######## stage2_pool_flat ########
===== src/rtl/stage2_pool_if.sv =====
// Stream bundle between the stage-2 adder, stage2_pool and the S4 consumer.
// The master drives the raster samples and bias; the slave returns pooled results.
interface stage2_pool_if #(
   parameter int DATA_WIDTH = 16
) ();
   logic                         en;
   logic signed [DATA_WIDTH-1:0] datain;
   logic signed [DATA_WIDTH-1:0] bias;
   logic signed [DATA_WIDTH-1:0] dataout;
   logic                         out_valid;
   logic                         frame_done;

   modport master (
      output en, datain, bias,
      input  dataout, out_valid, frame_done
   );

   modport slave (
      input  en, datain, bias,
      output dataout, out_valid, frame_done
   );
endinterface


===== src/rtl/stage2_pool.sv =====
// Bias add, saturate-or-wrap, ReLU, then 2x2 stride-2 max pooling over a raster stream.
// Macro STAGE2_POOL_SAT_EN: when defined the bias sum saturates, otherwise it wraps.
module stage2_pool #(
   parameter int DATA_WIDTH = 16,
   parameter int IMG_W      = 10,
   parameter int IMG_H      = 10
) (
   input  logic         clk,
   input  logic         rst_n,
   stage2_pool_if.slave bus
);
   localparam int CW     = (IMG_W > 2) ? $clog2(IMG_W) : 1;
   localparam int RW     = (IMG_H > 2) ? $clog2(IMG_H) : 1;
   localparam int HALF_W = IMG_W / 2;
   localparam int HW     = (HALF_W > 1) ? $clog2(HALF_W) : 1;
   localparam logic [CW-1:0] COL_LAST = CW'(IMG_W - 1);
   localparam logic [RW-1:0] ROW_LAST = RW'(IMG_H - 1);

   typedef logic signed [DATA_WIDTH-1:0] sample_t;

   function automatic sample_t reduce_sum(input logic signed [DATA_WIDTH:0] s);
`ifdef STAGE2_POOL_SAT_EN
      if (s[DATA_WIDTH] != s[DATA_WIDTH-1])
         return s[DATA_WIDTH] ? sample_t'({1'b1, {(DATA_WIDTH-1){1'b0}}})
                              : sample_t'({1'b0, {(DATA_WIDTH-1){1'b1}}});
      return s[DATA_WIDTH-1:0];
`else
      return s[DATA_WIDTH-1:0];
`endif
   endfunction

   function automatic sample_t relu(input sample_t x);
      return x[DATA_WIDTH-1] ? '0 : x;
   endfunction

   function automatic sample_t smax(input sample_t a, input sample_t b);
      return (a > b) ? a : b;
   endfunction

   // input capture
   logic                         in_vld_q;
   sample_t                      din_q;
   sample_t                      bias_q;
   // activation
   logic                         act_vld_q;
   sample_t                      act_q;
   logic signed [DATA_WIDTH:0]   sum_d;
   sample_t                      act_d;
   // pooling
   logic [CW-1:0]                col_q, col_d;
   logic [RW-1:0]                row_q, row_d;
   logic [HW-1:0]                half_idx;
   sample_t                      hreg_q;
   sample_t                      rowbuf_q [HALF_W];
   sample_t                      hmax_d;
   sample_t                      pool_d;
   sample_t                      dataout_q;
   logic                         out_valid_q;
   logic                         frame_done_q;
   logic                         win_done;

   always_comb begin
      sum_d    = {din_q[DATA_WIDTH-1], din_q} + {bias_q[DATA_WIDTH-1], bias_q};
      act_d    = relu(reduce_sum(sum_d));
      half_idx = HW'(col_q >> 1);
      hmax_d   = smax(hreg_q, act_q);
      pool_d   = smax(rowbuf_q[half_idx], hmax_d);
      win_done = act_vld_q & col_q[0] & row_q[0];
      col_d    = col_q;
      row_d    = row_q;
      if (act_vld_q) begin
         if (col_q == COL_LAST) begin
            col_d = '0;
            row_d = (row_q == ROW_LAST) ? '0 : row_q + 1'b1;
         end else begin
            col_d = col_q + 1'b1;
         end
      end
   end

   // Datapath registers carry no reset; the valid chain qualifies every use.
   always_ff @(posedge clk) begin
      if (bus.en) begin
         din_q  <= bus.datain;
         bias_q <= bus.bias;
      end
      if (in_vld_q)
         act_q <= act_d;
      if (act_vld_q && !col_q[0])
         hreg_q <= act_q;
      if (act_vld_q && col_q[0] && !row_q[0])
         rowbuf_q[half_idx] <= hmax_d;
   end

   always_ff @(posedge clk) begin
      if (!rst_n) begin
         in_vld_q     <= 1'b0;
         act_vld_q    <= 1'b0;
         col_q        <= '0;
         row_q        <= '0;
         dataout_q    <= '0;
         out_valid_q  <= 1'b0;
         frame_done_q <= 1'b0;
      end else begin
         in_vld_q     <= bus.en;
         act_vld_q    <= in_vld_q;
         col_q        <= col_d;
         row_q        <= row_d;
         out_valid_q  <= win_done;
         frame_done_q <= win_done && (col_q == COL_LAST) && (row_q == ROW_LAST);
         if (win_done)
            dataout_q <= pool_d;
      end
   end

   assign bus.dataout    = dataout_q;
   assign bus.out_valid  = out_valid_q;
   assign bus.frame_done = frame_done_q;
endmodule


===== src/flat_wrapper.sv =====
// flat-port wrapper written by rule: the top's interface ports become plain ports
module stage2_pool_flat 
#(
   parameter int DATA_WIDTH = 16,
   parameter int IMG_W      = 10,
   parameter int IMG_H      = 10
)
  (clk, rst_n, bus_en, bus_datain, bus_bias, bus_dataout, bus_out_valid, bus_frame_done);
  stage2_pool_if #(.DATA_WIDTH(DATA_WIDTH)) bus_i ();
  input  logic clk;
  input  logic rst_n;
  input wire logic [$bits(bus_i.en)-1:0] bus_en;
  input wire logic [$bits(bus_i.datain)-1:0] bus_datain;
  input wire logic [$bits(bus_i.bias)-1:0] bus_bias;
  output wire logic [$bits(bus_i.dataout)-1:0] bus_dataout;
  output wire logic [$bits(bus_i.out_valid)-1:0] bus_out_valid;
  output wire logic [$bits(bus_i.frame_done)-1:0] bus_frame_done;
  assign bus_i.en = bus_en;
  assign bus_i.datain = bus_datain;
  assign bus_i.bias = bus_bias;
  assign bus_dataout = bus_i.dataout;
  assign bus_out_valid = bus_i.out_valid;
  assign bus_frame_done = bus_i.frame_done;
  stage2_pool #(.DATA_WIDTH(DATA_WIDTH), .IMG_W(IMG_W), .IMG_H(IMG_H)) u_core (.clk(clk), .rst_n(rst_n), .bus(bus_i));
endmodule

===== config.mk =====
export PLATFORM = sky130hd
export DESIGN_NAME = stage2_pool_flat
export DESIGN_NICKNAME = d
export VERILOG_FILES = /design/src/rtl/stage2_pool_if.sv /design/src/rtl/stage2_pool.sv /design/src/flat_wrapper.sv
export SDC_FILE = /design/constraint.sdc
export NUM_CORES = 1
export LEC_CHECK = 0
export ABC_CLOCK_PERIOD_IN_PS = 7300
export CORE_UTILIZATION = 40
export DETAILED_ROUTE_END_ITERATION = 7
export HOLD_SLACK_MARGIN = 0.03
export MAX_ROUTING_LAYER = met4
export PLACE_DENSITY_LB_ADDON = 0.15
export SLEW_MARGIN = 20
export SYNTH_ARGS = -nofsm -noshare
export SYNTH_HDL_FRONTEND = slang
export SYNTH_SLANG_ARGS = --single-unit

===== constraint.sdc =====
create_clock -name clk -period 7.3 [get_ports clk]
set_input_delay 2.19 -clock clk [delete_from_list [all_inputs] [get_ports clk]]
set_output_delay 2.19 -clock clk [all_outputs]
set_load 0.005 [all_outputs]

######## apb_master_bridge ########
## config.mk

```make
export PLATFORM = sky130hd
export DESIGN_NAME = apb_master_bridge
export DESIGN_NICKNAME = d
export VERILOG_FILES = /design/src/rtl/apb_master_bridge.sv
export SDC_FILE = /design/constraint.sdc
export NUM_CORES = 1
export LEC_CHECK = 0
export CAP_MARGIN = 20
export CORE_UTILIZATION = 35
export DETAILED_ROUTE_END_ITERATION = 6
export DONT_BUFFER_PORTS = 1
export GPL_TIMING_DRIVEN = 0
export PLACE_DENSITY_LB_ADDON = 0.2
export SYNTH_ARGS = -nofsm -noshare
export SYNTH_HDL_FRONTEND = slang
export SYNTH_SLANG_ARGS = --single-unit
```

## constraint.sdc

```tcl
create_clock -name pclock20 -period 2.4 [get_ports pclock20]
set_input_delay 0.36 -clock pclock20 [delete_from_list [all_inputs] [get_ports pclock20]]
set_output_delay 0.36 -clock pclock20 [all_outputs]
set_load 0.02 [all_outputs]
```

## src/rtl/apb_master_bridge.sv

```systemverilog
// apb_master_bridge: valid/ready command port to APB master, one-hot psel decoded from address.
// Define APB_BRIDGE_TIMEOUT_EN to abort ACCESS after TIMEOUT_CYCLES wait states.
module apb_master_bridge #(
    parameter int ADDR_WIDTH     = 32,
    parameter int DATA_WIDTH     = 32,
    parameter int NUM_SLAVES     = 16,
    parameter int SLAVE_ADDR_LSB = 12,
    parameter int TIMEOUT_CYCLES = 256
) (
    input  logic                  pclock20,
    input  logic                  preset20,
    input  logic                  req_valid,
    output logic                  req_ready,
    input  logic                  req_write,
    input  logic [ADDR_WIDTH-1:0] req_addr,
    input  logic [DATA_WIDTH-1:0] req_wdata,
    output logic                  rsp_valid,
    output logic [DATA_WIDTH-1:0] rsp_rdata,
    output logic                  rsp_err,
    output logic [ADDR_WIDTH-1:0] paddr,
    output logic                  prwd,
    output logic [DATA_WIDTH-1:0] pwdata,
    output logic [15:0]           psel,
    output logic                  penable,
    input  logic                  pready,
    input  logic [DATA_WIDTH-1:0] prdata,
    input  logic                  pslverr,
    output logic                  busy
);
    typedef enum logic [1:0] {IDLE, SETUP, ACCESS, RESP} state_t;
    state_t state, state_nx;
    logic [3:0] idx;
    logic dec_ok, accept, done, timeout;

    assign idx       = req_addr[SLAVE_ADDR_LSB+3:SLAVE_ADDR_LSB];
    assign dec_ok    = 32'(idx) < NUM_SLAVES;
    assign accept    = req_valid && req_ready;
    assign done      = state == ACCESS && (pready || timeout);
    assign req_ready = state == IDLE;
    assign busy      = state != IDLE;
    assign penable   = state == ACCESS;
    assign rsp_valid = state == RESP;

    always_ff @(posedge pclock20 or negedge preset20)
        if (!preset20) state <= IDLE;
        else state <= state_nx;

    always_comb begin
        state_nx = state;
        case (state)
            IDLE:    state_nx = accept ? (dec_ok ? SETUP : RESP) : IDLE;
            SETUP:   state_nx = ACCESS;
            ACCESS:  state_nx = done ? RESP : ACCESS;
            RESP:    state_nx = IDLE;
            default: state_nx = IDLE;
        endcase
    end

    always_ff @(posedge pclock20 or negedge preset20) begin
        if (!preset20) begin
            paddr     <= '0;
            prwd      <= 1'b0;
            pwdata    <= '0;
            psel      <= '0;
            rsp_rdata <= '0;
            rsp_err   <= 1'b0;
        end else begin
            if (accept) begin
                paddr  <= req_addr;
                prwd   <= req_write;
                pwdata <= (req_write && dec_ok) ? req_wdata : '0;
                psel   <= dec_ok ? 16'd1 << idx : '0;
                if (!dec_ok) begin
                    rsp_rdata <= '0;
                    rsp_err   <= 1'b1;
                end
            end
            // a timeout completes with pready low, so it reports an error with no data
            if (done) begin
                psel      <= '0;
                pwdata    <= '0;
                rsp_rdata <= (pready && !prwd) ? prdata : '0;
                rsp_err   <= !pready || pslverr;
            end
        end
    end

`ifdef APB_BRIDGE_TIMEOUT_EN
    localparam int TW = $clog2(TIMEOUT_CYCLES + 1);
    logic [TW-1:0] tmo_cnt;

    assign timeout = state == ACCESS && !pready && tmo_cnt == TW'(TIMEOUT_CYCLES - 1);

    always_ff @(posedge pclock20 or negedge preset20)
        if (!preset20) tmo_cnt <= '0;
        else if (state == SETUP) tmo_cnt <= '0;
        else if (state == ACCESS && !pready) tmo_cnt <= tmo_cnt + 1'b1;
`else
    // ACCESS waits indefinitely for pready
    assign timeout = TIMEOUT_CYCLES < 0;
`endif

endmodule

```

######## vfifo_replay_ctrl ########
==> src/rtl/vfifo_ctrl_pkg.sv <==
// -----------------------------------------------------------------------------
// vfifo_ctrl_pkg
// Shared types and helpers for the vector FIFO replay controller.
//   rd_state_t : read-side sequencer states
//   beats()    : number of FIFO beats needed to move one whole vector
// -----------------------------------------------------------------------------
package vfifo_ctrl_pkg;

  typedef enum logic [1:0] {
    IDLE   = 2'd0,
    STREAM = 2'd1,
    REWIND = 2'd2,
    DONE   = 2'd3
  } rd_state_t;

  function automatic int beats(input int vec_elems, input int per_beat);
    return vec_elems / per_beat;
  endfunction

endpackage

==> src/rtl/vfifo_replay_ctrl_wrap_counter.sv <==
// -----------------------------------------------------------------------------
// wrap_counter
// Modulo-Max up-counter with a synchronous clear.
// Ports:
//   clk_in  : clock
//   rst_in  : synchronous active-high reset
//   inc     : advance by one
//   clr     : force count to 0 (wins over inc)
//   count   : current value, 0..Max-1
//   wrap    : inc while count == Max-1 (the increment that returns to 0)
// -----------------------------------------------------------------------------
module wrap_counter
  import vfifo_ctrl_pkg::*;
#(
  parameter int Max = 2,
  parameter int W   = $clog2(Max + 1)
) (
  input  logic         clk_in,
  input  logic         rst_in,
  input  logic         inc,
  input  logic         clr,
  output logic [W-1:0] count,
  output logic         wrap
);

  logic [W-1:0] count_q;

  assign count = count_q;
  assign wrap  = inc & (count_q == W'(Max - 1));

  always_ff @(posedge clk_in) begin
    if (rst_in || clr) begin
      count_q <= '0;
    end else if (inc) begin
      count_q <= wrap ? '0 : count_q + 1'b1;
    end
  end

endmodule

==> src/rtl/vfifo_replay_ctrl.sv <==
// -----------------------------------------------------------------------------
// vfifo_replay_ctrl
// Sequencer for one vector FIFO: write-side flow control and read-side replay.
// Each complete vector resident in the FIFO is streamed Repeats times, with a
// one-cycle read-pointer rewind between passes, and then its slot is released.
//
// Ports:
//   clk_in, rst_in   : clock, synchronous active-high reset
//   wr_valid/wr_ready: upstream write handshake; fifo_wr_en = wr_valid & wr_ready
//   rd_req           : downstream consumes the current beat
//   beat_valid/first/last : read beat framing; fifo_rd_en = beat_valid & rd_req
//   fifo_ptr_rst     : one-cycle rewind of the FIFO read pointer
//   pass_idx         : current pass, 0-based
//   vec_done         : one-cycle pulse when a vector's final pass completes
//   occupancy        : complete vectors resident
//   wr_stall_cnt, rd_stall_cnt : saturating stall counters, present only when
//                      VFIFO_REPLAY_PERF_EN is defined
// -----------------------------------------------------------------------------
module vfifo_replay_ctrl
  import vfifo_ctrl_pkg::*;
#(
  parameter int VecElements      = 16,
  parameter int ElementsPerWrite = 1,
  parameter int ElementsPerRead  = 4,
  parameter int Depth            = 2,
  parameter int Repeats          = 8
) (
  input  logic                         clk_in,
  input  logic                         rst_in,
  input  logic                         wr_valid,
  output logic                         wr_ready,
  output logic                         fifo_wr_en,
  input  logic                         rd_req,
  output logic                         beat_valid,
  output logic                         beat_first,
  output logic                         beat_last,
  output logic                         fifo_rd_en,
  output logic                         fifo_ptr_rst,
  output logic [$clog2(Repeats+1)-1:0] pass_idx,
  output logic                         vec_done,
  output logic [$clog2(Depth+1)-1:0]   occupancy
`ifdef VFIFO_REPLAY_PERF_EN
  ,
  output logic [31:0]                  wr_stall_cnt,
  output logic [31:0]                  rd_stall_cnt
`endif
);

  localparam int WrBeats = beats(VecElements, ElementsPerWrite);
  localparam int RdBeats = beats(VecElements, ElementsPerRead);
  localparam int PW      = $clog2(Repeats + 1);
  localparam int OW      = $clog2(Depth + 1);
  localparam int WBW     = $clog2(WrBeats + 1);
  localparam int RBW     = $clog2(RdBeats + 1);

  rd_state_t    state_q;
  logic         beat_valid_q;
  logic         ptr_rst_q;
  logic         vec_done_q;
  logic [OW-1:0] occupancy_q, occupancy_d;

  logic [WBW-1:0] wr_beat;
  logic           wr_complete;
  logic [RBW-1:0] rd_beat;
  logic           rd_wrap;
  logic           pass_wrap;

  // ---------------- write side ----------------
  // A partially written vector already owns a slot, so it may always finish.
  assign wr_ready   = (wr_beat != '0) | (occupancy_q < OW'(Depth));
  assign fifo_wr_en = wr_valid & wr_ready;

  wrap_counter #(.Max(WrBeats), .W(WBW)) u_wr_beat (
    .clk_in (clk_in),
    .rst_in (rst_in),
    .inc    (fifo_wr_en),
    .clr    (1'b0),
    .count  (wr_beat),
    .wrap   (wr_complete)
  );

  // ---------------- read side counters ----------------
  assign fifo_rd_en = beat_valid_q & rd_req;

  wrap_counter #(.Max(RdBeats), .W(RBW)) u_rd_beat (
    .clk_in (clk_in),
    .rst_in (rst_in),
    .inc    (fifo_rd_en),
    .clr    (state_q != STREAM),
    .count  (rd_beat),
    .wrap   (rd_wrap)
  );

  // Advances on the accepted last beat of each pass; its wrap marks the
  // final pass, which sends the FSM to DONE instead of REWIND.
  wrap_counter #(.Max(Repeats), .W(PW)) u_pass (
    .clk_in (clk_in),
    .rst_in (rst_in),
    .inc    (rd_wrap),
    .clr    (state_q == IDLE),
    .count  (pass_idx),
    .wrap   (pass_wrap)
  );

  // ---------------- read FSM with registered outputs ----------------
  always_ff @(posedge clk_in) begin
    if (rst_in) begin
      state_q      <= IDLE;
      beat_valid_q <= 1'b0;
      ptr_rst_q    <= 1'b0;
      vec_done_q   <= 1'b0;
    end else begin
      ptr_rst_q  <= 1'b0;
      vec_done_q <= 1'b0;
      case (state_q)
        IDLE: begin
          if (occupancy_q != '0) begin
            state_q      <= STREAM;
            beat_valid_q <= 1'b1;
          end
        end
        STREAM: begin
          if (pass_wrap) begin
            state_q      <= DONE;
            beat_valid_q <= 1'b0;
            vec_done_q   <= 1'b1;
          end else if (rd_wrap) begin
            state_q      <= REWIND;
            beat_valid_q <= 1'b0;
            ptr_rst_q    <= 1'b1;
          end
        end
        REWIND: begin
          state_q      <= STREAM;
          beat_valid_q <= 1'b1;
        end
        DONE: begin
          state_q <= IDLE;
        end
        default: begin
          state_q      <= IDLE;
          beat_valid_q <= 1'b0;
        end
      endcase
    end
  end

  // ---------------- occupancy ----------------
  // vec_done_q is high exactly during the DONE cycle, when the slot is freed.
  always_comb begin
    occupancy_d = occupancy_q;
    case ({wr_complete, vec_done_q})
      2'b10:   occupancy_d = occupancy_q + 1'b1;
      2'b01:   occupancy_d = occupancy_q - 1'b1;
      default: occupancy_d = occupancy_q;
    endcase
  end

  always_ff @(posedge clk_in) begin
    if (rst_in) begin
      occupancy_q <= '0;
    end else begin
      occupancy_q <= occupancy_d;
    end
  end

  assign beat_valid   = beat_valid_q;
  assign beat_first   = beat_valid_q & (rd_beat == '0);
  assign beat_last    = beat_valid_q & (rd_beat == RBW'(RdBeats - 1));
  assign fifo_ptr_rst = ptr_rst_q;
  assign vec_done     = vec_done_q;
  assign occupancy    = occupancy_q;

  a_occ_no_overflow: assert property (@(posedge clk_in) disable iff (rst_in)
    (wr_complete && !vec_done_q) |-> (occupancy_q < OW'(Depth)));
  a_occ_no_underflow: assert property (@(posedge clk_in) disable iff (rst_in)
    vec_done_q |-> (occupancy_q != '0));

`ifdef VFIFO_REPLAY_PERF_EN
  logic [31:0] wr_stall_q, wr_stall_d;
  logic [31:0] rd_stall_q, rd_stall_d;

  always_comb begin
    wr_stall_d = wr_stall_q;
    rd_stall_d = rd_stall_q;
    if (wr_valid && !wr_ready && (wr_stall_q != '1)) wr_stall_d = wr_stall_q + 1'b1;
    if (beat_valid_q && !rd_req && (rd_stall_q != '1)) rd_stall_d = rd_stall_q + 1'b1;
  end

  always_ff @(posedge clk_in) begin
    if (rst_in) begin
      wr_stall_q <= '0;
      rd_stall_q <= '0;
    end else begin
      wr_stall_q <= wr_stall_d;
      rd_stall_q <= rd_stall_d;
    end
  end

  assign wr_stall_cnt = wr_stall_q;
  assign rd_stall_cnt = rd_stall_q;
`endif

endmodule

==> config.mk <==
export PLATFORM = sky130hd
export DESIGN_NAME = vfifo_replay_ctrl
export DESIGN_NICKNAME = d
export VERILOG_FILES = /design/src/rtl/vfifo_ctrl_pkg.sv /design/src/rtl/vfifo_replay_ctrl_wrap_counter.sv /design/src/rtl/vfifo_replay_ctrl.sv
export SDC_FILE = /design/constraint.sdc
export NUM_CORES = 1
export LEC_CHECK = 0
export ABC_CLOCK_PERIOD_IN_PS = 5300
export CAP_MARGIN = 10
export CORE_MARGIN = 3
export CORE_UTILIZATION = 54
export CTS_CLUSTER_DIAMETER = 30
export DETAILED_ROUTE_END_ITERATION = 7
export HOLD_SLACK_MARGIN = 0.15
export PLACE_DENSITY = 0.82
export SLEW_MARGIN = 20
export SYNTH_ARGS = -nofsm -noshare
export SYNTH_HDL_FRONTEND = slang
export SYNTH_SLANG_ARGS = --single-unit
==> constraint.sdc <==
create_clock -name clk_in -period 5.3 [get_ports clk_in]
set_input_delay 0.53 -clock clk_in [delete_from_list [all_inputs] [get_ports clk_in]]
set_output_delay 0.53 -clock clk_in [all_outputs]
set_load 0.01 [all_outputs]
######## alu_decode_stage ########
**src/rtl/alu_definitions.vh**
```
// ALU operation select codes shared by the decode stage and the execute ALU.
`ifndef ALU_DEFINITIONS_VH
`define ALU_DEFINITIONS_VH

`define ALU_ADD  4'd0
`define ALU_SUB  4'd1
`define ALU_SLL  4'd2
`define ALU_SLT  4'd3
`define ALU_SLTU 4'd4
`define ALU_XOR  4'd5
`define ALU_SRL  4'd6
`define ALU_SRA  4'd7
`define ALU_OR   4'd8
`define ALU_AND  4'd9
`define ALU_LUI  4'd10

`endif

```
**src/rtl/rv32i_opcodes.vh**
```
// RV32I opcode, funct3 and funct7 field values shared by decode blocks.
`ifndef RV32I_OPCODES_VH
`define RV32I_OPCODES_VH

`define RV_OPC_OP     7'b0110011
`define RV_OPC_OPIMM  7'b0010011
`define RV_OPC_LUI    7'b0110111
`define RV_OPC_AUIPC  7'b0010111

`define RV_F3_ADD     3'b000
`define RV_F3_SLL     3'b001
`define RV_F3_SLT     3'b010
`define RV_F3_SLTU    3'b011
`define RV_F3_XOR     3'b100
`define RV_F3_SR      3'b101
`define RV_F3_OR      3'b110
`define RV_F3_AND     3'b111

`define RV_F7_BASE    7'b0000000
`define RV_F7_ALT     7'b0100000

`endif

```
**src/rtl/alu_decode_stage_pkg.sv**
```systemverilog
// Decode result record and immediate/select helpers for the ALU decode stage.
`include "alu_definitions.vh"
`include "rv32i_opcodes.vh"

package alu_decode_stage_pkg;

    typedef struct packed {
        logic [3:0]  alusel;
        logic [31:0] data1;
        logic [31:0] data2;
        logic [4:0]  rd;
        logic        regwrite;
        logic        aluclass;
        logic        illegal;
    } decode_t;

    localparam decode_t DEC_RESET = '{alusel: `ALU_ADD, default: '0};

    function automatic logic [31:0] imm_i(input logic [31:0] instr);
        return {{20{instr[31]}}, instr[31:20]};
    endfunction

    function automatic logic [31:0] imm_u(input logic [31:0] instr);
        return {instr[31:12], 12'b0};
    endfunction

    // alt selects the funct7=0100000 variant (SUB / SRA) of the funct3 operation.
    function automatic logic [3:0] base_sel(input logic [2:0] funct3, input logic alt);
        logic [3:0] sel;
        case (funct3)
            `RV_F3_ADD:  sel = alt ? `ALU_SUB : `ALU_ADD;
            `RV_F3_SLL:  sel = `ALU_SLL;
            `RV_F3_SLT:  sel = `ALU_SLT;
            `RV_F3_SLTU: sel = `ALU_SLTU;
            `RV_F3_XOR:  sel = `ALU_XOR;
            `RV_F3_SR:   sel = alt ? `ALU_SRA : `ALU_SRL;
            `RV_F3_OR:   sel = `ALU_OR;
            default:     sel = `ALU_AND;
        endcase
        return sel;
    endfunction

endpackage

```
**src/rtl/alu_decode_comb.sv**
```systemverilog
// Purely combinational RV32I decode into ALU select, operands and writeback controls.
`include "alu_definitions.vh"
`include "rv32i_opcodes.vh"

module alu_decode_comb
    import alu_decode_stage_pkg::*;
(
    input  logic [31:0] I_instr,
    input  logic [31:0] I_pc,
    input  logic [31:0] I_rs1data,
    input  logic [31:0] I_rs2data,
    output decode_t     O_dec
);

    logic [6:0] opcode;
    logic [2:0] funct3;
    logic [6:0] funct7;
    logic       is_shift;
    logic       f7_base;
    logic       f7_alt;

    assign opcode   = I_instr[6:0];
    assign funct3   = I_instr[14:12];
    assign funct7   = I_instr[31:25];
    assign is_shift = (funct3 == `RV_F3_SLL) || (funct3 == `RV_F3_SR);
    assign f7_base  = (funct7 == `RV_F7_BASE);
    assign f7_alt   = (funct7 == `RV_F7_ALT);

    always_comb begin
        O_dec.alusel   = `ALU_ADD;
        O_dec.data1    = I_rs1data;
        O_dec.data2    = imm_i(I_instr);
        O_dec.rd       = I_instr[11:7];
        O_dec.regwrite = 1'b0;
        O_dec.aluclass = 1'b0;
        O_dec.illegal  = 1'b0;

        case (opcode)
            `RV_OPC_OP: begin
                O_dec.aluclass = 1'b1;
                O_dec.alusel   = base_sel(funct3, f7_alt);
                O_dec.illegal  = !(f7_base || (f7_alt && (funct3 == `RV_F3_ADD || funct3 == `RV_F3_SR)));
                // The ALU shifts by the whole operand, so the amount must be trimmed here.
                O_dec.data2    = is_shift ? {27'b0, I_rs2data[4:0]} : I_rs2data;
            end
            `RV_OPC_OPIMM: begin
                O_dec.aluclass = 1'b1;
                O_dec.alusel   = base_sel(funct3, (funct3 == `RV_F3_SR) && f7_alt);
                O_dec.illegal  = ((funct3 == `RV_F3_SLL) && !f7_base) ||
                                 ((funct3 == `RV_F3_SR) && !f7_base && !f7_alt);
                if (is_shift) begin
                    O_dec.data2 = {27'b0, I_instr[24:20]};
                end
            end
            `RV_OPC_LUI: begin
                O_dec.aluclass = 1'b1;
                O_dec.alusel   = `ALU_LUI;
                O_dec.data1    = 32'b0;
                O_dec.data2    = imm_u(I_instr);
            end
            `RV_OPC_AUIPC: begin
                O_dec.aluclass = 1'b1;
                O_dec.data1    = I_pc;
                O_dec.data2    = imm_u(I_instr);
            end
            default: ;
        endcase

        if (O_dec.illegal) begin
            O_dec.alusel = `ALU_ADD;
        end
        O_dec.regwrite = O_dec.aluclass && !O_dec.illegal && (O_dec.rd != 5'd0);
    end

endmodule

```
**src/rtl/alu_decode_stage.sv**
```systemverilog
// Decode pipeline register between fetch and execute with valid/ready handshake and flush.
module alu_decode_stage
    import alu_decode_stage_pkg::*;
(
    input  logic        I_clk,
    input  logic        I_rst,
    input  logic [31:0] I_instr,
    input  logic [31:0] I_pc,
    input  logic        I_valid,
    output logic        O_ready,
    output logic [4:0]  O_rs1addr,
    output logic [4:0]  O_rs2addr,
    input  logic [31:0] I_rs1data,
    input  logic [31:0] I_rs2data,
    input  logic        I_ready,
    input  logic        I_flush,
    output logic        O_valid,
    output logic [3:0]  O_alusel,
    output logic [31:0] O_data1,
    output logic [31:0] O_data2,
    output logic [4:0]  O_rd,
    output logic        O_regwrite,
    output logic        O_aluclass,
    output logic        O_illegal
);

    decode_t dec_d;
    decode_t dec_q;
    logic    valid_q;
    logic    load;

    alu_decode_comb u_comb (
        .I_instr   (I_instr),
        .I_pc      (I_pc),
        .I_rs1data (I_rs1data),
        .I_rs2data (I_rs2data),
        .O_dec     (dec_d)
    );

    assign O_ready   = !valid_q || I_ready;
    assign O_rs1addr = I_instr[19:15];
    assign O_rs2addr = I_instr[24:20];
    assign load      = I_valid && O_ready && !I_flush;

    // Flush only kills valid; the data fields are allowed to go stale.
    always_ff @(posedge I_clk) begin
        if (I_rst) begin
            valid_q <= 1'b0;
            dec_q   <= DEC_RESET;
        end else if (I_flush) begin
            valid_q <= 1'b0;
        end else if (load) begin
            valid_q <= 1'b1;
            dec_q   <= dec_d;
        end else if (I_ready) begin
            valid_q <= 1'b0;
        end
    end

    assign O_valid    = valid_q;
    assign O_alusel   = dec_q.alusel;
    assign O_data1    = dec_q.data1;
    assign O_data2    = dec_q.data2;
    assign O_rd       = dec_q.rd;
    assign O_regwrite = dec_q.regwrite;
    assign O_aluclass = dec_q.aluclass;
    assign O_illegal  = dec_q.illegal;

endmodule

```
**config.mk**
```make
export PLATFORM = sky130hd
export DESIGN_NAME = alu_decode_stage
export DESIGN_NICKNAME = d
export VERILOG_FILES = /design/src/rtl/alu_decode_stage_pkg.sv /design/src/rtl/alu_decode_comb.sv /design/src/rtl/alu_decode_stage.sv
export VERILOG_INCLUDE_DIRS = /design/src /design/src/rtl
export SDC_FILE = /design/constraint.sdc
export NUM_CORES = 1
export LEC_CHECK = 0
export CAP_MARGIN = 20
export CORE_MARGIN = 5
export CORE_UTILIZATION = 38
export DETAILED_ROUTE_END_ITERATION = 10
export PLACE_DENSITY_LB_ADDON = 0.3
export SLEW_MARGIN = 15
export SYNTH_ARGS = -nofsm -noshare
export SYNTH_HDL_FRONTEND = slang
export SYNTH_SLANG_ARGS = --single-unit
```
**constraint.sdc**
```tcl
create_clock -name I_clk -period 2.27 [get_ports I_clk]
set_input_delay 0.454 -clock I_clk [delete_from_list [all_inputs] [get_ports I_clk]]
set_output_delay 0.454 -clock I_clk [all_outputs]
set_load 0.005 [all_outputs]
```

==> screenshots <==
Routed metal, one color a layer.
Two of the layers only.
image #1
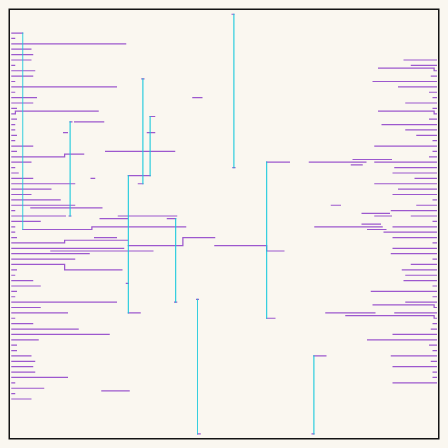
image #2
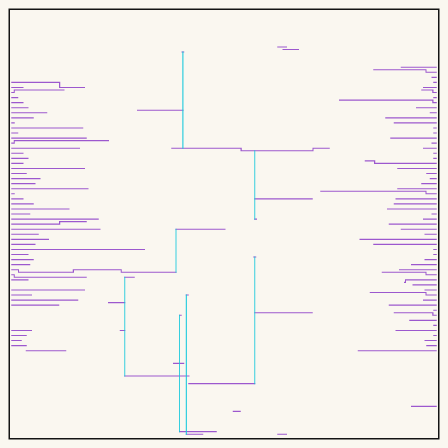
image #3
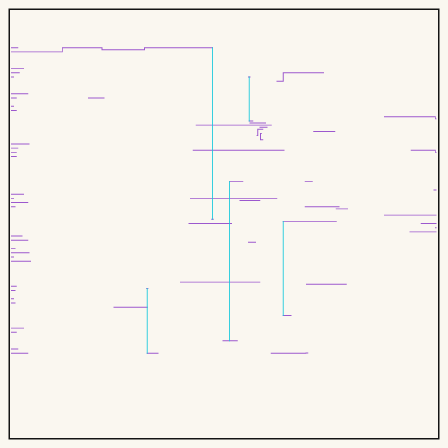
image #4
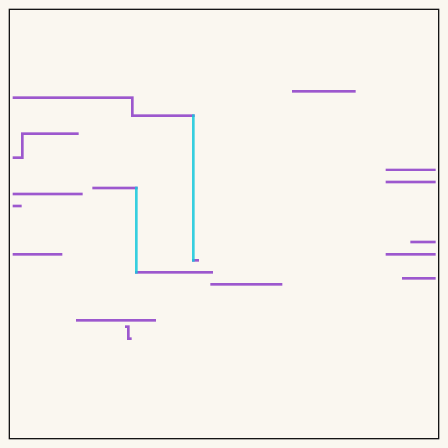
| from | picture |
|---|---|
| apb_master_bridge | image #2 |
| alu_decode_stage | image #1 |
| stage2_pool_flat | image #3 |
| vfifo_replay_ctrl | image #4 |
Of these, least wire: image #4

### The clock network, alu_decode_stage

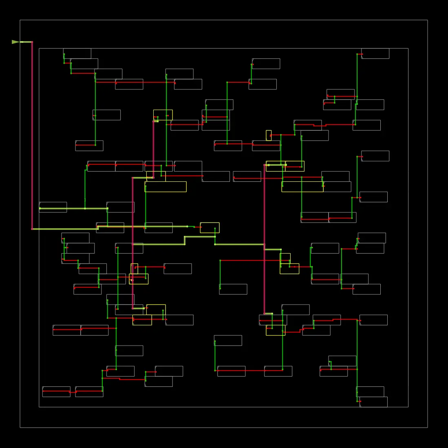
clk ins delay skew pair: 350 ps
Sink Count: 77
flop count: 77
final worst clock skew: 10.9 ps

### Clock network drawn from the DEF, alu_decode_stage

Scale bar: 20 um.
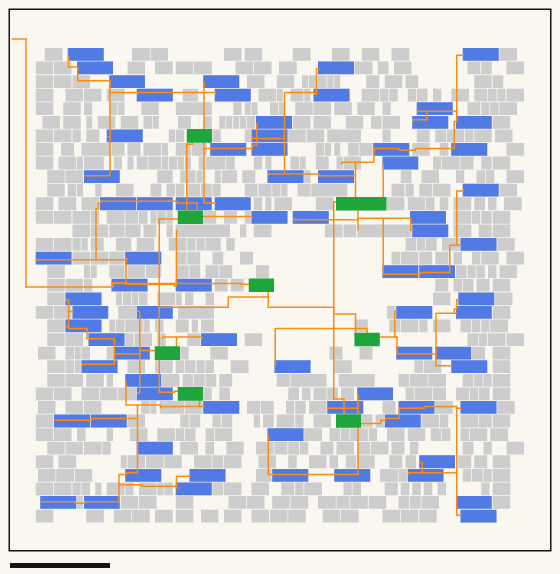
[clock drivers] green | count: 9
[clock wires] orange | length: 1030 um
[flip-flops] blue | count: 77
routed clock nets: 10
P_clk: 1140 uW
Clock Power Share: 0.342

==> out/qor.yml, alu_decode_stage <==
status: "finished clean"
r2r_end: "O_alusel[0]$_SDFFE_PP0P_"
ys_seq_share: 0.421
final_nets: 791
io_pins: 221
grt_pass1_wl_um: 21600
r2r_slack_ps: 520
internal_power_uw: 2530
drtIter0Drc: 219
r2r.worst_path.cells: 5
rsz0062_at_grt: "no"
path_cells: "clkdlybuf4s50_1, nor2b_1, inv_1, clkdlybuf4s50_1"
inv_count: 4
path_buffers: 3
ys.flops: 77
crit_end: "O_ready"
via_per_inst: 5.54
power_density_nw_per_um2: 528
crit_fanout: 3
cts_setup_buffers: 0
cts_tree: "done"
nClkBuffers: 11
p_sw_uw: 808
antenna_cells: 0
yosys_cells: 447
==> alu_decode_stage: kinds of logic after synthesis <==
| group | share of synthesized area |
|---|---|
| AOI/OAI and AO/OA | 0.327 |
| xor gates and xnor gates | 0.00239 |
| buffers and inverters | 0.0735 |
| DFF | 0.421 |
| and+or+nand+nor | 0.176 |
==> alu_decode_stage: layer usage <==
metal  track usage  vias to the layer above  routed length [um]
li1              -                     2066                   -
met1         0.278                     2091                5520
met2         0.392                      200                6760
met3        0.0663                       23                1310
met4        0.0875                        0                 302
met5             0                        -                   0
### Clock network drawn from the DEF, vfifo_replay_ctrl

Scale bar: 10 um.
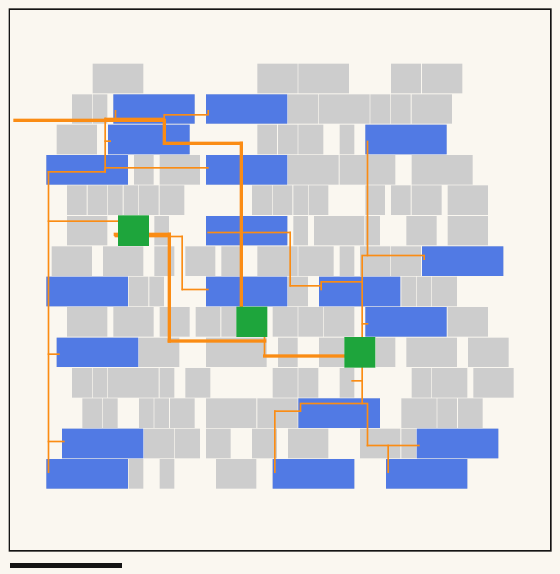
[clock drivers] green | count: 3
[clock wires] orange | length: 228 um
[flip-flops] blue | count: 19
routed clock nets: 4
flops lie: spread over the die
Clock Power Share: 0.311
P_clk: 72.7 uW
final worst clock skew: 1.02 ps

==> out/qor.yml, vfifo_replay_ctrl <==
startpoint: "u_wr_beat.count[0]$_SDFFE_PP0P_"
rsz0062_at_grt: "no"
antenna_cells: 0
vias: 845
drive_above_1_share: 0.0938
synth-adder-area-share: 0.0907
lay_top_count: "dfxtp_1"
gp_congestion: 0.917
p_leak_uw: 0.000413
synth_cell_types: 35
cts_tree: "done"
path_buffers: 2
io_pins: 18
worst_slack_ps: 2620
drc: 0
syn_avg_cell_area_um2: 8.86
finalInstanceArea_um2: 1180
fp_nets: 120
top_cells_by_count: "dfxtp_1 (19), a21oi_1 (10), inv_1 (10), o21ai_0 (10), nand2_1 (8)"
cts_max_level: 1
status: "finished clean"
slew_headroom: 0.646
r2r.worst_path.cells: 8
setup_tns_ps: 0
synthAoiAreaFrac: 0.192
ys_sh_simple: 0.258
period_used_share: 0.506
path_depth: 5
crit_family: "simple AND/OR/NAND/NOR gates"
cts_sinks: 19
regArea_um2: 380
cts-root-buf: "clkbuf_4"
==> vfifo_replay_ctrl: layer usage <==
layer	vias to the layer above	global-route usage	wire (um)
li1	432	-	-
met5	-	0	0
met3	4	0.0738	106
met1	389	0.240	902
met4	0	0.0806	25
met2	20	0.328	962
==> vfifo_replay_ctrl: state kept, by name, indices dropped and copies added (netlist names) <==
name,cells
state_q,2
vec_done,1
u_wr_beat.count,5
occupancy,2
u_pass.count,4
fifo_ptr_rst,1
u_rd_beat.count,3
beat_valid,1
### Clock network drawn from the DEF, stage2_pool_flat

Scale bar: 50 um.
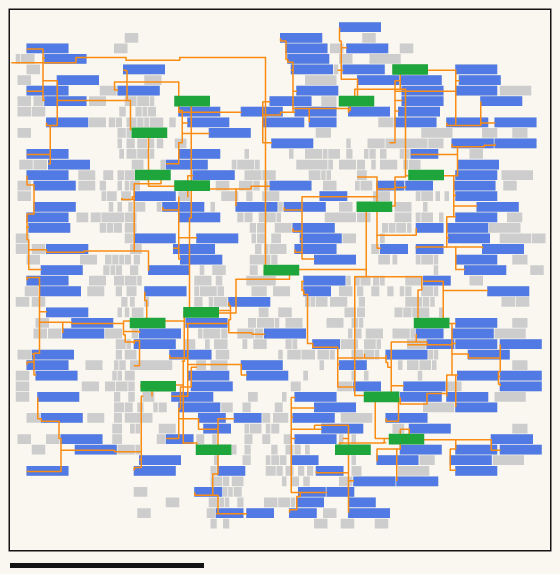
[flip-flops] blue | count: 167
[clock drivers] green | count: 17
[clock wires] orange | length: 1940 um
flops lie: spread over the die
clk ins delay skew pair: 430 ps
Clock Power Share: 0.389
P_clk: 888 uW

==> out/qor.yml, stage2_pool_flat <==
status: "complete, but fails checks"
mostFrequentLayoutCells: "edfxtp_1 (137), inv_1 (57), clkdlybuf4s50_1 (51)"
placed_area_um2: 8290
fin_crit_ps: 4220
drc: 2
flop_cell: "edfxtp_1"
grt_pass1_vias: 4576
ant_nets: 0
cp.arrival_ps: 4480
fin_cells: 849
sh_seq_area: 0.531
dp_hpwl_um: 10000
inv_count: 58
worst_pin_slew_ps: 1050
met3_usage: 0.0352
seq_cells: 167
die-area_um2: 19300
drt-pass1-iter-count: 7
setup.worst_path.class: "flip-flop to flip-flop"
grt_pass1_wl_um: 23400
met1_usage: 0.186
violations: "DRC"
slowest_delay_ps: 610
max_cap_violations: 0
slew_headroom: 0.299
num_tap_cells: 229
r2r_slack_ps: 3080
worst_slack_ps: 3080
p_seq_frac: 0.488
synth_top_area_share: 0.547
crit_fanout: 15
## stage2_pool_flat: critical path, delay by kind of cell, from the launching register on
kind / cells / cell delay (ps)
adders and majority gates: 2 / 650
muxes: 1 / 510
AOI/OAI and AO/OA: 7 / 1710
DFF: 1 / 400
and+or+nand+nor: 3 / 790
## stage2_pool_flat: kinds of logic (layout without fill, tap and decap cells)
logic type	Yosys count	count (layout)	synth area share
compound gates	90	90	0.0812
xor+xnor	11	11	0.0128
fa+ha+maj	46	46	0.0776
buf+inv	72	145	0.0385
flops	167	167	0.627
mux	46	46	0.0886
other cells	1	1	0.000499
simple gates	114	114	0.0736
### The clock network, apb_master_bridge

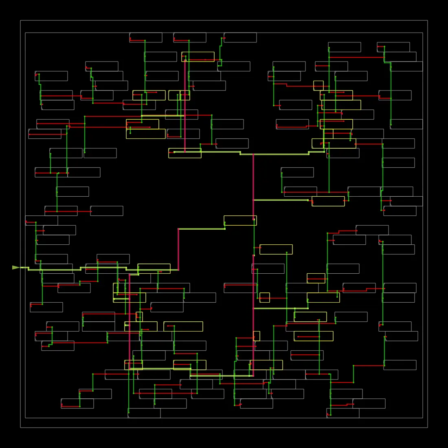
flop count: 116
TritonCTS buffer count: 17
final worst clock skew: 6.31 ps

### Placed cells, one color a class, apb_master_bridge

Scale bar: 20 um.
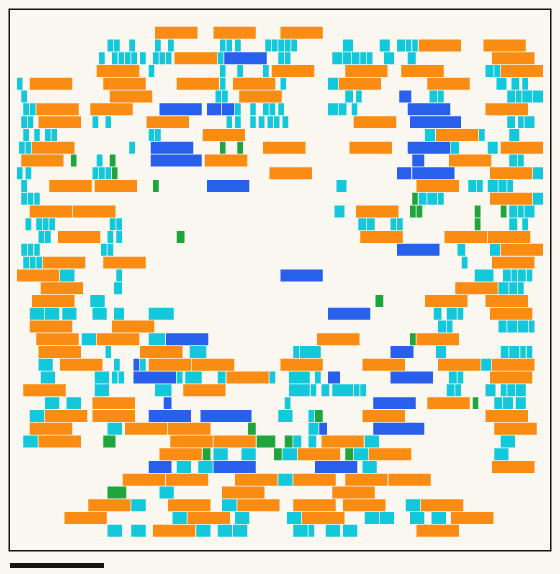
| class | color | cells | share of their area |
|---|---|---|---|
| other buffers and delay cells | green | 25 | 2.4% |
| clock drivers and dummy loads | blue | 32 | 12% |
| flops | orange | 116 | 57% |
| combinational and other logic | cyan | 266 | 28% |
Std-Cell Rows: 40
final instance area: 5310 um2

==> out/qor.yml, apb_master_bridge <==
drv_slew: 0
chipHeight_um: 115
status: "complete, but fails checks"
internal_power_uw: 5180
n_all_buffers: 25
hold_violations: 116
cts_tree: "done"
warnings: 33
violations: "hold timing"
grt_pass1_vias: 3093
yosys_cells: 407
regArea_um2: 2900
fin_cells: 607
overflow: 0
vias: 3052
cts_max_level: 4
via_per_inst: 5.03
met3_usage: 0.0791
power_density_nw_per_um2: 1620
holdWs_ps: -353
met1_usage: 0.192
startpoint: "state[0]$_DFF_PN0_"
comb_share: 0.268
grt_pass1_wl_um: 16600
crit_required_ps: 2690
antenna_cells: 0
wl_met3_um: 1160
dieWidth_um: 115
p_seq_frac: 0.495
synth_top_cell_by_count: "nand2_1"
[apb_master_bridge: kinds of logic after synthesis]
group,after synthesis,share of synthesized area
flops,116,0.649
simple gates,171,0.168
mux,1,0.00252
compound gates,85,0.137
fa+ha+maj,4,0.0112
buf+inv,30,0.0316
[apb_master_bridge: sequential cells by signal (all words and copies together), names as in the netlist]
| register | flops |
|---|---|
| paddr | 32 |
| rsp_err | 1 |
| prwd | 1 |
| state | 2 |
| psel | 16 |
| rsp_rdata | 32 |
| pwdata | 32 |

######## pac_rr_src_frontend ########
### PDN straps and rails, pac_rr_src_frontend

Pins as bars on the die edge.
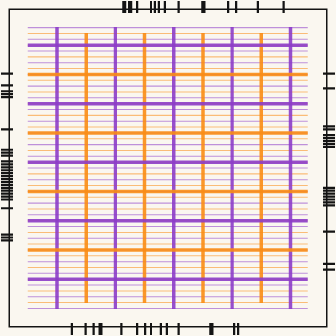

--- config.mk ---
export PLATFORM = sky130hd
export DESIGN_NAME = pac_rr_src_frontend
export DESIGN_NICKNAME = d
export VERILOG_FILES = /design/src/rtl/pac_rr_src_frontend.sv
export SDC_FILE = /design/constraint.sdc
export NUM_CORES = 1
export LEC_CHECK = 0
export CAP_MARGIN = 20
export CORE_MARGIN = 8
export CORE_UTILIZATION = 40
export CTS_CLUSTER_DIAMETER = 200
export DETAILED_ROUTE_END_ITERATION = 7
export GPL_TIMING_DRIVEN = 0
export MAX_ROUTING_LAYER = met4
export PLACE_DENSITY = 0.57
export SYNTH_ARGS = -nofsm -noshare
export SYNTH_HDL_FRONTEND = slang
export SYNTH_SLANG_ARGS = --single-unit
export TNS_END_PERCENT = 10
--- constraint.sdc ---
create_clock -name clk_i -period 4.5 [get_ports clk_i]
set_input_delay 1.35 -clock clk_i [delete_from_list [all_inputs] [get_ports clk_i]]
set_output_delay 1.35 -clock clk_i [all_outputs]
set_load 0.03 [all_outputs]
--- src/rtl/pac_rr_src_frontend.sv ---
// -----------------------------------------------------------------------------
// pac_rr_src_frontend
//   Requester-side front end for the weighted round-robin arbiter core.
//   Each of N clients writes into its own small FIFO. req_o[k] is raised while
//   FIFO k holds data. When the arbiter grants a client, the head word of that
//   client's FIFO is presented to the sink. The FIFO pops on every accepted beat
//   (src_valid_o & sink_ready_i).
//
// Ports
//   clk_i, rst_ni   clock, asynchronous active-low reset
//   wr_valid_i      per-client write strobe
//   wr_data_i       per-client write data, client k at [k*DW +: DW]
//   wr_ready_o      FIFO k not full; independent of a same-cycle pop
//   req_o           FIFO k non-empty, sent to the arbiter req_i
//   grant_i         arbiter grant vector (one-hot or zero)
//   grant_idx_i     arbiter grant index
//   src_valid_o     granted FIFO has a head word, sent to arbiter and sink
//   sink_ready_i    sink accepts the current beat
//   out_data_o      head word of FIFO grant_idx_i
//   out_src_o       source index of the current beat
//   level_o         per-FIFO occupancy, FIFO k at [k*(PTR_W+1) +: PTR_W+1]
//   err_o           sticky protocol error (bad grant or grant to empty FIFO)
//   clr_err_i       clears err_o; a new error in the same cycle wins
// -----------------------------------------------------------------------------
module pac_rr_src_frontend #(
  parameter int N         = 4,
  parameter int IDX_WIDTH = 2,
  parameter int DW        = 8,
  parameter int DEPTH     = 4,
  parameter int PTR_W     = 2
) (
  input  logic                   clk_i,
  input  logic                   rst_ni,
  input  logic [N-1:0]           wr_valid_i,
  input  logic [N*DW-1:0]        wr_data_i,
  output logic [N-1:0]           wr_ready_o,
  output logic [N-1:0]           req_o,
  input  logic [N-1:0]           grant_i,
  input  logic [IDX_WIDTH-1:0]   grant_idx_i,
  output logic                   src_valid_o,
  input  logic                   sink_ready_i,
  output logic [DW-1:0]          out_data_o,
  output logic [IDX_WIDTH-1:0]   out_src_o,
  output logic [N*(PTR_W+1)-1:0] level_o,
  output logic                   err_o,
  input  logic                   clr_err_i
);

  localparam int CW = PTR_W + 1;

  logic [DW-1:0]    mem_q    [N][DEPTH];
  logic [PTR_W-1:0] wr_ptr_q [N];
  logic [PTR_W-1:0] rd_ptr_q [N];
  logic [CW-1:0]    count_q  [N];

  logic [N-1:0] full;
  logic [N-1:0] nonempty;
  logic [N-1:0] push;
  logic [N-1:0] pop;
  logic [N-1:0] idx_onehot;
  logic         beat;
  logic         err_set;

  always_comb begin
    full     = '0;
    nonempty = '0;
    level_o  = '0;
    for (int k = 0; k < N; k++) begin
      full[k]                = (count_q[k] == CW'(DEPTH));
      nonempty[k]            = (count_q[k] != '0);
      level_o[k*CW +: CW]    = count_q[k];
    end
  end

  assign wr_ready_o  = ~full;
  assign req_o       = nonempty;

  // A beat needs a grant that actually points at a FIFO holding data.
  assign src_valid_o = (|grant_i) & grant_i[grant_idx_i] & nonempty[grant_idx_i];
  assign beat        = src_valid_o & sink_ready_i;
  assign out_data_o  = mem_q[grant_idx_i][rd_ptr_q[grant_idx_i]];
  assign out_src_o   = grant_idx_i;

  // Full is taken from the registered count, so a full FIFO refuses a push
  // even in a cycle where it is being popped.
  assign push = wr_valid_i & ~full;

  always_comb begin
    pop        = '0;
    idx_onehot = '0;
    idx_onehot[grant_idx_i] = 1'b1;
    for (int k = 0; k < N; k++) begin
      pop[k] = beat & (grant_idx_i == IDX_WIDTH'(k));
    end
  end

  // Error sources: multiple grant bits, grant bit disagreeing with the index,
  // or a grant to a FIFO that holds nothing.
  assign err_set = (|(grant_i & (grant_i - {{(N-1){1'b0}}, 1'b1})))
                 | ((grant_i != '0) & (grant_i != idx_onehot))
                 | (|(grant_i & ~nonempty));

  always_ff @(posedge clk_i or negedge rst_ni) begin
    if (!rst_ni) begin
      for (int k = 0; k < N; k++) begin
        wr_ptr_q[k] <= '0;
        rd_ptr_q[k] <= '0;
        count_q[k]  <= '0;
      end
    end else begin
      for (int k = 0; k < N; k++) begin
        if (push[k]) wr_ptr_q[k] <= wr_ptr_q[k] + PTR_W'(1);
        if (pop[k])  rd_ptr_q[k] <= rd_ptr_q[k] + PTR_W'(1);
        case ({push[k], pop[k]})
          2'b10:   count_q[k] <= count_q[k] + CW'(1);
          2'b01:   count_q[k] <= count_q[k] - CW'(1);
          default: count_q[k] <= count_q[k];
        endcase
      end
    end
  end

  // Storage carries no reset: contents are meaningless while count is zero.
  always_ff @(posedge clk_i) begin
    for (int k = 0; k < N; k++) begin
      if (push[k]) mem_q[k][wr_ptr_q[k]] <= wr_data_i[k*DW +: DW];
    end
  end

  always_ff @(posedge clk_i or negedge rst_ni) begin
    if (!rst_ni)        err_o <= 1'b0;
    else if (err_set)   err_o <= 1'b1;
    else if (clr_err_i) err_o <= 1'b0;
  end

endmodule

######## pkt_ring_sched ########
[config.mk]
export PLATFORM = sky130hd
export DESIGN_NAME = pkt_ring_sched
export DESIGN_NICKNAME = d
export VERILOG_FILES = /design/src/rtl/pkt_ring_sched.sv
export SDC_FILE = /design/constraint.sdc
export NUM_CORES = 1
export LEC_CHECK = 0
export CAP_MARGIN = 40
export CELL_PAD_IN_SITES_DETAIL_PLACEMENT = 1
export CELL_PAD_IN_SITES_GLOBAL_PLACEMENT = 1
export CORE_ASPECT_RATIO = 0.5
export CORE_UTILIZATION = 42
export CTS_BUF_LIST = sky130_fd_sc_hd__clkbuf_8 sky130_fd_sc_hd__clkbuf_16
export DETAILED_ROUTE_END_ITERATION = 8
export PLACE_DENSITY = 0.89
export SETUP_SLACK_MARGIN = 0.02
export SLEW_MARGIN = 25
export SYNTH_ARGS = -nofsm -noshare
export SYNTH_HDL_FRONTEND = slang
export SYNTH_SLANG_ARGS = --single-unit
[constraint.sdc]
create_clock -name clk -period 9.3 [get_ports clk]
set_input_delay 1.86 -clock clk [delete_from_list [all_inputs] [get_ports clk]]
set_output_delay 1.86 -clock clk [all_outputs]
set_load 0.02 [all_outputs]
[src/rtl/pkt_ring_sched.sv]
// Packet ring scheduler: turns packet descriptors into one or two write-controller
// commands that place each packet into a circular byte ring, splitting at the ring end.
module pkt_ring_sched (
    input  logic        clk,
    input  logic        reset,
    input  logic        desc_valid,
    input  logic [15:0] desc_len,
    output logic        desc_ready,
    input  logic [31:0] ring_base,
    input  logic [31:0] ring_size,
    input  logic [31:0] host_rd_ptr,
    input  logic        enable,
    output logic        wr_ctrl,
    output logic [31:0] control,
    output logic [31:0] pkt_begin,
    output logic [31:0] pkt_end,
    output logic [31:0] write_address,
    input  logic        wr_ctrl_rdy,
    output logic [31:0] wr_ptr,
    output logic [31:0] pkt_count,
    output logic [15:0] drop_count,
    output logic        err
);

    localparam logic [2:0] IDLE  = 3'd0;
    localparam logic [2:0] CHECK = 3'd1;
    localparam logic [2:0] SEG1  = 3'd2;
    localparam logic [2:0] GAP1  = 3'd3;
    localparam logic [2:0] SEG2  = 3'd4;
    localparam logic [2:0] GAP2  = 3'd5;

    logic [2:0]  state_reg;
    logic [2:0]  state_next;

    logic [15:0] len_reg;
    logic [16:0] rlen_reg;
    logic [31:0] tail_reg;
    logic        split_reg;

    logic        wr_ctrl_reg;
    logic [31:0] control_reg;
    logic [31:0] pkt_begin_reg;
    logic [31:0] pkt_end_reg;
    logic [31:0] write_address_reg;
    logic [31:0] wr_ptr_reg;
    logic [31:0] pkt_count_reg;
    logic [15:0] drop_count_reg;
    logic        err_reg;

    logic        accept;
    logic        seg_done;
    logic        last_gap;
    logic [31:0] rlen_ext;
    logic [31:0] used;
    logic [31:0] free_space;
    logic [31:0] tail;
    logic [32:0] wr_ptr_sum;
    logic [32:0] wr_ptr_wrap;
    logic [31:0] wr_ptr_next;
    logic        len_zero;
    logic        oversize;
    logic        no_room;
    logic        split;

    assign desc_ready = reset & enable & (state_reg == IDLE);
    assign accept     = desc_valid & desc_ready;
    assign seg_done   = wr_ctrl_reg & wr_ctrl_rdy;
    assign last_gap   = (state_reg == GAP2) | ((state_reg == GAP1) & ~split_reg);

    // Occupancy keeps one word in reserve so equal pointers always mean an empty ring.
    always_comb begin
        rlen_ext = {15'd0, rlen_reg};
        if (wr_ptr_reg >= host_rd_ptr) begin
            used = wr_ptr_reg - host_rd_ptr;
        end else begin
            used = wr_ptr_reg + ring_size - host_rd_ptr;
        end
        free_space  = ring_size - used - 32'd4;
        tail        = ring_size - wr_ptr_reg;
        len_zero    = (len_reg == 16'd0);
        oversize    = rlen_ext > (ring_size - 32'd4);
        no_room     = rlen_ext > free_space;
        split       = rlen_ext > tail;
        wr_ptr_sum  = {1'b0, wr_ptr_reg} + {16'd0, rlen_reg};
        wr_ptr_wrap = wr_ptr_sum - {1'b0, ring_size};
        if (wr_ptr_sum >= {1'b0, ring_size}) begin
            wr_ptr_next = wr_ptr_wrap[31:0];
        end else begin
            wr_ptr_next = wr_ptr_sum[31:0];
        end
    end

    always_comb begin
        state_next = state_reg;
        case (state_reg)
            IDLE: begin
                if (accept) begin
                    state_next = CHECK;
                end
            end
            CHECK: begin
                if (len_zero || oversize) begin
                    state_next = IDLE;
                end else if (!no_room) begin
                    state_next = SEG1;
                end
            end
            SEG1: begin
                if (seg_done) begin
                    state_next = GAP1;
                end
            end
            GAP1: begin
                state_next = split_reg ? SEG2 : IDLE;
            end
            SEG2: begin
                if (seg_done) begin
                    state_next = GAP2;
                end
            end
            GAP2: begin
                state_next = IDLE;
            end
            default: begin
                state_next = IDLE;
            end
        endcase
    end

    always_ff @(posedge clk) begin
        if (!reset) begin
            state_reg         <= IDLE;
            len_reg           <= 16'd0;
            rlen_reg          <= 17'd0;
            tail_reg          <= 32'd0;
            split_reg         <= 1'b0;
            wr_ctrl_reg       <= 1'b0;
            control_reg       <= 32'd0;
            pkt_begin_reg     <= 32'd0;
            pkt_end_reg       <= 32'd0;
            write_address_reg <= 32'd0;
            wr_ptr_reg        <= 32'd0;
            pkt_count_reg     <= 32'd0;
            drop_count_reg    <= 16'd0;
            err_reg           <= 1'b0;
        end else begin
            state_reg <= state_next;
            case (state_reg)
                IDLE: begin
                    if (accept) begin
                        len_reg  <= desc_len;
                        rlen_reg <= ({1'b0, desc_len} + 17'd3) & ~17'd3;
                    end
                end
                CHECK: begin
                    if (len_zero || oversize) begin
                        if (oversize && !len_zero) begin
                            err_reg <= 1'b1;
                        end
                        if (drop_count_reg != 16'hFFFF) begin
                            drop_count_reg <= drop_count_reg + 16'd1;
                        end
                    end else if (!no_room) begin
                        // Split and tail are frozen here so the second segment sees the same geometry.
                        split_reg         <= split;
                        tail_reg          <= tail;
                        wr_ctrl_reg       <= 1'b1;
                        write_address_reg <= ring_base + wr_ptr_reg;
                        pkt_begin_reg     <= 32'd0;
                        pkt_end_reg       <= split ? tail : {16'd0, len_reg};
                        control_reg       <= {14'd0, ~split, 1'b0, len_reg};
                    end
                end
                SEG1, SEG2: begin
                    if (seg_done) begin
                        wr_ctrl_reg <= 1'b0;
                    end
                end
                GAP1: begin
                    if (split_reg) begin
                        wr_ctrl_reg       <= 1'b1;
                        write_address_reg <= ring_base;
                        pkt_begin_reg     <= tail_reg;
                        pkt_end_reg       <= {16'd0, len_reg};
                        control_reg       <= {14'd0, 1'b1, 1'b1, len_reg};
                    end
                end
                default: begin
                end
            endcase
            if (last_gap) begin
                wr_ptr_reg    <= wr_ptr_next;
                pkt_count_reg <= pkt_count_reg + 32'd1;
            end
        end
    end

    assign wr_ctrl       = wr_ctrl_reg;
    assign control       = control_reg;
    assign pkt_begin     = pkt_begin_reg;
    assign pkt_end       = pkt_end_reg;
    assign write_address = write_address_reg;
    assign wr_ptr        = wr_ptr_reg;
    assign pkt_count     = pkt_count_reg;
    assign drop_count    = drop_count_reg;
    assign err           = err_reg;

endmodule

### Placed cells, one color a class, pac_rr_src_frontend

Scale bar: 50 um.
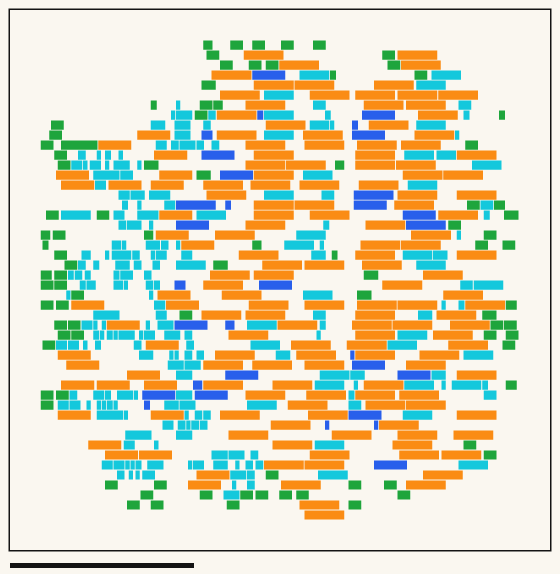
| class | color | cells | share of their area |
|---|---|---|---|
| flops | orange | 157 | 56% |
| other buffers and delay cells | green | 91 | 11% |
| clock drivers and dummy loads | blue | 31 | 7.0% |
| combinational and other logic | cyan | 219 | 27% |
flop share of the area: 0.537
Layout Utilization: 0.501
area of the core: 17000 um2
Std-Cell Rows: 48

About 'PDN straps and rails' of pac_rr_src_frontend:
| net | color |
|---|---|
| VSS | purple |
| VDD | orange |
signal pins: 78
met4 straps: 9
met5 straps: 9
die height: 147 um
die width: 147 um

==> out/qor.yml, pac_rr_src_frontend <==
status: "finished clean"
path_depth: 7
total_power_uw: 5260
seq_cells: 157
holdCritPathClass: "flip-flop to flip-flop"
grt_pass1_wl_um: 25700
bufAreaShareNonClock: 0.105
fin_crit_ps: 4430
internal_power_uw: 3510
synth-adder-area-share: 0.0482
comb_power_share: 0.325
maxPowerGroup: "sequential cells"
via_per_inst: 5.16
dp_hpwl_um: 11400
p_seq_frac: 0.407
logic_gates: 188
synth_top_area_share: 0.561
final-clk-cell-share: 0.0680
cts_inserted_buffers: 17
path_buffers: 4
drc: 0
cts-root-buf: "clkbuf_16"
routed_wl_um: 16900
synthToLayoutAreaGrowth_pct: 24.2
fmax_mhz: 226
num_tap_cells: 225
r2r-start: "level_o[2]$_DFFE_PN0P_"
drv_slew: 0
min_path_cells: 1
wl_met2_um: 8700
r2r_slack_ps: 2110
cpMostUsedCell: "buf_6"
post-place-ws_ps: -685
p_leak_uw: 0.00316
largest_register_ff_count: 128
met3_usage: 0.0354
fp_nets: 461
cp.arrival_ps: 3080
crit_fanout: 10
-- pac_rr_src_frontend: synth_stat cells (all sizes together) --
cell type / instances
xnor2: 16
ha: 20
dfrtp: 29
o22ai: 1
o221a: 1
fa: 4
nand2: 12
nor4: 1
inv: 31
nand3: 6
nand2b: 1
nor3: 2
nand3b: 1
a31oi: 1
mux4: 35
nand4b: 1
nand4: 2
and2: 4
buf: 15
mux2i: 10
a21oi: 2
o21bai: 1
or2: 1
edfxtp: 128
o211ai: 1
or3: 4
o311a: 1
nor2: 6
o21ai: 12
nor3b: 1
o221ai: 1
xor2: 8
or4: 2
nand4bb: 1
and3: 17
mux2: 12
### Placed cells, one color a class, pkt_ring_sched

Scale bar: 100 um.
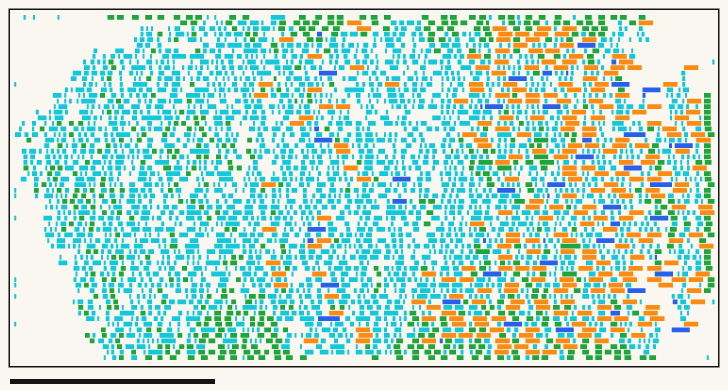
| class | color | cells | share of their area |
|---|---|---|---|
| flops | orange | 263 | 17% |
| clock drivers and dummy loads | blue | 49 | 3.0% |
| combinational and other logic | cyan | 2827 | 63% |
| other buffers and delay cells | green | 567 | 17% |
Std-Cell Rows: 62
Layout Utilization: 0.543
flop share of the area: 0.168
final instance area: 31400 um2

### PDN straps and rails, pkt_ring_sched

Pins as bars on the die edge.
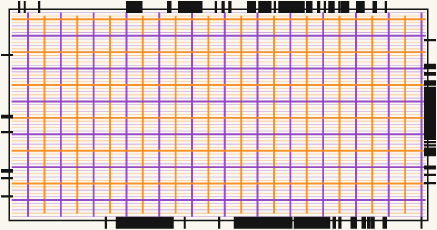
| net | color |
|---|---|
| VDD | orange |
| VSS | purple |
met1 rails: 63
met4 straps: 25
met5 straps: 12
die height: 174 um
Peak VDD IR: 0.000120 V
area of the core: 57800 um2
die width: 345 um

==> out/qor.yml, pkt_ring_sched <==
cts-root-buf: "clkbuf_16"
synthAoiAreaFrac: 0.261
crit_family: "AND-OR/OR-AND gates"
r2r_slack_ps: 1420
netlist_instances: 3217
crit_required_ps: 9830
worstHoldStart: "tail_reg[6]$_SDFFE_PN0P_"
p_leak_uw: 0.0139
overflow: 0
drt-met1-wl_um: 47600
yosys_cells: 3217
slew_headroom: 0.303
hold_buffers: 0
status: "finished clean"
synthArstFlopShare: 0
port_buffers: 313
yosys_area_um2: 24700
worst_pin_slew_ps: 1040
dp_hpwl_um: 88400
min_to: "pkt_begin[6]$_SDFFE_PN0P_"
vias: 27696
grt_antenna_before_repair: 5
met3_usage: 0.0620
grt_pass1_vias: 28419
core_util_floorplan: 0.428
total_power_uw: 4350
drc: 0
post-place-ws_ps: -840
regArea_um2: 5270
r2r_end: "control[17]$_SDFFE_PN0P_"
pkt_ring_sched: area by class of cell:
| cell class | count | area share |
|---|---|---|
| diodes | 10 | 0.000798 |
| multi-input cells | 2545 | 0.573 |
| well taps | 768 | 0.0306 |
| inverters | 282 | 0.0339 |
| clock buffers | 31 | 0.0233 |
| flip-flops and latches | 263 | 0.168 |
| repair buffers | 567 | 0.164 |
| clock inverters | 18 | 0.00598 |
pkt_ring_sched: report_power, final:
group	leakage (uW)	internal, uW	switching, uW
clock	0.000461	649	518
sequential	0.00212	1150	28.0
combinational	0.0113	880	1130
total	0.0139	2670	1680

==> layout pictures side by side <==
Routed metal, one color a layer.
Two of the layers only.
(a)
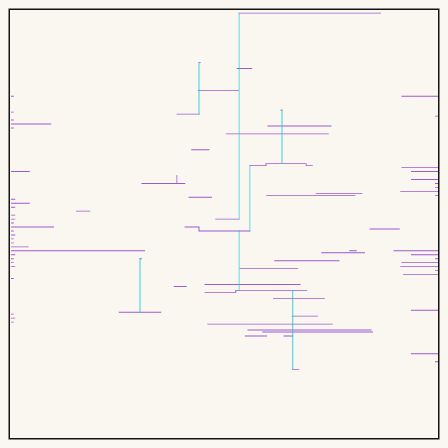
(b)
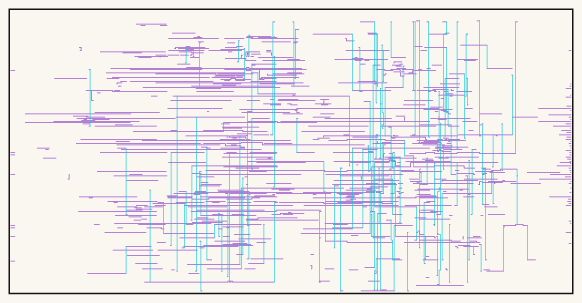
pkt_ring_sched -> (b)
pac_rr_src_frontend -> (a)

Key to (b):
| layer | color | wire length |
|---|---|---|
| metal 4 | cyan | 4880 um |
| metal 3 | purple | 9780 um |


######## mul_rr_sequencer ########
===== src/rtl/mul_rr_sequencer.sv =====
// mul_rr_sequencer: two-requester round-robin front end for a shift-add multiplier (optional MUL_EARLY_TERM_EN)
module mul_rr_sequencer #(
  parameter int M = 8,
  parameter int N = 8
) (
  input  logic           clk,
  input  logic           rst,
  input  logic           req0_valid,
  output logic           req0_ready,
  input  logic [M-1:0]   req0_a,
  input  logic [N-1:0]   req0_b,
  input  logic           req1_valid,
  output logic           req1_ready,
  input  logic [M-1:0]   req1_a,
  input  logic [N-1:0]   req1_b,
  output logic           rsp_valid,
  input  logic           rsp_ready,
  output logic           rsp_id,
  output logic [M+N-1:0] rsp_c,
  output logic           busy
);
  localparam int CW = N > 1 ? $clog2(N) : 1;
  typedef enum logic [1:0] {IDLE, BUSY, DONE} state_t;
  state_t         state;
  logic [M+N-1:0] a_reg, acc, sum;
  logic [N-1:0]   b_reg;
  logic [CW-1:0]  cnt;
  logic           last_grant, g1, done_now;
  // round-robin grant, partial-product accumulation and finish detection
  always_comb begin
    g1 = req1_valid && (!req0_valid || !last_grant);
    req0_ready = state == IDLE && req0_valid && !g1;
    req1_ready = state == IDLE && g1;
    sum = acc + (b_reg[cnt] ? a_reg << cnt : '0);
`ifdef MUL_EARLY_TERM_EN
    done_now = cnt == CW'(N - 1) || ((b_reg >> cnt) >> 1) == '0;
`else
    done_now = cnt == CW'(N - 1);
`endif
  end
  assign busy = state != IDLE;
  // accept one job, iterate one multiplier bit per clock, hold the product until taken
  always_ff @(posedge clk) begin
    if (rst) begin
      state      <= IDLE;
      rsp_valid  <= 1'b0;
      rsp_id     <= 1'b0;
      rsp_c      <= '0;
      cnt        <= '0;
      acc        <= '0;
      a_reg      <= '0;
      b_reg      <= '0;
      last_grant <= 1'b1;
    end else begin
      case (state)
        IDLE: if (req0_ready || req1_ready) begin
          a_reg      <= {{N{1'b0}}, g1 ? req1_a : req0_a};
          b_reg      <= g1 ? req1_b : req0_b;
          acc        <= '0;
          cnt        <= '0;
          rsp_id     <= g1;
          last_grant <= g1;
          state      <= BUSY;
        end
        BUSY: begin
          acc <= sum;
          cnt <= cnt + 1'b1;
          if (done_now) begin
            rsp_c     <= sum;
            rsp_valid <= 1'b1;
            state     <= DONE;
          end
        end
        DONE: if (rsp_ready) begin
          rsp_valid <= 1'b0;
          state     <= IDLE;
        end
        default: state <= IDLE;
      endcase
    end
  end
endmodule


===== config.mk =====
export PLATFORM = sky130hd
export DESIGN_NAME = mul_rr_sequencer
export DESIGN_NICKNAME = d
export VERILOG_FILES = /design/src/rtl/mul_rr_sequencer.sv
export SDC_FILE = /design/constraint.sdc
export NUM_CORES = 1
export LEC_CHECK = 0
export CELL_PAD_IN_SITES_DETAIL_PLACEMENT = 1
export CELL_PAD_IN_SITES_GLOBAL_PLACEMENT = 2
export CORE_ASPECT_RATIO = 1.75
export CORE_UTILIZATION = 33
export CTS_CLUSTER_DIAMETER = 200
export DETAILED_ROUTE_END_ITERATION = 6
export GPL_TIMING_DRIVEN = 0
export PLACE_DENSITY = 0.88
export SLEW_MARGIN = 20
export SYNTH_ARGS = -nofsm -noshare
export SYNTH_HDL_FRONTEND = slang
export SYNTH_SLANG_ARGS = --single-unit
export TNS_END_PERCENT = 1

===== constraint.sdc =====
create_clock -name clk -period 6 [get_ports clk]
set_input_delay 1.2 -clock clk [delete_from_list [all_inputs] [get_ports clk]]
set_output_delay 1.2 -clock clk [all_outputs]
set_load 0.01 [all_outputs]

######## wf_neopixel_frame_arbiter_flat ########
### src/rtl/wf_neopixel_frame_arbiter_if.sv
// Requester-side pixel write / commit handshake into the frame arbiter.
interface wf_neopixel_frame_arbiter_if;
    logic        req;
    logic        cmt;
    logic [7:0]  addr;
    logic [23:0] data;
    logic        gnt;

    modport master (output req, cmt, addr, data, input gnt);
    modport slave  (input req, cmt, addr, data, output gnt);
endinterface

### src/rtl/wf_neopixel_frame_arbiter.sv
// Double-buffered neopixel frame store: two round-robin writers fill the back bank,
// reads come from the front bank, banks swap only at a frame boundary, then front is copied to back.
module wf_neopixel_frame_arbiter #(
    parameter int unsigned NUM_OF_PIXELS = 8
) (
    input  logic                              clk,
    input  logic                              rst,
    wf_neopixel_frame_arbiter_if.slave        req_a_if,
    wf_neopixel_frame_arbiter_if.slave        req_b_if,
    input  logic [7:0]                        np_rd_addr,
    output logic [23:0]                       np_rd_data,
    output logic                              frame_swap,
    output logic                              wr_err,
    output logic                              busy
);
    localparam int unsigned AW = (NUM_OF_PIXELS > 1) ? $clog2(NUM_OF_PIXELS) : 1;
    localparam logic [7:0]  NPIX  = 8'(NUM_OF_PIXELS);
    localparam logic [7:0]  LAST  = 8'(NUM_OF_PIXELS - 1);

    typedef enum logic [1:0] {ST_IDLE, ST_SWAP_WAIT, ST_COPY} state_t;

    state_t      state_q, state_d;
    logic        front_q, front_d;
    logic        ptr_q, ptr_d;
    logic [7:0]  idx_q, idx_d;
    logic        gnt_a_q, gnt_a_d;
    logic        gnt_b_q, gnt_b_d;
    logic        frame_swap_q, frame_swap_d;
    logic        wr_err_q, wr_err_d;
    logic [7:0]  prev_addr_q;
    logic [23:0] np_rd_data_q, np_rd_data_d;

    logic [23:0] bank0_q [NUM_OF_PIXELS];
    logic [23:0] bank1_q [NUM_OF_PIXELS];

    logic          we_c;
    logic [AW-1:0] waddr_c;
    logic [23:0]   wdata_c;

    // A requester that was just granted is still holding req this cycle; skip it once.
    logic        el_a, el_b, sel_b, boundary_c;
    logic        g_cmt;
    logic [7:0]  g_addr;
    logic [23:0] g_data;

    assign el_a       = req_a_if.req && !gnt_a_q;
    assign el_b       = req_b_if.req && !gnt_b_q;
    assign sel_b      = el_b && (!el_a || ptr_q);
    assign g_cmt      = sel_b ? req_b_if.cmt  : req_a_if.cmt;
    assign g_addr     = sel_b ? req_b_if.addr : req_a_if.addr;
    assign g_data     = sel_b ? req_b_if.data : req_a_if.data;
    assign boundary_c = (prev_addr_q != 8'd0) && (np_rd_addr == 8'd0);

    always_comb begin
        state_d      = state_q;
        front_d      = front_q;
        ptr_d        = ptr_q;
        idx_d        = idx_q;
        gnt_a_d      = 1'b0;
        gnt_b_d      = 1'b0;
        frame_swap_d = 1'b0;
        wr_err_d     = 1'b0;
        we_c         = 1'b0;
        waddr_c      = '0;
        wdata_c      = '0;
        case (state_q)
            ST_IDLE: begin
                if (el_a || el_b) begin
                    gnt_a_d = !sel_b;
                    gnt_b_d = sel_b;
                    ptr_d   = !sel_b;
                    if (g_cmt) begin
                        state_d = ST_SWAP_WAIT;
                    end else if (g_addr < NPIX) begin
                        we_c    = 1'b1;
                        waddr_c = g_addr[AW-1:0];
                        wdata_c = g_data;
                    end else begin
                        wr_err_d = 1'b1;
                    end
                end
            end
            ST_SWAP_WAIT: begin
                if (boundary_c) begin
                    front_d      = !front_q;
                    frame_swap_d = 1'b1;
                    idx_d        = 8'd0;
                    state_d      = ST_COPY;
                end
            end
            ST_COPY: begin
                we_c    = 1'b1;
                waddr_c = idx_q[AW-1:0];
                wdata_c = front_q ? bank1_q[idx_q[AW-1:0]] : bank0_q[idx_q[AW-1:0]];
                idx_d   = idx_q + 8'd1;
                if (idx_q == LAST) state_d = ST_IDLE;
            end
            default: state_d = ST_IDLE;
        endcase
    end

    // Read port: one-cycle latency from the front bank, zero outside the pixel range.
    always_comb begin
        np_rd_data_d = '0;
        if (np_rd_addr < NPIX)
            np_rd_data_d = front_q ? bank1_q[np_rd_addr[AW-1:0]] : bank0_q[np_rd_addr[AW-1:0]];
    end

    always_ff @(posedge clk or posedge rst) begin
        if (rst) begin
            state_q      <= ST_IDLE;
            front_q      <= 1'b0;
            ptr_q        <= 1'b0;
            idx_q        <= 8'd0;
            gnt_a_q      <= 1'b0;
            gnt_b_q      <= 1'b0;
            frame_swap_q <= 1'b0;
            wr_err_q     <= 1'b0;
            prev_addr_q  <= 8'd0;
            np_rd_data_q <= 24'd0;
        end else begin
            state_q      <= state_d;
            front_q      <= front_d;
            ptr_q        <= ptr_d;
            idx_q        <= idx_d;
            gnt_a_q      <= gnt_a_d;
            gnt_b_q      <= gnt_b_d;
            frame_swap_q <= frame_swap_d;
            wr_err_q     <= wr_err_d;
            prev_addr_q  <= np_rd_addr;
            np_rd_data_q <= np_rd_data_d;
        end
    end

    // Bank storage is intentionally unreset; writes always target the back bank.
    always_ff @(posedge clk) begin
        if (we_c) begin
            if (front_q) bank0_q[waddr_c] <= wdata_c;
            else         bank1_q[waddr_c] <= wdata_c;
        end
    end

    assign req_a_if.gnt = gnt_a_q;
    assign req_b_if.gnt = gnt_b_q;
    assign np_rd_data   = np_rd_data_q;
    assign frame_swap   = frame_swap_q;
    assign wr_err       = wr_err_q;
    assign busy         = (state_q != ST_IDLE);
endmodule

### src/flat_wrapper.sv
// flat-port wrapper written by rule: the top's interface ports become plain ports
module wf_neopixel_frame_arbiter_flat 
#(
    parameter int unsigned NUM_OF_PIXELS = 8
)
  (clk, rst, np_rd_addr, np_rd_data, frame_swap, wr_err, busy, req_a_if_req, req_a_if_cmt, req_a_if_addr, req_a_if_data, req_a_if_gnt, req_b_if_req, req_b_if_cmt, req_b_if_addr, req_b_if_data, req_b_if_gnt);
  wf_neopixel_frame_arbiter_if req_a_if_i ();
  wf_neopixel_frame_arbiter_if req_b_if_i ();
  input  logic clk;
  input  logic rst;
  input  logic [7:0] np_rd_addr;
  output logic [23:0] np_rd_data;
  output logic frame_swap;
  output logic wr_err;
  output logic busy;
  input wire logic [$bits(req_a_if_i.req)-1:0] req_a_if_req;
  input wire logic [$bits(req_a_if_i.cmt)-1:0] req_a_if_cmt;
  input wire logic [$bits(req_a_if_i.addr)-1:0] req_a_if_addr;
  input wire logic [$bits(req_a_if_i.data)-1:0] req_a_if_data;
  output wire logic [$bits(req_a_if_i.gnt)-1:0] req_a_if_gnt;
  input wire logic [$bits(req_b_if_i.req)-1:0] req_b_if_req;
  input wire logic [$bits(req_b_if_i.cmt)-1:0] req_b_if_cmt;
  input wire logic [$bits(req_b_if_i.addr)-1:0] req_b_if_addr;
  input wire logic [$bits(req_b_if_i.data)-1:0] req_b_if_data;
  output wire logic [$bits(req_b_if_i.gnt)-1:0] req_b_if_gnt;
  assign req_a_if_i.req = req_a_if_req;
  assign req_a_if_i.cmt = req_a_if_cmt;
  assign req_a_if_i.addr = req_a_if_addr;
  assign req_a_if_i.data = req_a_if_data;
  assign req_a_if_gnt = req_a_if_i.gnt;
  assign req_b_if_i.req = req_b_if_req;
  assign req_b_if_i.cmt = req_b_if_cmt;
  assign req_b_if_i.addr = req_b_if_addr;
  assign req_b_if_i.data = req_b_if_data;
  assign req_b_if_gnt = req_b_if_i.gnt;
  wf_neopixel_frame_arbiter #(.NUM_OF_PIXELS(NUM_OF_PIXELS)) u_core (.clk(clk), .rst(rst), .req_a_if(req_a_if_i), .req_b_if(req_b_if_i), .np_rd_addr(np_rd_addr), .np_rd_data(np_rd_data), .frame_swap(frame_swap), .wr_err(wr_err), .busy(busy));
endmodule
### config.mk
export PLATFORM = sky130hd
export DESIGN_NAME = wf_neopixel_frame_arbiter_flat
export DESIGN_NICKNAME = d
export VERILOG_FILES = /design/src/rtl/wf_neopixel_frame_arbiter_if.sv /design/src/rtl/wf_neopixel_frame_arbiter.sv /design/src/flat_wrapper.sv
export SDC_FILE = /design/constraint.sdc
export NUM_CORES = 1
export LEC_CHECK = 0
export CORE_MARGIN = 2
export CORE_UTILIZATION = 29
export CTS_BUF_LIST = sky130_fd_sc_hd__clkbuf_4 sky130_fd_sc_hd__clkbuf_8
export CTS_CLUSTER_DIAMETER = 80
export CTS_CLUSTER_SIZE = 25
export DETAILED_ROUTE_END_ITERATION = 16
export GPL_TIMING_DRIVEN = 0
export PLACE_DENSITY_LB_ADDON = 0.05
export SLEW_MARGIN = 20
export SYNTH_ARGS = -nofsm -noshare
export SYNTH_HDL_FRONTEND = slang
export SYNTH_SLANG_ARGS = --single-unit
### constraint.sdc
create_clock -name clk -period 4.29 [get_ports clk]
set_clock_uncertainty 0.15 [all_clocks]
set_input_delay 0.858 -clock clk [delete_from_list [all_inputs] [get_ports clk]]
set_output_delay 0.858 -clock clk [all_outputs]
set_load 0.02 [all_outputs]
######## sseg_scanner ########
$ cat config.mk
export PLATFORM = sky130hd
export DESIGN_NAME = sseg_scanner
export DESIGN_NICKNAME = d
export VERILOG_FILES = /design/src/rtl/sseg_scanner_pkg.sv /design/src/rtl/sseg_decoder.sv /design/src/rtl/sseg_scanner.sv
export SDC_FILE = /design/constraint.sdc
export NUM_CORES = 1
export LEC_CHECK = 0
export CORE_UTILIZATION = 50
export DETAILED_ROUTE_END_ITERATION = 8
export GPL_TIMING_DRIVEN = 0
export PLACE_DENSITY = 0.68
export SLEW_MARGIN = 0
export SYNTH_ARGS = -nofsm -noshare
export SYNTH_HDL_FRONTEND = slang
export SYNTH_SLANG_ARGS = --single-unit
export TNS_END_PERCENT = 1
$ cat constraint.sdc
create_clock -name clk -period 6.89 [get_ports clk]
set_input_delay 1.378 -clock clk [delete_from_list [all_inputs] [get_ports clk]]
set_output_delay 1.378 -clock clk [all_outputs]
set_load 0.01 [all_outputs]
$ cat src/rtl/sseg_scanner_pkg.sv
`default_nettype none
//------------------------------------------------------------------------------
// sseg_scanner_pkg
//   Shared constants for the 7-segment display stage: active-low glyph codes
//   in {g,f,e,d,c,b,a} order and the digit-slot index assignments.
//   The optional over-range blink (SSEG_OVERRANGE_BLINK_EN) needs nothing here.
//   Revision: 1.0  initial release
//------------------------------------------------------------------------------
package sseg_scanner_pkg;

    // Glyph codes, active-low, bit order {g,f,e,d,c,b,a}
    localparam logic [6:0] c_GLYPH_0     = 7'b1000000;
    localparam logic [6:0] c_GLYPH_1     = 7'b1111001;
    localparam logic [6:0] c_GLYPH_2     = 7'b0100100;
    localparam logic [6:0] c_GLYPH_3     = 7'b0110000;
    localparam logic [6:0] c_GLYPH_4     = 7'b0011001;
    localparam logic [6:0] c_GLYPH_5     = 7'b0010010;
    localparam logic [6:0] c_GLYPH_6     = 7'b0000010;
    localparam logic [6:0] c_GLYPH_7     = 7'b1111000;
    localparam logic [6:0] c_GLYPH_8     = 7'b0000000;
    localparam logic [6:0] c_GLYPH_9     = 7'b0010000;
    localparam logic [6:0] c_GLYPH_DASH  = 7'b0111111;
    localparam logic [6:0] c_GLYPH_BLANK = 7'b1111111;

    // Digit-slot indices; slot index n drives anode_n[n]
    localparam logic [1:0] c_D_INT  = 2'd0;   // integer digit, decimal point lit
    localparam logic [1:0] c_D_F1   = 2'd1;   // first fractional digit
    localparam logic [1:0] c_D_F2   = 2'd2;   // second fractional digit
    localparam logic [1:0] c_D_UNIT = 2'd3;   // always blank

endpackage : sseg_scanner_pkg
`default_nettype wire

$ cat src/rtl/sseg_decoder.sv
`default_nettype none
//------------------------------------------------------------------------------
// sseg_decoder
//   Combinational BCD to active-low 7-segment glyph. Codes 10..15 are not
//   valid BCD and show a dash so a corrupted digit is visible on the board.
//   Ports:
//     bcd    in  4  BCD digit
//     seg_n  out 7  {g,f,e,d,c,b,a}, active-low
//   Revision: 1.0  initial release
//------------------------------------------------------------------------------
module sseg_decoder
    import sseg_scanner_pkg::*;
(
    input  logic [3:0] bcd,
    output logic [6:0] seg_n
);

    always_comb begin
        seg_n = c_GLYPH_DASH;
        case (bcd)
            4'd0:    seg_n = c_GLYPH_0;
            4'd1:    seg_n = c_GLYPH_1;
            4'd2:    seg_n = c_GLYPH_2;
            4'd3:    seg_n = c_GLYPH_3;
            4'd4:    seg_n = c_GLYPH_4;
            4'd5:    seg_n = c_GLYPH_5;
            4'd6:    seg_n = c_GLYPH_6;
            4'd7:    seg_n = c_GLYPH_7;
            4'd8:    seg_n = c_GLYPH_8;
            4'd9:    seg_n = c_GLYPH_9;
            default: seg_n = c_GLYPH_DASH;
        endcase
    end

endmodule : sseg_decoder
`default_nettype wire

$ cat src/rtl/sseg_scanner.sv
`default_nettype none
//------------------------------------------------------------------------------
// sseg_scanner
//   Display stage of the voltage path. Generates the periodic update pulse
//   (flag) for the voltage calculator, captures its three BCD digits two
//   cycles after each pulse, and multiplexes them onto a 4-digit common-anode
//   7-segment display (d0 = integer with DP, d1/d2 = fraction, d3 = blank).
//   Optional feature macro: SSEG_OVERRANGE_BLINK_EN -- blinks the display at
//   the flag rate while the captured value is 5.00 (calculator saturation).
//   Ports:
//     clk           in   1  system clock
//     rst           in   1  synchronous reset, active-high
//     integer_data  in   4  BCD integer digit
//     float1_data   in   4  BCD first fractional digit
//     float2_data   in   4  BCD second fractional digit
//     flag          out  1  one-cycle update pulse
//     anode_n       out  4  digit enables, active-low, bit0 = d0
//     seg_n         out  7  {g,f,e,d,c,b,a}, active-low
//     dp_n          out  1  decimal point, active-low
//   Revision: 1.0  initial release
//------------------------------------------------------------------------------
module sseg_scanner
    import sseg_scanner_pkg::*;
#(
    parameter int CLK_HZ    = 12_000_000,
    parameter int UPDATE_HZ = 2,
    parameter int SCAN_HZ   = 1000,
    parameter int BLANK_CYC = 16
)(
    input  logic       clk,
    input  logic       rst,
    input  logic [3:0] integer_data,
    input  logic [3:0] float1_data,
    input  logic [3:0] float2_data,
    output logic       flag,
    output logic [3:0] anode_n,
    output logic [6:0] seg_n,
    output logic       dp_n
);

    localparam int c_UPDATE_DIV = CLK_HZ / UPDATE_HZ;
    localparam int c_SLOT_DIV   = CLK_HZ / SCAN_HZ;
    localparam int c_UPD_W      = $clog2(c_UPDATE_DIV);
    localparam int c_SLOT_W     = $clog2(c_SLOT_DIV);

    localparam logic [c_UPD_W-1:0]  c_UPD_LAST  = c_UPD_W'(c_UPDATE_DIV - 1);
    localparam logic [c_SLOT_W-1:0] c_SLOT_LAST = c_SLOT_W'(c_SLOT_DIV - 1);
    localparam logic [c_SLOT_W-1:0] c_BLANK     = c_SLOT_W'(BLANK_CYC);

    //--------------------------------------------------------------------------
    // Update prescaler and flag
    //--------------------------------------------------------------------------
    logic [c_UPD_W-1:0] r_upd_cnt;
    logic               w_flag;

    assign w_flag = (r_upd_cnt == c_UPD_LAST);
    assign flag   = w_flag;

    always_ff @(posedge clk) begin
        if (rst) begin
            r_upd_cnt <= '0;
        end else if (w_flag) begin
            r_upd_cnt <= '0;
        end else begin
            r_upd_cnt <= r_upd_cnt + 1'b1;
        end
    end

    //--------------------------------------------------------------------------
    // Capture: the calculator registers on the flag cycle, so its outputs are
    // settled by the second cycle after flag; load the shadow copy then.
    //--------------------------------------------------------------------------
    logic       r_flag_d1;
    logic       r_flag_d2;
    logic [3:0] r_sh_int;
    logic [3:0] r_sh_f1;
    logic [3:0] r_sh_f2;
    logic [3:0] w_sh_int_nxt;
    logic [3:0] w_sh_f1_nxt;
    logic [3:0] w_sh_f2_nxt;

    assign w_sh_int_nxt = r_flag_d2 ? integer_data : r_sh_int;
    assign w_sh_f1_nxt  = r_flag_d2 ? float1_data  : r_sh_f1;
    assign w_sh_f2_nxt  = r_flag_d2 ? float2_data  : r_sh_f2;

    always_ff @(posedge clk) begin
        if (rst) begin
            r_flag_d1 <= 1'b0;
            r_flag_d2 <= 1'b0;
            r_sh_int  <= '0;
            r_sh_f1   <= '0;
            r_sh_f2   <= '0;
        end else begin
            r_flag_d1 <= w_flag;
            r_flag_d2 <= r_flag_d1;
            r_sh_int  <= w_sh_int_nxt;
            r_sh_f1   <= w_sh_f1_nxt;
            r_sh_f2   <= w_sh_f2_nxt;
        end
    end

    //--------------------------------------------------------------------------
    // Scan counter and slot index
    //--------------------------------------------------------------------------
    logic [c_SLOT_W-1:0] r_slot_cnt;
    logic [1:0]          r_idx;
    logic                w_slot_wrap;
    logic [c_SLOT_W-1:0] w_slot_nxt;
    logic [1:0]          w_idx_nxt;
    logic                w_blank_nxt;

    assign w_slot_wrap = (r_slot_cnt == c_SLOT_LAST);
    assign w_slot_nxt  = w_slot_wrap ? '0 : r_slot_cnt + 1'b1;
    assign w_idx_nxt   = w_slot_wrap ? r_idx + 2'd1 : r_idx;
    assign w_blank_nxt = (w_slot_nxt < c_BLANK);

    always_ff @(posedge clk) begin
        if (rst) begin
            r_slot_cnt <= '0;
            r_idx      <= c_D_INT;
        end else begin
            r_slot_cnt <= w_slot_nxt;
            r_idx      <= w_idx_nxt;
        end
    end

    //--------------------------------------------------------------------------
    // Output mux. Everything is computed from next-state values so the
    // registered outputs line up with the counter/shadow they belong to;
    // this also makes a slot change coinciding with a shadow load show the
    // freshly captured digit.
    //--------------------------------------------------------------------------
    logic [3:0] w_digit;
    logic [6:0] w_glyph;
    logic [6:0] w_seg_nxt;
    logic       w_dp_nxt;
    logic       w_dark_nxt;

    always_comb begin
        w_digit = 4'd0;
        case (w_idx_nxt)
            c_D_INT: w_digit = w_sh_int_nxt;
            c_D_F1:  w_digit = w_sh_f1_nxt;
            c_D_F2:  w_digit = w_sh_f2_nxt;
            default: w_digit = 4'd0;
        endcase
    end

    sseg_decoder u_decoder (
        .bcd   (w_digit),
        .seg_n (w_glyph)
    );

    assign w_seg_nxt = (w_idx_nxt == c_D_UNIT) ? c_GLYPH_BLANK : w_glyph;
    assign w_dp_nxt  = (w_idx_nxt != c_D_INT);

`ifdef SSEG_OVERRANGE_BLINK_EN
    // Toggle only runs while the captured value is exactly 5.00; any other
    // value clears it so the display returns to steady immediately.
    logic r_blink;
    logic w_blink_nxt;
    logic w_at_sat;

    assign w_at_sat    = ({w_sh_int_nxt, w_sh_f1_nxt, w_sh_f2_nxt} == 12'h500);
    assign w_blink_nxt = !w_at_sat ? 1'b0 : (w_flag ? ~r_blink : r_blink);
    assign w_dark_nxt  = w_blank_nxt | w_blink_nxt;

    always_ff @(posedge clk) begin
        if (rst) begin
            r_blink <= 1'b0;
        end else begin
            r_blink <= w_blink_nxt;
        end
    end
`else
    assign w_dark_nxt = w_blank_nxt;
`endif

    always_ff @(posedge clk) begin
        if (rst) begin
            anode_n <= 4'b1111;
            seg_n   <= c_GLYPH_BLANK;
            dp_n    <= 1'b1;
        end else begin
            anode_n <= w_dark_nxt ? 4'b1111 : ~(4'b0001 << w_idx_nxt);
            seg_n   <= w_seg_nxt;
            dp_n    <= w_dp_nxt;
        end
    end

endmodule : sseg_scanner
`default_nettype wire

######## sram_stream_reader ########
===== config.mk =====
export PLATFORM = sky130hd
export DESIGN_NAME = sram_stream_reader
export DESIGN_NICKNAME = d
export VERILOG_FILES = /design/src/rtl/nn_acc_pkg.sv /design/src/rtl/sram_rd_ostage.sv /design/src/rtl/sram_stream_reader.sv
export SDC_FILE = /design/constraint.sdc
export NUM_CORES = 1
export LEC_CHECK = 0
export CORE_AREA = 4 4 214 216
export DETAILED_ROUTE_END_ITERATION = 8
export DIE_AREA = 0 0 218 220
export HOLD_SLACK_MARGIN = 0.1
export SYNTH_ARGS = -nofsm -noshare
export SYNTH_HDL_FRONTEND = slang
export SYNTH_SLANG_ARGS = --single-unit
export TNS_END_PERCENT = 10

===== constraint.sdc =====
create_clock -name clk -period 3.25 [get_ports clk]
set_input_delay 0.8125 -clock clk [delete_from_list [all_inputs] [get_ports clk]]
set_output_delay 0.8125 -clock clk [all_outputs]
set_load 0.05 [all_outputs]

===== src/rtl/nn_acc_pkg.sv =====
// Shared definitions for the accelerator SRAM read path: default widths and
// the stream-reader FSM encoding.
package nn_acc_pkg;

    localparam int unsigned SRD_ADDR_WIDTH = 10;
    localparam int unsigned SRD_DATA_WIDTH = 256;

    typedef enum logic {
        SRD_IDLE = 1'b0,
        SRD_RUN  = 1'b1
    } srd_state_e;

endpackage


===== src/rtl/sram_rd_ostage.sv =====
// Registered output stage of the SRAM stream reader: captures a fetched word and
// holds it on the stream until the consumer accepts it.
module sram_rd_ostage
    import nn_acc_pkg::*;
#(
    parameter int unsigned DATA_WIDTH = SRD_DATA_WIDTH
) (
    input  logic                  clk,
    input  logic                  reset_n,
    input  logic                  load,
    input  logic [DATA_WIDTH-1:0] load_data,
    input  logic                  load_last,
    input  logic                  m_ready,
    output logic                  m_valid,
    output logic [DATA_WIDTH-1:0] m_data,
    output logic                  m_last
);

    logic                  valid_q;
    logic [DATA_WIDTH-1:0] data_q;
    logic                  last_q;

    // A load always wins: the reader only fetches when the slot is empty or draining.
    always_ff @(posedge clk or negedge reset_n) begin
        if (!reset_n) begin
            valid_q <= 1'b0;
            data_q  <= '0;
            last_q  <= 1'b0;
        end else if (load) begin
            valid_q <= 1'b1;
            data_q  <= load_data;
            last_q  <= load_last;
        end else if (valid_q && m_ready) begin
            valid_q <= 1'b0;
            last_q  <= 1'b0;
        end
    end

    assign m_valid = valid_q;
    assign m_data  = data_q;
    assign m_last  = last_q;

endmodule


===== src/rtl/sram_stream_reader.sv =====
// Streams num_words consecutive SRAM words from base_addr onto a valid/ready port.
// Optional multi-pass replay is enabled by defining SRAM_RD_LOOP_EN (adds num_loops).
module sram_stream_reader
    import nn_acc_pkg::*;
#(
    parameter int unsigned ADDR_WIDTH = SRD_ADDR_WIDTH,
    parameter int unsigned DATA_WIDTH = SRD_DATA_WIDTH
) (
    input  logic                  clk,
    input  logic                  reset_n,
    input  logic                  start,
    input  logic [ADDR_WIDTH-1:0] base_addr,
    input  logic [ADDR_WIDTH:0]   num_words,
    output logic                  busy,
    output logic                  done,
    output logic                  enb,
    output logic [ADDR_WIDTH-1:0] addrb,
    input  logic [DATA_WIDTH-1:0] doutb,
    output logic                  m_valid,
    input  logic                  m_ready,
    output logic [DATA_WIDTH-1:0] m_data,
    output logic                  m_last
`ifdef SRAM_RD_LOOP_EN
    ,
    input  logic [7:0]            num_loops
`endif
);

    localparam logic [ADDR_WIDTH:0] LEFT_ONE = (ADDR_WIDTH + 1)'(1);

    srd_state_e            state_q, state_d;
    logic [ADDR_WIDTH-1:0] addr_q, addr_d;
    logic [ADDR_WIDTH:0]   left_q, left_d;
    logic                  done_q, done_d;
    logic                  slot_free;
    logic                  fetch;
    logic                  last_fetch;

`ifdef SRAM_RD_LOOP_EN
    logic [ADDR_WIDTH-1:0] base_q, base_d;
    logic [ADDR_WIDTH:0]   num_q, num_d;
    logic [7:0]            loops_q, loops_d;
`endif

    assign slot_free  = !m_valid || m_ready;
    assign fetch      = (state_q == SRD_RUN) && (left_q != '0) && slot_free;
    assign last_fetch = (left_q == LEFT_ONE);

    always_comb begin
        state_d = state_q;
        addr_d  = addr_q;
        left_d  = left_q;
        done_d  = 1'b0;
`ifdef SRAM_RD_LOOP_EN
        base_d  = base_q;
        num_d   = num_q;
        loops_d = loops_q;
`endif
        case (state_q)
            SRD_IDLE: begin
                if (start) begin
                    state_d = SRD_RUN;
                    addr_d  = base_addr;
                    left_d  = num_words;
`ifdef SRAM_RD_LOOP_EN
                    base_d  = base_addr;
                    num_d   = num_words;
                    // loops_q counts passes still to run after the current one
                    loops_d = (num_loops == 8'd0) ? 8'd0 : num_loops - 8'd1;
`endif
                end
            end
            SRD_RUN: begin
                if (fetch) begin
                    addr_d = addr_q + ADDR_WIDTH'(1);
                    left_d = left_q - LEFT_ONE;
`ifdef SRAM_RD_LOOP_EN
                    if (last_fetch && loops_q != 8'd0) begin
                        addr_d  = base_q;
                        left_d  = num_q;
                        loops_d = loops_q - 8'd1;
                    end
`endif
                end else if (left_q == '0 && slot_free) begin
                    state_d = SRD_IDLE;
                    done_d  = 1'b1;
                end
            end
            default: state_d = SRD_IDLE;
        endcase
    end

    always_ff @(posedge clk or negedge reset_n) begin
        if (!reset_n) begin
            state_q <= SRD_IDLE;
            addr_q  <= '0;
            left_q  <= '0;
            done_q  <= 1'b0;
        end else begin
            state_q <= state_d;
            addr_q  <= addr_d;
            left_q  <= left_d;
            done_q  <= done_d;
        end
    end

`ifdef SRAM_RD_LOOP_EN
    always_ff @(posedge clk or negedge reset_n) begin
        if (!reset_n) begin
            base_q  <= '0;
            num_q   <= '0;
            loops_q <= 8'd0;
        end else begin
            base_q  <= base_d;
            num_q   <= num_d;
            loops_q <= loops_d;
        end
    end
`endif

    assign busy  = (state_q == SRD_RUN);
    assign done  = done_q;
    assign enb   = fetch;
    assign addrb = addr_q;

    sram_rd_ostage #(
        .DATA_WIDTH (DATA_WIDTH)
    ) u_ostage (
        .clk       (clk),
        .reset_n   (reset_n),
        .load      (fetch),
        .load_data (doutb),
        .load_last (last_fetch),
        .m_ready   (m_ready),
        .m_valid   (m_valid),
        .m_data    (m_data),
        .m_last    (m_last)
    );

endmodule


### PDN straps and rails, wf_neopixel_frame_arbiter_flat

Pins as bars on the die edge.
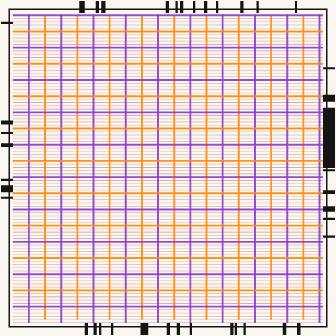
| net | color |
|---|---|
| VSS | purple |
| VDD | orange |
met5 straps: 19
met1 rails: 96
die width: 266 um
Peak VDD IR: 0.000336 V
area of the core: 67400 um2
die height: 266 um

==> out/qor.yml, wf_neopixel_frame_arbiter_flat <==
cts-root-buf: "clkbuf_8"
syn_area_um2: 19800
warnings: 27
crit_end: "u_core.bank0_q[1][5]$_DFFE_PP_"
p_sw_uw: 3290
r2r_slack_ps: 620
port_buffers: 106
dp_hpwl_um: 50400
grt_pass1_wl_um: 101000
startpoint: "req_b_if_addr[7]"
post-place-ws_ps: -339
n_all_buffers: 263
p_seq_frac: 0.449
maxPowerGroup: "sequential cells"
crit_required_ps: 4540
path_buffers: 4
flop_cell: "edfxtp_1"
edf_count: 384
r2r-start: "u_core.idx_q[1]$_DFFE_PP0P_"
finalInstanceArea_um2: 23700
rsz0062_at_grt: "no"
track_usage: 0.209
final.fill_count: 6224
drc: 0
core_util_floorplan: 0.294
synthAoiAreaFrac: 0.0231
area.combinational_um2: 6840
die-area_um2: 70500
setup_tns_ps: 0
holdCritPathClass: "primary input to asynchronous set/reset pin"
cp.arrival_ps: 4160
dr.max_layer_used: "met4"
cts_setup_buffers: 0
cpMostUsedCell: "buf_6"
fmax_mhz: 256
status: "finished clean"
seq_cells: 432
cts_sinks: 432
slowest_delay_ps: 620
hold_violations: 0
-- wf_neopixel_frame_arbiter_flat: layer usage --
metal	vias up	track usage
li1	4548	-
met4	0	0.0356
met1	6296	0.308
met5	-	0
met3	64	0.0283
met2	447	0.336
-- wf_neopixel_frame_arbiter_flat: sequential cells by signal, summed over array words and instances (netlist names), 2 cells and up --
signal,cells
u_core.bank0_q,192
u_core.bank1_q,192
u_core.np_rd_data,24
u_core.idx_q,8
u_core.prev_addr_q,8
u_core.state_q,2
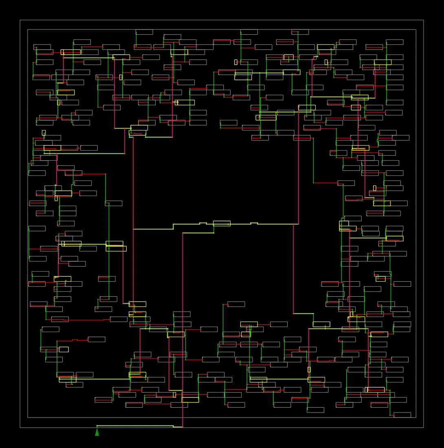
*The clock network, sram_stream_reader*
TritonCTS buffer count: 35
clk ins delay skew pair: 520 ps
final worst clock skew: 8.45 ps
flop count: 281

### PDN straps and rails, sram_stream_reader

Pins as bars on the die edge.
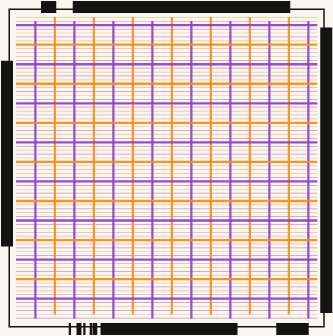
| net | color |
|---|---|
| VSS | purple |
| VDD | orange |
met4 straps: 15
met1 rails: 78
met5 straps: 15
rows: 77
signal pins: 552
die height: 220 um
area of the core: 43900 um2
die width: 218 um
Peak VDD IR: 0.000416 V

==> out/qor.yml, sram_stream_reader <==
status: "finished clean"
hold_buffers: 0
sh_seq_area: 0.380
port_buffers: 551
r2r.worst_path.cells: 8
edf_count: 0
track_usage: 0.143
hold_violations: 0
maxPowerGroup: "sequential cells"
worstSetupStartpointType: "flip-flop"
largest_register_ff_count: 256
ant_nets: 0
fp_nets: 1002
cts_max_level: 2
ys.flops: 281
drt-pass1-iter-count: 4
path_depth: 6
n_all_buffers: 575
comb_power_share: 0.320
drt-met1-wl_um: 13800
synth-adder-area-share: 0.00337
topCellsByArea: "dfrtp_1 (63%), mux2_2 (26%), buf_4 (1.6%), mux2i_1 (0.72%), a221o_1 (0.63%)"
final_nets: 1576
die-area_um2: 48000
clk_pin_slew_worst_paths_ps: 50
ys_sh_simple: 0.0413
met1_usage: 0.166
internal_power_uw: 7770
yosys_cells: 718
xor_share: 0
worst_pin_slew_ps: 766
p_clk_uw: 3730
pg_seq_uw: 4260
setup.worst_path.class: "flip-flop to output pin"
synthAoiAreaFrac: 0.0322
cp.arrival_ps: 2290
regArea_um2: 7030
worstSetupEndpointType: "output pin"
r2r_end: "u_ostage.m_data[143]$_DFFE_PN0P_"
dr.max_layer_used: "met4"
synthArstFlopShare: 1.00
p_sw_uw: 3980
sram_stream_reader: through the flow:
stage          std cells  instance area (um2)   util
2_1_floorplan        718                11100      -
3_3_place_gp        1846                17400  0.396
3_5_place_dp        1846                17400  0.396
4_1_cts             1906                18500  0.421
5_1_grt             1906                18500  0.421
6_report            1906                18500  0.421
sram_stream_reader: worst register-to-register path, delay by kind of cell, from the launching register on:
family / cells / cell delay, ps
and+or+nand+nor: 1 / 520
DFF: 1 / 410
AOI/OAI and AO/OA: 1 / 300
muxes: 1 / 420
buffers and inverters: 4 / 950
adders and majority gates: 1 / 190
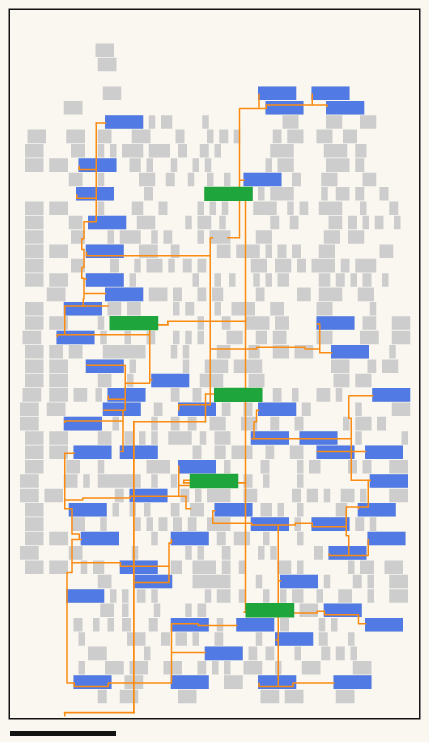
*Clock network drawn from the DEF, mul_rr_sequencer*
Scale bar: 20 um.
[clock wires] orange | length: 871 um
[flip-flops] blue | count: 56
[clock drivers] green | count: 5
routed clock nets: 6
final worst clock skew: 7.58 ps
clk ins delay skew pair: 310 ps

### The clock network, mul_rr_sequencer

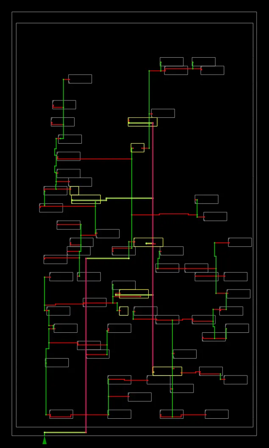
clock buffers: 5
flop count: 56
Sink Count: 56
P_clk: 316 uW

==> out/qor.yml, mul_rr_sequencer <==
status: "finished clean"
yosys_area_um2: 3290
max_cap_violations: 0
synth.mux.area_fraction: 0.0848
cts_setup_buffers: 0
cts_tree: "done"
via_per_inst: 5.37
synth-adder-area-share: 0.0707
holdCritPathClass: "flip-flop to flip-flop"
pwr-share-clk: 0.360
wl_met3_um: 193
ys_seq_share: 0.341
dieWidth_um: 77.5
fp_nets: 464
routedWlPerCell_um: 16.5
drt-pass1-iter-count: 4
routed_wl_um: 9850
==> mul_rr_sequencer: worst paths after layout <==
| path | startpoint | end | depth (start not counted) |
|---|---|---|---|
| setup / recovery | req1_valid | req0_ready | 6 |
| hold / removal | acc[7]$_SDFFE_PP0P_ | acc[7]$_SDFFE_PP0P_ | 2 |
| setup reg to reg | cnt[0]$_SDFFE_PP0P_ | acc[12]$_SDFFE_PP0P_ | 13 |
| hold reg to reg | acc[7]$_SDFFE_PP0P_ | acc[7]$_SDFFE_PP0P_ | 2 |
### Clock network drawn from the DEF, sseg_scanner

Scale bar: 20 um.
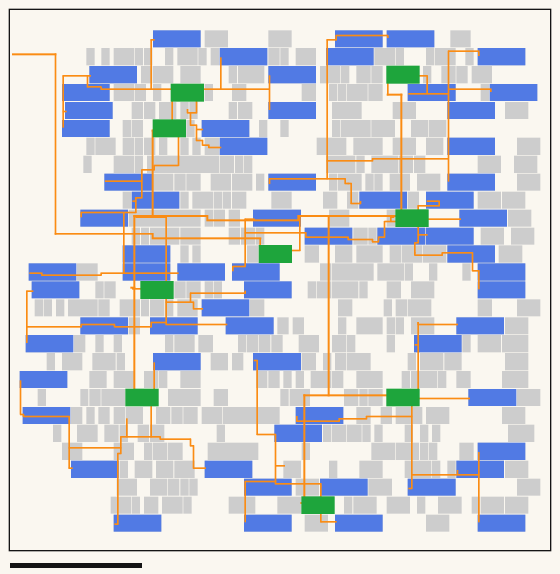
[clock wires] orange | length: 870 um
[clock drivers] green | count: 9
[flip-flops] blue | count: 65
flops lie: spread over the die
routed clock nets: 10
final worst clock skew: 12.1 ps
P_clk: 353 uW
Clock Power Share: 0.462
clk ins delay skew pair: 350 ps

==> out/qor.yml, sseg_scanner <==
p_sw_uw: 166
maxPowerGroup: "sequential cells"
r2r_slack_ps: 3390
r2r-start: "r_slot_cnt[0]$_SDFF_PP0_"
worstSetupEndpointType: "flip-flop"
comb_power_share: 0.035
ant_nets: 0
rsz0062_at_grt: "no"
status: "finished clean"
synth_top_area_share: 0.408
area.combinational_um2: 1750
synth_cell_types: 53
worst_pin_slew_ps: 661
synth_top_cell_by_count: "nor2_1"
dr.max_layer_used: "met4"
dp_hpwl_um: 4540
drv_slew: 0
ys_sh_simple: 0.251
grt_antenna_before_repair: 0
flop_cell: "dfxtp_1"
wl_met2_um: 2850
met3_usage: 0.0467
io_pins: 27
crit_end: "seg_n[4]$_SDFF_PP1_"
xor_share: 0.0933
==> sseg_scanner: layout make-up <==
cell class	instances	share of cell area
Clock inverter	5	0.0214
Tap cell	75	0.0251
Timing Repair Buffer	25	0.0668
Multi-Input combinational cell	265	0.467
Clock buffer	11	0.0351
Buffer	18	0.0230
Sequential cell	65	0.347
Inverter	14	0.0140
==> sseg_scanner: critical path, stage by stage, from the launching register on <==
cell and delay (ps):
dfxtp_1 400, ha_1 300, nand4_1 310, nor4b_4 550, clkbuf_1 450, nor3_1 100
o21ai_0 290, and2_1 250, ha_1 170, inv_1 50, a2111oi_0 380, a21oi_1 130

######## arb_mux_nto1 ########
<file path="src/rtl/arb_mux_nto1_pkg.sv">
// Shared constants for the N-to-1 arbitrated mux: arbitration mode encodings.
package arb_mux_nto1_pkg;

   // Arbitration modes selectable through the ARB_MODE parameter
   localparam int ARB_RR    = 0;   // round-robin, search starts at the rotating pointer
   localparam int ARB_FIXED = 1;   // fixed priority, lowest channel index wins

endpackage

</file>
<file path="src/rtl/arb_mux_nto1_rr_arbiter.sv">
// Request arbiter for arb_mux_nto1. Holds the round-robin pointer and performs the
// wrap-around search; in fixed-priority mode the search always starts at channel 0
// and the pointer stays at 0.
module arb_mux_nto1_rr_arbiter
   import arb_mux_nto1_pkg::*;
#(
   parameter  int N_CH     = 4,
   parameter  int ARB_MODE = ARB_RR,
   localparam int NB_SEL   = $clog2(N_CH)
) (
   input  logic              i_clk,
   input  logic              i_rst,
   input  logic [N_CH-1:0]   i_req,
   input  logic              i_adv,
   output logic [N_CH-1:0]   o_gnt,
   output logic [NB_SEL-1:0] o_gnt_idx
);

   logic [NB_SEL-1:0] ptr_reg;
   logic [NB_SEL-1:0] ptr_next;
   logic [NB_SEL-1:0] start_sel;
   logic [N_CH-1:0]   req_rot;
   logic              found;
   logic [NB_SEL-1:0] gnt_idx;
   int                sum;

   // Search origin: rotating pointer for round-robin, channel 0 for fixed priority
   assign start_sel = (ARB_MODE == ARB_FIXED) ? '0 : ptr_reg;

   // Rotate requests so the search origin sits at bit 0, take the first set bit and
   // map its offset back to an absolute channel index modulo N_CH
   always_comb begin
      req_rot = N_CH'({i_req, i_req} >> start_sel);
      found   = 1'b0;
      gnt_idx = '0;
      sum     = 0;
      for (int off = 0; off < N_CH; off++) begin
         if (!found && req_rot[off]) begin
            found = 1'b1;
            sum   = int'(start_sel) + off;
            if (sum >= N_CH) begin
               sum = sum - N_CH;
            end
            gnt_idx = NB_SEL'(sum);
         end
      end
   end

   // One-hot grant decoded from the winning index; zero when nothing requests
   generate
      for (genvar gi = 0; gi < N_CH; gi++) begin : g_gnt
         assign o_gnt[gi] = found && (gnt_idx == NB_SEL'(gi));
      end
   endgenerate

   assign o_gnt_idx = gnt_idx;

   // Pointer moves past the winner only when the grant is actually taken
   always_comb begin
      ptr_next = ptr_reg;
      if ((ARB_MODE == ARB_RR) && i_adv && found) begin
         ptr_next = (gnt_idx == NB_SEL'(N_CH - 1)) ? '0 : gnt_idx + NB_SEL'(1);
      end
   end

   // Pointer register
   always_ff @(posedge i_clk) begin
      if (i_rst) begin
         ptr_reg <= '0;
      end else begin
         ptr_reg <= ptr_next;
      end
   end

endmodule

</file>
<file path="src/rtl/arb_mux_nto1.sv">
// N-to-1 registered data mux with per-channel valid/ready and built-in arbitration.
// One output register gives 1-cycle latency; a beat can load in the same cycle the
// previous one drains, so throughput is one beat per cycle.
module arb_mux_nto1
   import arb_mux_nto1_pkg::*;
#(
   parameter  int NB_DATA  = 32,
   parameter  int N_CH     = 4,
   parameter  int ARB_MODE = ARB_RR,
   localparam int NB_SEL   = $clog2(N_CH)
) (
   input  logic                    i_clk,
   input  logic                    i_rst,
   input  logic [N_CH*NB_DATA-1:0] i_data,
   input  logic [N_CH-1:0]         i_valid,
   output logic [N_CH-1:0]         o_ready,
   output logic [NB_DATA-1:0]      o_data,
   output logic [NB_SEL-1:0]       o_sel,
   output logic                    o_valid,
   input  logic                    i_ready
);

   logic                load_en;
   logic [N_CH-1:0]     gnt;
   logic [NB_SEL-1:0]   gnt_idx;
   logic                transfer;
   logic [NB_DATA-1:0]  mux_data;
   logic [NB_DATA-1:0]  data_reg;
   logic [NB_SEL-1:0]   sel_reg;
   logic                valid_reg;

   // Output register can take a new beat when empty or being drained this cycle
   assign load_en = ~valid_reg | i_ready;

   arb_mux_nto1_rr_arbiter #(
      .N_CH     (N_CH),
      .ARB_MODE (ARB_MODE)
   ) u_arbiter (
      .i_clk     (i_clk),
      .i_rst     (i_rst),
      .i_req     (i_valid),
      .i_adv     (load_en),
      .o_gnt     (gnt),
      .o_gnt_idx (gnt_idx)
   );

   // Accept strobes: grant qualified by load_en, forced low while in reset
   generate
      for (genvar gi = 0; gi < N_CH; gi++) begin : g_ready
         assign o_ready[gi] = gnt[gi] & load_en & ~i_rst;
      end
   endgenerate

   // Grant implies valid, so any accept strobe is a transfer
   assign transfer = |o_ready;

   // Select the granted channel's slice out of the flattened data bus
   always_comb begin
      mux_data = '0;
      for (int k = 0; k < N_CH; k++) begin
         if (gnt_idx == NB_SEL'(k)) begin
            mux_data = i_data[k*NB_DATA +: NB_DATA];
         end
      end
   end

   // Output register: load on transfer, clear valid on drain, otherwise hold
   always_ff @(posedge i_clk) begin
      if (i_rst) begin
         valid_reg <= 1'b0;
         data_reg  <= '0;
         sel_reg   <= '0;
      end else if (transfer) begin
         valid_reg <= 1'b1;
         data_reg  <= mux_data;
         sel_reg   <= gnt_idx;
      end else if (i_ready) begin
         valid_reg <= 1'b0;
      end
   end

   assign o_data  = data_reg;
   assign o_sel   = sel_reg;
   assign o_valid = valid_reg;

endmodule
</file>
<file path="config.mk">
export PLATFORM = sky130hd
export DESIGN_NAME = arb_mux_nto1
export DESIGN_NICKNAME = d
export VERILOG_FILES = /design/src/rtl/arb_mux_nto1_pkg.sv /design/src/rtl/arb_mux_nto1_rr_arbiter.sv /design/src/rtl/arb_mux_nto1.sv
export SDC_FILE = /design/constraint.sdc
export NUM_CORES = 1
export LEC_CHECK = 0
export ABC_AREA = 1
export CAP_MARGIN = 15
export CELL_PAD_IN_SITES_DETAIL_PLACEMENT = 0
export CELL_PAD_IN_SITES_GLOBAL_PLACEMENT = 1
export CORE_MARGIN = 2
export CORE_UTILIZATION = 25
export CTS_CLUSTER_DIAMETER = 150
export DETAILED_ROUTE_END_ITERATION = 8
export PLACE_DENSITY_LB_ADDON = 0.12
export SYNTH_ARGS = -nofsm -noshare
export SYNTH_HDL_FRONTEND = slang
export SYNTH_HIERARCHICAL = 1
export SYNTH_SLANG_ARGS = --single-unit
</file>
<file path="constraint.sdc">
create_clock -name i_clk -period 4.3 [get_ports i_clk]
set_input_delay 1.075 -clock i_clk [delete_from_list [all_inputs] [get_ports i_clk]]
set_output_delay 1.075 -clock i_clk [all_outputs]
set_load 0.02 [all_outputs]
</file>
######## uart_deframer ########
`config.mk`:
```
export PLATFORM = sky130hd
export DESIGN_NAME = uart_deframer
export DESIGN_NICKNAME = d
export VERILOG_FILES = /design/src/rtl/uart_lite_pkg.sv /design/src/rtl/uart_deframer.sv
export SDC_FILE = /design/constraint.sdc
export NUM_CORES = 1
export LEC_CHECK = 0
export ABC_AREA = 1
export CAP_MARGIN = 10
export CELL_PAD_IN_SITES_DETAIL_PLACEMENT = 1
export CELL_PAD_IN_SITES_GLOBAL_PLACEMENT = 1
export CORE_UTILIZATION = 41
export CTS_BUF_LIST = sky130_fd_sc_hd__clkbuf_2
export CTS_CLUSTER_DIAMETER = 40
export DETAILED_ROUTE_END_ITERATION = 8
export PLACE_DENSITY = 0.81
export SLEW_MARGIN = 25
export SYNTH_ARGS = -nofsm -noshare
export SYNTH_HDL_FRONTEND = slang
export SYNTH_SLANG_ARGS = --single-unit
```
`constraint.sdc`:
```
create_clock -name clk_i -period 2.1 [get_ports clk_i]
set_input_delay 0.315 -clock clk_i [delete_from_list [all_inputs] [get_ports clk_i]]
set_output_delay 0.315 -clock clk_i [all_outputs]
set_load 0.02 [all_outputs]
```
`src/rtl/uart_lite_pkg.sv`:
```
// uart_lite_pkg: shared deframer state encoding and parity-mode constants.
package uart_lite_pkg;
  typedef enum logic [2:0] {ST_IDLE, ST_DATA, ST_PARITY, ST_STOP, ST_RESYNC} state_e;
  localparam int PARITY_NONE = 0;
  localparam int PARITY_ODD  = 1;
  localparam int PARITY_EVEN = 2;
endpackage

```
`src/rtl/uart_deframer.sv`:
```
// uart_deframer: assembles UART frames from recovered bits and flags line errors.
module uart_deframer
  import uart_lite_pkg::*;
#(
  parameter int DATA_BITS = 8,
  parameter int PARITY    = PARITY_NONE
) (
  input  logic                 clk_i,
  input  logic                 rst_i,
  input  logic                 bit_i,
  input  logic                 bit_valid_i,
  output logic [DATA_BITS-1:0] data_o,
  output logic                 valid_o,
  input  logic                 ready_i,
  output logic                 frame_err_o,
  output logic                 parity_err_o,
  output logic                 break_o,
  output logic                 overrun_o
);
  localparam int IW = $clog2(DATA_BITS + 1);
  state_e state_q, state_d;
  logic [IW-1:0] idx_q, idx_d;
  logic [DATA_BITS-1:0] shift_q, shift_d, data_q, data_d;
  logic par_q, par_d, valid_q, valid_d;
  logic fe_q, fe_d, pe_q, pe_d, brk_q, brk_d, ovr_q, ovr_d;
  logic stop_ev, perr, good, load;
  always_comb begin
    state_d = state_q;
    idx_d   = idx_q;
    shift_d = shift_q;
    par_d   = par_q;
    stop_ev = bit_valid_i && state_q == ST_STOP;
    perr    = PARITY != PARITY_NONE && ((^{shift_q, par_q}) != (PARITY == PARITY_ODD));
    brk_d   = stop_ev && !bit_i && shift_q == '0 && (PARITY == PARITY_NONE || !par_q);
    fe_d    = stop_ev && !bit_i && !brk_d;
    pe_d    = stop_ev && bit_i && perr;
    good    = stop_ev && bit_i && !perr;
    // a transfer in the completion cycle frees the slot, so no overrun then
    load    = good && !(valid_q && !ready_i);
    ovr_d   = good && valid_q && !ready_i;
    valid_d = load || (valid_q && !ready_i);
    data_d  = load ? shift_q : data_q;
    if (bit_valid_i) begin
      case (state_q)
        ST_IDLE: begin
          state_d = bit_i ? ST_IDLE : ST_DATA;
          idx_d   = '0;
        end
        ST_DATA: begin
          shift_d = {bit_i, shift_q[DATA_BITS-1:1]};
          idx_d   = idx_q + IW'(1);
          if (idx_q == IW'(DATA_BITS - 1)) state_d = PARITY != PARITY_NONE ? ST_PARITY : ST_STOP;
        end
        ST_PARITY: begin
          par_d   = bit_i;
          state_d = ST_STOP;
        end
        ST_STOP:   state_d = bit_i ? ST_IDLE : ST_RESYNC;
        ST_RESYNC: state_d = bit_i ? ST_IDLE : ST_RESYNC;
        default:   state_d = ST_IDLE;
      endcase
    end
  end
  always_ff @(posedge clk_i) begin
    if (rst_i) begin
      state_q <= ST_IDLE;
      idx_q   <= '0;
      valid_q <= 1'b0;
      fe_q    <= 1'b0;
      pe_q    <= 1'b0;
      brk_q   <= 1'b0;
      ovr_q   <= 1'b0;
    end else begin
      state_q <= state_d;
      idx_q   <= idx_d;
      valid_q <= valid_d;
      fe_q    <= fe_d;
      pe_q    <= pe_d;
      brk_q   <= brk_d;
      ovr_q   <= ovr_d;
    end
  end
  always_ff @(posedge clk_i) begin
    shift_q <= shift_d;
    par_q   <= par_d;
    data_q  <= data_d;
  end
  assign data_o       = data_q;
  assign valid_o      = valid_q;
  assign frame_err_o  = fe_q;
  assign parity_err_o = pe_q;
  assign break_o      = brk_q;
  assign overrun_o    = ovr_q;
endmodule
```
######## aeolus_control_unit_flat ########
--- config.mk ---
export PLATFORM = sky130hd
export DESIGN_NAME = aeolus_control_unit_flat
export DESIGN_NICKNAME = d
export VERILOG_FILES = /design/src/rtl/aeolus_pkg.sv /design/src/rtl/aeolus_if.sv /design/src/rtl/aeolus_pc.sv /design/src/rtl/aeolus_control_unit.sv /design/src/flat_wrapper.sv
export SDC_FILE = /design/constraint.sdc
export NUM_CORES = 1
export LEC_CHECK = 0
export CAP_MARGIN = 20
export CORE_UTILIZATION = 53
export CTS_BUF_LIST = sky130_fd_sc_hd__clkbuf_8
export DETAILED_ROUTE_END_ITERATION = 10
export GPL_TIMING_DRIVEN = 1
export PLACE_DENSITY = 0.83
export SLEW_MARGIN = 15
export SYNTH_ARGS = -nofsm -noshare
export SYNTH_HDL_FRONTEND = slang
export SYNTH_SLANG_ARGS = --single-unit
export TNS_END_PERCENT = 5
--- constraint.sdc ---
create_clock -name clk -period 2.9 [get_ports clk]
set_input_delay 0.435 -clock clk [delete_from_list [all_inputs] [get_ports clk]]
set_output_delay 0.435 -clock clk [all_outputs]
set_load 0.005 [all_outputs]
--- src/rtl/aeolus_pkg.sv ---
`default_nettype none
// ============================================================================
// Module   : aeolus_pkg
// Brief    : Shared opcodes, sequencer states and ALU op encodings for Aeolus.
// Revision : 1.0 - initial release
// ============================================================================
package aeolus_pkg;

  localparam int OPCODE_WIDTH = 4;

  typedef logic [OPCODE_WIDTH-1:0] opcode_t;

  localparam opcode_t OPC_NOP  = 4'h0;
  localparam opcode_t OPC_LDAI = 4'h1;
  localparam opcode_t OPC_LDBI = 4'h2;
  localparam opcode_t OPC_ADD  = 4'h3;
  localparam opcode_t OPC_SUB  = 4'h4;
  localparam opcode_t OPC_AND  = 4'h5;
  localparam opcode_t OPC_OR   = 4'h6;
  localparam opcode_t OPC_MOVA = 4'h7;
  localparam opcode_t OPC_MOVB = 4'h8;
  localparam opcode_t OPC_JMP  = 4'h9;
  localparam opcode_t OPC_JZ   = 4'hA;
  localparam opcode_t OPC_JC   = 4'hB;
  localparam opcode_t OPC_HALT = 4'hF;

  localparam logic [1:0] ALU_ADD = 2'b00;
  localparam logic [1:0] ALU_SUB = 2'b01;
  localparam logic [1:0] ALU_AND = 2'b10;
  localparam logic [1:0] ALU_OR  = 2'b11;

  typedef enum logic [1:0] {
    ST_FETCH   = 2'd0,
    ST_DECODE  = 2'd1,
    ST_EXECUTE = 2'd2,
    ST_HALT    = 2'd3
  } state_t;

  function automatic int instr_width(input int data_width);
    return OPCODE_WIDTH + data_width;
  endfunction

endpackage
`default_nettype wire

--- src/rtl/aeolus_if.sv ---
`default_nettype none
// ============================================================================
// Module   : aeolus_if
// Brief    : ROM fetch and register-file control bundle of the Aeolus core.
// Revision : 1.0 - initial release
// ============================================================================
interface aeolus_if
  import aeolus_pkg::*;
#(
  parameter int ADDR_WIDTH = 4,
  parameter int DATA_WIDTH = 4
);

  logic [instr_width(DATA_WIDTH)-1:0] instr_in;
  logic                               alu_zero;
  logic                               alu_carry;
  logic [ADDR_WIDTH-1:0]              rom_addr;
  logic [DATA_WIDTH-1:0]              imm;
  logic                               a_src;
  logic                               b_src;
  logic [1:0]                         alu_op;
  logic                               LDA;
  logic                               LDB;
  logic                               LDO;
  logic                               halted;

  modport master (
    input  instr_in, alu_zero, alu_carry,
    output rom_addr, imm, a_src, b_src, alu_op, LDA, LDB, LDO, halted
  );

  modport slave (
    output instr_in, alu_zero, alu_carry,
    input  rom_addr, imm, a_src, b_src, alu_op, LDA, LDB, LDO, halted
  );

endinterface
`default_nettype wire

--- src/rtl/aeolus_pc.sv ---
`default_nettype none
// ============================================================================
// Module   : aeolus_pc
// Brief    : Program counter with load / increment / hold; wraps modulo 2^N.
// Revision : 1.0 - initial release
// ============================================================================
module aeolus_pc #(
  parameter int ADDR_WIDTH = 4
) (
  input  logic                  clk,
  input  logic                  reset,
  input  logic                  i_inc,
  input  logic                  i_load,
  input  logic [ADDR_WIDTH-1:0] i_load_val,
  output logic [ADDR_WIDTH-1:0] o_pc
);

  logic [ADDR_WIDTH-1:0] r_pc;

  // Load wins over increment so a taken branch needs no separate inc gating.
  always_ff @(posedge clk or negedge reset) begin
    if (!reset) begin
      r_pc <= '0;
    end else if (i_load) begin
      r_pc <= i_load_val;
    end else if (i_inc) begin
      r_pc <= r_pc + 1'b1;
    end
  end

  assign o_pc = r_pc;

endmodule
`default_nettype wire

--- src/rtl/aeolus_control_unit.sv ---
`default_nettype none
// ============================================================================
// Module   : aeolus_control_unit
// Brief    : Fetch/decode/execute sequencer driving the Aeolus register file.
// Revision : 1.0 - initial release
// ============================================================================
module aeolus_control_unit
  import aeolus_pkg::*;
#(
  parameter int ADDR_WIDTH = 4,
  parameter int DATA_WIDTH = 4
) (
  input  logic     clk,
  input  logic     reset,
  input  logic     run,
  aeolus_if.master bus
);

  localparam int C_IW = instr_width(DATA_WIDTH);

  state_t                r_state;
  state_t                w_next;
  logic [C_IW-1:0]       r_ir;
  logic                  r_z;
  logic                  r_c;
  opcode_t               w_opcode;
  logic [ADDR_WIDTH-1:0] w_pc;
  logic [ADDR_WIDTH-1:0] w_target;
  logic                  w_pc_inc;
  logic                  w_pc_load;
  logic                  w_flag_ld;
  logic                  w_lda;
  logic                  w_ldb;
  logic                  w_ldo;
  logic                  w_a_src;
  logic                  w_b_src;
  logic [1:0]            w_alu_op;
  logic                  w_halted;

  assign w_opcode = r_ir[C_IW-1 -: OPCODE_WIDTH];
  assign w_target = ADDR_WIDTH'(r_ir[DATA_WIDTH-1:0]);

  always_ff @(posedge clk or negedge reset) begin
    if (!reset) begin
      r_state <= ST_FETCH;
      r_ir    <= '0;
      r_z     <= 1'b0;
      r_c     <= 1'b0;
    end else begin
      r_state <= w_next;
      if (r_state == ST_DECODE) begin
        r_ir <= bus.instr_in;
      end
      if (w_flag_ld) begin
        r_z <= bus.alu_zero;
        r_c <= bus.alu_carry;
      end
    end
  end

  always_comb begin
    w_next    = r_state;
    w_lda     = 1'b0;
    w_ldb     = 1'b0;
    w_ldo     = 1'b0;
    w_a_src   = 1'b0;
    w_b_src   = 1'b0;
    w_alu_op  = ALU_ADD;
    w_halted  = 1'b0;
    w_pc_inc  = 1'b0;
    w_pc_load = 1'b0;
    w_flag_ld = 1'b0;
    case (r_state)
      ST_FETCH: begin
        if (run) w_next = ST_DECODE;
      end
      ST_DECODE: begin
        w_next = ST_EXECUTE;
      end
      ST_EXECUTE: begin
        w_next   = ST_FETCH;
        w_pc_inc = 1'b1;
        case (w_opcode)
          OPC_LDAI: w_lda = 1'b1;
          OPC_LDBI: w_ldb = 1'b1;
          OPC_ADD:  begin w_ldo = 1'b1; w_alu_op = ALU_ADD; w_flag_ld = 1'b1; end
          OPC_SUB:  begin w_ldo = 1'b1; w_alu_op = ALU_SUB; w_flag_ld = 1'b1; end
          OPC_AND:  begin w_ldo = 1'b1; w_alu_op = ALU_AND; w_flag_ld = 1'b1; end
          OPC_OR:   begin w_ldo = 1'b1; w_alu_op = ALU_OR;  w_flag_ld = 1'b1; end
          OPC_MOVA: begin w_lda = 1'b1; w_a_src = 1'b1; end
          OPC_MOVB: begin w_ldb = 1'b1; w_b_src = 1'b1; end
          OPC_JMP:  w_pc_load = 1'b1;
          OPC_JZ:   w_pc_load = r_z;
          OPC_JC:   w_pc_load = r_c;
          OPC_HALT: w_next = ST_HALT;
          default:  ;
        endcase
      end
      ST_HALT: begin
        w_halted = 1'b1;
      end
      default: begin
        w_next = ST_FETCH;
      end
    endcase
  end

  aeolus_pc #(
    .ADDR_WIDTH (ADDR_WIDTH)
  ) u_pc (
    .clk        (clk),
    .reset      (reset),
    .i_inc      (w_pc_inc),
    .i_load     (w_pc_load),
    .i_load_val (w_target),
    .o_pc       (w_pc)
  );

  assign bus.rom_addr = w_pc;
  assign bus.imm      = r_ir[DATA_WIDTH-1:0];
  assign bus.a_src    = w_a_src;
  assign bus.b_src    = w_b_src;
  assign bus.alu_op   = w_alu_op;
  assign bus.LDA      = w_lda;
  assign bus.LDB      = w_ldb;
  assign bus.LDO      = w_ldo;
  assign bus.halted   = w_halted;

endmodule
`default_nettype wire
--- src/flat_wrapper.sv ---
// flat-port wrapper written by rule: the top's interface ports become plain ports
module aeolus_control_unit_flat import aeolus_pkg::*;
#(
  parameter int ADDR_WIDTH = 4,
  parameter int DATA_WIDTH = 4
)
  (clk, reset, run, bus_instr_in, bus_alu_zero, bus_alu_carry, bus_rom_addr, bus_imm, bus_a_src, bus_b_src, bus_alu_op, bus_LDA, bus_LDB, bus_LDO, bus_halted);
  aeolus_if #(.ADDR_WIDTH(ADDR_WIDTH), .DATA_WIDTH(DATA_WIDTH)) bus_i ();
  input  logic clk;
  input  logic reset;
  input  logic run;
  input wire logic [$bits(bus_i.instr_in)-1:0] bus_instr_in;
  input wire logic [$bits(bus_i.alu_zero)-1:0] bus_alu_zero;
  input wire logic [$bits(bus_i.alu_carry)-1:0] bus_alu_carry;
  output wire logic [$bits(bus_i.rom_addr)-1:0] bus_rom_addr;
  output wire logic [$bits(bus_i.imm)-1:0] bus_imm;
  output wire logic [$bits(bus_i.a_src)-1:0] bus_a_src;
  output wire logic [$bits(bus_i.b_src)-1:0] bus_b_src;
  output wire logic [$bits(bus_i.alu_op)-1:0] bus_alu_op;
  output wire logic [$bits(bus_i.LDA)-1:0] bus_LDA;
  output wire logic [$bits(bus_i.LDB)-1:0] bus_LDB;
  output wire logic [$bits(bus_i.LDO)-1:0] bus_LDO;
  output wire logic [$bits(bus_i.halted)-1:0] bus_halted;
  assign bus_i.instr_in = bus_instr_in;
  assign bus_i.alu_zero = bus_alu_zero;
  assign bus_i.alu_carry = bus_alu_carry;
  assign bus_rom_addr = bus_i.rom_addr;
  assign bus_imm = bus_i.imm;
  assign bus_a_src = bus_i.a_src;
  assign bus_b_src = bus_i.b_src;
  assign bus_alu_op = bus_i.alu_op;
  assign bus_LDA = bus_i.LDA;
  assign bus_LDB = bus_i.LDB;
  assign bus_LDO = bus_i.LDO;
  assign bus_halted = bus_i.halted;
  aeolus_control_unit #(.ADDR_WIDTH(ADDR_WIDTH), .DATA_WIDTH(DATA_WIDTH)) u_core (.clk(clk), .reset(reset), .run(run), .bus(bus_i));
endmodule

==> screenshots <==
Clock network drawn from the DEF.
Plate I
Scale bar: 20 um.
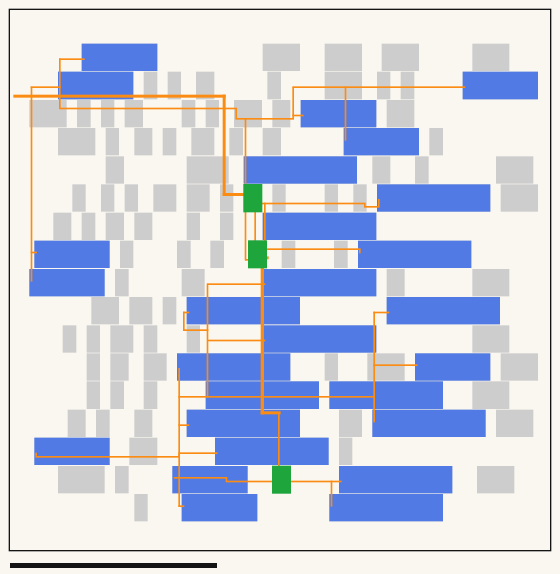
Plate II
Scale bar: 10 um.
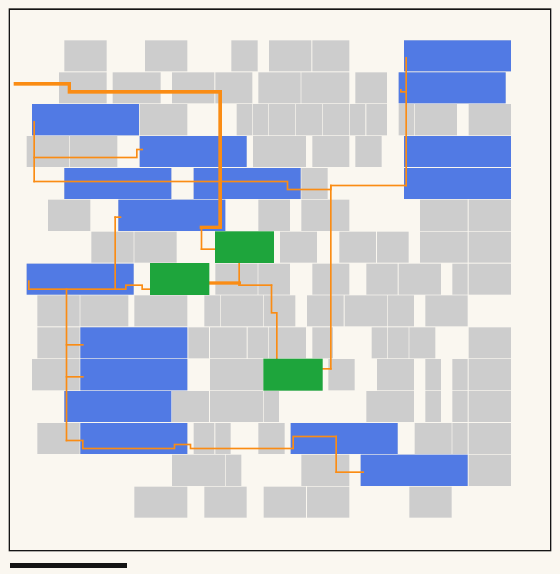
Plate III
Scale bar: 20 um.
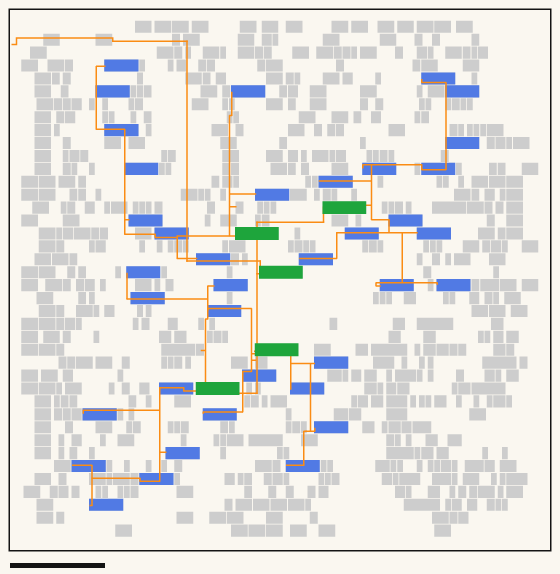
The one with the largest die is Plate III.
- uart_deframer = Plate I
- aeolus_control_unit_flat = Plate II
- arb_mux_nto1 = Plate III

Key to Plate I:
[clock drivers] green | count: 3
[flip-flops] blue | count: 27
[clock wires] orange | length: 295 um
routed clock nets: 4

### The clock network, aeolus_control_unit_flat

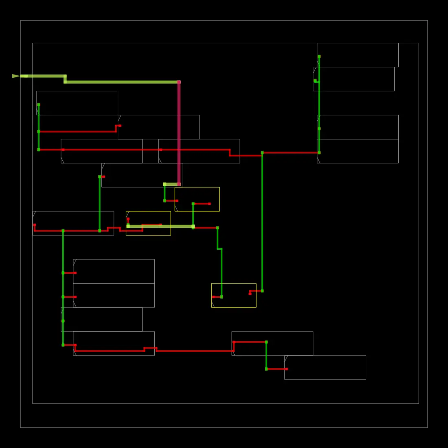
TritonCTS buffer count: 3
P_clk: 162 uW
flop count: 16

==> out/qor.yml, aeolus_control_unit_flat <==
grt_antenna_before_repair: 0
synth_top_area_share: 0.389
dp_hpwl_um: 1440
nClkBuffers: 3
cp.arrival_ps: 2180
wl_met2_um: 883
max_cap_violations: 0
syn_area_um2: 1030
fin_cells: 142
hold_buffers: 0
synthToLayoutAreaGrowth_pct: 25.5
cpMaxStageDelayCell: "clkdlybuf4s50_1"
wl_met3_um: 74
power_density_nw_per_um2: 946
clk_path_buf_depth: 2
core_um2: 1780
cts_tree: "done"
worst_pin_slew_ps: 696
routed_wl_um: 1890
met3_usage: 0.0471
holdCritPathClass: "flip-flop to flip-flop"
netlist_instances: 96
ir_worst_vdd_v: 0.000563
synth_cell_types: 38
comb_power_share: 0.480
status: "finished clean"
topCombFamilyByArea: "simple AND/OR/NAND/NOR gates"
inv_count: 6
regArea_um2: 400
xor_share: 0.0255
track_usage: 0.198
grt_max_degree: 17
path_cells: "inv_1, ha_1, nor2b_1, nand2_1, nor2_1, clkdlybuf4s50_1"
setup.worst_path.class: "flip-flop to output pin"
total_power_uw: 1220
drc: 0
synth.mux.area_fraction: 0.109
internal_power_uw: 781
drv_slew: 0
min_to: "u_core.r_c$_DFFE_PN0P_"
warnings: 30
r2r-start: "u_core.r_state[0]$_DFFE_PN0P_"
p_seq_frac: 0.387
[aeolus_control_unit_flat: power by group through the flow]
stage	combinational [uW]	sequential, uW	clock, uW
global route	659	491	175
floorplan	525	403	0
finish	587	473	162
detailed placement	592	475	0
CTS	596	471	165
global placement	569	464	0
[aeolus_control_unit_flat: worst max-delay path: cells and delay by family, from the launching register on]
kind	cells	cell delay, ps
buffers and inverters	2	610
adders and majority gates	1	430
DFF	1	420
and+or+nand+nor	3	480
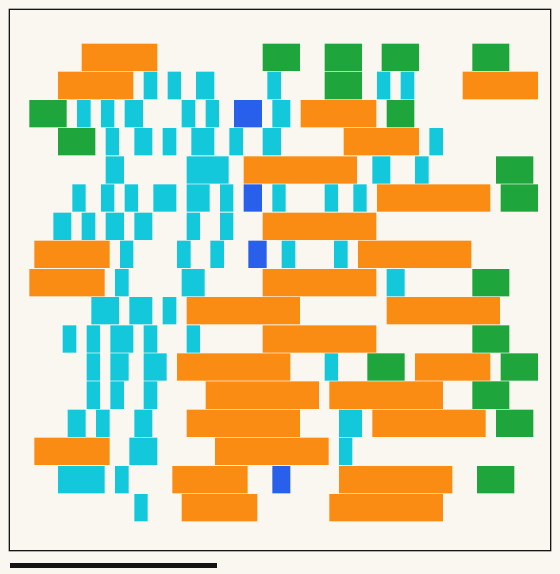
*Placed cells, one color a class, uart_deframer*
Scale bar: 20 um.
| class | color | cells | share of their area |
|---|---|---|---|
| flops | orange | 27 | 58% |
| other buffers and delay cells | green | 17 | 14% |
| combinational and other logic | cyan | 70 | 27% |
| clock drivers and dummy loads | blue | 4 | 1.9% |
final instance area: 1250 um2
Std-Cell Rows: 17

==> out/qor.yml, uart_deframer <==
status: "finished clean"
overflow: 0
wl_met2_um: 1100
clk_path_buf_depth: 2
comb_share: 0.220
path_depth: 1
worstSetupStartpointType: "flip-flop"
synthAoiAreaFrac: 0.0679
nClkBuffers: 3
cp.arrival_ps: 1390
die-area_um2: 2720
netlist_instances: 98
setup.worst_path.class: "flip-flop to output pin"
n_all_buffers: 17
core_um2: 2300
warnings: 26
syn_avg_cell_area_um2: 10.5
ys.flops: 27
path_buffers: 1
crit_end: "valid_o"
largest_area_cell: "edfxtp_1"
top_cells_by_count: "edfxtp_1 (16), nor2_1 (16), nand2_1 (14), dfxtp_1 (11), inv_1 (11)"
yosys_cells: 98
via_per_inst: 5.05
routedWlPerCell_um: 13.8
synthArstFlopShare: 0
min_path_cells: 0
min_to: "data_o[0]$_DFFE_PP_"
period_used_share: 0.810
clk_pin_slew_worst_paths_ps: 240
vias: 738
slowest_delay_ps: 620
largest_class: "flip-flops and latches"
yosys_warnings: 0
uart_deframer: placed cells by master, fill, tap and decap left out:
cell type	count
nand2_1	14
nand3b_1	1
nand2_2	2
o21ai_0	3
nor2_2	2
o21ai_1	1
nand4_1	2
a31oi_1	2
nand3_1	4
clkdlybuf4s50_1	16
conb_1	1
edfxtp_1	16
a21oi_1	6
clkinvlp_4	1
nor2_4	1
o21a_1	1
inv_2	2
nor2_1	16
inv_1	11
clkbuf_2	3
buf_4	1
dfxtp_1	11
ha_1	1
### PDN straps and rails, arb_mux_nto1

Pins as bars on the die edge.
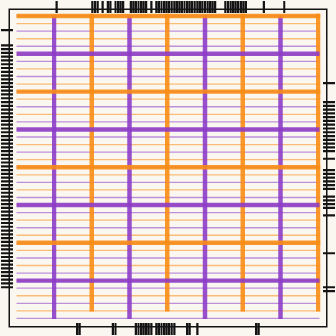
| net | color |
|---|---|
| VDD | orange |
| VSS | purple |
met5 straps: 8
signal pins: 174
met1 rails: 41
met4 straps: 8
rows: 40
Peak VDD IR: 0.000431 V
area of the core: 11900 um2
die width: 114 um

==> out/qor.yml, arb_mux_nto1 <==
status: "finished clean"
worstSetupEndpointType: "output pin"
finalSetupViolations: 0
p_seq_frac: 0.122
largest_area_cell: "dfxtp_1"
yosys_area_um2: 3010
drv_slew: 0
final_nets: 807
ys_seq_share: 0.246
setup.worst_path.class: "primary input to output pin"
seq_cells: 37
die-area_um2: 12900
synth_top_cell_by_count: "nand3_1"
dr.max_layer_used: "met4"
flop_cell: "dfxtp_1"
area.combinational_um2: 1840
bufAreaShareNonClock: 0.387
syn_avg_cell_area_um2: 6.04
maxPowerGroup: "combinational cells"
hold_buffers: 0
num_tap_cells: 147
via_per_inst: 4.65
logic_gates: 363
grt_antenna_before_repair: 0
[arb_mux_nto1: critical path: stages]
cell and delay (ps):
clkdlybuf4s50_1 500, nand2_1 90, nand2_1 110, nand2_2 60
nand2_4 90, nor2_1 50, nand2_1 50, nand2_1 60
a31oi_2 200, o21ai_4 110, ha_1 220, nand2_1 60
inv_1 40, inv_1 40, nor2_1 30, nand2_1 70
inv_1 40, buf_2 150
[arb_mux_nto1: cells by family after synthesis]
kind of cell,synth area share
and+or+nand+nor,0.560
buffers and inverters,0.153
DFF,0.246
AOI/OAI and AO/OA,0.0204
adders and majority gates,0.0166
xor gates and xnor gates,0.00291

######## flag_cond_unit ########
### Placed cells, one color a class, flag_cond_unit

Scale bar: 20 um.
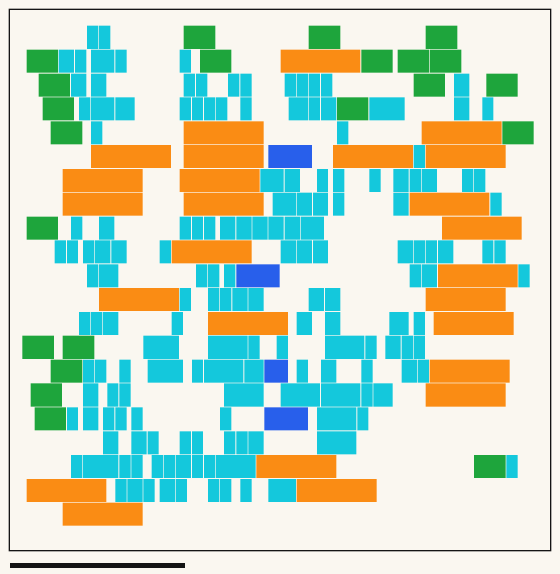

**src/rtl/flag_cond_unit.sv**
```systemverilog
// ALU flag register with branch-condition decode, a small LIFO of saved flags
// for call/return context, and an overflow trap request held until acknowledged.
module flag_cond_unit #(
    parameter int STACK_DEPTH = 4,
    parameter int PTR_W       = 2
) (
    input  logic       clk,
    input  logic       reset,
    input  logic       flag_we,
    input  logic       carry_in,
    input  logic       overflow_in,
    input  logic       zero_in,
    input  logic       sign_in,
    input  logic [2:0] cond,
    output logic       take,
    output logic [3:0] flags,
    input  logic       push,
    input  logic       pop,
    output logic       stack_empty,
    output logic       stack_full,
    output logic       stack_err,
    input  logic       ov_trap_en,
    output logic       trap_req,
    input  logic       trap_ack
);

    localparam logic [PTR_W:0]   FULL_CNT = STACK_DEPTH[PTR_W:0];
    localparam logic [PTR_W:0]   CNT_ONE  = {{PTR_W{1'b0}}, 1'b1};
    localparam logic [PTR_W-1:0] IDX_ONE  = {{(PTR_W-1){1'b0}}, 1'b1};

    logic [3:0]       stack_mem [STACK_DEPTH];
    logic [PTR_W:0]   ptr;
    logic [PTR_W-1:0] top_idx;
    logic             do_push;
    logic             do_pop;
    logic             do_swap;
    logic             illegal;
    logic             trap_event;

    assign stack_empty = (ptr == '0);
    assign stack_full  = (ptr == FULL_CNT);
    // When full, the low bits wrap to zero and minus one lands on the last entry.
    assign top_idx     = ptr[PTR_W-1:0] - IDX_ONE;

    assign do_push    = push & ~pop & ~stack_full;
    assign do_pop     = pop & ~push & ~stack_empty;
    assign do_swap    = push & pop & ~stack_empty;
    assign illegal    = (push & ~pop & stack_full) | (pop & stack_empty);
    assign trap_event = flag_we & overflow_in & ov_trap_en;

    always_comb begin
        take = 1'b1;
        case (cond)
            3'b000: take = 1'b1;
            3'b001: take = flags[0];
            3'b010: take = ~flags[0];
            3'b011: take = flags[1];
            3'b100: take = ~flags[1];
            3'b101: take = flags[2];
            3'b110: take = flags[3];
            3'b111: take = flags[3] ^ flags[2];
            default: take = 1'b1;
        endcase
    end

    // Trap handshake: trap_req rises the edge after an event and stays high
    // until trap_ack is sampled at an edge with no new event in that cycle.
    always_ff @(posedge clk or posedge reset) begin
        if (reset) begin
            flags     <= 4'b0000;
            ptr       <= '0;
            stack_err <= 1'b0;
            trap_req  <= 1'b0;
            for (int i = 0; i < STACK_DEPTH; i++) begin
                stack_mem[i] <= 4'b0000;
            end
        end else begin
            // Restored flags take priority over a same-cycle ALU load.
            if (do_pop || do_swap) begin
                flags <= stack_mem[top_idx];
            end else if (flag_we) begin
                flags <= {sign_in, overflow_in, carry_in, zero_in};
            end

            if (do_push) begin
                stack_mem[ptr[PTR_W-1:0]] <= flags;
                ptr                       <= ptr + CNT_ONE;
            end
            if (do_swap) begin
                stack_mem[top_idx] <= flags;
            end
            if (do_pop) begin
                ptr <= ptr - CNT_ONE;
            end
            if (illegal) begin
                stack_err <= 1'b1;
            end

            if (trap_event) begin
                trap_req <= 1'b1;
            end else if (trap_ack) begin
                trap_req <= 1'b0;
            end
        end
    end

endmodule

```
**config.mk**
```make
export PLATFORM = sky130hd
export DESIGN_NAME = flag_cond_unit
export DESIGN_NICKNAME = d
export VERILOG_FILES = /design/src/rtl/flag_cond_unit.sv
export SDC_FILE = /design/constraint.sdc
export NUM_CORES = 1
export LEC_CHECK = 0
export ABC_AREA = 1
export ABC_CLOCK_PERIOD_IN_PS = 5200
export CELL_PAD_IN_SITES_DETAIL_PLACEMENT = 0
export CELL_PAD_IN_SITES_GLOBAL_PLACEMENT = 1
export CORE_UTILIZATION = 41
export CTS_BUF_LIST = sky130_fd_sc_hd__clkbuf_8 sky130_fd_sc_hd__clkbuf_16
export CTS_CLUSTER_SIZE = 40
export DETAILED_ROUTE_END_ITERATION = 10
export PLACE_DENSITY_LB_ADDON = 0.2
export SETUP_SLACK_MARGIN = 0.02
export SLEW_MARGIN = 0
export SYNTH_ARGS = -nofsm -noshare
export SYNTH_HDL_FRONTEND = slang
export SYNTH_SLANG_ARGS = --single-unit
```
**constraint.sdc**
```tcl
create_clock -name clk -period 5.2 [get_ports clk]
set_input_delay 1.04 -clock clk [delete_from_list [all_inputs] [get_ports clk]]
set_output_delay 1.04 -clock clk [all_outputs]
set_load 0.01 [all_outputs]
```
######## float_to_fixed_serial_flat ########
--- src/rtl/float_to_fixed_serial_pkg.sv ---
// Shared types and constants for the float-to-fixed conversion path.
package float_fixed_pkg;

  localparam int FP_BIAS  = 127;
  localparam int FP_MAN_W = 23;
  localparam int FP_EXP_W = 8;

  localparam logic [31:0] SAT_POS = 32'h7FFF_FFFF;
  localparam logic [31:0] SAT_NEG = 32'h8000_0000;

  typedef enum logic [1:0] {
    IDLE  = 2'd0,
    ALIGN = 2'd1,
    DONE  = 2'd2
  } ftf_state_e;

  // Outcome class decided at acceptance; SP_MIN is the one exact -2^31 case.
  typedef enum logic [1:0] {
    SP_NONE = 2'd0,
    SP_ZERO = 2'd1,
    SP_SAT  = 2'd2,
    SP_MIN  = 2'd3
  } special_e;

  typedef struct packed {
    logic                sign;
    logic [FP_EXP_W-1:0] exp;
    logic [FP_MAN_W-1:0] man;
  } fp32_t;

  function automatic logic [31:0] sat_value(input logic sign);
    return sign ? SAT_NEG : SAT_POS;
  endfunction

endpackage

--- src/rtl/float_to_fixed_serial_if.sv ---
// Valid/ready bundle: float + fractional-bit count in, fixed-point word + overflow flag out.
interface float_to_fixed_serial_if #(parameter int DATA_W = 32);
  logic              in_valid;
  logic              in_ready;
  logic [DATA_W-1:0] in_float;
  logic [4:0]        fixpointpos;
  logic              out_valid;
  logic              out_ready;
  logic [DATA_W-1:0] result;
  logic              ovf;

  modport master (
    output in_valid, in_float, fixpointpos, out_ready,
    input  in_ready, out_valid, result, ovf
  );

  modport slave (
    input  in_valid, in_float, fixpointpos, out_ready,
    output in_ready, out_valid, result, ovf
  );
endinterface

--- src/rtl/float_to_fixed_serial_align_shifter.sv ---
// ftf_align_shifter: magnitude/count register slice, shifts one bit per enabled cycle.
// With FTF_ROUND_NEAREST_EN, tracks guard/sticky and presents the round-half-even magnitude.
module ftf_align_shifter
  import float_fixed_pkg::*;
#(
  parameter int DATA_W = 32
) (
  input  logic              clk,
  input  logic              rst,
  input  logic              i_load,
  input  logic              i_shift,
  input  logic              i_left,
  input  logic [DATA_W-1:0] i_mag,
  input  logic [4:0]        i_cnt,
  output logic [DATA_W-1:0] o_mag,
  output logic              o_cnt_zero
);

  logic [DATA_W-1:0] r_mag;
  logic [4:0]        r_cnt;
  logic              r_left;

  always_ff @(posedge clk or negedge rst) begin
    if (!rst) begin
      r_mag  <= '0;
      r_cnt  <= '0;
      r_left <= 1'b0;
    end else if (i_load) begin
      r_mag  <= i_mag;
      r_cnt  <= i_cnt;
      r_left <= i_left;
    end else if (i_shift) begin
      r_mag  <= r_left ? {r_mag[DATA_W-2:0], 1'b0} : {1'b0, r_mag[DATA_W-1:1]};
      r_cnt  <= r_cnt - 5'd1;
    end
  end

  assign o_cnt_zero = (r_cnt == '0);

`ifdef FTF_ROUND_NEAREST_EN
  logic r_guard;
  logic r_sticky;
  logic w_inc;

  always_ff @(posedge clk or negedge rst) begin
    if (!rst) begin
      r_guard  <= 1'b0;
      r_sticky <= 1'b0;
    end else if (i_load) begin
      r_guard  <= 1'b0;
      r_sticky <= 1'b0;
    end else if (i_shift && !r_left) begin
      r_sticky <= r_sticky | r_guard;
      r_guard  <= r_mag[0];
    end
  end

  // Cannot carry out: after any right shift the magnitude is below 2^24.
  assign w_inc = r_guard & (r_sticky | r_mag[0]);
  assign o_mag = r_mag + {{(DATA_W-1){1'b0}}, w_inc};
`else
  assign o_mag = r_mag;
`endif

endmodule

--- src/rtl/float_to_fixed_serial.sv ---
// IEEE single to signed fixed-point, one alignment bit per clock; out_valid N+1 cycles after accept.
// One conversion in flight, result held in DONE until out_ready; FTF_ROUND_NEAREST_EN adds round-half-even.
module float_to_fixed_serial
  import float_fixed_pkg::*;
#(
  parameter int DATA_W     = 32,
  parameter int MAX_RSHIFT = 25
) (
  input  logic                     clk,
  input  logic                     rst,
  float_to_fixed_serial_if.slave   bus
);

  localparam logic signed [9:0] RSH_CLAMP = 10'(MAX_RSHIFT);

  ftf_state_e        r_state;
  special_e          r_special;
  logic              r_sign;
  logic [DATA_W-1:0] r_result;
  logic              r_ovf;

  fp32_t             w_fp;
  special_e          w_special;
  logic signed [9:0] w_p;
  logic signed [9:0] w_rsh;
  logic              w_left;
  logic              w_accept;
  logic              w_shift;
  logic              w_cnt_zero;
  logic [4:0]        w_cnt;
  logic [DATA_W-1:0] w_mag_load;
  logic [DATA_W-1:0] w_mag;
  logic [DATA_W-1:0] w_result;
  logic              w_ovf;

  assign w_fp     = fp32_t'(bus.in_float);
  assign w_accept = bus.in_valid && (r_state == IDLE);
  assign w_p      = $signed({2'b00, w_fp.exp}) + $signed({5'b00000, bus.fixpointpos}) - 10'sd127;
  assign w_rsh    = 10'sd23 - w_p;
  assign w_left   = (w_p > 10'sd23);
  assign w_mag_load = {{(DATA_W-FP_MAN_W-1){1'b0}}, 1'b1, w_fp.man};

  always_comb begin
    w_special = SP_NONE;
    if (w_fp.exp == '0)
      w_special = SP_ZERO;
    else if (w_fp.exp == '1)
      w_special = SP_SAT;
    else if (w_p >= 10'sd31)
      w_special = (w_fp.sign && (w_p == 10'sd31) && (w_fp.man == '0)) ? SP_MIN : SP_SAT;
  end

  // Specials finish on the first ALIGN edge; right shifts past the clamp only feed sticky.
  always_comb begin
    w_cnt = '0;
    if (w_special == SP_NONE) begin
      if (w_left)
        w_cnt = 5'(w_p - 10'sd23);
      else if (w_rsh > RSH_CLAMP)
        w_cnt = 5'(MAX_RSHIFT);
      else
        w_cnt = 5'(w_rsh);
    end
  end

  assign w_shift = (r_state == ALIGN) && !w_cnt_zero;

  ftf_align_shifter #(
    .DATA_W (DATA_W)
  ) u_shifter (
    .clk        (clk),
    .rst        (rst),
    .i_load     (w_accept),
    .i_shift    (w_shift),
    .i_left     (w_left),
    .i_mag      (w_mag_load),
    .i_cnt      (w_cnt),
    .o_mag      (w_mag),
    .o_cnt_zero (w_cnt_zero)
  );

  always_comb begin
    w_result = '0;
    w_ovf    = 1'b0;
    case (r_special)
      SP_ZERO: w_result = '0;
      SP_SAT: begin
        w_result = sat_value(r_sign);
        w_ovf    = 1'b1;
      end
      SP_MIN:  w_result = SAT_NEG;
      default: w_result = r_sign ? (~w_mag + 1'b1) : w_mag;
    endcase
  end

  always_ff @(posedge clk or negedge rst) begin
    if (!rst) begin
      r_state   <= IDLE;
      r_special <= SP_NONE;
      r_sign    <= 1'b0;
      r_result  <= '0;
      r_ovf     <= 1'b0;
    end else begin
      case (r_state)
        IDLE: if (w_accept) begin
          r_state   <= ALIGN;
          r_sign    <= w_fp.sign;
          r_special <= w_special;
        end
        ALIGN: if (w_cnt_zero) begin
          r_state  <= DONE;
          r_result <= w_result;
          r_ovf    <= w_ovf;
        end
        DONE: if (bus.out_ready) r_state <= IDLE;
        default: r_state <= IDLE;
      endcase
    end
  end

  assign bus.in_ready  = (r_state == IDLE);
  assign bus.out_valid = (r_state == DONE);
  assign bus.result    = r_result;
  assign bus.ovf       = r_ovf;

endmodule

--- src/flat_wrapper.sv ---
// flat-port wrapper written by rule: the top's interface ports become plain ports
module float_to_fixed_serial_flat import float_fixed_pkg::*;
#(
  parameter int DATA_W     = 32,
  parameter int MAX_RSHIFT = 25
)
  (clk, rst, bus_in_valid, bus_in_float, bus_fixpointpos, bus_out_ready, bus_in_ready, bus_out_valid, bus_result, bus_ovf);
  float_to_fixed_serial_if #(.DATA_W(DATA_W)) bus_i ();
  input  logic clk;
  input  logic rst;
  input wire logic [$bits(bus_i.in_valid)-1:0] bus_in_valid;
  input wire logic [$bits(bus_i.in_float)-1:0] bus_in_float;
  input wire logic [$bits(bus_i.fixpointpos)-1:0] bus_fixpointpos;
  input wire logic [$bits(bus_i.out_ready)-1:0] bus_out_ready;
  output wire logic [$bits(bus_i.in_ready)-1:0] bus_in_ready;
  output wire logic [$bits(bus_i.out_valid)-1:0] bus_out_valid;
  output wire logic [$bits(bus_i.result)-1:0] bus_result;
  output wire logic [$bits(bus_i.ovf)-1:0] bus_ovf;
  assign bus_i.in_valid = bus_in_valid;
  assign bus_i.in_float = bus_in_float;
  assign bus_i.fixpointpos = bus_fixpointpos;
  assign bus_i.out_ready = bus_out_ready;
  assign bus_in_ready = bus_i.in_ready;
  assign bus_out_valid = bus_i.out_valid;
  assign bus_result = bus_i.result;
  assign bus_ovf = bus_i.ovf;
  float_to_fixed_serial #(.DATA_W(DATA_W), .MAX_RSHIFT(MAX_RSHIFT)) u_core (.clk(clk), .rst(rst), .bus(bus_i));
endmodule
--- config.mk ---
export PLATFORM = sky130hd
export DESIGN_NAME = float_to_fixed_serial_flat
export DESIGN_NICKNAME = d
export VERILOG_FILES = /design/src/rtl/float_to_fixed_serial_pkg.sv /design/src/rtl/float_to_fixed_serial_if.sv /design/src/rtl/float_to_fixed_serial_align_shifter.sv /design/src/rtl/float_to_fixed_serial.sv /design/src/flat_wrapper.sv
export SDC_FILE = /design/constraint.sdc
export NUM_CORES = 1
export LEC_CHECK = 0
export CELL_PAD_IN_SITES_DETAIL_PLACEMENT = 1
export CELL_PAD_IN_SITES_GLOBAL_PLACEMENT = 2
export CORE_UTILIZATION = 30
export DETAILED_ROUTE_END_ITERATION = 8
export PLACE_DENSITY = 0.71
export RECOVER_POWER = 100
export SLEW_MARGIN = 20
export SYNTH_ARGS = -nofsm -noshare
export SYNTH_HDL_FRONTEND = slang
export SYNTH_SLANG_ARGS = --single-unit
--- constraint.sdc ---
create_clock -name clk -period 5.15 [get_ports clk]
set_input_delay 0.7725 -clock clk [delete_from_list [all_inputs] [get_ports clk]]
set_output_delay 0.7725 -clock clk [all_outputs]
set_load 0.005 [all_outputs]
### PDN straps and rails, float_to_fixed_serial_flat

Pins as bars on the die edge.
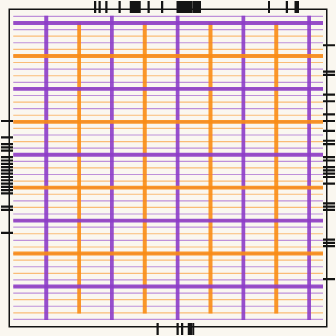
| net | color |
|---|---|
| VSS | purple |
| VDD | orange |
met4 straps: 9
rows: 46
signal pins: 76
area of the core: 16000 um2
die width: 130 um
Peak VDD IR: 0.000198 V
die height: 130 um

### Placed cells, one color a class, float_to_fixed_serial_flat

Scale bar: 50 um.
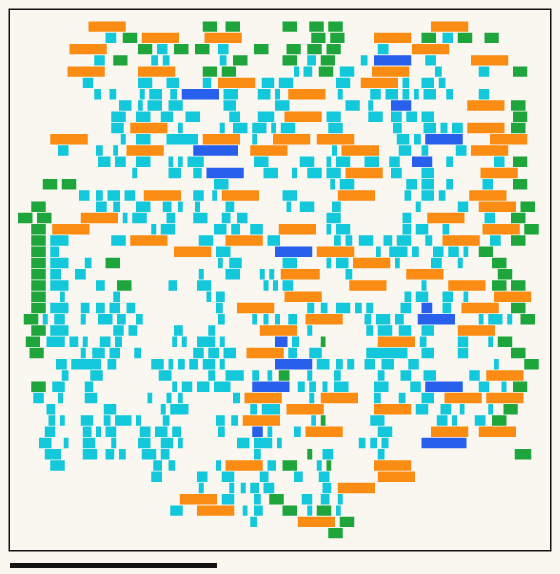
| class | color | cells | share of their area |
|---|---|---|---|
| other buffers and delay cells | green | 80 | 13% |
| flops | orange | 76 | 32% |
| clock drivers and dummy loads | blue | 16 | 5.7% |
| combinational and other logic | cyan | 415 | 49% |
Std-Cell Rows: 46
final instance area: 6150 um2
flop share of the area: 0.309
Layout Utilization: 0.384

==> out/qor.yml, float_to_fixed_serial_flat <==
vias: 4317
dp.cells: 787
pg_seq_uw: 1220
path_cells: "dlygate4sd3_1, nor3b_1, clkbuf_1, nor2_1, clkbuf_1, a221o_1"
grt_max_degree: 77
drv_slew: 109
crit_fanout: 32
synth_cell_types: 64
hold_buffers: 0
warnings: 29
status: "complete, but fails checks"
synthAoiAreaFrac: 0.240
flop_cell: "dfrtp_1"
cp.arrival_ps: 4270
max_cap_violations: 3
holdWs_ps: 472
routedWlPerCell_um: 18.6
r2r-start: "u_core.r_state[0]$_DFFE_PN0P_"
grt_pass1_vias: 4372
top_cells_by_count: "dfrtp_1 (76), nor2_1 (46), o21ai_0 (45), mux2i_1 (33), xor2_1 (30)"
worstSetupStartpointType: "primary input"
topCombFamilyByArea: "AND-OR/OR-AND gates"
violations: "capacitance limit, slew limit"
cts_setup_buffers: 0
logic_gates: 396
startpoint: "bus_in_valid"
edf_count: 0
r2r_end: "u_core.u_shifter.o_mag[7]$_DFFE_PN0P_"
xor_share: 0.0654
comb_power_share: 0.474
## float_to_fixed_serial_flat: worst register-to-register path: cells and delay by family, from the launching register on
kind | cells | cell delay [ps]
AND/OR/NAND/NOR | 2 | 670
AND-OR/OR-AND | 1 | 480
buffers and inverters | 2 | 1810
flip-flops | 1 | 410
## float_to_fixed_serial_flat: metal layers
layer  global-route usage  wire, um  up-vias
met5                    0         0        -
li1                     -         -     2076
met1                0.258      7290     2139
met3               0.0265       510       18
met2                0.294      6880       84
met4               0.0663       272        0
### PDN straps and rails, flag_cond_unit

Pins as bars on the die edge.
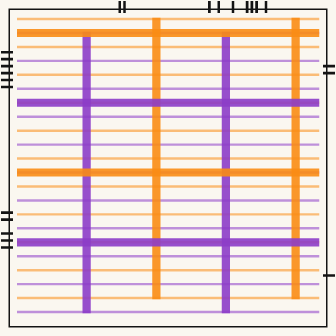
| net | color |
|---|---|
| VSS | purple |
| VDD | orange |
met5 straps: 4
signal pins: 23
met4 straps: 4
met1 rails: 22
Peak VDD IR: 0.000230 V
die height: 61.6 um
area of the core: 3360 um2

### Clock network drawn from the DEF, flag_cond_unit

Scale bar: 20 um.
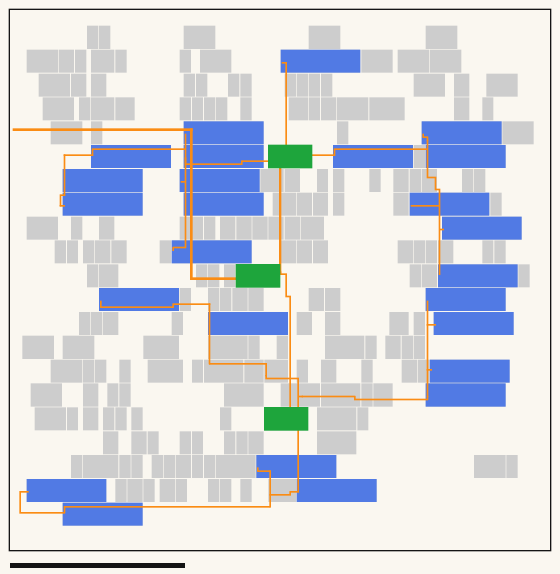
[clock drivers] green | count: 3
[clock wires] orange | length: 293 um
[flip-flops] blue | count: 25
flops lie: spread over the die
routed clock nets: 4
P_clk: 118 uW
clk ins delay skew pair: 270 ps
final worst clock skew: 4.42 ps
Clock Power Share: 0.126

Notes on 'Placed cells, one color a class' of flag_cond_unit above:
| class | color | cells | share of their area |
|---|---|---|---|
| combinational and other logic | cyan | 166 | 48% |
| other buffers and delay cells | green | 22 | 13% |
| flops | orange | 25 | 36% |
| clock drivers and dummy loads | blue | 4 | 2.8% |
Std-Cell Rows: 21
Layout Utilization: 0.529
final instance area: 1780 um2
flop share of the area: 0.352

==> out/qor.yml, flag_cond_unit <==
status: "finished clean"
grt_pass1_vias: 1095
grtUsageMet2: 0.283
seq_cells: 25
cts_sinks: 25
rsz0062_at_grt: "no"
max_cap_violations: 0
synthAoiAreaFrac: 0.119
num_tap_cells: 46
ys_seq_share: 0.430
yosys_cells: 192
worst_pin_slew_ps: 937
slowest_delay_ps: 560
port_buffers: 22
grt_antenna_before_repair: 0
area.combinational_um2: 724
drc: 0
comb_power_uw: 448
startpoint: "cond[0]"
ys.flops: 25
synth-adder-area-share: 0.0773
grt_pass1_wl_um: 5090
cpMostUsedCell: "clkdlybuf4s50_1"
final_nets: 241
dp_hpwl_um: 2320
drt-met1-wl_um: 1570
path_depth: 6
worstHoldStart: "stack_mem[6]$_DFF_PP0_"
cts_inserted_buffers: 3
pg_seq_uw: 372
setup_tns_ps: 0
p_leak_uw: 0.000900
path_buffers: 2
syn_avg_cell_area_um2: 7.59
largest_class: "logic gates"
flop_cell: "dfrtp_1"
cpMaxStageDelayCell: "clkdlybuf4s50_1"
syn_area_um2: 1460
io_pins: 23
synth_top_cell_by_count: "nand2_1"
largest_area_cell: "dfrtp_1"
track_usage: 0.184
finalSetupViolations: 0
-- flag_cond_unit: flip-flops by register name, summed over array words and instances (netlist names) --
| register | count |
|---|---|
| stack_mem | 16 |
| flags | 4 |
| ptr | 3 |
| stack_err | 1 |
| trap_req | 1 |
-- flag_cond_unit: cells in the final DEF, fill, tap and decap left out, drive strengths merged --
master         Yosys  routed
nand2             68      68
inv               27      27
dfrtp             25      25
clkdlybuf4s50      0      22
o21ai             20      20
nand3             18      18
nor2              10      10
ha                 9       9
a21oi              6       6
o211ai             4       4
clkbuf             0       3
o22ai              1       1
a21boi             1       1
xor2               1       1
mux2               1       1
clkinvlp           0       1

==> layout pictures side by side <==
Routed metal, one color a layer.
Two of the layers only.
panel A
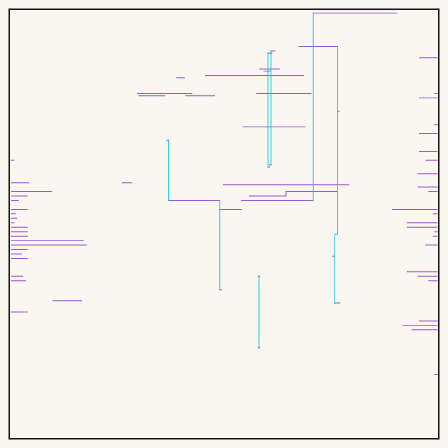
panel B
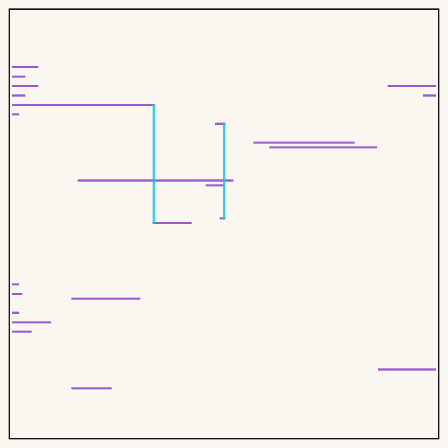
| from | picture |
|---|---|
| flag_cond_unit | panel B |
| float_to_fixed_serial_flat | panel A |
The one with the most wire is panel A.


######## touch_filter ########
$ cat src/rtl/touch_pkg.sv
// rtl/touch_pkg.sv - shared state encoding and constants for the capsense touch filter
package touch_pkg;

  typedef enum logic [1:0] {
    ST_CAL     = 2'd0,
    ST_IDLE    = 2'd1,
    ST_PRESSED = 2'd2
  } touch_state_t;

  localparam int          CAL_SAMPLES = 8;
  localparam logic [11:0] ACC_MAX     = 12'hFF0;

  function automatic logic [7:0] sat_delta(input logic [7:0] f, input logic [7:0] b);
    return (f > b) ? (f - b) : 8'd0;
  endfunction

endpackage

$ cat src/rtl/iir_step.sv
// rtl/iir_step.sv - one first-order IIR update of an 8.4 accumulator toward an 8-bit target
module iir_step
  import touch_pkg::*;
(
  input  logic [11:0] acc,
  input  logic [7:0]  sample,
  input  logic [3:0]  shift,
  output logic [11:0] acc_next
);

  logic signed [12:0] diff;
  logic signed [12:0] step;
  logic signed [13:0] sum;

  always_comb begin
    diff = $signed({1'b0, sample, 4'b0000}) - $signed({1'b0, acc});
    step = diff >>> shift;
    sum  = $signed({step[12], step}) + $signed({2'b00, acc});
    if (sum < 14'sd0) begin
      acc_next = 12'd0;
    end else if (sum > $signed({2'b00, ACC_MAX})) begin
      acc_next = ACC_MAX;
    end else begin
      acc_next = sum[11:0];
    end
  end

endmodule

$ cat src/rtl/touch_filter.sv
// rtl/touch_filter.sv - capsense sample smoothing, baseline tracking and debounced touch detection
module touch_filter
  import touch_pkg::*;
#(
  parameter int          AVG_SHIFT     = 2,
  parameter int          BASE_SHIFT    = 4,
  parameter logic [7:0]  THRESH_ON     = 8'd3,
  parameter logic [7:0]  THRESH_OFF    = 8'd1,
  parameter int          DEBOUNCE      = 3,
  parameter logic [15:0] PRESS_TIMEOUT = 16'd4096
) (
  input  logic       clk,
  input  logic       reset_n,
  input  logic [7:0] sample,
  input  logic       sample_valid,
  input  logic       recal,
  output logic       touched,
  output logic       press,
  output logic       release_pulse,
  output logic [7:0] filtered,
  output logic [7:0] baseline,
  output logic [7:0] delta,
  output logic       calibrating
);

  touch_state_t state, state_n;
  logic [1:0]   sync;
  logic         ready;
  logic [2:0]   cal_cnt, cal_cnt_n;
  logic [10:0]  cal_sum, cal_sum_n, cal_total;
  logic [11:0]  filt_acc, filt_n, filt_step;
  logic [11:0]  base_acc, base_n, base_step;
  logic [7:0]   deb_cnt, deb_n;
  logic [15:0]  hold_cnt, hold_n;
  logic         touched_n, press_n, release_n;
  logic [7:0]   delta_n, d_run;

  // inputs are ignored until the reset release has crossed two flops
  assign ready = sync[1];

  iir_step u_filt (.acc(filt_acc), .sample(sample),          .shift(4'(AVG_SHIFT)),  .acc_next(filt_step));
  iir_step u_base (.acc(base_acc), .sample(filt_acc[11:4]),  .shift(4'(BASE_SHIFT)), .acc_next(base_step));

  always_ff @(posedge clk or negedge reset_n) begin
    if (!reset_n) begin
      sync          <= 2'b00;
      state         <= ST_CAL;
      cal_cnt       <= '0;
      cal_sum       <= '0;
      filt_acc      <= '0;
      base_acc      <= '0;
      deb_cnt       <= '0;
      hold_cnt      <= '0;
      touched       <= 1'b0;
      press         <= 1'b0;
      release_pulse <= 1'b0;
      delta         <= '0;
    end else begin
      sync          <= {sync[0], 1'b1};
      state         <= state_n;
      cal_cnt       <= cal_cnt_n;
      cal_sum       <= cal_sum_n;
      filt_acc      <= filt_n;
      base_acc      <= base_n;
      deb_cnt       <= deb_n;
      hold_cnt      <= hold_n;
      touched       <= touched_n;
      press         <= press_n;
      release_pulse <= release_n;
      delta         <= delta_n;
    end
  end

  always_comb begin
    state_n   = state;
    cal_cnt_n = cal_cnt;
    cal_sum_n = cal_sum;
    filt_n    = filt_acc;
    base_n    = base_acc;
    deb_n     = deb_cnt;
    hold_n    = hold_cnt;
    touched_n = touched;
    press_n   = 1'b0;
    release_n = 1'b0;
    delta_n   = delta;
    d_run     = '0;
    cal_total = cal_sum + {3'b000, sample};

    if (ready && recal) begin
      state_n   = ST_CAL;
      cal_cnt_n = '0;
      cal_sum_n = '0;
      deb_n     = '0;
      hold_n    = '0;
      touched_n = 1'b0;
      release_n = touched;
    end else if (ready && sample_valid) begin
      unique case (state)
        ST_CAL: begin
          if (cal_cnt == 3'(CAL_SAMPLES - 1)) begin
            filt_n    = {cal_total[10:3], 4'b0000};
            base_n    = {cal_total[10:3], 4'b0000};
            delta_n   = '0;
            state_n   = ST_IDLE;
            cal_cnt_n = '0;
            cal_sum_n = '0;
            deb_n     = '0;
            hold_n    = '0;
          end else begin
            cal_cnt_n = cal_cnt + 3'd1;
            cal_sum_n = cal_total;
          end
        end
        ST_IDLE: begin
          filt_n  = filt_step;
          base_n  = base_step;
          d_run   = sat_delta(filt_step[11:4], base_step[11:4]);
          delta_n = d_run;
          deb_n   = (d_run >= THRESH_ON) ? deb_cnt + 8'd1 : 8'd0;
          if (deb_n >= 8'(DEBOUNCE)) begin
            state_n   = ST_PRESSED;
            touched_n = 1'b1;
            press_n   = 1'b1;
            deb_n     = '0;
            hold_n    = '0;
          end
        end
        ST_PRESSED: begin
          // baseline frozen so a long press is not absorbed into it
          filt_n  = filt_step;
          d_run   = sat_delta(filt_step[11:4], base_acc[11:4]);
          delta_n = d_run;
          hold_n  = hold_cnt + 16'd1;
          deb_n   = (d_run <= THRESH_OFF) ? deb_cnt + 8'd1 : 8'd0;
          if (PRESS_TIMEOUT != 16'd0 && hold_n == PRESS_TIMEOUT) begin
            state_n   = ST_CAL;
            touched_n = 1'b0;
            release_n = 1'b1;
            deb_n     = '0;
            hold_n    = '0;
            cal_cnt_n = '0;
            cal_sum_n = '0;
          end else if (deb_n >= 8'(DEBOUNCE)) begin
            state_n   = ST_IDLE;
            touched_n = 1'b0;
            release_n = 1'b1;
            deb_n     = '0;
            hold_n    = '0;
          end
        end
        default: state_n = ST_CAL;
      endcase
    end
  end

  assign filtered    = filt_acc[11:4];
  assign baseline    = base_acc[11:4];
  assign calibrating = (state == ST_CAL);

endmodule

$ cat config.mk
export PLATFORM = sky130hd
export DESIGN_NAME = touch_filter
export DESIGN_NICKNAME = d
export VERILOG_FILES = /design/src/rtl/touch_pkg.sv /design/src/rtl/iir_step.sv /design/src/rtl/touch_filter.sv
export SDC_FILE = /design/constraint.sdc
export NUM_CORES = 1
export LEC_CHECK = 0
export CELL_PAD_IN_SITES_DETAIL_PLACEMENT = 1
export CELL_PAD_IN_SITES_GLOBAL_PLACEMENT = 1
export CORE_MARGIN = 2
export CORE_UTILIZATION = 43
export CTS_CLUSTER_DIAMETER = 40
export DETAILED_ROUTE_END_ITERATION = 10
export PLACE_DENSITY = 0.91
export SLEW_MARGIN = 5
export SYNTH_ARGS = -nofsm -noshare
export SYNTH_HDL_FRONTEND = slang
export SYNTH_SLANG_ARGS = --single-unit
$ cat constraint.sdc
create_clock -name clk -period 6.8 [get_ports clk]
set_input_delay 1.36 -clock clk [delete_from_list [all_inputs] [get_ports clk]]
set_output_delay 1.36 -clock clk [all_outputs]
set_load 0.02 [all_outputs]
######## gcd_datapath ########
**src/rtl/gcd_datapath.sv**
```systemverilog
// Datapath for the subtractive GCD engine: X/Y operand registers, result G, status flags and an iteration counter.
// Define GCD_DP_ERRCHK_EN to add a sticky err output that flags illegal subtract commands.
module gcd_datapath #(
    parameter int WIDTH = 8,
    parameter int CNT_W = 8
) (
    input  logic             clk,
    input  logic             clr_n,
    input  logic [WIDTH-1:0] xin,
    input  logic [WIDTH-1:0] yin,
    input  logic             xmsel,
    input  logic             ymsel,
    input  logic             xld,
    input  logic             yld,
    input  logic             gld,
    output logic             eqflg,
    output logic             ltflg,
    output logic             zflg,
    output logic [WIDTH-1:0] gcd,
    output logic             gvalid,
`ifdef GCD_DP_ERRCHK_EN
    output logic             err,
`endif
    output logic [CNT_W-1:0] iter_cnt
);

    logic [WIDTH-1:0] x_p0, y_p0, g_p0;
    logic [CNT_W-1:0] cnt_p0;
    logic             vld_p0;

    logic             x_sub, y_sub, op_load, sub_upd;
    logic [WIDTH-1:0] x_next, y_next;

    function automatic logic [CNT_W-1:0] sat_inc(input logic [CNT_W-1:0] v);
        if (v == {CNT_W{1'b1}})
            return v;
        return v + 1'b1;
    endfunction

    always_comb begin
        x_sub   = xld & ~xmsel;
        y_sub   = yld & ~ymsel;
        op_load = (xld & xmsel) | (yld & ymsel);
        sub_upd = x_sub | y_sub;
        x_next  = xmsel ? xin : (x_p0 - y_p0);
        y_next  = ymsel ? yin : (y_p0 - x_p0);
        eqflg   = (x_p0 == y_p0);
        ltflg   = (x_p0 < y_p0);
        zflg    = (x_p0 == '0) | (y_p0 == '0);
    end

    // Operand and result registers; subtractions see pre-edge values of both operands
    always_ff @(posedge clk or negedge clr_n) begin
        if (!clr_n) begin
            x_p0 <= '0;
            y_p0 <= '0;
            g_p0 <= '0;
        end else begin
            if (xld) x_p0 <= x_next;
            if (yld) y_p0 <= y_next;
            if (gld) g_p0 <= x_p0;
        end
    end

    // Status: operand load takes priority over both gld and subtract counting
    always_ff @(posedge clk or negedge clr_n) begin
        if (!clr_n) begin
            vld_p0 <= 1'b0;
            cnt_p0 <= '0;
        end else begin
            if (op_load)
                vld_p0 <= 1'b0;
            else if (gld)
                vld_p0 <= 1'b1;

            if (op_load)
                cnt_p0 <= '0;
            else if (sub_upd)
                cnt_p0 <= sat_inc(cnt_p0);
        end
    end

`ifdef GCD_DP_ERRCHK_EN
    logic err_p0;
    logic err_hit;

    always_comb begin
        err_hit = (sub_upd & zflg)
                | (x_sub & y_sub)
                | (x_sub & ltflg)
                | (y_sub & ~ltflg & ~eqflg);
    end

    always_ff @(posedge clk or negedge clr_n) begin
        if (!clr_n)
            err_p0 <= 1'b0;
        else if (op_load)
            err_p0 <= 1'b0;
        else if (err_hit)
            err_p0 <= 1'b1;
    end

    assign err = err_p0;
`endif

    assign gcd      = g_p0;
    assign gvalid   = vld_p0;
    assign iter_cnt = cnt_p0;

endmodule

```
**config.mk**
```make
export PLATFORM = sky130hd
export DESIGN_NAME = gcd_datapath
export DESIGN_NICKNAME = d
export VERILOG_FILES = /design/src/rtl/gcd_datapath.sv
export SDC_FILE = /design/constraint.sdc
export NUM_CORES = 1
export LEC_CHECK = 0
export CORE_MARGIN = 2
export CORE_UTILIZATION = 52
export DETAILED_ROUTE_END_ITERATION = 8
export PLACE_DENSITY_LB_ADDON = 0.25
export SLEW_MARGIN = 10
export SYNTH_ARGS = -nofsm -noshare
export SYNTH_HDL_FRONTEND = slang
export SYNTH_SLANG_ARGS = --single-unit
```
**constraint.sdc**
```tcl
create_clock -name clk -period 2.5 [get_ports clk]
set_clock_uncertainty 0.05 [all_clocks]
set_input_delay 0.5 -clock clk [delete_from_list [all_inputs] [get_ports clk]]
set_output_delay 0.5 -clock clk [all_outputs]
set_load 0.02 [all_outputs]
```
######## uart_msg_sequencer ########
[src/rtl/uart_msg_sequencer.sv]
`default_nettype none
// +----------------------------------------------------------------------------+
// | uart_msg_sequencer                                                         |
// | Periodic arithmetic-message source for the UART TX handshake; optional     |
// | trailing checksum byte enabled by defining MSG_CHECKSUM_EN.                |
// | Revision: 1.0                                                              |
// +----------------------------------------------------------------------------+
module uart_msg_sequencer #(
    parameter int unsigned       DATA_W   = 8,
    parameter int unsigned       MSG_LEN  = 6,
    parameter logic [DATA_W-1:0] BASE     = 8'h0A,
    parameter int unsigned       STEP     = 1,
    parameter int unsigned       INTERVAL = 25_000_000,
    parameter int unsigned       GAP      = 0,
    parameter int unsigned       IDX_W    = $clog2(MSG_LEN+1)
) (
    input  logic              CLK,
    input  logic              RSTn,
    input  logic              Enable,
    input  logic              Mode,
    input  logic              TX_Done_Sig,
    output logic              TX_En_Sig,
    output logic [DATA_W-1:0] TX_Data,
    output logic [IDX_W-1:0]  Byte_Idx,
    output logic              Busy,
    output logic              Msg_Done,
    output logic              Overrun_Sig
);

    localparam int unsigned c_CNT_W = (INTERVAL > 1) ? $clog2(INTERVAL) : 1;
    localparam int unsigned c_GAP_W = (GAP > 1) ? $clog2(GAP) : 1;
`ifdef MSG_CHECKSUM_EN
    localparam int unsigned c_NUM_BYTES = MSG_LEN + 1;
`else
    localparam int unsigned c_NUM_BYTES = MSG_LEN;
`endif
    localparam logic [IDX_W-1:0] c_LAST_IDX = IDX_W'(c_NUM_BYTES - 1);

    function automatic logic [DATA_W-1:0] payload_byte(input int unsigned k);
        return BASE + DATA_W'(k) * DATA_W'(STEP);
    endfunction

`ifdef MSG_CHECKSUM_EN
    function automatic logic [DATA_W-1:0] payload_checksum();
        logic [DATA_W-1:0] s;
        s = '0;
        for (int unsigned k = 0; k < MSG_LEN; k++) s = s + payload_byte(k);
        return ~s + 1'b1;
    endfunction
    localparam logic [DATA_W-1:0] c_CHECKSUM = payload_checksum();
`endif

    typedef enum logic [1:0] {
        S_IDLE      = 2'd0,
        S_SEND      = 2'd1,
        S_WAIT_DONE = 2'd2,
        S_GAP       = 2'd3
    } state_t;

    state_t             r_state;
    logic [c_CNT_W-1:0] r_cnt;
    logic [c_GAP_W-1:0] r_gap_cnt;
    logic [IDX_W-1:0]   r_next;
    logic [IDX_W-1:0]   r_idx;
    logic [DATA_W-1:0]  r_tx_data;
    logic               r_tx_en;
    logic               r_mode;
    logic               r_busy;
    logic               r_msg_done;
    logic               r_overrun;

    logic               w_tick;
    logic [IDX_W-1:0]   w_sel_idx;
    logic [DATA_W-1:0]  w_byte;

    assign w_tick = Enable && (r_cnt == c_CNT_W'(INTERVAL - 1));

    // An accepted tick presents its first byte directly from IDLE so the
    // request appears one cycle after the tick.
    assign w_sel_idx = (r_state == S_IDLE) ? (Mode ? '0 : r_next) : r_next;

    always_comb begin
        w_byte = payload_byte(32'(w_sel_idx));
`ifdef MSG_CHECKSUM_EN
        if (w_sel_idx == IDX_W'(MSG_LEN)) w_byte = c_CHECKSUM;
`endif
    end

    always_ff @(posedge CLK) begin
        if (!RSTn) begin
            r_state    <= S_IDLE;
            r_cnt      <= '0;
            r_gap_cnt  <= '0;
            r_next     <= '0;
            r_idx      <= '0;
            r_tx_data  <= '0;
            r_tx_en    <= 1'b0;
            r_mode     <= 1'b0;
            r_busy     <= 1'b0;
            r_msg_done <= 1'b0;
            r_overrun  <= 1'b0;
        end else begin
            r_msg_done <= 1'b0;
            r_overrun  <= 1'b0;

            if (!Enable || w_tick) r_cnt <= '0;
            else                   r_cnt <= r_cnt + 1'b1;

            if (w_tick && r_busy) r_overrun <= 1'b1;

            case (r_state)
                S_IDLE: begin
                    if (!Enable) begin
                        r_next <= '0;
                    end else if (w_tick) begin
                        r_mode    <= Mode;
                        r_tx_en   <= 1'b1;
                        r_tx_data <= w_byte;
                        r_idx     <= w_sel_idx;
                        r_busy    <= 1'b1;
                        r_state   <= S_WAIT_DONE;
                    end
                end
                S_SEND: begin
                    if (!Enable) begin
                        r_next  <= '0;
                        r_idx   <= '0;
                        r_busy  <= 1'b0;
                        r_state <= S_IDLE;
                    end else begin
                        r_tx_en   <= 1'b1;
                        r_tx_data <= w_byte;
                        r_idx     <= w_sel_idx;
                        r_state   <= S_WAIT_DONE;
                    end
                end
                S_WAIT_DONE: begin
                    if (TX_Done_Sig) begin
                        r_tx_en <= 1'b0;
                        if (!Enable) begin
                            // Aborted unit: no completion reported, restart at byte 0.
                            r_next  <= '0;
                            r_idx   <= '0;
                            r_busy  <= 1'b0;
                            r_state <= S_IDLE;
                        end else if (r_idx == c_LAST_IDX) begin
                            r_next     <= '0;
                            r_msg_done <= 1'b1;
                            r_busy     <= 1'b0;
                            r_state    <= S_IDLE;
                        end else begin
                            r_next <= r_idx + 1'b1;
                            if (!r_mode) begin
                                r_busy  <= 1'b0;
                                r_state <= S_IDLE;
                            end else if (GAP == 0) begin
                                r_state <= S_SEND;
                            end else begin
                                r_gap_cnt <= '0;
                                r_state   <= S_GAP;
                            end
                        end
                    end
                end
                S_GAP: begin
                    if (!Enable) begin
                        r_next  <= '0;
                        r_idx   <= '0;
                        r_busy  <= 1'b0;
                        r_state <= S_IDLE;
                    end else if (r_gap_cnt == c_GAP_W'(GAP - 1)) begin
                        r_state <= S_SEND;
                    end else begin
                        r_gap_cnt <= r_gap_cnt + 1'b1;
                    end
                end
                default: r_state <= S_IDLE;
            endcase
        end
    end

    assign TX_En_Sig   = r_tx_en;
    assign TX_Data     = r_tx_data;
    assign Byte_Idx    = r_idx;
    assign Busy        = r_busy;
    assign Msg_Done    = r_msg_done;
    assign Overrun_Sig = r_overrun;

endmodule
`default_nettype wire
[config.mk]
export PLATFORM = sky130hd
export DESIGN_NAME = uart_msg_sequencer
export DESIGN_NICKNAME = d
export VERILOG_FILES = /design/src/rtl/uart_msg_sequencer.sv
export SDC_FILE = /design/constraint.sdc
export NUM_CORES = 1
export LEC_CHECK = 0
export CAP_MARGIN = 20
export CORE_ASPECT_RATIO = 2
export CORE_MARGIN = 2
export CORE_UTILIZATION = 55
export CTS_CLUSTER_SIZE = 28
export DETAILED_ROUTE_END_ITERATION = 8
export PLACE_DENSITY_LB_ADDON = 0.1
export SETUP_SLACK_MARGIN = 0.1
export SLEW_MARGIN = 20
export SYNTH_ARGS = -nofsm -noshare
export SYNTH_HDL_FRONTEND = slang
export SYNTH_SLANG_ARGS = --single-unit
[constraint.sdc]
create_clock -name CLK -period 2.1 [get_ports CLK]
set_input_delay 0.63 -clock CLK [delete_from_list [all_inputs] [get_ports CLK]]
set_output_delay 0.63 -clock CLK [all_outputs]
set_load 0.05 [all_outputs]
######## multi_debouncer ########
`src/rtl/debounce_pkg.sv`:
```
// Shared constants and helpers for the multi-channel debouncer.
//   DEFAULT_DELAY        default stability window in clk cycles
//   DEFAULT_SYNC_STAGES  default synchroniser depth
//   DEFAULT_LONG_PRESS   default long-press threshold in clk cycles (0 = off)
//   cnt_width(n)         bits needed to hold values 0..n
package debounce_pkg;

  localparam int DEFAULT_DELAY       = 400_000;
  localparam int DEFAULT_SYNC_STAGES = 2;
  localparam int DEFAULT_LONG_PRESS  = 100_000_000;

  // Width of a counter that must be able to hold the value n.
  function automatic int cnt_width(input int n);
    return $clog2(n + 1);
  endfunction

endpackage : debounce_pkg

```
`src/rtl/debounce_channel.sv`:
```
// One debouncer channel: pad synchroniser, consecutive-stability filter,
// registered edge pulses and optional long-press detection.
// Ports:
//   clk         system clock, all state on posedge
//   rst_n       asynchronous active-low reset
//   din         raw asynchronous input, active-high
//   level       debounced level
//   rise/fall   one-cycle pulses coincident with the first cycle of a new level
//   long_pulse  one-cycle pulse when the level has been high LONG_PRESS cycles
//   long_held   high from long_pulse until the next fall
module debounce_channel
  import debounce_pkg::*;
#(
  parameter int DELAY       = DEFAULT_DELAY,
  parameter int SYNC_STAGES = DEFAULT_SYNC_STAGES,
  parameter int LONG_PRESS  = DEFAULT_LONG_PRESS
) (
  input  logic clk,
  input  logic rst_n,
  input  logic din,
  output logic level,
  output logic rise,
  output logic fall,
  output logic long_pulse,
  output logic long_held
);

  localparam int              CW     = cnt_width(DELAY);
  localparam logic [CW-1:0]   C_LAST = CW'(DELAY - 1);

  logic [SYNC_STAGES-1:0] r_sync;
  logic                   w_s;
  logic [CW-1:0]          r_cnt;
  logic [CW-1:0]          w_cnt_nxt;
  logic                   w_flip;
  logic                   w_fall_now;
  logic                   r_level;
  logic                   r_rise;
  logic                   r_fall;

  // Input synchroniser shift register; oldest stage is the filtered sample.
  always_ff @(posedge clk or negedge rst_n) begin
    if (!rst_n) begin
      r_sync <= '0;
    end else begin
      r_sync <= {r_sync[SYNC_STAGES-2:0], din};
    end
  end

  assign w_s = r_sync[SYNC_STAGES-1];

  // Stability counter next state: any matching sample restarts the count,
  // the DELAY-th consecutive mismatch flips the level.
  always_comb begin
    w_flip    = 1'b0;
    w_cnt_nxt = '0;
    if (w_s != r_level) begin
      if (r_cnt == C_LAST) begin
        w_flip    = 1'b1;
        w_cnt_nxt = '0;
      end else begin
        w_flip    = 1'b0;
        w_cnt_nxt = r_cnt + CW'(1);
      end
    end else begin
      w_flip    = 1'b0;
      w_cnt_nxt = '0;
    end
  end

  assign w_fall_now = w_flip & r_level;

  // Level, counter and edge pulses; pulses are set on the same edge as the flip.
  always_ff @(posedge clk or negedge rst_n) begin
    if (!rst_n) begin
      r_cnt   <= '0;
      r_level <= 1'b0;
      r_rise  <= 1'b0;
      r_fall  <= 1'b0;
    end else begin
      r_cnt   <= w_cnt_nxt;
      r_level <= r_level ^ w_flip;
      r_rise  <= w_flip & ~r_level;
      r_fall  <= w_fall_now;
    end
  end

  assign level = r_level;
  assign rise  = r_rise;
  assign fall  = r_fall;

  generate
    if (LONG_PRESS > 0) begin : g_long
      localparam int            HW     = cnt_width(LONG_PRESS);
      localparam logic [HW-1:0] H_LAST = HW'(LONG_PRESS - 1);
      localparam logic [HW-1:0] H_SAT  = HW'(LONG_PRESS);

      logic [HW-1:0] r_hold;
      logic [HW-1:0] w_hold_nxt;
      logic          w_hit;
      logic          r_long_pulse;
      logic          r_long_held;

      // Hold counter saturates at LONG_PRESS so a press fires only once.
      // A hit coinciding with a fall is suppressed so long_held never
      // survives past the release.
      always_comb begin
        w_hold_nxt = r_hold;
        w_hit      = 1'b0;
        if (!r_level) begin
          w_hold_nxt = '0;
          w_hit      = 1'b0;
        end else begin
          if (r_hold != H_SAT) begin
            w_hold_nxt = r_hold + HW'(1);
          end else begin
            w_hold_nxt = r_hold;
          end
          if ((r_hold == H_LAST) && !w_fall_now) begin
            w_hit = 1'b1;
          end else begin
            w_hit = 1'b0;
          end
        end
      end

      // Long-press registers; fall has priority over a new hit.
      always_ff @(posedge clk or negedge rst_n) begin
        if (!rst_n) begin
          r_hold       <= '0;
          r_long_pulse <= 1'b0;
          r_long_held  <= 1'b0;
        end else begin
          r_hold       <= w_hold_nxt;
          r_long_pulse <= w_hit;
          if (w_fall_now) begin
            r_long_held <= 1'b0;
          end else if (w_hit) begin
            r_long_held <= 1'b1;
          end else begin
            r_long_held <= r_long_held;
          end
        end
      end

      assign long_pulse = r_long_pulse;
      assign long_held  = r_long_held;
    end else begin : g_no_long
      assign long_pulse = 1'b0;
      assign long_held  = 1'b0;
    end
  endgenerate

endmodule : debounce_channel

```
`src/rtl/multi_debouncer.sv`:
```
// Bank of CHANNELS independent debouncers between board I/O and control FSMs.
// Ports:
//   clk, rst_n   clock and asynchronous active-low reset
//   din          raw asynchronous inputs, one bit per channel
//   level        debounced levels
//   rise, fall   one-cycle edge pulses per channel
//   long_pulse   one-cycle long-press pulse per channel
//   long_held    long-press flag per channel, cleared by that channel's fall
module multi_debouncer
  import debounce_pkg::*;
#(
  parameter int CHANNELS    = 4,
  parameter int DELAY       = DEFAULT_DELAY,
  parameter int SYNC_STAGES = DEFAULT_SYNC_STAGES,
  parameter int LONG_PRESS  = DEFAULT_LONG_PRESS
) (
  input  logic                clk,
  input  logic                rst_n,
  input  logic [CHANNELS-1:0] din,
  output logic [CHANNELS-1:0] level,
  output logic [CHANNELS-1:0] rise,
  output logic [CHANNELS-1:0] fall,
  output logic [CHANNELS-1:0] long_pulse,
  output logic [CHANNELS-1:0] long_held
);

  genvar gi;
  generate
    for (gi = 0; gi < CHANNELS; gi++) begin : g_ch
      debounce_channel #(
        .DELAY       (DELAY),
        .SYNC_STAGES (SYNC_STAGES),
        .LONG_PRESS  (LONG_PRESS)
      ) u_ch (
        .clk        (clk),
        .rst_n      (rst_n),
        .din        (din[gi]),
        .level      (level[gi]),
        .rise       (rise[gi]),
        .fall       (fall[gi]),
        .long_pulse (long_pulse[gi]),
        .long_held  (long_held[gi])
      );
    end
  endgenerate

endmodule : multi_debouncer

```
`config.mk`:
```
export PLATFORM = sky130hd
export DESIGN_NAME = multi_debouncer
export DESIGN_NICKNAME = d
export VERILOG_FILES = /design/src/rtl/debounce_pkg.sv /design/src/rtl/debounce_channel.sv /design/src/rtl/multi_debouncer.sv
export SDC_FILE = /design/constraint.sdc
export NUM_CORES = 1
export LEC_CHECK = 0
export ABC_AREA = 0
export ABC_CLOCK_PERIOD_IN_PS = 5900
export CORE_UTILIZATION = 34
export CTS_BUF_LIST = sky130_fd_sc_hd__clkbuf_4
export DETAILED_ROUTE_END_ITERATION = 6
export PLACE_DENSITY = 0.58
export SETUP_SLACK_MARGIN = 0.2
export SYNTH_ARGS = -nofsm -noshare
export SYNTH_HDL_FRONTEND = slang
export SYNTH_SLANG_ARGS = --single-unit
export TNS_END_PERCENT = 10
```
`constraint.sdc`:
```
create_clock -name clk -period 5.9 [get_ports clk]
set_input_delay 0.59 -clock clk [delete_from_list [all_inputs] [get_ports clk]]
set_output_delay 0.59 -clock clk [all_outputs]
set_load 0.05 [all_outputs]
```
### Clock network drawn from the DEF, gcd_datapath

Scale bar: 20 um.
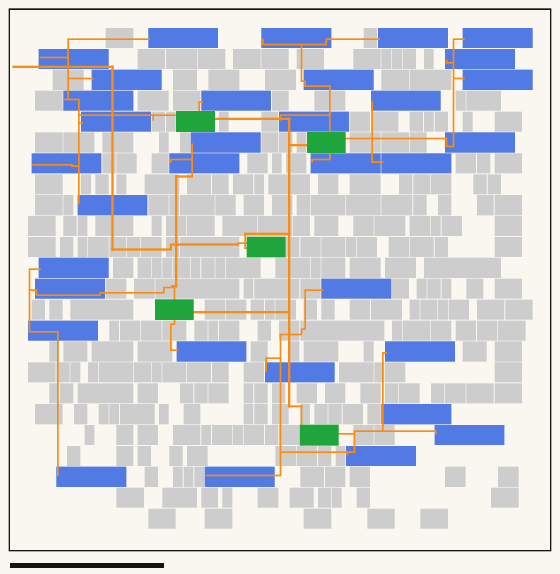
[flip-flops] blue | count: 33
[clock drivers] green | count: 5
[clock wires] orange | length: 470 um
routed clock nets: 6
flops lie: spread over the die
clk ins delay skew pair: 290 ps

### The clock network, gcd_datapath

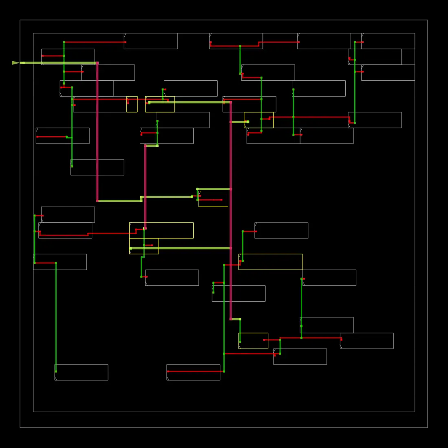
Sink Count: 33
clock buffers: 5
TritonCTS buffer count: 5

==> out/qor.yml, gcd_datapath <==
status: "complete, but fails checks"
violations: "setup timing"
synth-adder-area-share: 0.105
slew_headroom: 0.700
mostFrequentLayoutCells: "clkdlybuf4s50_1 (39), dfrtp_1 (33), buf_4 (30)"
max_cap_violations: 0
antenna_cells: 0
io_pins: 43
placed_area_um2: 2900
track_usage: 0.255
ant_nets: 0
finalSetupViolations: 1
min_to: "gcd[5]$_DFFE_PN0P_"
cts-root-buf: "clkbuf_8"
worst_slack_ps: -109
warnings: 35
logic_gates: 194
syn_avg_cell_area_um2: 8.79
yosys_warnings: 0
worstSetupStartpointType: "flip-flop"
holdWs_ps: 458
gp_congestion: 0.876
area.combinational_um2: 1350
final-clk-cell-share: 0.0424
syn_area_um2: 2280
synth_top_cell_by_count: "dfrtp_1"
seq_cells: 33
drt-pass1-iter-count: 4
top_cells_by_count: "dfrtp_1 (33), a21oi_1 (26), nor2_1 (25), nand2_1 (18), inv_1 (17)"
post-place-ws_ps: -165
ys_sh_simple: 0.223
==> gcd_datapath: routing by layer <==
layer	routed length, um	up-vias	GRT usage
met2	3110	77	0.427
met4	190	0	0.126
li1	-	1068	-
met3	265	20	0.0476
met5	0	-	0
met1	2510	1093	0.313
==> gcd_datapath: worst max-delay path: stages, from the launching register on <==
cell	delay (ps)
dfrtp_1	350
inv_1	50
ha_2	190
fa_2	420
nor2b_4	160
o31ai_4	90
a21oi_2	140
buf_4	120
a31oi_1	70
buf_4	180
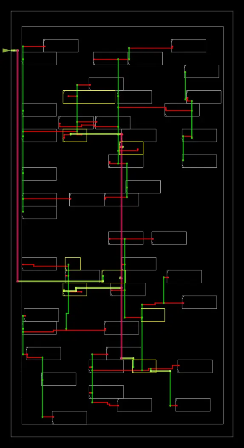
*The clock network, uart_msg_sequencer*
final worst clock skew: 11.9 ps
TritonCTS buffer count: 5
flop count: 44
clock buffers: 6

==> out/qor.yml, uart_msg_sequencer <==
grt_pass1_vias: 1648
holdWs_ps: 469
finalSetupViolations: 0
holdCritPathClass: "flip-flop to flip-flop"
hold_violations: 0
comb_share: 0.456
status: "finished clean"
synth.mux.area_fraction: 0.00977
setup_tns_ps: 0
n_all_buffers: 23
top_register: "r_cnt"
ys_sh_simple: 0.289
drc: 0
crit_required_ps: 2300
dp.cells: 298
synth_cell_types: 50
cts_max_level: 2
bufAreaShareNonClock: 0.0833
path_buffers: 1
drtIter0Drc: 32
flop_cell: "dfxtp_1"
yosys_warnings: 0
ant_nets: 0
grtUsageMet2: 0.395
cts-root-buf: "clkbuf_8"
fin_util: 0.658
setup.worst_path.class: "flip-flop to flip-flop"
routedWlPerCell_um: 14.0
inv_count: 8
rsz0062_at_grt: "no"
period_used_share: 0.898
-- uart_msg_sequencer: final timing paths --
kind                  startpoint                 endpoint  slack [ps]
min reg2reg  r_cnt[0]$_SDFF_PP0_      r_cnt[0]$_SDFF_PP0_         470
max          r_cnt[9]$_SDFF_PP0_  TX_Data[1]$_SDFFE_PN0P_         210
max reg2reg  r_cnt[9]$_SDFF_PP0_  TX_Data[1]$_SDFFE_PN0P_         210
min          r_cnt[0]$_SDFF_PP0_      r_cnt[0]$_SDFF_PP0_         470
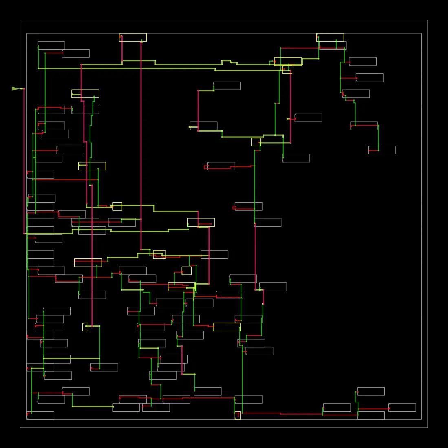
*The clock network, touch_filter*
final worst clock skew: 24.4 ps
clock buffers: 9
clk ins delay skew pair: 400 ps
Sink Count: 77
flop count: 77

### Clock network drawn from the DEF, touch_filter

Scale bar: 50 um.
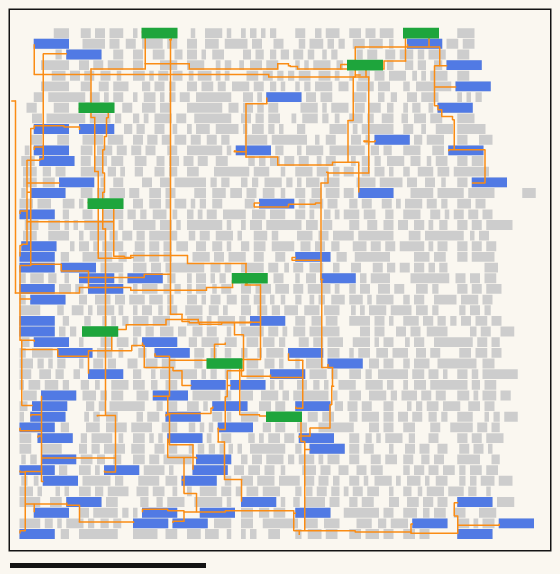
[clock wires] orange | length: 1860 um
[flip-flops] blue | count: 77
[clock drivers] green | count: 9
routed clock nets: 10

==> out/qor.yml, touch_filter <==
status: "complete, but fails checks"
violations: "setup timing"
synth_top_area_share: 0.250
num_tap_cells: 225
regArea_um2: 1930
path_buffers: 3
cp.arrival_ps: 8310
drive_above_1_share: 0.350
lay_top_count: "buf_4"
dp_hpwl_um: 22300
fin_crit_ps: 8030
dp.cells: 1289
antenna_cells: 1
synth.mux.area_fraction: 0.0136
slowest_delay_ps: 640
comb_share: 0.570
final_nets: 1234
finalSetupViolations: 31
bufAreaShareNonClock: 0.191
r2r-start: "base_acc[5]$_DFFE_PN0P_"
ant_nets: 0
worstSetupEndpointType: "flip-flop"
worst_slack_ps: -1230
yosys_warnings: 0
yosys_cells: 919
cts_setup_buffers: 39
hold_buffers: 0
min_path_cells: 0
final-clk-cell-share: 0.0251
chipHeight_um: 138
port_buffers: 39
==> touch_filter: flip-flops by register name, indices dropped and copies added, names as in the netlist <==
name / flops
press: 1
release_pulse: 1
base_acc: 12
cal_sum: 11
delta: 8
hold_cnt: 16
state: 2
deb_cnt: 8
cal_cnt: 3
filt_acc: 12
sync: 2
touched: 1
### Clock network drawn from the DEF, multi_debouncer

Scale bar: 50 um.
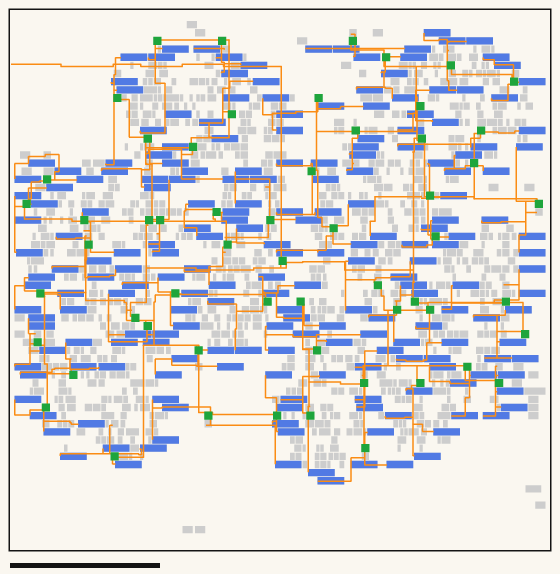
[flip-flops] blue | count: 212
[clock drivers] green | count: 57
[clock wires] orange | length: 3520 um
routed clock nets: 58
clk ins delay skew pair: 690 ps
final worst clock skew: 31.9 ps

### PDN straps and rails, multi_debouncer

Pins as bars on the die edge.
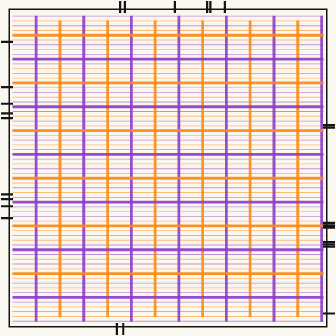
| net | color |
|---|---|
| VDD | orange |
| VSS | purple |
met5 straps: 12
rows: 64
signal pins: 26
die width: 180 um
area of the core: 30900 um2

==> out/qor.yml, multi_debouncer <==
status: "finished clean"
drv_slew: 0
cts_max_level: 2
path_depth: 1
r2r.worst_path.cells: 4
max_cap_violations: 0
final.fill_count: 3112
synth.mux.area_fraction: 0.00960
biggestRegsByFlops: "g_ch.u_ch.g_long.r_hold x108, g_ch.u_ch.r_cnt x76, g_ch.u_ch.r_sync x8"
synth-adder-area-share: 0.0139
placed_area_um2: 11300
seq_cells: 212
cpMaxStageDelayCell: "clkdlybuf4s50_1"
n_all_buffers: 29
fin_crit_ps: 2740
## multi_debouncer: stage by stage
step | hold slack, ps | cells | setup WS (ps)
after global routing | 261 | 1583 | 3020
after global placement | 335 | 1480 | 3660
after detailed placement | 335 | 1480 | 3640
final | 348 | 1583 | 3160
after CTS | 259 | 1582 | 3070
after floorplan | 294 | 1122 | 3830
## multi_debouncer: what timing repair did
action                                 in CTS  in global routing
hold buffers                                1                  0
endpoints found under the hold margin      93                  0
gates resized                               0                  0

## Gallery

Placed cells, one color a class.
shot_01.png
Scale bar: 10 um.
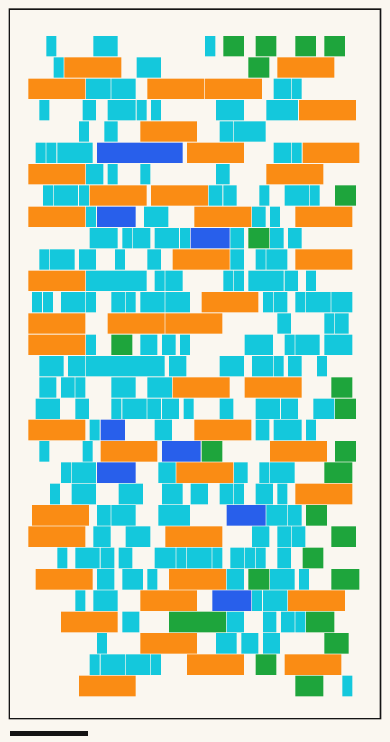
shot_02.png
Scale bar: 50 um.
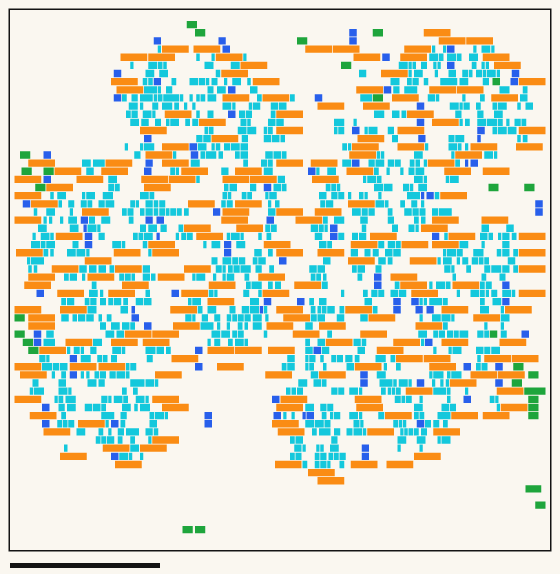
shot_03.png
Scale bar: 20 um.
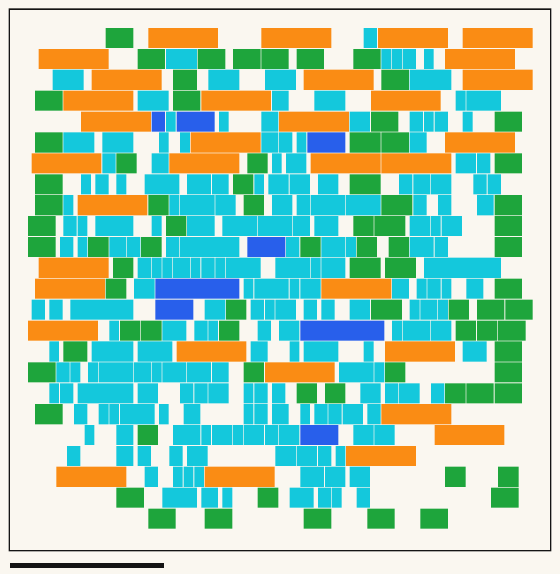
shot_04.png
Scale bar: 50 um.
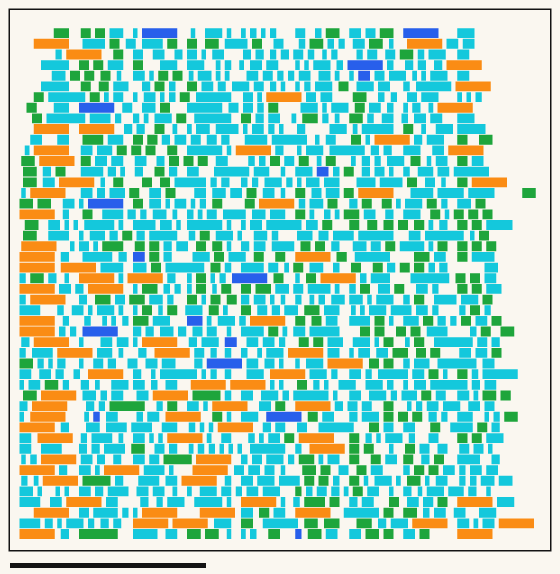
- multi_debouncer = shot_02.png
- uart_msg_sequencer = shot_01.png
- touch_filter = shot_04.png
- gcd_datapath = shot_03.png
The one with the most sequential cells is shot_02.png.
The one with the fewest cells is shot_01.png.

Key to shot_01.png:
| class | color | cells | share of their area |
|---|---|---|---|
| flops | orange | 44 | 38% |
| combinational and other logic | cyan | 182 | 48% |
| clock drivers and dummy loads | blue | 8 | 5.3% |
| other buffers and delay cells | green | 23 | 8.6% |


######## case_state_sequencer ########
### Routed metal, one color a layer, case_state_sequencer

Two of the layers only.
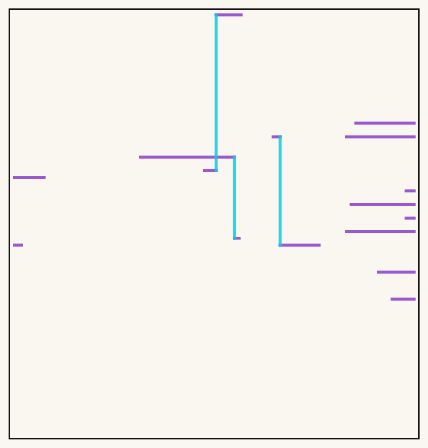

## config.mk

```make
export PLATFORM = sky130hd
export DESIGN_NAME = case_state_sequencer
export DESIGN_NICKNAME = d
export VERILOG_FILES = /design/src/rtl/case_state_sequencer.sv
export SDC_FILE = /design/constraint.sdc
export NUM_CORES = 1
export LEC_CHECK = 0
export CAP_MARGIN = 15
export CORE_AREA = 2 2 39 41
export DETAILED_ROUTE_END_ITERATION = 8
export DIE_AREA = 0 0 41 43
export GPL_ROUTABILITY_DRIVEN = 1
export PLACE_DENSITY = 0.69
export SLEW_MARGIN = 25
export SYNTH_ARGS = -nofsm -noshare
export SYNTH_HDL_FRONTEND = slang
export SYNTH_SLANG_ARGS = --single-unit
```

## constraint.sdc

```tcl
create_clock -name clk -period 3.4 [get_ports clk]
set_input_delay 0.51 -clock clk [delete_from_list [all_inputs] [get_ports clk]]
set_output_delay 0.51 -clock clk [all_outputs]
set_load 0.005 [all_outputs]
```

## src/rtl/case_state_sequencer.sv

```systemverilog
// case_state_sequencer: N-state phase sequencer advanced by step strobe or dwell timer
module case_state_sequencer #(
  parameter int NUM_STATES = 4,
  parameter int OUT_W = 2,
  parameter int NUM_W = 3,
  parameter int DWELL_W = 4,
  parameter int WRAP = 1
) (
  input  logic                          clk,
  input  logic                          rst,
  input  logic                          step,
  input  logic                          hold,
  input  logic                          mode,
  input  logic [DWELL_W-1:0]            dwell_len,
  output logic [OUT_W-1:0]              out,
  output logic [NUM_W-1:0]              out_num,
  output logic [$clog2(NUM_STATES)-1:0] state_o,
  output logic                          at_end,
  output logic                          wrap_pulse
);
  localparam int SW = $clog2(NUM_STATES);
  localparam logic [SW-1:0] STATE_FIRST = '0;
  localparam logic [SW-1:0] STATE_LAST = SW'(NUM_STATES - 1);
  logic [DWELL_W-1:0] dwell_cnt;
  logic [DWELL_W-1:0] dwell_nxt;
  logic [SW-1:0] state_nxt;
  logic adv;
  logic wrap;
  logic valid;
  always_comb begin
    valid = int'(state_o) < NUM_STATES;
    at_end = state_o == STATE_LAST;
    adv = !hold && (mode ? dwell_cnt >= dwell_len : step);
    wrap = adv && at_end && WRAP != 0;
    state_nxt = !adv ? state_o : at_end ? (WRAP != 0 ? STATE_FIRST : state_o) : state_o + 1'b1;
    // saturating count so a long dwell_len can never be skipped by wraparound
    dwell_nxt = (!mode || adv) ? '0 : (hold || &dwell_cnt) ? dwell_cnt : dwell_cnt + 1'b1;
    out = valid ? OUT_W'(2 * int'(state_o) + 1) : '0;
  end
  always_ff @(posedge clk) begin
    if (rst) begin
      state_o <= STATE_FIRST;
      dwell_cnt <= '0;
      out_num <= '0;
      wrap_pulse <= 1'b0;
    end else begin
      state_o <= state_nxt;
      dwell_cnt <= dwell_nxt;
      out_num <= valid ? NUM_W'(2 * int'(state_o) + 2) : '0;
      wrap_pulse <= wrap;
    end
  end
endmodule
```

######## mac_acc34_flat ########
### config.mk
export PLATFORM = sky130hd
export DESIGN_NAME = mac_acc34_flat
export DESIGN_NICKNAME = d
export VERILOG_FILES = /design/src/rtl/mac_acc34_if.sv /design/src/rtl/mac_acc34.sv /design/src/flat_wrapper.sv
export SDC_FILE = /design/constraint.sdc
export NUM_CORES = 1
export LEC_CHECK = 0
export CAP_MARGIN = 20
export CORE_AREA = 2 2 209 129
export CTS_CLUSTER_SIZE = 10
export DETAILED_ROUTE_END_ITERATION = 7
export DIE_AREA = 0 0 211 131
export HOLD_SLACK_MARGIN = 0.08
export PLACE_DENSITY = 0.79
export SLEW_MARGIN = 20
export SYNTH_ARGS = -nofsm -noshare
export SYNTH_HDL_FRONTEND = slang
export SYNTH_SLANG_ARGS = --single-unit
### constraint.sdc
create_clock -name clk -period 4.6 [get_ports clk]
set_clock_uncertainty 0.05 [all_clocks]
set_input_delay 0.92 -clock clk [delete_from_list [all_inputs] [get_ports clk]]
set_output_delay 0.92 -clock clk [all_outputs]
set_load 0.01 [all_outputs]
### src/rtl/mac_acc34_if.sv
// ============================================================================
// mac_acc34_if : operand stream and result bus of the signed MAC stage
// Rev 1.0
// ============================================================================
`default_nettype none

interface mac_acc34_if #(
  parameter int DW = 16,
  parameter int AW = 34,
  parameter int CW = 8
);
  logic [DW-1:0] a;
  logic [DW-1:0] b;
  logic          valid;
  logic          first;
  logic          last;
  logic [AW-1:0] acc;
  logic          done;
  logic          busy;
  logic          ovf;
  logic [CW-1:0] cnt;

  // master: operand producer / result consumer
  modport master (
    output a, b, valid, first, last,
    input  acc, done, busy, ovf, cnt
  );

  // slave: the MAC stage itself
  modport slave (
    input  a, b, valid, first, last,
    output acc, done, busy, ovf, cnt
  );
endinterface

`default_nettype wire

### src/rtl/mac_acc34.sv
// ============================================================================
// mac_acc34 : two-stage signed multiply-accumulate with a saturating
//             accumulator, First/Last framing and a one-cycle Done strobe
// Rev 1.0
// ============================================================================
`default_nettype none

module mac_acc34 #(
  parameter int DW = 16,
  parameter int AW = 34,
  parameter int CW = 8
) (
  input  logic        clk,
  input  logic        rst_n,
  mac_acc34_if.slave  bus
);

  typedef enum logic [1:0] {
    S_IDLE  = 2'd0,
    S_ACCUM = 2'd1,
    S_HOLD  = 2'd2
  } state_t;

  localparam logic [AW-1:0] c_acc_max = {1'b0, {(AW-1){1'b1}}};
  localparam logic [AW-1:0] c_acc_min = {1'b1, {(AW-1){1'b0}}};
  localparam logic [CW-1:0] c_cnt_max = {CW{1'b1}};
  localparam logic [CW-1:0] c_cnt_one = CW'(1);

  // ---------------------------------------------------------------- stage 1
  logic signed [2*DW-1:0] w_prod_full;
  logic        [AW-1:0]   w_prod_ext;
  logic        [AW-1:0]   r_prod;
  logic                   r_pv;
  logic                   r_pf;
  logic                   r_pl;

  // operands widened first so the low 2*DW bits hold the exact product
  assign w_prod_full = $signed({{DW{bus.a[DW-1]}}, bus.a})
                     * $signed({{DW{bus.b[DW-1]}}, bus.b});
  assign w_prod_ext  = {{(AW-2*DW){w_prod_full[2*DW-1]}}, w_prod_full};

  always_ff @(posedge clk or negedge rst_n) begin
    if (!rst_n) begin
      r_prod <= '0;
      r_pv   <= 1'b0;
      r_pf   <= 1'b0;
      r_pl   <= 1'b0;
    end else begin
      r_pv <= bus.valid;
      if (bus.valid) begin
        r_prod <= w_prod_ext;
        r_pf   <= bus.first;
        r_pl   <= bus.last;
      end
    end
  end

  // ---------------------------------------------------------------- stage 2
  state_t        r_state;
  state_t        w_state_nxt;
  logic [AW-1:0] r_acc;
  logic [AW-1:0] w_acc_nxt;
  logic          r_ovf;
  logic          w_ovf_nxt;
  logic [CW-1:0] r_cnt;
  logic [CW-1:0] w_cnt_nxt;
  logic          r_done;
  logic          w_done_nxt;

  logic [AW:0]   w_sum;
  logic          w_pos_clip;
  logic          w_neg_clip;
  logic [AW-1:0] w_acc_sat;
  logic [CW-1:0] w_cnt_inc;

  // one guard bit is enough: both addends fit in AW bits
  assign w_sum      = {r_acc[AW-1], r_acc} + {r_prod[AW-1], r_prod};
  assign w_pos_clip = ~w_sum[AW] &  w_sum[AW-1];
  assign w_neg_clip =  w_sum[AW] & ~w_sum[AW-1];
  assign w_acc_sat  = w_pos_clip ? c_acc_max :
                      w_neg_clip ? c_acc_min : w_sum[AW-1:0];
  assign w_cnt_inc  = (r_cnt == c_cnt_max) ? r_cnt : r_cnt + 1'b1;

  always_ff @(posedge clk or negedge rst_n) begin
    if (!rst_n) begin
      r_state <= S_IDLE;
    end else begin
      r_state <= w_state_nxt;
    end
  end

  always_comb begin
    w_state_nxt = r_state;
    w_acc_nxt   = r_acc;
    w_ovf_nxt   = r_ovf;
    w_cnt_nxt   = r_cnt;
    w_done_nxt  = 1'b0;

    case (r_state)
      S_IDLE, S_HOLD: begin
        if (r_pv && r_pf) begin
          w_acc_nxt   = r_prod;
          w_ovf_nxt   = 1'b0;
          w_cnt_nxt   = c_cnt_one;
          w_state_nxt = r_pl ? S_HOLD : S_ACCUM;
          w_done_nxt  = r_pl;
        end
      end
      S_ACCUM: begin
        if (r_pv) begin
          // a First inside a vector silently restarts it
          if (r_pf) begin
            w_acc_nxt = r_prod;
            w_ovf_nxt = 1'b0;
            w_cnt_nxt = c_cnt_one;
          end else begin
            w_acc_nxt = w_acc_sat;
            w_ovf_nxt = r_ovf | w_pos_clip | w_neg_clip;
            w_cnt_nxt = w_cnt_inc;
          end
          w_state_nxt = r_pl ? S_HOLD : S_ACCUM;
          w_done_nxt  = r_pl;
        end
      end
      default: begin
        w_state_nxt = S_IDLE;
      end
    endcase
  end

  always_ff @(posedge clk or negedge rst_n) begin
    if (!rst_n) begin
      r_acc  <= '0;
      r_ovf  <= 1'b0;
      r_cnt  <= '0;
      r_done <= 1'b0;
    end else begin
      r_acc  <= w_acc_nxt;
      r_ovf  <= w_ovf_nxt;
      r_cnt  <= w_cnt_nxt;
      r_done <= w_done_nxt;
    end
  end

  assign bus.acc  = r_acc;
  assign bus.ovf  = r_ovf;
  assign bus.cnt  = r_cnt;
  assign bus.done = r_done;
  assign bus.busy = (r_state == S_ACCUM);

endmodule

`default_nettype wire

### src/flat_wrapper.sv
// flat-port wrapper written by rule: the top's interface ports become plain ports
module mac_acc34_flat 
#(
  parameter int DW = 16,
  parameter int AW = 34,
  parameter int CW = 8
)
  (clk, rst_n, bus_a, bus_b, bus_valid, bus_first, bus_last, bus_acc, bus_done, bus_busy, bus_ovf, bus_cnt);
  mac_acc34_if #(.DW(DW), .AW(AW), .CW(CW)) bus_i ();
  input  logic clk;
  input  logic rst_n;
  input wire logic [$bits(bus_i.a)-1:0] bus_a;
  input wire logic [$bits(bus_i.b)-1:0] bus_b;
  input wire logic [$bits(bus_i.valid)-1:0] bus_valid;
  input wire logic [$bits(bus_i.first)-1:0] bus_first;
  input wire logic [$bits(bus_i.last)-1:0] bus_last;
  output wire logic [$bits(bus_i.acc)-1:0] bus_acc;
  output wire logic [$bits(bus_i.done)-1:0] bus_done;
  output wire logic [$bits(bus_i.busy)-1:0] bus_busy;
  output wire logic [$bits(bus_i.ovf)-1:0] bus_ovf;
  output wire logic [$bits(bus_i.cnt)-1:0] bus_cnt;
  assign bus_i.a = bus_a;
  assign bus_i.b = bus_b;
  assign bus_i.valid = bus_valid;
  assign bus_i.first = bus_first;
  assign bus_i.last = bus_last;
  assign bus_acc = bus_i.acc;
  assign bus_done = bus_i.done;
  assign bus_busy = bus_i.busy;
  assign bus_ovf = bus_i.ovf;
  assign bus_cnt = bus_i.cnt;
  mac_acc34 #(.DW(DW), .AW(AW), .CW(CW)) u_core (.clk(clk), .rst_n(rst_n), .bus(bus_i));
endmodule
######## fifo_wr_arbiter ########
File: config.mk
export PLATFORM = sky130hd
export DESIGN_NAME = fifo_wr_arbiter
export DESIGN_NICKNAME = d
export VERILOG_FILES = /design/src/rtl/fifo_arb_pkg.sv /design/src/rtl/fifo_rr_pick.sv /design/src/rtl/fifo_wr_arbiter.sv
export SDC_FILE = /design/constraint.sdc
export NUM_CORES = 1
export LEC_CHECK = 0
export ABC_AREA = 0
export CORE_ASPECT_RATIO = 0.7
export CORE_UTILIZATION = 38
export DETAILED_ROUTE_END_ITERATION = 7
export GPL_TIMING_DRIVEN = 0
export PLACE_DENSITY = 0.81
export REMOVE_ABC_BUFFERS = 1
export SETUP_SLACK_MARGIN = 0.02
export SYNTH_ARGS = -nofsm -noshare
export SYNTH_HDL_FRONTEND = slang
export SYNTH_SLANG_ARGS = --single-unit
File: constraint.sdc
create_clock -name w_clk -period 3.2 [get_ports w_clk]
set_input_delay 0.8 -clock w_clk [delete_from_list [all_inputs] [get_ports w_clk]]
set_output_delay 0.8 -clock w_clk [all_outputs]
set_load 0.05 [all_outputs]
File: src/rtl/fifo_arb_pkg.sv
// Shared types and the round-robin search used by the FIFO write-port arbiter.
// rr_next works on a fixed 32-bit vector so one function serves every NUM_REQ up to 32.
package fifo_arb_pkg;

    typedef enum logic {
        IDLE  = 1'b0,
        GRANT = 1'b1
    } arb_state_e;

    localparam int RR_MAX = 32;

    typedef struct packed {
        logic       found;
        logic [5:0] idx;
    } rr_res_t;

    // Rotate so start_idx sits at bit 0, take the lowest set bit, then map back modulo n.
    function automatic rr_res_t rr_next(
        input logic [RR_MAX-1:0] req_vec,
        input logic [5:0]        start_idx,
        input logic [6:0]        n
    );
        rr_res_t           res;
        logic [RR_MAX-1:0] rot;
        int                pos;
        rot = '0;
        res = '0;
        for (int k = 0; k < RR_MAX; k++) begin
            if (k < int'(n)) begin
                pos = int'(start_idx) + k;
                if (pos >= int'(n)) pos = pos - int'(n);
                rot[k] = req_vec[pos];
            end
        end
        for (int k = RR_MAX - 1; k >= 0; k--) begin
            if (rot[k]) begin
                pos = int'(start_idx) + k;
                if (pos >= int'(n)) pos = pos - int'(n);
                res.found = 1'b1;
                res.idx   = 6'(pos);
            end
        end
        return res;
    endfunction

endpackage

File: src/rtl/fifo_rr_pick.sv
// Combinational round-robin pick: first set request at or after start_idx, wrapping at NUM_REQ.
// Zero latency, no state; found is low when no request is set.
module fifo_rr_pick
    import fifo_arb_pkg::*;
#(
    parameter int NUM_REQ = 4,
    parameter int IDX_W   = $clog2(NUM_REQ)
) (
    input  logic [NUM_REQ-1:0] req_vec,
    input  logic [IDX_W-1:0]   start_idx,
    output logic               found,
    output logic [IDX_W-1:0]   pick_idx
);

    rr_res_t res;
    logic    unused_idx_hi;

    assign res           = rr_next(RR_MAX'(req_vec), 6'(start_idx), 7'(NUM_REQ));
    assign found         = res.found;
    assign pick_idx      = res.idx[IDX_W-1:0];
    assign unused_idx_hi = ^res.idx[5:IDX_W];

endmodule

File: src/rtl/fifo_wr_arbiter.sv
// Round-robin sharing of the FIFO write port among NUM_REQ requesters with bursts of up to MAX_BURST words.
// Grant/winc are combinational from the registered owner; full stalls the owner without losing its burst.
module fifo_wr_arbiter
    import fifo_arb_pkg::*;
#(
    parameter int NUM_REQ   = 4,
    parameter int width     = 8,
    parameter int MAX_BURST = 4,
    parameter int idx_w     = $clog2(NUM_REQ),
    parameter int cnt_w     = (MAX_BURST > 1) ? $clog2(MAX_BURST) : 1
) (
    input  logic                     w_clk,
    input  logic                     w_rst,
    input  logic [NUM_REQ-1:0]       req,
    input  logic [NUM_REQ*width-1:0] req_data,
    input  logic                     full,
    output logic [NUM_REQ-1:0]       grant,
    output logic                     winc,
    output logic [width-1:0]         w_data,
    output logic [idx_w-1:0]         owner,
    output logic                     busy
);

    localparam logic [idx_w-1:0] LAST_IDX = idx_w'(NUM_REQ - 1);
    localparam logic [cnt_w-1:0] LAST_CNT = cnt_w'(MAX_BURST - 1);

    arb_state_e       state_q, state_d;
    logic [idx_w-1:0] owner_q, owner_d;
    logic [cnt_w-1:0] cnt_q, cnt_d;

    logic             req_own;
    logic             accept;
    logic             burst_end;
    logic [idx_w-1:0] start_idx;
    logic [idx_w-1:0] pick_idx;
    logic             pick_found;

    always_comb begin
        req_own = 1'b0;
        w_data  = '0;
        for (int i = 0; i < NUM_REQ; i++) begin
            if (owner_q == idx_w'(i)) begin
                req_own = req[i];
                w_data  = req_data[i*width +: width];
            end
        end
    end

    // Explicit wrap so a non-power-of-two NUM_REQ never searches from a phantom index.
    assign start_idx = (owner_q == LAST_IDX) ? '0 : owner_q + 1'b1;

    fifo_rr_pick #(
        .NUM_REQ (NUM_REQ),
        .IDX_W   (idx_w)
    ) u_pick (
        .req_vec   (req),
        .start_idx (start_idx),
        .found     (pick_found),
        .pick_idx  (pick_idx)
    );

    assign accept    = ~w_rst & (state_q == GRANT) & req_own & ~full;
    assign burst_end = (state_q == GRANT) & ((accept & (cnt_q == LAST_CNT)) | ~req_own);

    always_comb begin
        grant = '0;
        for (int i = 0; i < NUM_REQ; i++) begin
            grant[i] = accept & (owner_q == idx_w'(i));
        end
    end

    assign winc  = accept;
    assign owner = owner_q;
    assign busy  = (state_q == GRANT);

    always_comb begin
        state_d = state_q;
        owner_d = owner_q;
        cnt_d   = cnt_q;
        case (state_q)
            IDLE: begin
                if (pick_found) begin
                    owner_d = pick_idx;
                    cnt_d   = '0;
                    state_d = GRANT;
                end
            end
            GRANT: begin
                if (burst_end) begin
                    if (pick_found) begin
                        owner_d = pick_idx;
                        cnt_d   = '0;
                    end else begin
                        state_d = IDLE;
                    end
                end else if (accept) begin
                    cnt_d = cnt_q + 1'b1;
                end
            end
            default: state_d = IDLE;
        endcase
    end

    always_ff @(posedge w_clk) begin
        if (w_rst) begin
            state_q <= IDLE;
            owner_q <= LAST_IDX;
            cnt_q   <= '0;
        end else begin
            state_q <= state_d;
            owner_q <= owner_d;
            cnt_q   <= cnt_d;
        end
    end

endmodule
### Placed cells, one color a class, case_state_sequencer

Scale bar: 10 um.
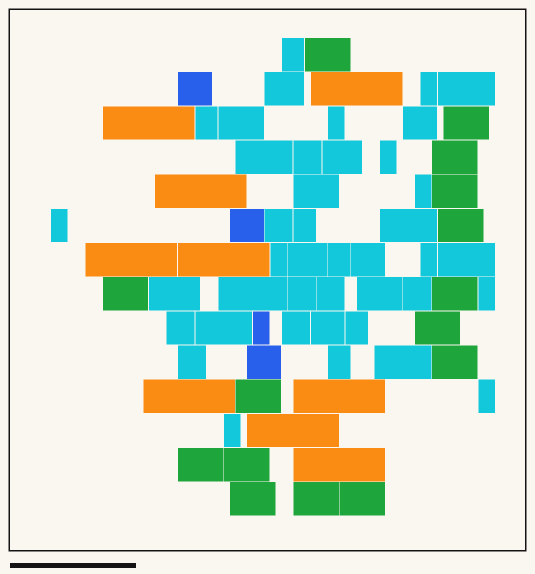
| class | color | cells | share of their area |
|---|---|---|---|
| clock drivers and dummy loads | blue | 4 | 4.0% |
| flops | orange | 9 | 28% |
| other buffers and delay cells | green | 15 | 23% |
| combinational and other logic | cyan | 41 | 46% |
final instance area: 674 um2
Std-Cell Rows: 14

Notes on 'Routed metal, one color a layer' of case_state_sequencer above:
| layer | color | wire length |
|---|---|---|
| metal 3 | purple | 54.8 um |
| metal 4 | cyan | 34.7 um |
Total GRT Usage: 0.131
vias post-DR: 428

==> out/qor.yml, case_state_sequencer <==
path_cells: "clkdlybuf4s50_1, inv_1, ha_1, o211ai_1, o211a_1, nor2_2, mux2_2"
synth_cell_types: 26
r2r_end: "dwell_cnt[2]$_SDFFE_PP0N_"
nClkBuffers: 4
insertion_delay_ps: 250
cts_inserted_buffers: 3
synthToLayoutAreaGrowth_pct: 34.8
hold_buffers: 0
crit_fanout: 5
cts_sinks: 9
wl_met2_um: 439
cpMaxStageDelayCell: "clkdlybuf4s50_1"
grt_max_degree: 7
status: "finished clean"
period_used_share: 0.611
synthAoiAreaFrac: 0.118
drt-pass1-iter-count: 4
==> case_state_sequencer: metrics by stage <==
step	hold WS, ps	utilization	setup slack [ps]
6_report	495	0.487	1320
5_1_grt	522	0.487	1240
3_3_place_gp	474	0.468	1070
4_1_cts	501	0.487	1320
2_1_floorplan	459	-	1640
3_5_place_dp	487	0.468	1060
==> case_state_sequencer: registers in the layout, summed over array words and instances, names as in the netlist <==
name and count:
dwell_cnt 4, out_num 2, state_o 2, wrap_pulse 1
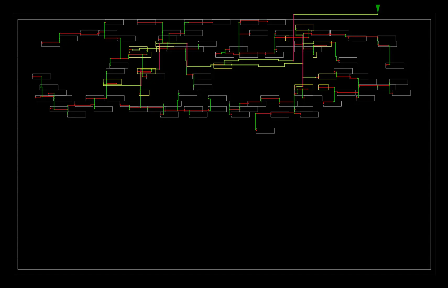
*The clock network, mac_acc34_flat*
flop count: 81
clk ins delay skew pair: 340 ps
clock buffers: 12
TritonCTS buffer count: 9

==> out/qor.yml, mac_acc34_flat <==
dieWidth_um: 211
yosys_area_um2: 15300
max_cap_violations: 0
startpoint: "bus_a[2]"
clk_path_buf_depth: 2
worst_slack_ps: -1820
holdCritPathClass: "flip-flop to flip-flop"
min_path_cells: 1
hold_buffers: 0
synth.mux.area_fraction: 0.0228
status: "complete, but fails checks"
finalSetupViolations: 25
largest_area_cell: "fa_1"
overflow: 0
synthAoiAreaFrac: 0.123
fp_nets: 2088
warnings: 29
fin_util: 0.752
violations: "setup timing"
grt_busiest_layer: "met2"
num_tap_cells: 336
netlist_instances: 1671
rows: 46
-- mac_acc34_flat: metal layers --
layer,wire [um],share of wire
met2,20400,0.47
met3,4030,0.092
met5,0,0
met1,18600,0.42
met4,761,0.017
-- mac_acc34_flat: state kept, by name (all words and copies together) (netlist names) --
name,cells
u_core.bus.acc,34
u_core.bus.cnt,8
u_core.bus.done,1
u_core.bus.ovf,1
u_core.r_pf,1
u_core.r_pl,1
u_core.r_prod,32
u_core.r_pv,1
u_core.r_state,2
### The clock network, fifo_wr_arbiter

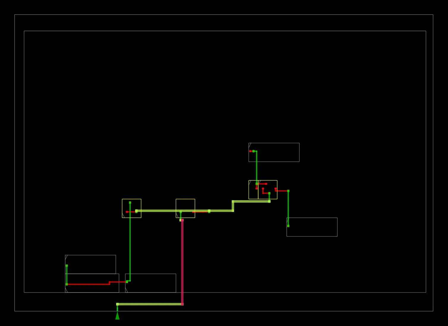
flop count: 5
clk ins delay skew pair: 240 ps

### Routed metal, one color a layer, fifo_wr_arbiter

Two of the layers only.
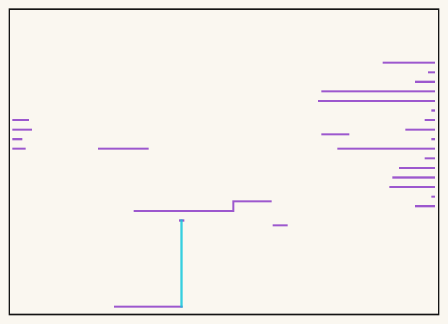
| layer | color | wire length |
|---|---|---|
| metal 4 | cyan | 12.2 um |
| metal 3 | purple | 133 um |
Total GRT Usage: 0.231
drt total wl: 2990 um
vias post-DR: 1139

==> out/qor.yml, fifo_wr_arbiter <==
cts_tree: "done"
io_pins: 55
ant_nets: 0
largest_class: "logic gates"
crit_family: "buffers and inverters"
cpMaxStageDelayCell: "clkdlybuf4s50_1"
grt_pass1_wl_um: 4560
slowest_delay_ps: 660
hold_buffers: 0
path_buffers: 2
port_buffers: 54
status: "finished clean"
fifo_wr_arbiter: cells by family (layout without fill, tap and decap cells):
kind of cell | Yosys count | count (layout) | synth area share
AND-OR/OR-AND | 48 | 48 | 0.338
multiplexers | 5 | 5 | 0.0693
buffers and inverters | 14 | 61 | 0.0815
flip-flops | 5 | 5 | 0.109
AND/OR/NAND/NOR | 56 | 56 | 0.321
adder cells (fa/ha/maj) | 6 | 6 | 0.0815
fifo_wr_arbiter: metal layers:
layer	vias to the layer above	share of wire
met3	2	0.044
li1	581	-
met2	32	0.47
met4	0	0.0040
met1	524	0.48
met5	-	0

==> layout pictures side by side <==
Clock network drawn from the DEF.
picture 1
Scale bar: 10 um.
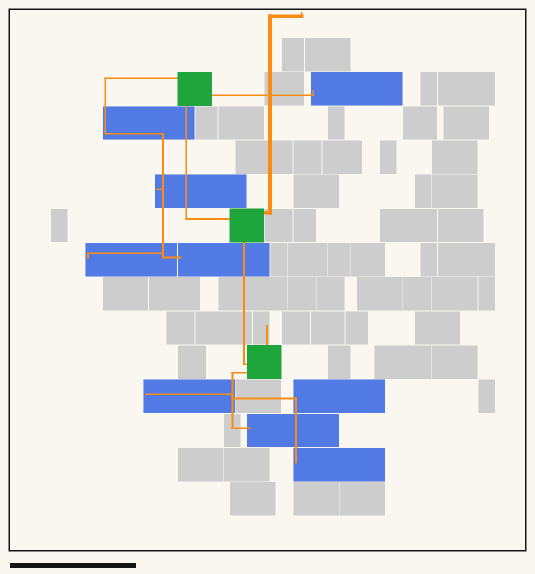
picture 2
Scale bar: 20 um.
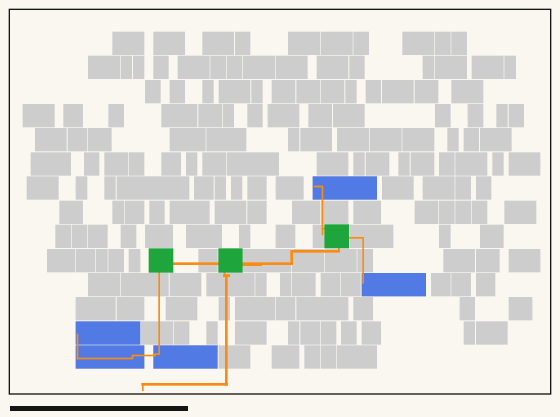
picture 3
Scale bar: 50 um.
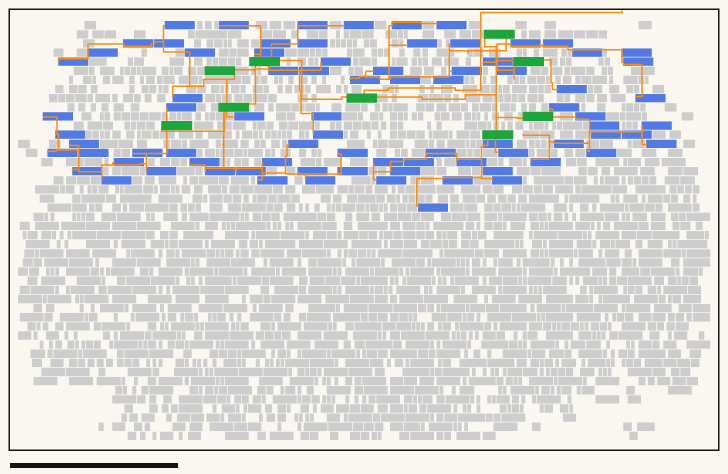
Of these, most sequential cells: picture 3
Of these, largest die: picture 3
| picture | from |
|---|---|
| picture 2 | fifo_wr_arbiter |
| picture 3 | mac_acc34_flat |
| picture 1 | case_state_sequencer |


######## wb_ctrl ########
### The clock network, wb_ctrl

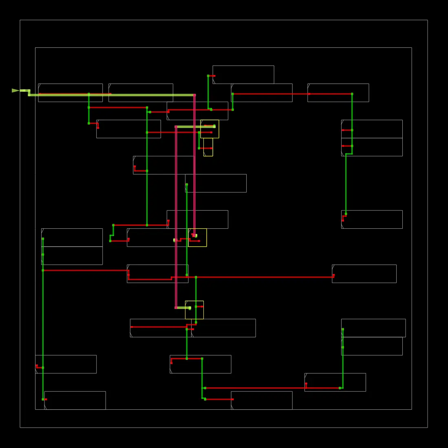

File: src/rtl/wb_pkg.sv
// Shared encodings for the write-back controller and MUX_DW: write-back class,
// dw_sel source codes and controller FSM states.
package wb_pkg;

  typedef enum logic [1:0] {
    WB_NONE = 2'b00,
    WB_ALU  = 2'b01,
    WB_LOAD = 2'b10,
    WB_LINK = 2'b11
  } wb_type_e;

  typedef enum logic [1:0] {
    DW_ALU  = 2'b00,
    DW_MEM  = 2'b01,
    DW_PC   = 2'b10,
    DW_IDLE = 2'b11
  } dw_sel_e;

  // 2'b11 is unused and recovers to ST_IDLE
  typedef enum logic [1:0] {
    ST_IDLE     = 2'b00,
    ST_MEM_WAIT = 2'b01,
    ST_WB       = 2'b10
  } wb_state_e;

endpackage

File: src/rtl/wb_timeout_cnt.sv
// Load-wait counter: counts cycles spent waiting for mem_ack and flags the
// last allowed cycle. Only instantiated when WB_TIMEOUT_EN is defined.
module wb_timeout_cnt #(
  parameter int unsigned TIMEOUT_CYC = 64
) (
  input  logic clk,
  input  logic rst,
  input  logic clr,
  input  logic en,
  output logic expired_c
);

  localparam int unsigned CW = $clog2(TIMEOUT_CYC + 1);

  logic [CW-1:0] cnt;

  always_ff @(posedge clk or posedge rst) begin
    if (rst) begin
      cnt <= '0;
    end else if (clr) begin
      cnt <= '0;
    end else if (en) begin
      cnt <= cnt + CW'(1);
    end
  end

  // High in the TIMEOUT_CYC-th waiting cycle, so the FSM leaves on that edge
  assign expired_c = en && (cnt == CW'(TIMEOUT_CYC - 1));

endmodule

File: src/rtl/wb_ctrl.sv
// Write-back controller for the register-file write port: drives MUX_DW select,
// rf write strobe/address, load handshake and PC stall. Optional WB_TIMEOUT_EN.
module wb_ctrl
  import wb_pkg::*;
#(
  parameter int unsigned AW          = 5,
  parameter int unsigned CNT_W       = 16,
  parameter int unsigned TIMEOUT_CYC = 64
) (
  input  logic             clk,
  input  logic             rst,
  input  logic             instr_valid,
  output logic             instr_ready,
  input  logic [1:0]       wb_type,
  input  logic [AW-1:0]    rd_addr,
  output logic             mem_req,
  input  logic             mem_ack,
  output logic [1:0]       dw_sel,
  output logic             rf_we,
  output logic [AW-1:0]    rf_waddr,
  output logic             pc_stall,
  output logic [CNT_W-1:0] wb_count
`ifdef WB_TIMEOUT_EN
  ,
  output logic             timeout_err
`endif
);

  wb_state_e     state, state_nxt;
  logic          mem_req_nxt;
  dw_sel_e       dw_sel_nxt;
  logic          rf_we_nxt;
  logic [AW-1:0] rf_waddr_nxt;

  assign instr_ready = (state == ST_IDLE);
  assign pc_stall    = (state != ST_IDLE);

`ifdef WB_TIMEOUT_EN
  logic tmo_clr;
  logic tmo_expired;
  logic timeout_err_nxt;

  wb_timeout_cnt #(.TIMEOUT_CYC(TIMEOUT_CYC)) u_timeout_cnt (
    .clk       (clk),
    .rst       (rst),
    .clr       (tmo_clr),
    .en        (state == ST_MEM_WAIT),
    .expired_c (tmo_expired)
  );
`else
  logic unused_timeout_cyc;
  assign unused_timeout_cyc = ^TIMEOUT_CYC;
`endif

  // Next-state and next-output decode
  always_comb begin
    state_nxt    = state;
    mem_req_nxt  = mem_req;
    dw_sel_nxt   = dw_sel_e'(dw_sel);
    rf_we_nxt    = 1'b0;
    rf_waddr_nxt = rf_waddr;
`ifdef WB_TIMEOUT_EN
    tmo_clr         = 1'b0;
    timeout_err_nxt = timeout_err;
`endif
    case (state)
      ST_IDLE: begin
        if (instr_valid) begin
          rf_waddr_nxt = rd_addr;
          case (wb_type_e'(wb_type))
            WB_ALU: begin
              state_nxt  = ST_WB;
              dw_sel_nxt = DW_ALU;
              rf_we_nxt  = |rd_addr;
            end
            WB_LINK: begin
              state_nxt  = ST_WB;
              dw_sel_nxt = DW_PC;
              rf_we_nxt  = |rd_addr;
            end
            WB_LOAD: begin
              state_nxt   = ST_MEM_WAIT;
              mem_req_nxt = 1'b1;
`ifdef WB_TIMEOUT_EN
              tmo_clr     = 1'b1;
`endif
            end
            default: ;
          endcase
        end
      end
      ST_MEM_WAIT: begin
        if (mem_ack) begin
          state_nxt   = ST_WB;
          mem_req_nxt = 1'b0;
          dw_sel_nxt  = DW_MEM;
          rf_we_nxt   = |rf_waddr;
        end
`ifdef WB_TIMEOUT_EN
        else if (tmo_expired) begin
          state_nxt       = ST_IDLE;
          mem_req_nxt     = 1'b0;
          timeout_err_nxt = 1'b1;
        end
`endif
      end
      ST_WB: begin
        state_nxt  = ST_IDLE;
        dw_sel_nxt = DW_IDLE;
      end
      default: begin
        state_nxt   = ST_IDLE;
        mem_req_nxt = 1'b0;
        dw_sel_nxt  = DW_IDLE;
      end
    endcase
  end

  // State and registered outputs; wb_count retires on the rf_we cycle
  always_ff @(posedge clk or posedge rst) begin
    if (rst) begin
      state    <= ST_IDLE;
      mem_req  <= 1'b0;
      dw_sel   <= DW_IDLE;
      rf_we    <= 1'b0;
      rf_waddr <= '0;
      wb_count <= '0;
`ifdef WB_TIMEOUT_EN
      timeout_err <= 1'b0;
`endif
    end else begin
      state    <= state_nxt;
      mem_req  <= mem_req_nxt;
      dw_sel   <= dw_sel_nxt;
      rf_we    <= rf_we_nxt;
      rf_waddr <= rf_waddr_nxt;
      if (rf_we) begin
        wb_count <= wb_count + CNT_W'(1);
      end
`ifdef WB_TIMEOUT_EN
      timeout_err <= timeout_err_nxt;
`endif
    end
  end

endmodule
File: config.mk
export PLATFORM = sky130hd
export DESIGN_NAME = wb_ctrl
export DESIGN_NICKNAME = d
export VERILOG_FILES = /design/src/rtl/wb_pkg.sv /design/src/rtl/wb_timeout_cnt.sv /design/src/rtl/wb_ctrl.sv
export SDC_FILE = /design/constraint.sdc
export NUM_CORES = 1
export LEC_CHECK = 0
export ABC_AREA = 1
export ABC_CLOCK_PERIOD_IN_PS = 1100
export CAP_MARGIN = 20
export CORE_MARGIN = 2
export CORE_UTILIZATION = 43
export CTS_CLUSTER_DIAMETER = 120
export DETAILED_ROUTE_END_ITERATION = 10
export GPL_TIMING_DRIVEN = 0
export PLACE_DENSITY_LB_ADDON = 0.15
export SLEW_MARGIN = 20
export SYNTH_ARGS = -nofsm -noshare
export SYNTH_HDL_FRONTEND = slang
export SYNTH_SLANG_ARGS = --single-unit
File: constraint.sdc
create_clock -name clk -period 1.1 [get_ports clk]
set_clock_uncertainty 0.1 [all_clocks]
set_input_delay 0.11 -clock clk [delete_from_list [all_inputs] [get_ports clk]]
set_output_delay 0.11 -clock clk [all_outputs]
set_load 0.01 [all_outputs]
######## hazard_ctrl_flat ########
<file path="src/rtl/hazard_pkg.sv">
// Shared types and limits for the pipeline hazard controller: FSM encoding,
// counter widths, the freeze timeout limit and the load-use match rule.
package hazard_pkg;

    typedef enum logic [1:0] {
        ST_RUN     = 2'd0,
        ST_FREEZE  = 2'd1,
        ST_TIMEOUT = 2'd2
    } hz_state_t;

    localparam int CNT_W    = 16;
    localparam int FREEZE_W = 8;

    localparam logic [FREEZE_W-1:0] FREEZE_LIMIT = 8'd255;
    // TIMEOUT is entered on the edge where freeze_ctr steps onto the limit.
    localparam logic [FREEZE_W-1:0] FREEZE_LAST  = FREEZE_LIMIT - 8'd1;

    function automatic logic load_use_hit(
        input logic       mem_read,
        input logic [4:0] ex_rt,
        input logic [4:0] id_rs,
        input logic [4:0] id_rt,
        input logic       uses_rt
    );
        return mem_read && (ex_rt != 5'd0) &&
               ((ex_rt == id_rs) || (uses_rt && (ex_rt == id_rt)));
    endfunction

endpackage

</file>
<file path="src/rtl/hazard_ctrl_if.sv">
// Pipeline-side bundle of the hazard controller: hazard inputs, pipeline
// enables/flushes and the status counters.
interface hazard_ctrl_if;
    import hazard_pkg::*;

    logic             ID_EX_MemRead;
    logic [4:0]       ID_EX_RegisterRt;
    logic [4:0]       IF_ID_RegisterRs;
    logic [4:0]       IF_ID_RegisterRt;
    logic             IF_ID_UsesRt;
    logic             EX_MEM_Branch_taken;
    logic             EX_MEM_Jump;
    logic             mem_busy;

    logic             PC_Write;
    logic             IF_ID_Write;
    logic             IF_Flush;
    logic             ID_Flush_lwstall;
    logic             ID_Flush_Branch;
    logic             EX_Flush;
    logic             Pipe_Hold;
    logic [CNT_W-1:0] stall_cnt;
    logic [CNT_W-1:0] flush_cnt;
    logic             timeout_err;

    modport slave (
        input  ID_EX_MemRead, ID_EX_RegisterRt, IF_ID_RegisterRs, IF_ID_RegisterRt,
               IF_ID_UsesRt, EX_MEM_Branch_taken, EX_MEM_Jump, mem_busy,
        output PC_Write, IF_ID_Write, IF_Flush, ID_Flush_lwstall, ID_Flush_Branch,
               EX_Flush, Pipe_Hold, stall_cnt, flush_cnt, timeout_err
    );

    modport master (
        output ID_EX_MemRead, ID_EX_RegisterRt, IF_ID_RegisterRs, IF_ID_RegisterRt,
               IF_ID_UsesRt, EX_MEM_Branch_taken, EX_MEM_Jump, mem_busy,
        input  PC_Write, IF_ID_Write, IF_Flush, ID_Flush_lwstall, ID_Flush_Branch,
               EX_Flush, Pipe_Hold, stall_cnt, flush_cnt, timeout_err
    );

endinterface

</file>
<file path="src/rtl/hazard_ctrl_sat_counter.sv">
// Saturating up-counter with synchronous reset and clear; clear wins over inc
// and the count sticks at all-ones.
module sat_counter #(
    parameter int WIDTH = 8
) (
    input  logic             clk,
    input  logic             reset,
    input  logic             inc,
    input  logic             clear,
    output logic [WIDTH-1:0] count
);

    always_ff @(posedge clk) begin
        if (reset || clear) begin
            count <= '0;
        end else if (inc && (count != {WIDTH{1'b1}})) begin
            count <= count + WIDTH'(1);
        end
    end

endmodule

</file>
<file path="src/rtl/hazard_ctrl.sv">
// Pipeline hazard controller: memory freeze with timeout, control flushes and
// load-use bubbles, plus saturating event counters.
//
// state      | meaning
// ST_RUN     | pipeline free-running, no memory wait in progress
// ST_FREEZE  | mem_busy held, freeze_ctr counting wait cycles
// ST_TIMEOUT | wait exceeded the limit, timeout_err raised, still frozen
module hazard_ctrl
    import hazard_pkg::*;
(
    input  logic          clk,
    input  logic          reset,
    hazard_ctrl_if.slave  bus
);

    hz_state_t            state;
    hz_state_t            state_next;
    logic [FREEZE_W-1:0]  freeze_ctr;
    logic [CNT_W-1:0]     stall_cnt;
    logic [CNT_W-1:0]     flush_cnt;
    logic                 timeout_err;

    logic freeze;
    logic ctrl_flush;
    logic load_use;
    logic stall_inc;
    logic flush_inc;
    logic freeze_inc;
    logic freeze_clr;

    assign freeze     = bus.mem_busy;
    assign ctrl_flush = bus.EX_MEM_Branch_taken | bus.EX_MEM_Jump;
    assign load_use   = load_use_hit(bus.ID_EX_MemRead, bus.ID_EX_RegisterRt,
                                     bus.IF_ID_RegisterRs, bus.IF_ID_RegisterRt,
                                     bus.IF_ID_UsesRt);

    always_ff @(posedge clk) begin
        if (reset) begin
            state <= ST_RUN;
        end else begin
            state <= state_next;
        end
    end

    always_comb begin
        state_next = state;
        case (state)
            ST_RUN: begin
                if (bus.mem_busy) state_next = ST_FREEZE;
            end
            ST_FREEZE: begin
                if (!bus.mem_busy)               state_next = ST_RUN;
                else if (freeze_ctr >= FREEZE_LAST) state_next = ST_TIMEOUT;
            end
            ST_TIMEOUT: begin
                if (!bus.mem_busy) state_next = ST_RUN;
            end
            default: state_next = ST_RUN;
        endcase
    end

    // Outputs depend only on reset and live inputs, never on counter values.
    always_comb begin
        bus.PC_Write         = 1'b1;
        bus.IF_ID_Write      = 1'b1;
        bus.IF_Flush         = 1'b0;
        bus.ID_Flush_lwstall = 1'b0;
        bus.ID_Flush_Branch  = 1'b0;
        bus.EX_Flush         = 1'b0;
        bus.Pipe_Hold        = 1'b0;
        if (reset) begin
            bus.PC_Write         = 1'b0;
            bus.IF_ID_Write      = 1'b0;
            bus.IF_Flush         = 1'b1;
            bus.ID_Flush_lwstall = 1'b1;
            bus.ID_Flush_Branch  = 1'b1;
            bus.EX_Flush         = 1'b1;
        end else if (freeze) begin
            bus.PC_Write    = 1'b0;
            bus.IF_ID_Write = 1'b0;
            bus.Pipe_Hold   = 1'b1;
        end else if (ctrl_flush) begin
            bus.IF_Flush        = 1'b1;
            bus.ID_Flush_Branch = 1'b1;
            bus.EX_Flush        = 1'b1;
        end else if (load_use) begin
            bus.PC_Write         = 1'b0;
            bus.IF_ID_Write      = 1'b0;
            bus.ID_Flush_lwstall = 1'b1;
        end
    end

    assign stall_inc  = !reset && !freeze && !ctrl_flush && load_use;
    assign flush_inc  = !reset && !freeze && ctrl_flush;
    assign freeze_inc = (state == ST_FREEZE);
    assign freeze_clr = (state_next == ST_RUN);

    sat_counter #(.WIDTH(CNT_W)) u_stall_cnt (
        .clk   (clk),
        .reset (reset),
        .inc   (stall_inc),
        .clear (1'b0),
        .count (stall_cnt)
    );

    sat_counter #(.WIDTH(CNT_W)) u_flush_cnt (
        .clk   (clk),
        .reset (reset),
        .inc   (flush_inc),
        .clear (1'b0),
        .count (flush_cnt)
    );

    sat_counter #(.WIDTH(FREEZE_W)) u_freeze_ctr (
        .clk   (clk),
        .reset (reset),
        .inc   (freeze_inc),
        .clear (freeze_clr),
        .count (freeze_ctr)
    );

    always_ff @(posedge clk) begin
        if (reset) begin
            timeout_err <= 1'b0;
        end else if ((state != ST_TIMEOUT) && (state_next == ST_TIMEOUT)) begin
            timeout_err <= 1'b1;
        end
    end

    assign bus.stall_cnt   = stall_cnt;
    assign bus.flush_cnt   = flush_cnt;
    assign bus.timeout_err = timeout_err;

endmodule

</file>
<file path="src/flat_wrapper.sv">
// flat-port wrapper written by rule: the top's interface ports become plain ports
module hazard_ctrl_flat import hazard_pkg::*;
  (clk, reset, bus_ID_EX_MemRead, bus_ID_EX_RegisterRt, bus_IF_ID_RegisterRs, bus_IF_ID_RegisterRt, bus_IF_ID_UsesRt, bus_EX_MEM_Branch_taken, bus_EX_MEM_Jump, bus_mem_busy, bus_PC_Write, bus_IF_ID_Write, bus_IF_Flush, bus_ID_Flush_lwstall, bus_ID_Flush_Branch, bus_EX_Flush, bus_Pipe_Hold, bus_stall_cnt, bus_flush_cnt, bus_timeout_err);
  hazard_ctrl_if bus_i ();
  input  logic clk;
  input  logic reset;
  input wire logic [$bits(bus_i.ID_EX_MemRead)-1:0] bus_ID_EX_MemRead;
  input wire logic [$bits(bus_i.ID_EX_RegisterRt)-1:0] bus_ID_EX_RegisterRt;
  input wire logic [$bits(bus_i.IF_ID_RegisterRs)-1:0] bus_IF_ID_RegisterRs;
  input wire logic [$bits(bus_i.IF_ID_RegisterRt)-1:0] bus_IF_ID_RegisterRt;
  input wire logic [$bits(bus_i.IF_ID_UsesRt)-1:0] bus_IF_ID_UsesRt;
  input wire logic [$bits(bus_i.EX_MEM_Branch_taken)-1:0] bus_EX_MEM_Branch_taken;
  input wire logic [$bits(bus_i.EX_MEM_Jump)-1:0] bus_EX_MEM_Jump;
  input wire logic [$bits(bus_i.mem_busy)-1:0] bus_mem_busy;
  output wire logic [$bits(bus_i.PC_Write)-1:0] bus_PC_Write;
  output wire logic [$bits(bus_i.IF_ID_Write)-1:0] bus_IF_ID_Write;
  output wire logic [$bits(bus_i.IF_Flush)-1:0] bus_IF_Flush;
  output wire logic [$bits(bus_i.ID_Flush_lwstall)-1:0] bus_ID_Flush_lwstall;
  output wire logic [$bits(bus_i.ID_Flush_Branch)-1:0] bus_ID_Flush_Branch;
  output wire logic [$bits(bus_i.EX_Flush)-1:0] bus_EX_Flush;
  output wire logic [$bits(bus_i.Pipe_Hold)-1:0] bus_Pipe_Hold;
  output wire logic [$bits(bus_i.stall_cnt)-1:0] bus_stall_cnt;
  output wire logic [$bits(bus_i.flush_cnt)-1:0] bus_flush_cnt;
  output wire logic [$bits(bus_i.timeout_err)-1:0] bus_timeout_err;
  assign bus_i.ID_EX_MemRead = bus_ID_EX_MemRead;
  assign bus_i.ID_EX_RegisterRt = bus_ID_EX_RegisterRt;
  assign bus_i.IF_ID_RegisterRs = bus_IF_ID_RegisterRs;
  assign bus_i.IF_ID_RegisterRt = bus_IF_ID_RegisterRt;
  assign bus_i.IF_ID_UsesRt = bus_IF_ID_UsesRt;
  assign bus_i.EX_MEM_Branch_taken = bus_EX_MEM_Branch_taken;
  assign bus_i.EX_MEM_Jump = bus_EX_MEM_Jump;
  assign bus_i.mem_busy = bus_mem_busy;
  assign bus_PC_Write = bus_i.PC_Write;
  assign bus_IF_ID_Write = bus_i.IF_ID_Write;
  assign bus_IF_Flush = bus_i.IF_Flush;
  assign bus_ID_Flush_lwstall = bus_i.ID_Flush_lwstall;
  assign bus_ID_Flush_Branch = bus_i.ID_Flush_Branch;
  assign bus_EX_Flush = bus_i.EX_Flush;
  assign bus_Pipe_Hold = bus_i.Pipe_Hold;
  assign bus_stall_cnt = bus_i.stall_cnt;
  assign bus_flush_cnt = bus_i.flush_cnt;
  assign bus_timeout_err = bus_i.timeout_err;
  hazard_ctrl u_core (.clk(clk), .reset(reset), .bus(bus_i));
endmodule
</file>
<file path="config.mk">
export PLATFORM = sky130hd
export DESIGN_NAME = hazard_ctrl_flat
export DESIGN_NICKNAME = d
export VERILOG_FILES = /design/src/rtl/hazard_pkg.sv /design/src/rtl/hazard_ctrl_if.sv /design/src/rtl/hazard_ctrl_sat_counter.sv /design/src/rtl/hazard_ctrl.sv /design/src/flat_wrapper.sv
export SDC_FILE = /design/constraint.sdc
export NUM_CORES = 1
export LEC_CHECK = 0
export CAP_MARGIN = 20
export CORE_ASPECT_RATIO = 1.4
export CORE_MARGIN = 4
export CORE_UTILIZATION = 49
export CTS_CLUSTER_DIAMETER = 50
export DETAILED_ROUTE_END_ITERATION = 16
export MAX_ROUTING_LAYER = met4
export PLACE_DENSITY = 0.8
export SYNTH_ARGS = -nofsm -noshare
export SYNTH_HDL_FRONTEND = slang
export SYNTH_SLANG_ARGS = --single-unit
</file>
<file path="constraint.sdc">
create_clock -name clk -period 2.4 [get_ports clk]
set_input_delay 0.36 -clock clk [delete_from_list [all_inputs] [get_ports clk]]
set_output_delay 0.36 -clock clk [all_outputs]
set_load 0.005 [all_outputs]
</file>
### PDN straps and rails, wb_ctrl

Pins as bars on the die edge.
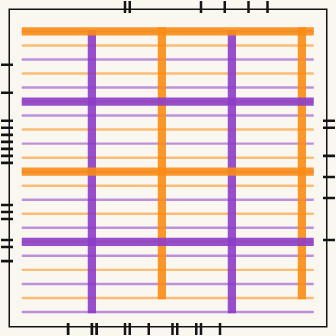
| net | color |
|---|---|
| VDD | orange |
| VSS | purple |
met4 straps: 4
met1 rails: 21
rows: 20
met5 straps: 4
signal pins: 38
die height: 61.3 um
Peak VDD IR: 0.00148 V
area of the core: 3080 um2

About 'The clock network' of wb_ctrl:
clk ins delay skew pair: 340 ps
TritonCTS buffer count: 3

==> out/qor.yml, wb_ctrl <==
finalSetupViolations: 43
synth_top_cell_by_count: "nand2_1"
path_cells: "nor2_4, inv_4, buf_6"
slew_headroom: 0.602
sw_frac_of_total: 0.405
worstSetupStartpointType: "flip-flop"
dp.cells: 252
routedWlPerCell_um: 14.2
cts_max_level: 1
synthArstFlopShare: 1.00
port_buffers: 37
met3_usage: 0.0336
violations: "setup timing"
grt_busiest_layer: "met2"
nClkBuffers: 4
flop_cell: "dfrtp_1"
drv_slew: 0
area.combinational_um2: 836
slowest_delay_ps: 450
topCombFamilyByArea: "simple AND/OR/NAND/NOR gates"
dp_hpwl_um: 2150
logic_gates: 116
total_power_uw: 5110
num_tap_cells: 44
power_density_nw_per_um2: 2090
p_leak_uw: 0.00133
p_seq_frac: 0.294
r2r-start: "wb_count[2]$_DFFE_PP0P_"
crit_fanout: 4
grt_antenna_before_repair: 0
clk_pin_slew_worst_paths_ps: 160
syn_area_um2: 1410
fin_util: 0.793
worst_pin_slew_ps: 596
internal_power_uw: 3040
status: "complete, but fails checks"
drt-met1-wl_um: 1690
synth.mux.area_fraction: 0
vias: 1458
worst_slack_ps: -261
die-area_um2: 3750
[wb_ctrl: flip-flops by register name, indices dropped and copies added (netlist names)]
signal	cells
dw_sel	2
mem_req	1
rf_waddr	5
rf_we	1
state	2
wb_count	16
[wb_ctrl: worst register-to-register path, cell delays in order (launching register included)]
cell and delay (ps):
dfrtp_2 400, buf_6 130, nand2_4 70, nor2_4 150
nand2_4 100, o21bai_1 200, nand2_1 90, inv_1 50
### PDN straps and rails, hazard_ctrl_flat

Pins as bars on the die edge.
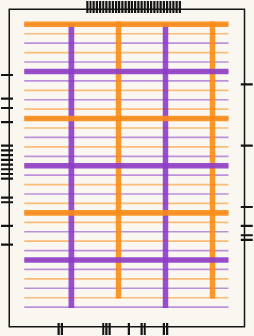
| net | color |
|---|---|
| VDD | orange |
| VSS | purple |
signal pins: 62
rows: 30
met1 rails: 31
die height: 91.2 um
die width: 67.4 um
Peak VDD IR: 0.000495 V
area of the core: 4800 um2

==> out/qor.yml, hazard_ctrl_flat <==
comb_share: 0.449
yosys_warnings: 0
comb_power_share: 0.104
flop_cell: "dfxtp_1"
r2r-start: "u_core.u_stall_cnt.count[3]$_SDFFE_PP0P_"
grt_busiest_layer: "met2"
port_buffers: 61
power_density_nw_per_um2: 447
antenna_cells: 0
die-area_um2: 6150
skew_ps: 11.0
clk_pin_slew_worst_paths_ps: 80
status: "finished clean"
cts_tree: "done"
topCellsByArea: "dfxtp_1 (36%), xor2_1 (9.0%), nor2_1 (6.0%), mux2_2 (3.7%), nand4_1 (3.6%)"
synthArstFlopShare: 0
min_to: "u_core.bus.timeout_err$_SDFFE_PP0P_"
area.combinational_um2: 1470
crit_end: "bus_PC_Write"
yosys_area_um2: 2420
drv_slew: 0
largest_area_cell: "dfxtp_1"
gp_congestion: 0.812
fin_crit_ps: 2290
comb_power_uw: 152
largest_class: "logic gates"
crit_required_ps: 2040
[hazard_ctrl_flat: stage by stage]
| step | cells | hold WS, ps |
|---|---|---|
| 4_1_cts | 417 | 488 |
| 5_1_grt | 417 | 504 |
| 3_3_place_gp | 409 | 458 |
| 2_1_floorplan | 282 | 449 |
| 6_report | 417 | 478 |
| 3_5_place_dp | 409 | 474 |
[hazard_ctrl_flat: worst min-delay path, cell delays in order (launching register included)]
cell     delay [ps]
dfxtp_1         320
inv_1            60
o32ai_1          50
[hazard_ctrl_flat: repair_timing]
item,CTS,global route
gates resized,9,4
hold buffers,0,0
endpoints found under the setup margin,3,9
pin swaps,4,4

==> screenshots <==
Placed cells, one color a class.
Scale bar: 20 um.
(a)
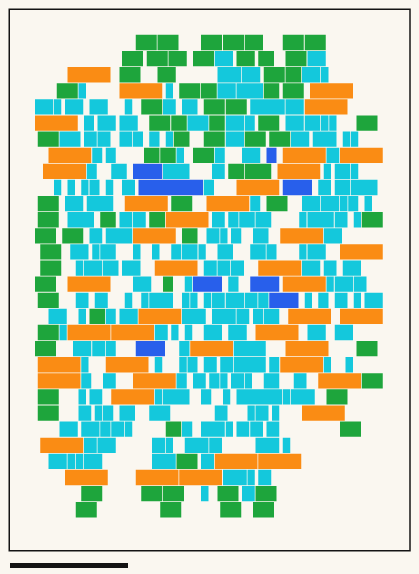
(b)
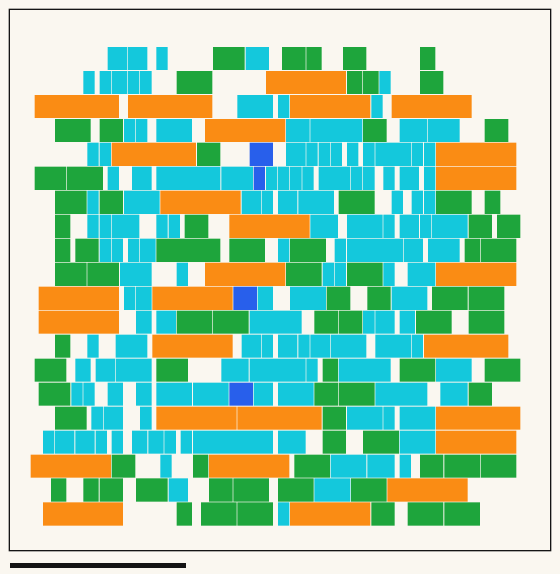
(a) comes from hazard_ctrl_flat.
(b) comes from wb_ctrl.
Of these, largest die: (a)
Of these, most sequential cells: (a)

Key to (b):
| class | color | cells | share of their area |
|---|---|---|---|
| clock drivers and dummy loads | blue | 4 | 1.1% |
| flops | orange | 27 | 29% |
| other buffers and delay cells | green | 80 | 30% |
| combinational and other logic | cyan | 144 | 40% |



==> layout pictures side by side <==
Routed metal, one color a layer.
Two of the layers only.
(a)
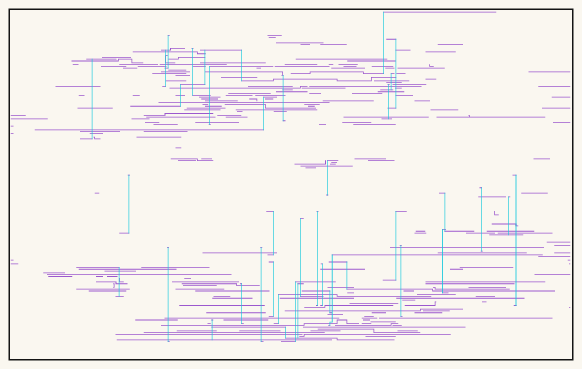
(b)
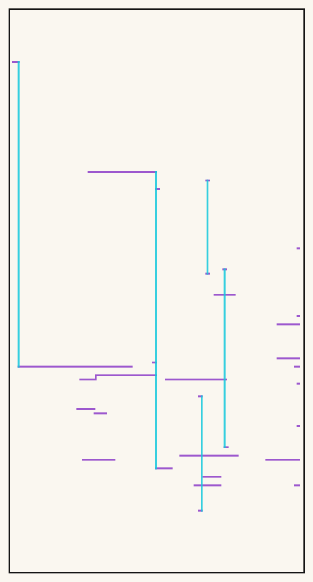
(c)
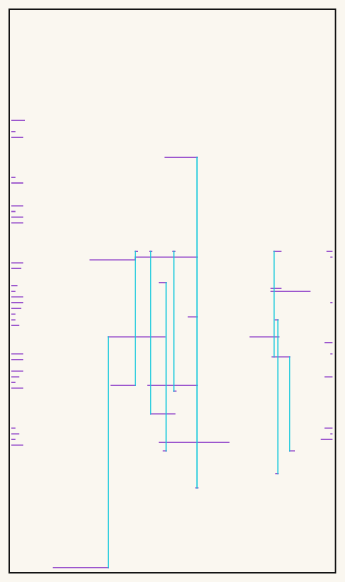
(d)
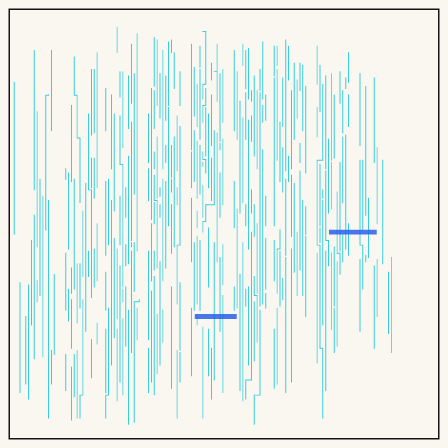
(e)
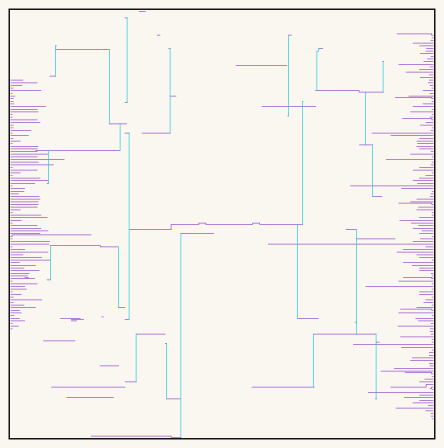
(f)
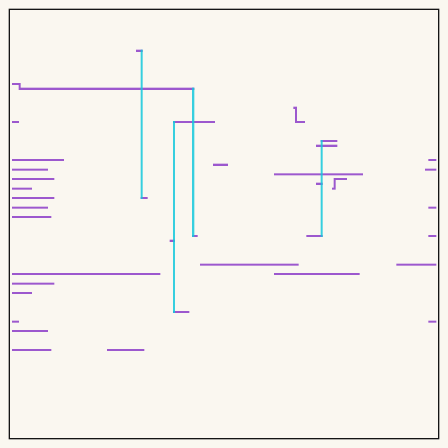
(c) comes from mul_rr_sequencer.
(b) comes from uart_msg_sequencer.
(a) comes from mac_acc34_flat.
(e) comes from sram_stream_reader.
(d) comes from touch_filter.
(f) comes from wb_ctrl.
Of these, most wire: (d)

Key to (e):
| layer | color | wire length |
|---|---|---|
| metal 3 | purple | 2800 um |
| metal 4 | cyan | 833 um |


==> layout pictures side by side <==
PDN straps and rails.
Pins as bars on the die edge.
shot_01.png
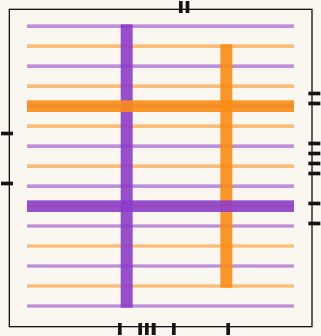
shot_02.png
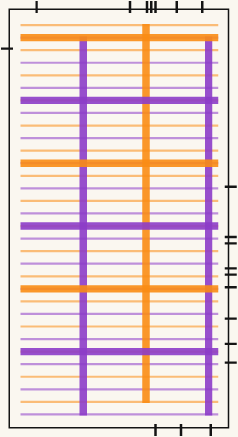
shot_03.png
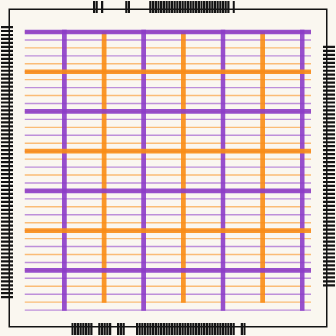
shot_04.png
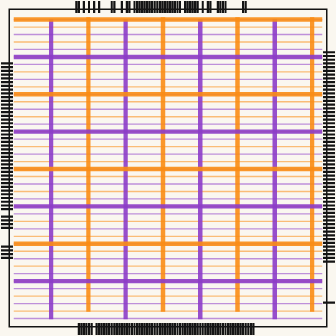
shot_05.png
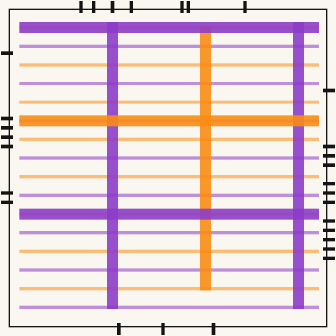
shot_06.png
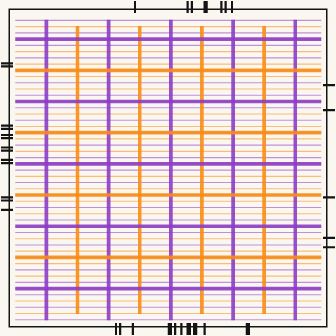
- case_state_sequencer = shot_01.png
- touch_filter = shot_06.png
- alu_decode_stage = shot_03.png
- aeolus_control_unit_flat = shot_05.png
- apb_master_bridge = shot_04.png
- uart_msg_sequencer = shot_02.png

Key to shot_01.png:
| net | color |
|---|---|
| VDD | orange |
| VSS | purple |
signal pins: 18
met5 straps: 2

Power and IR drop assume default switching activity.
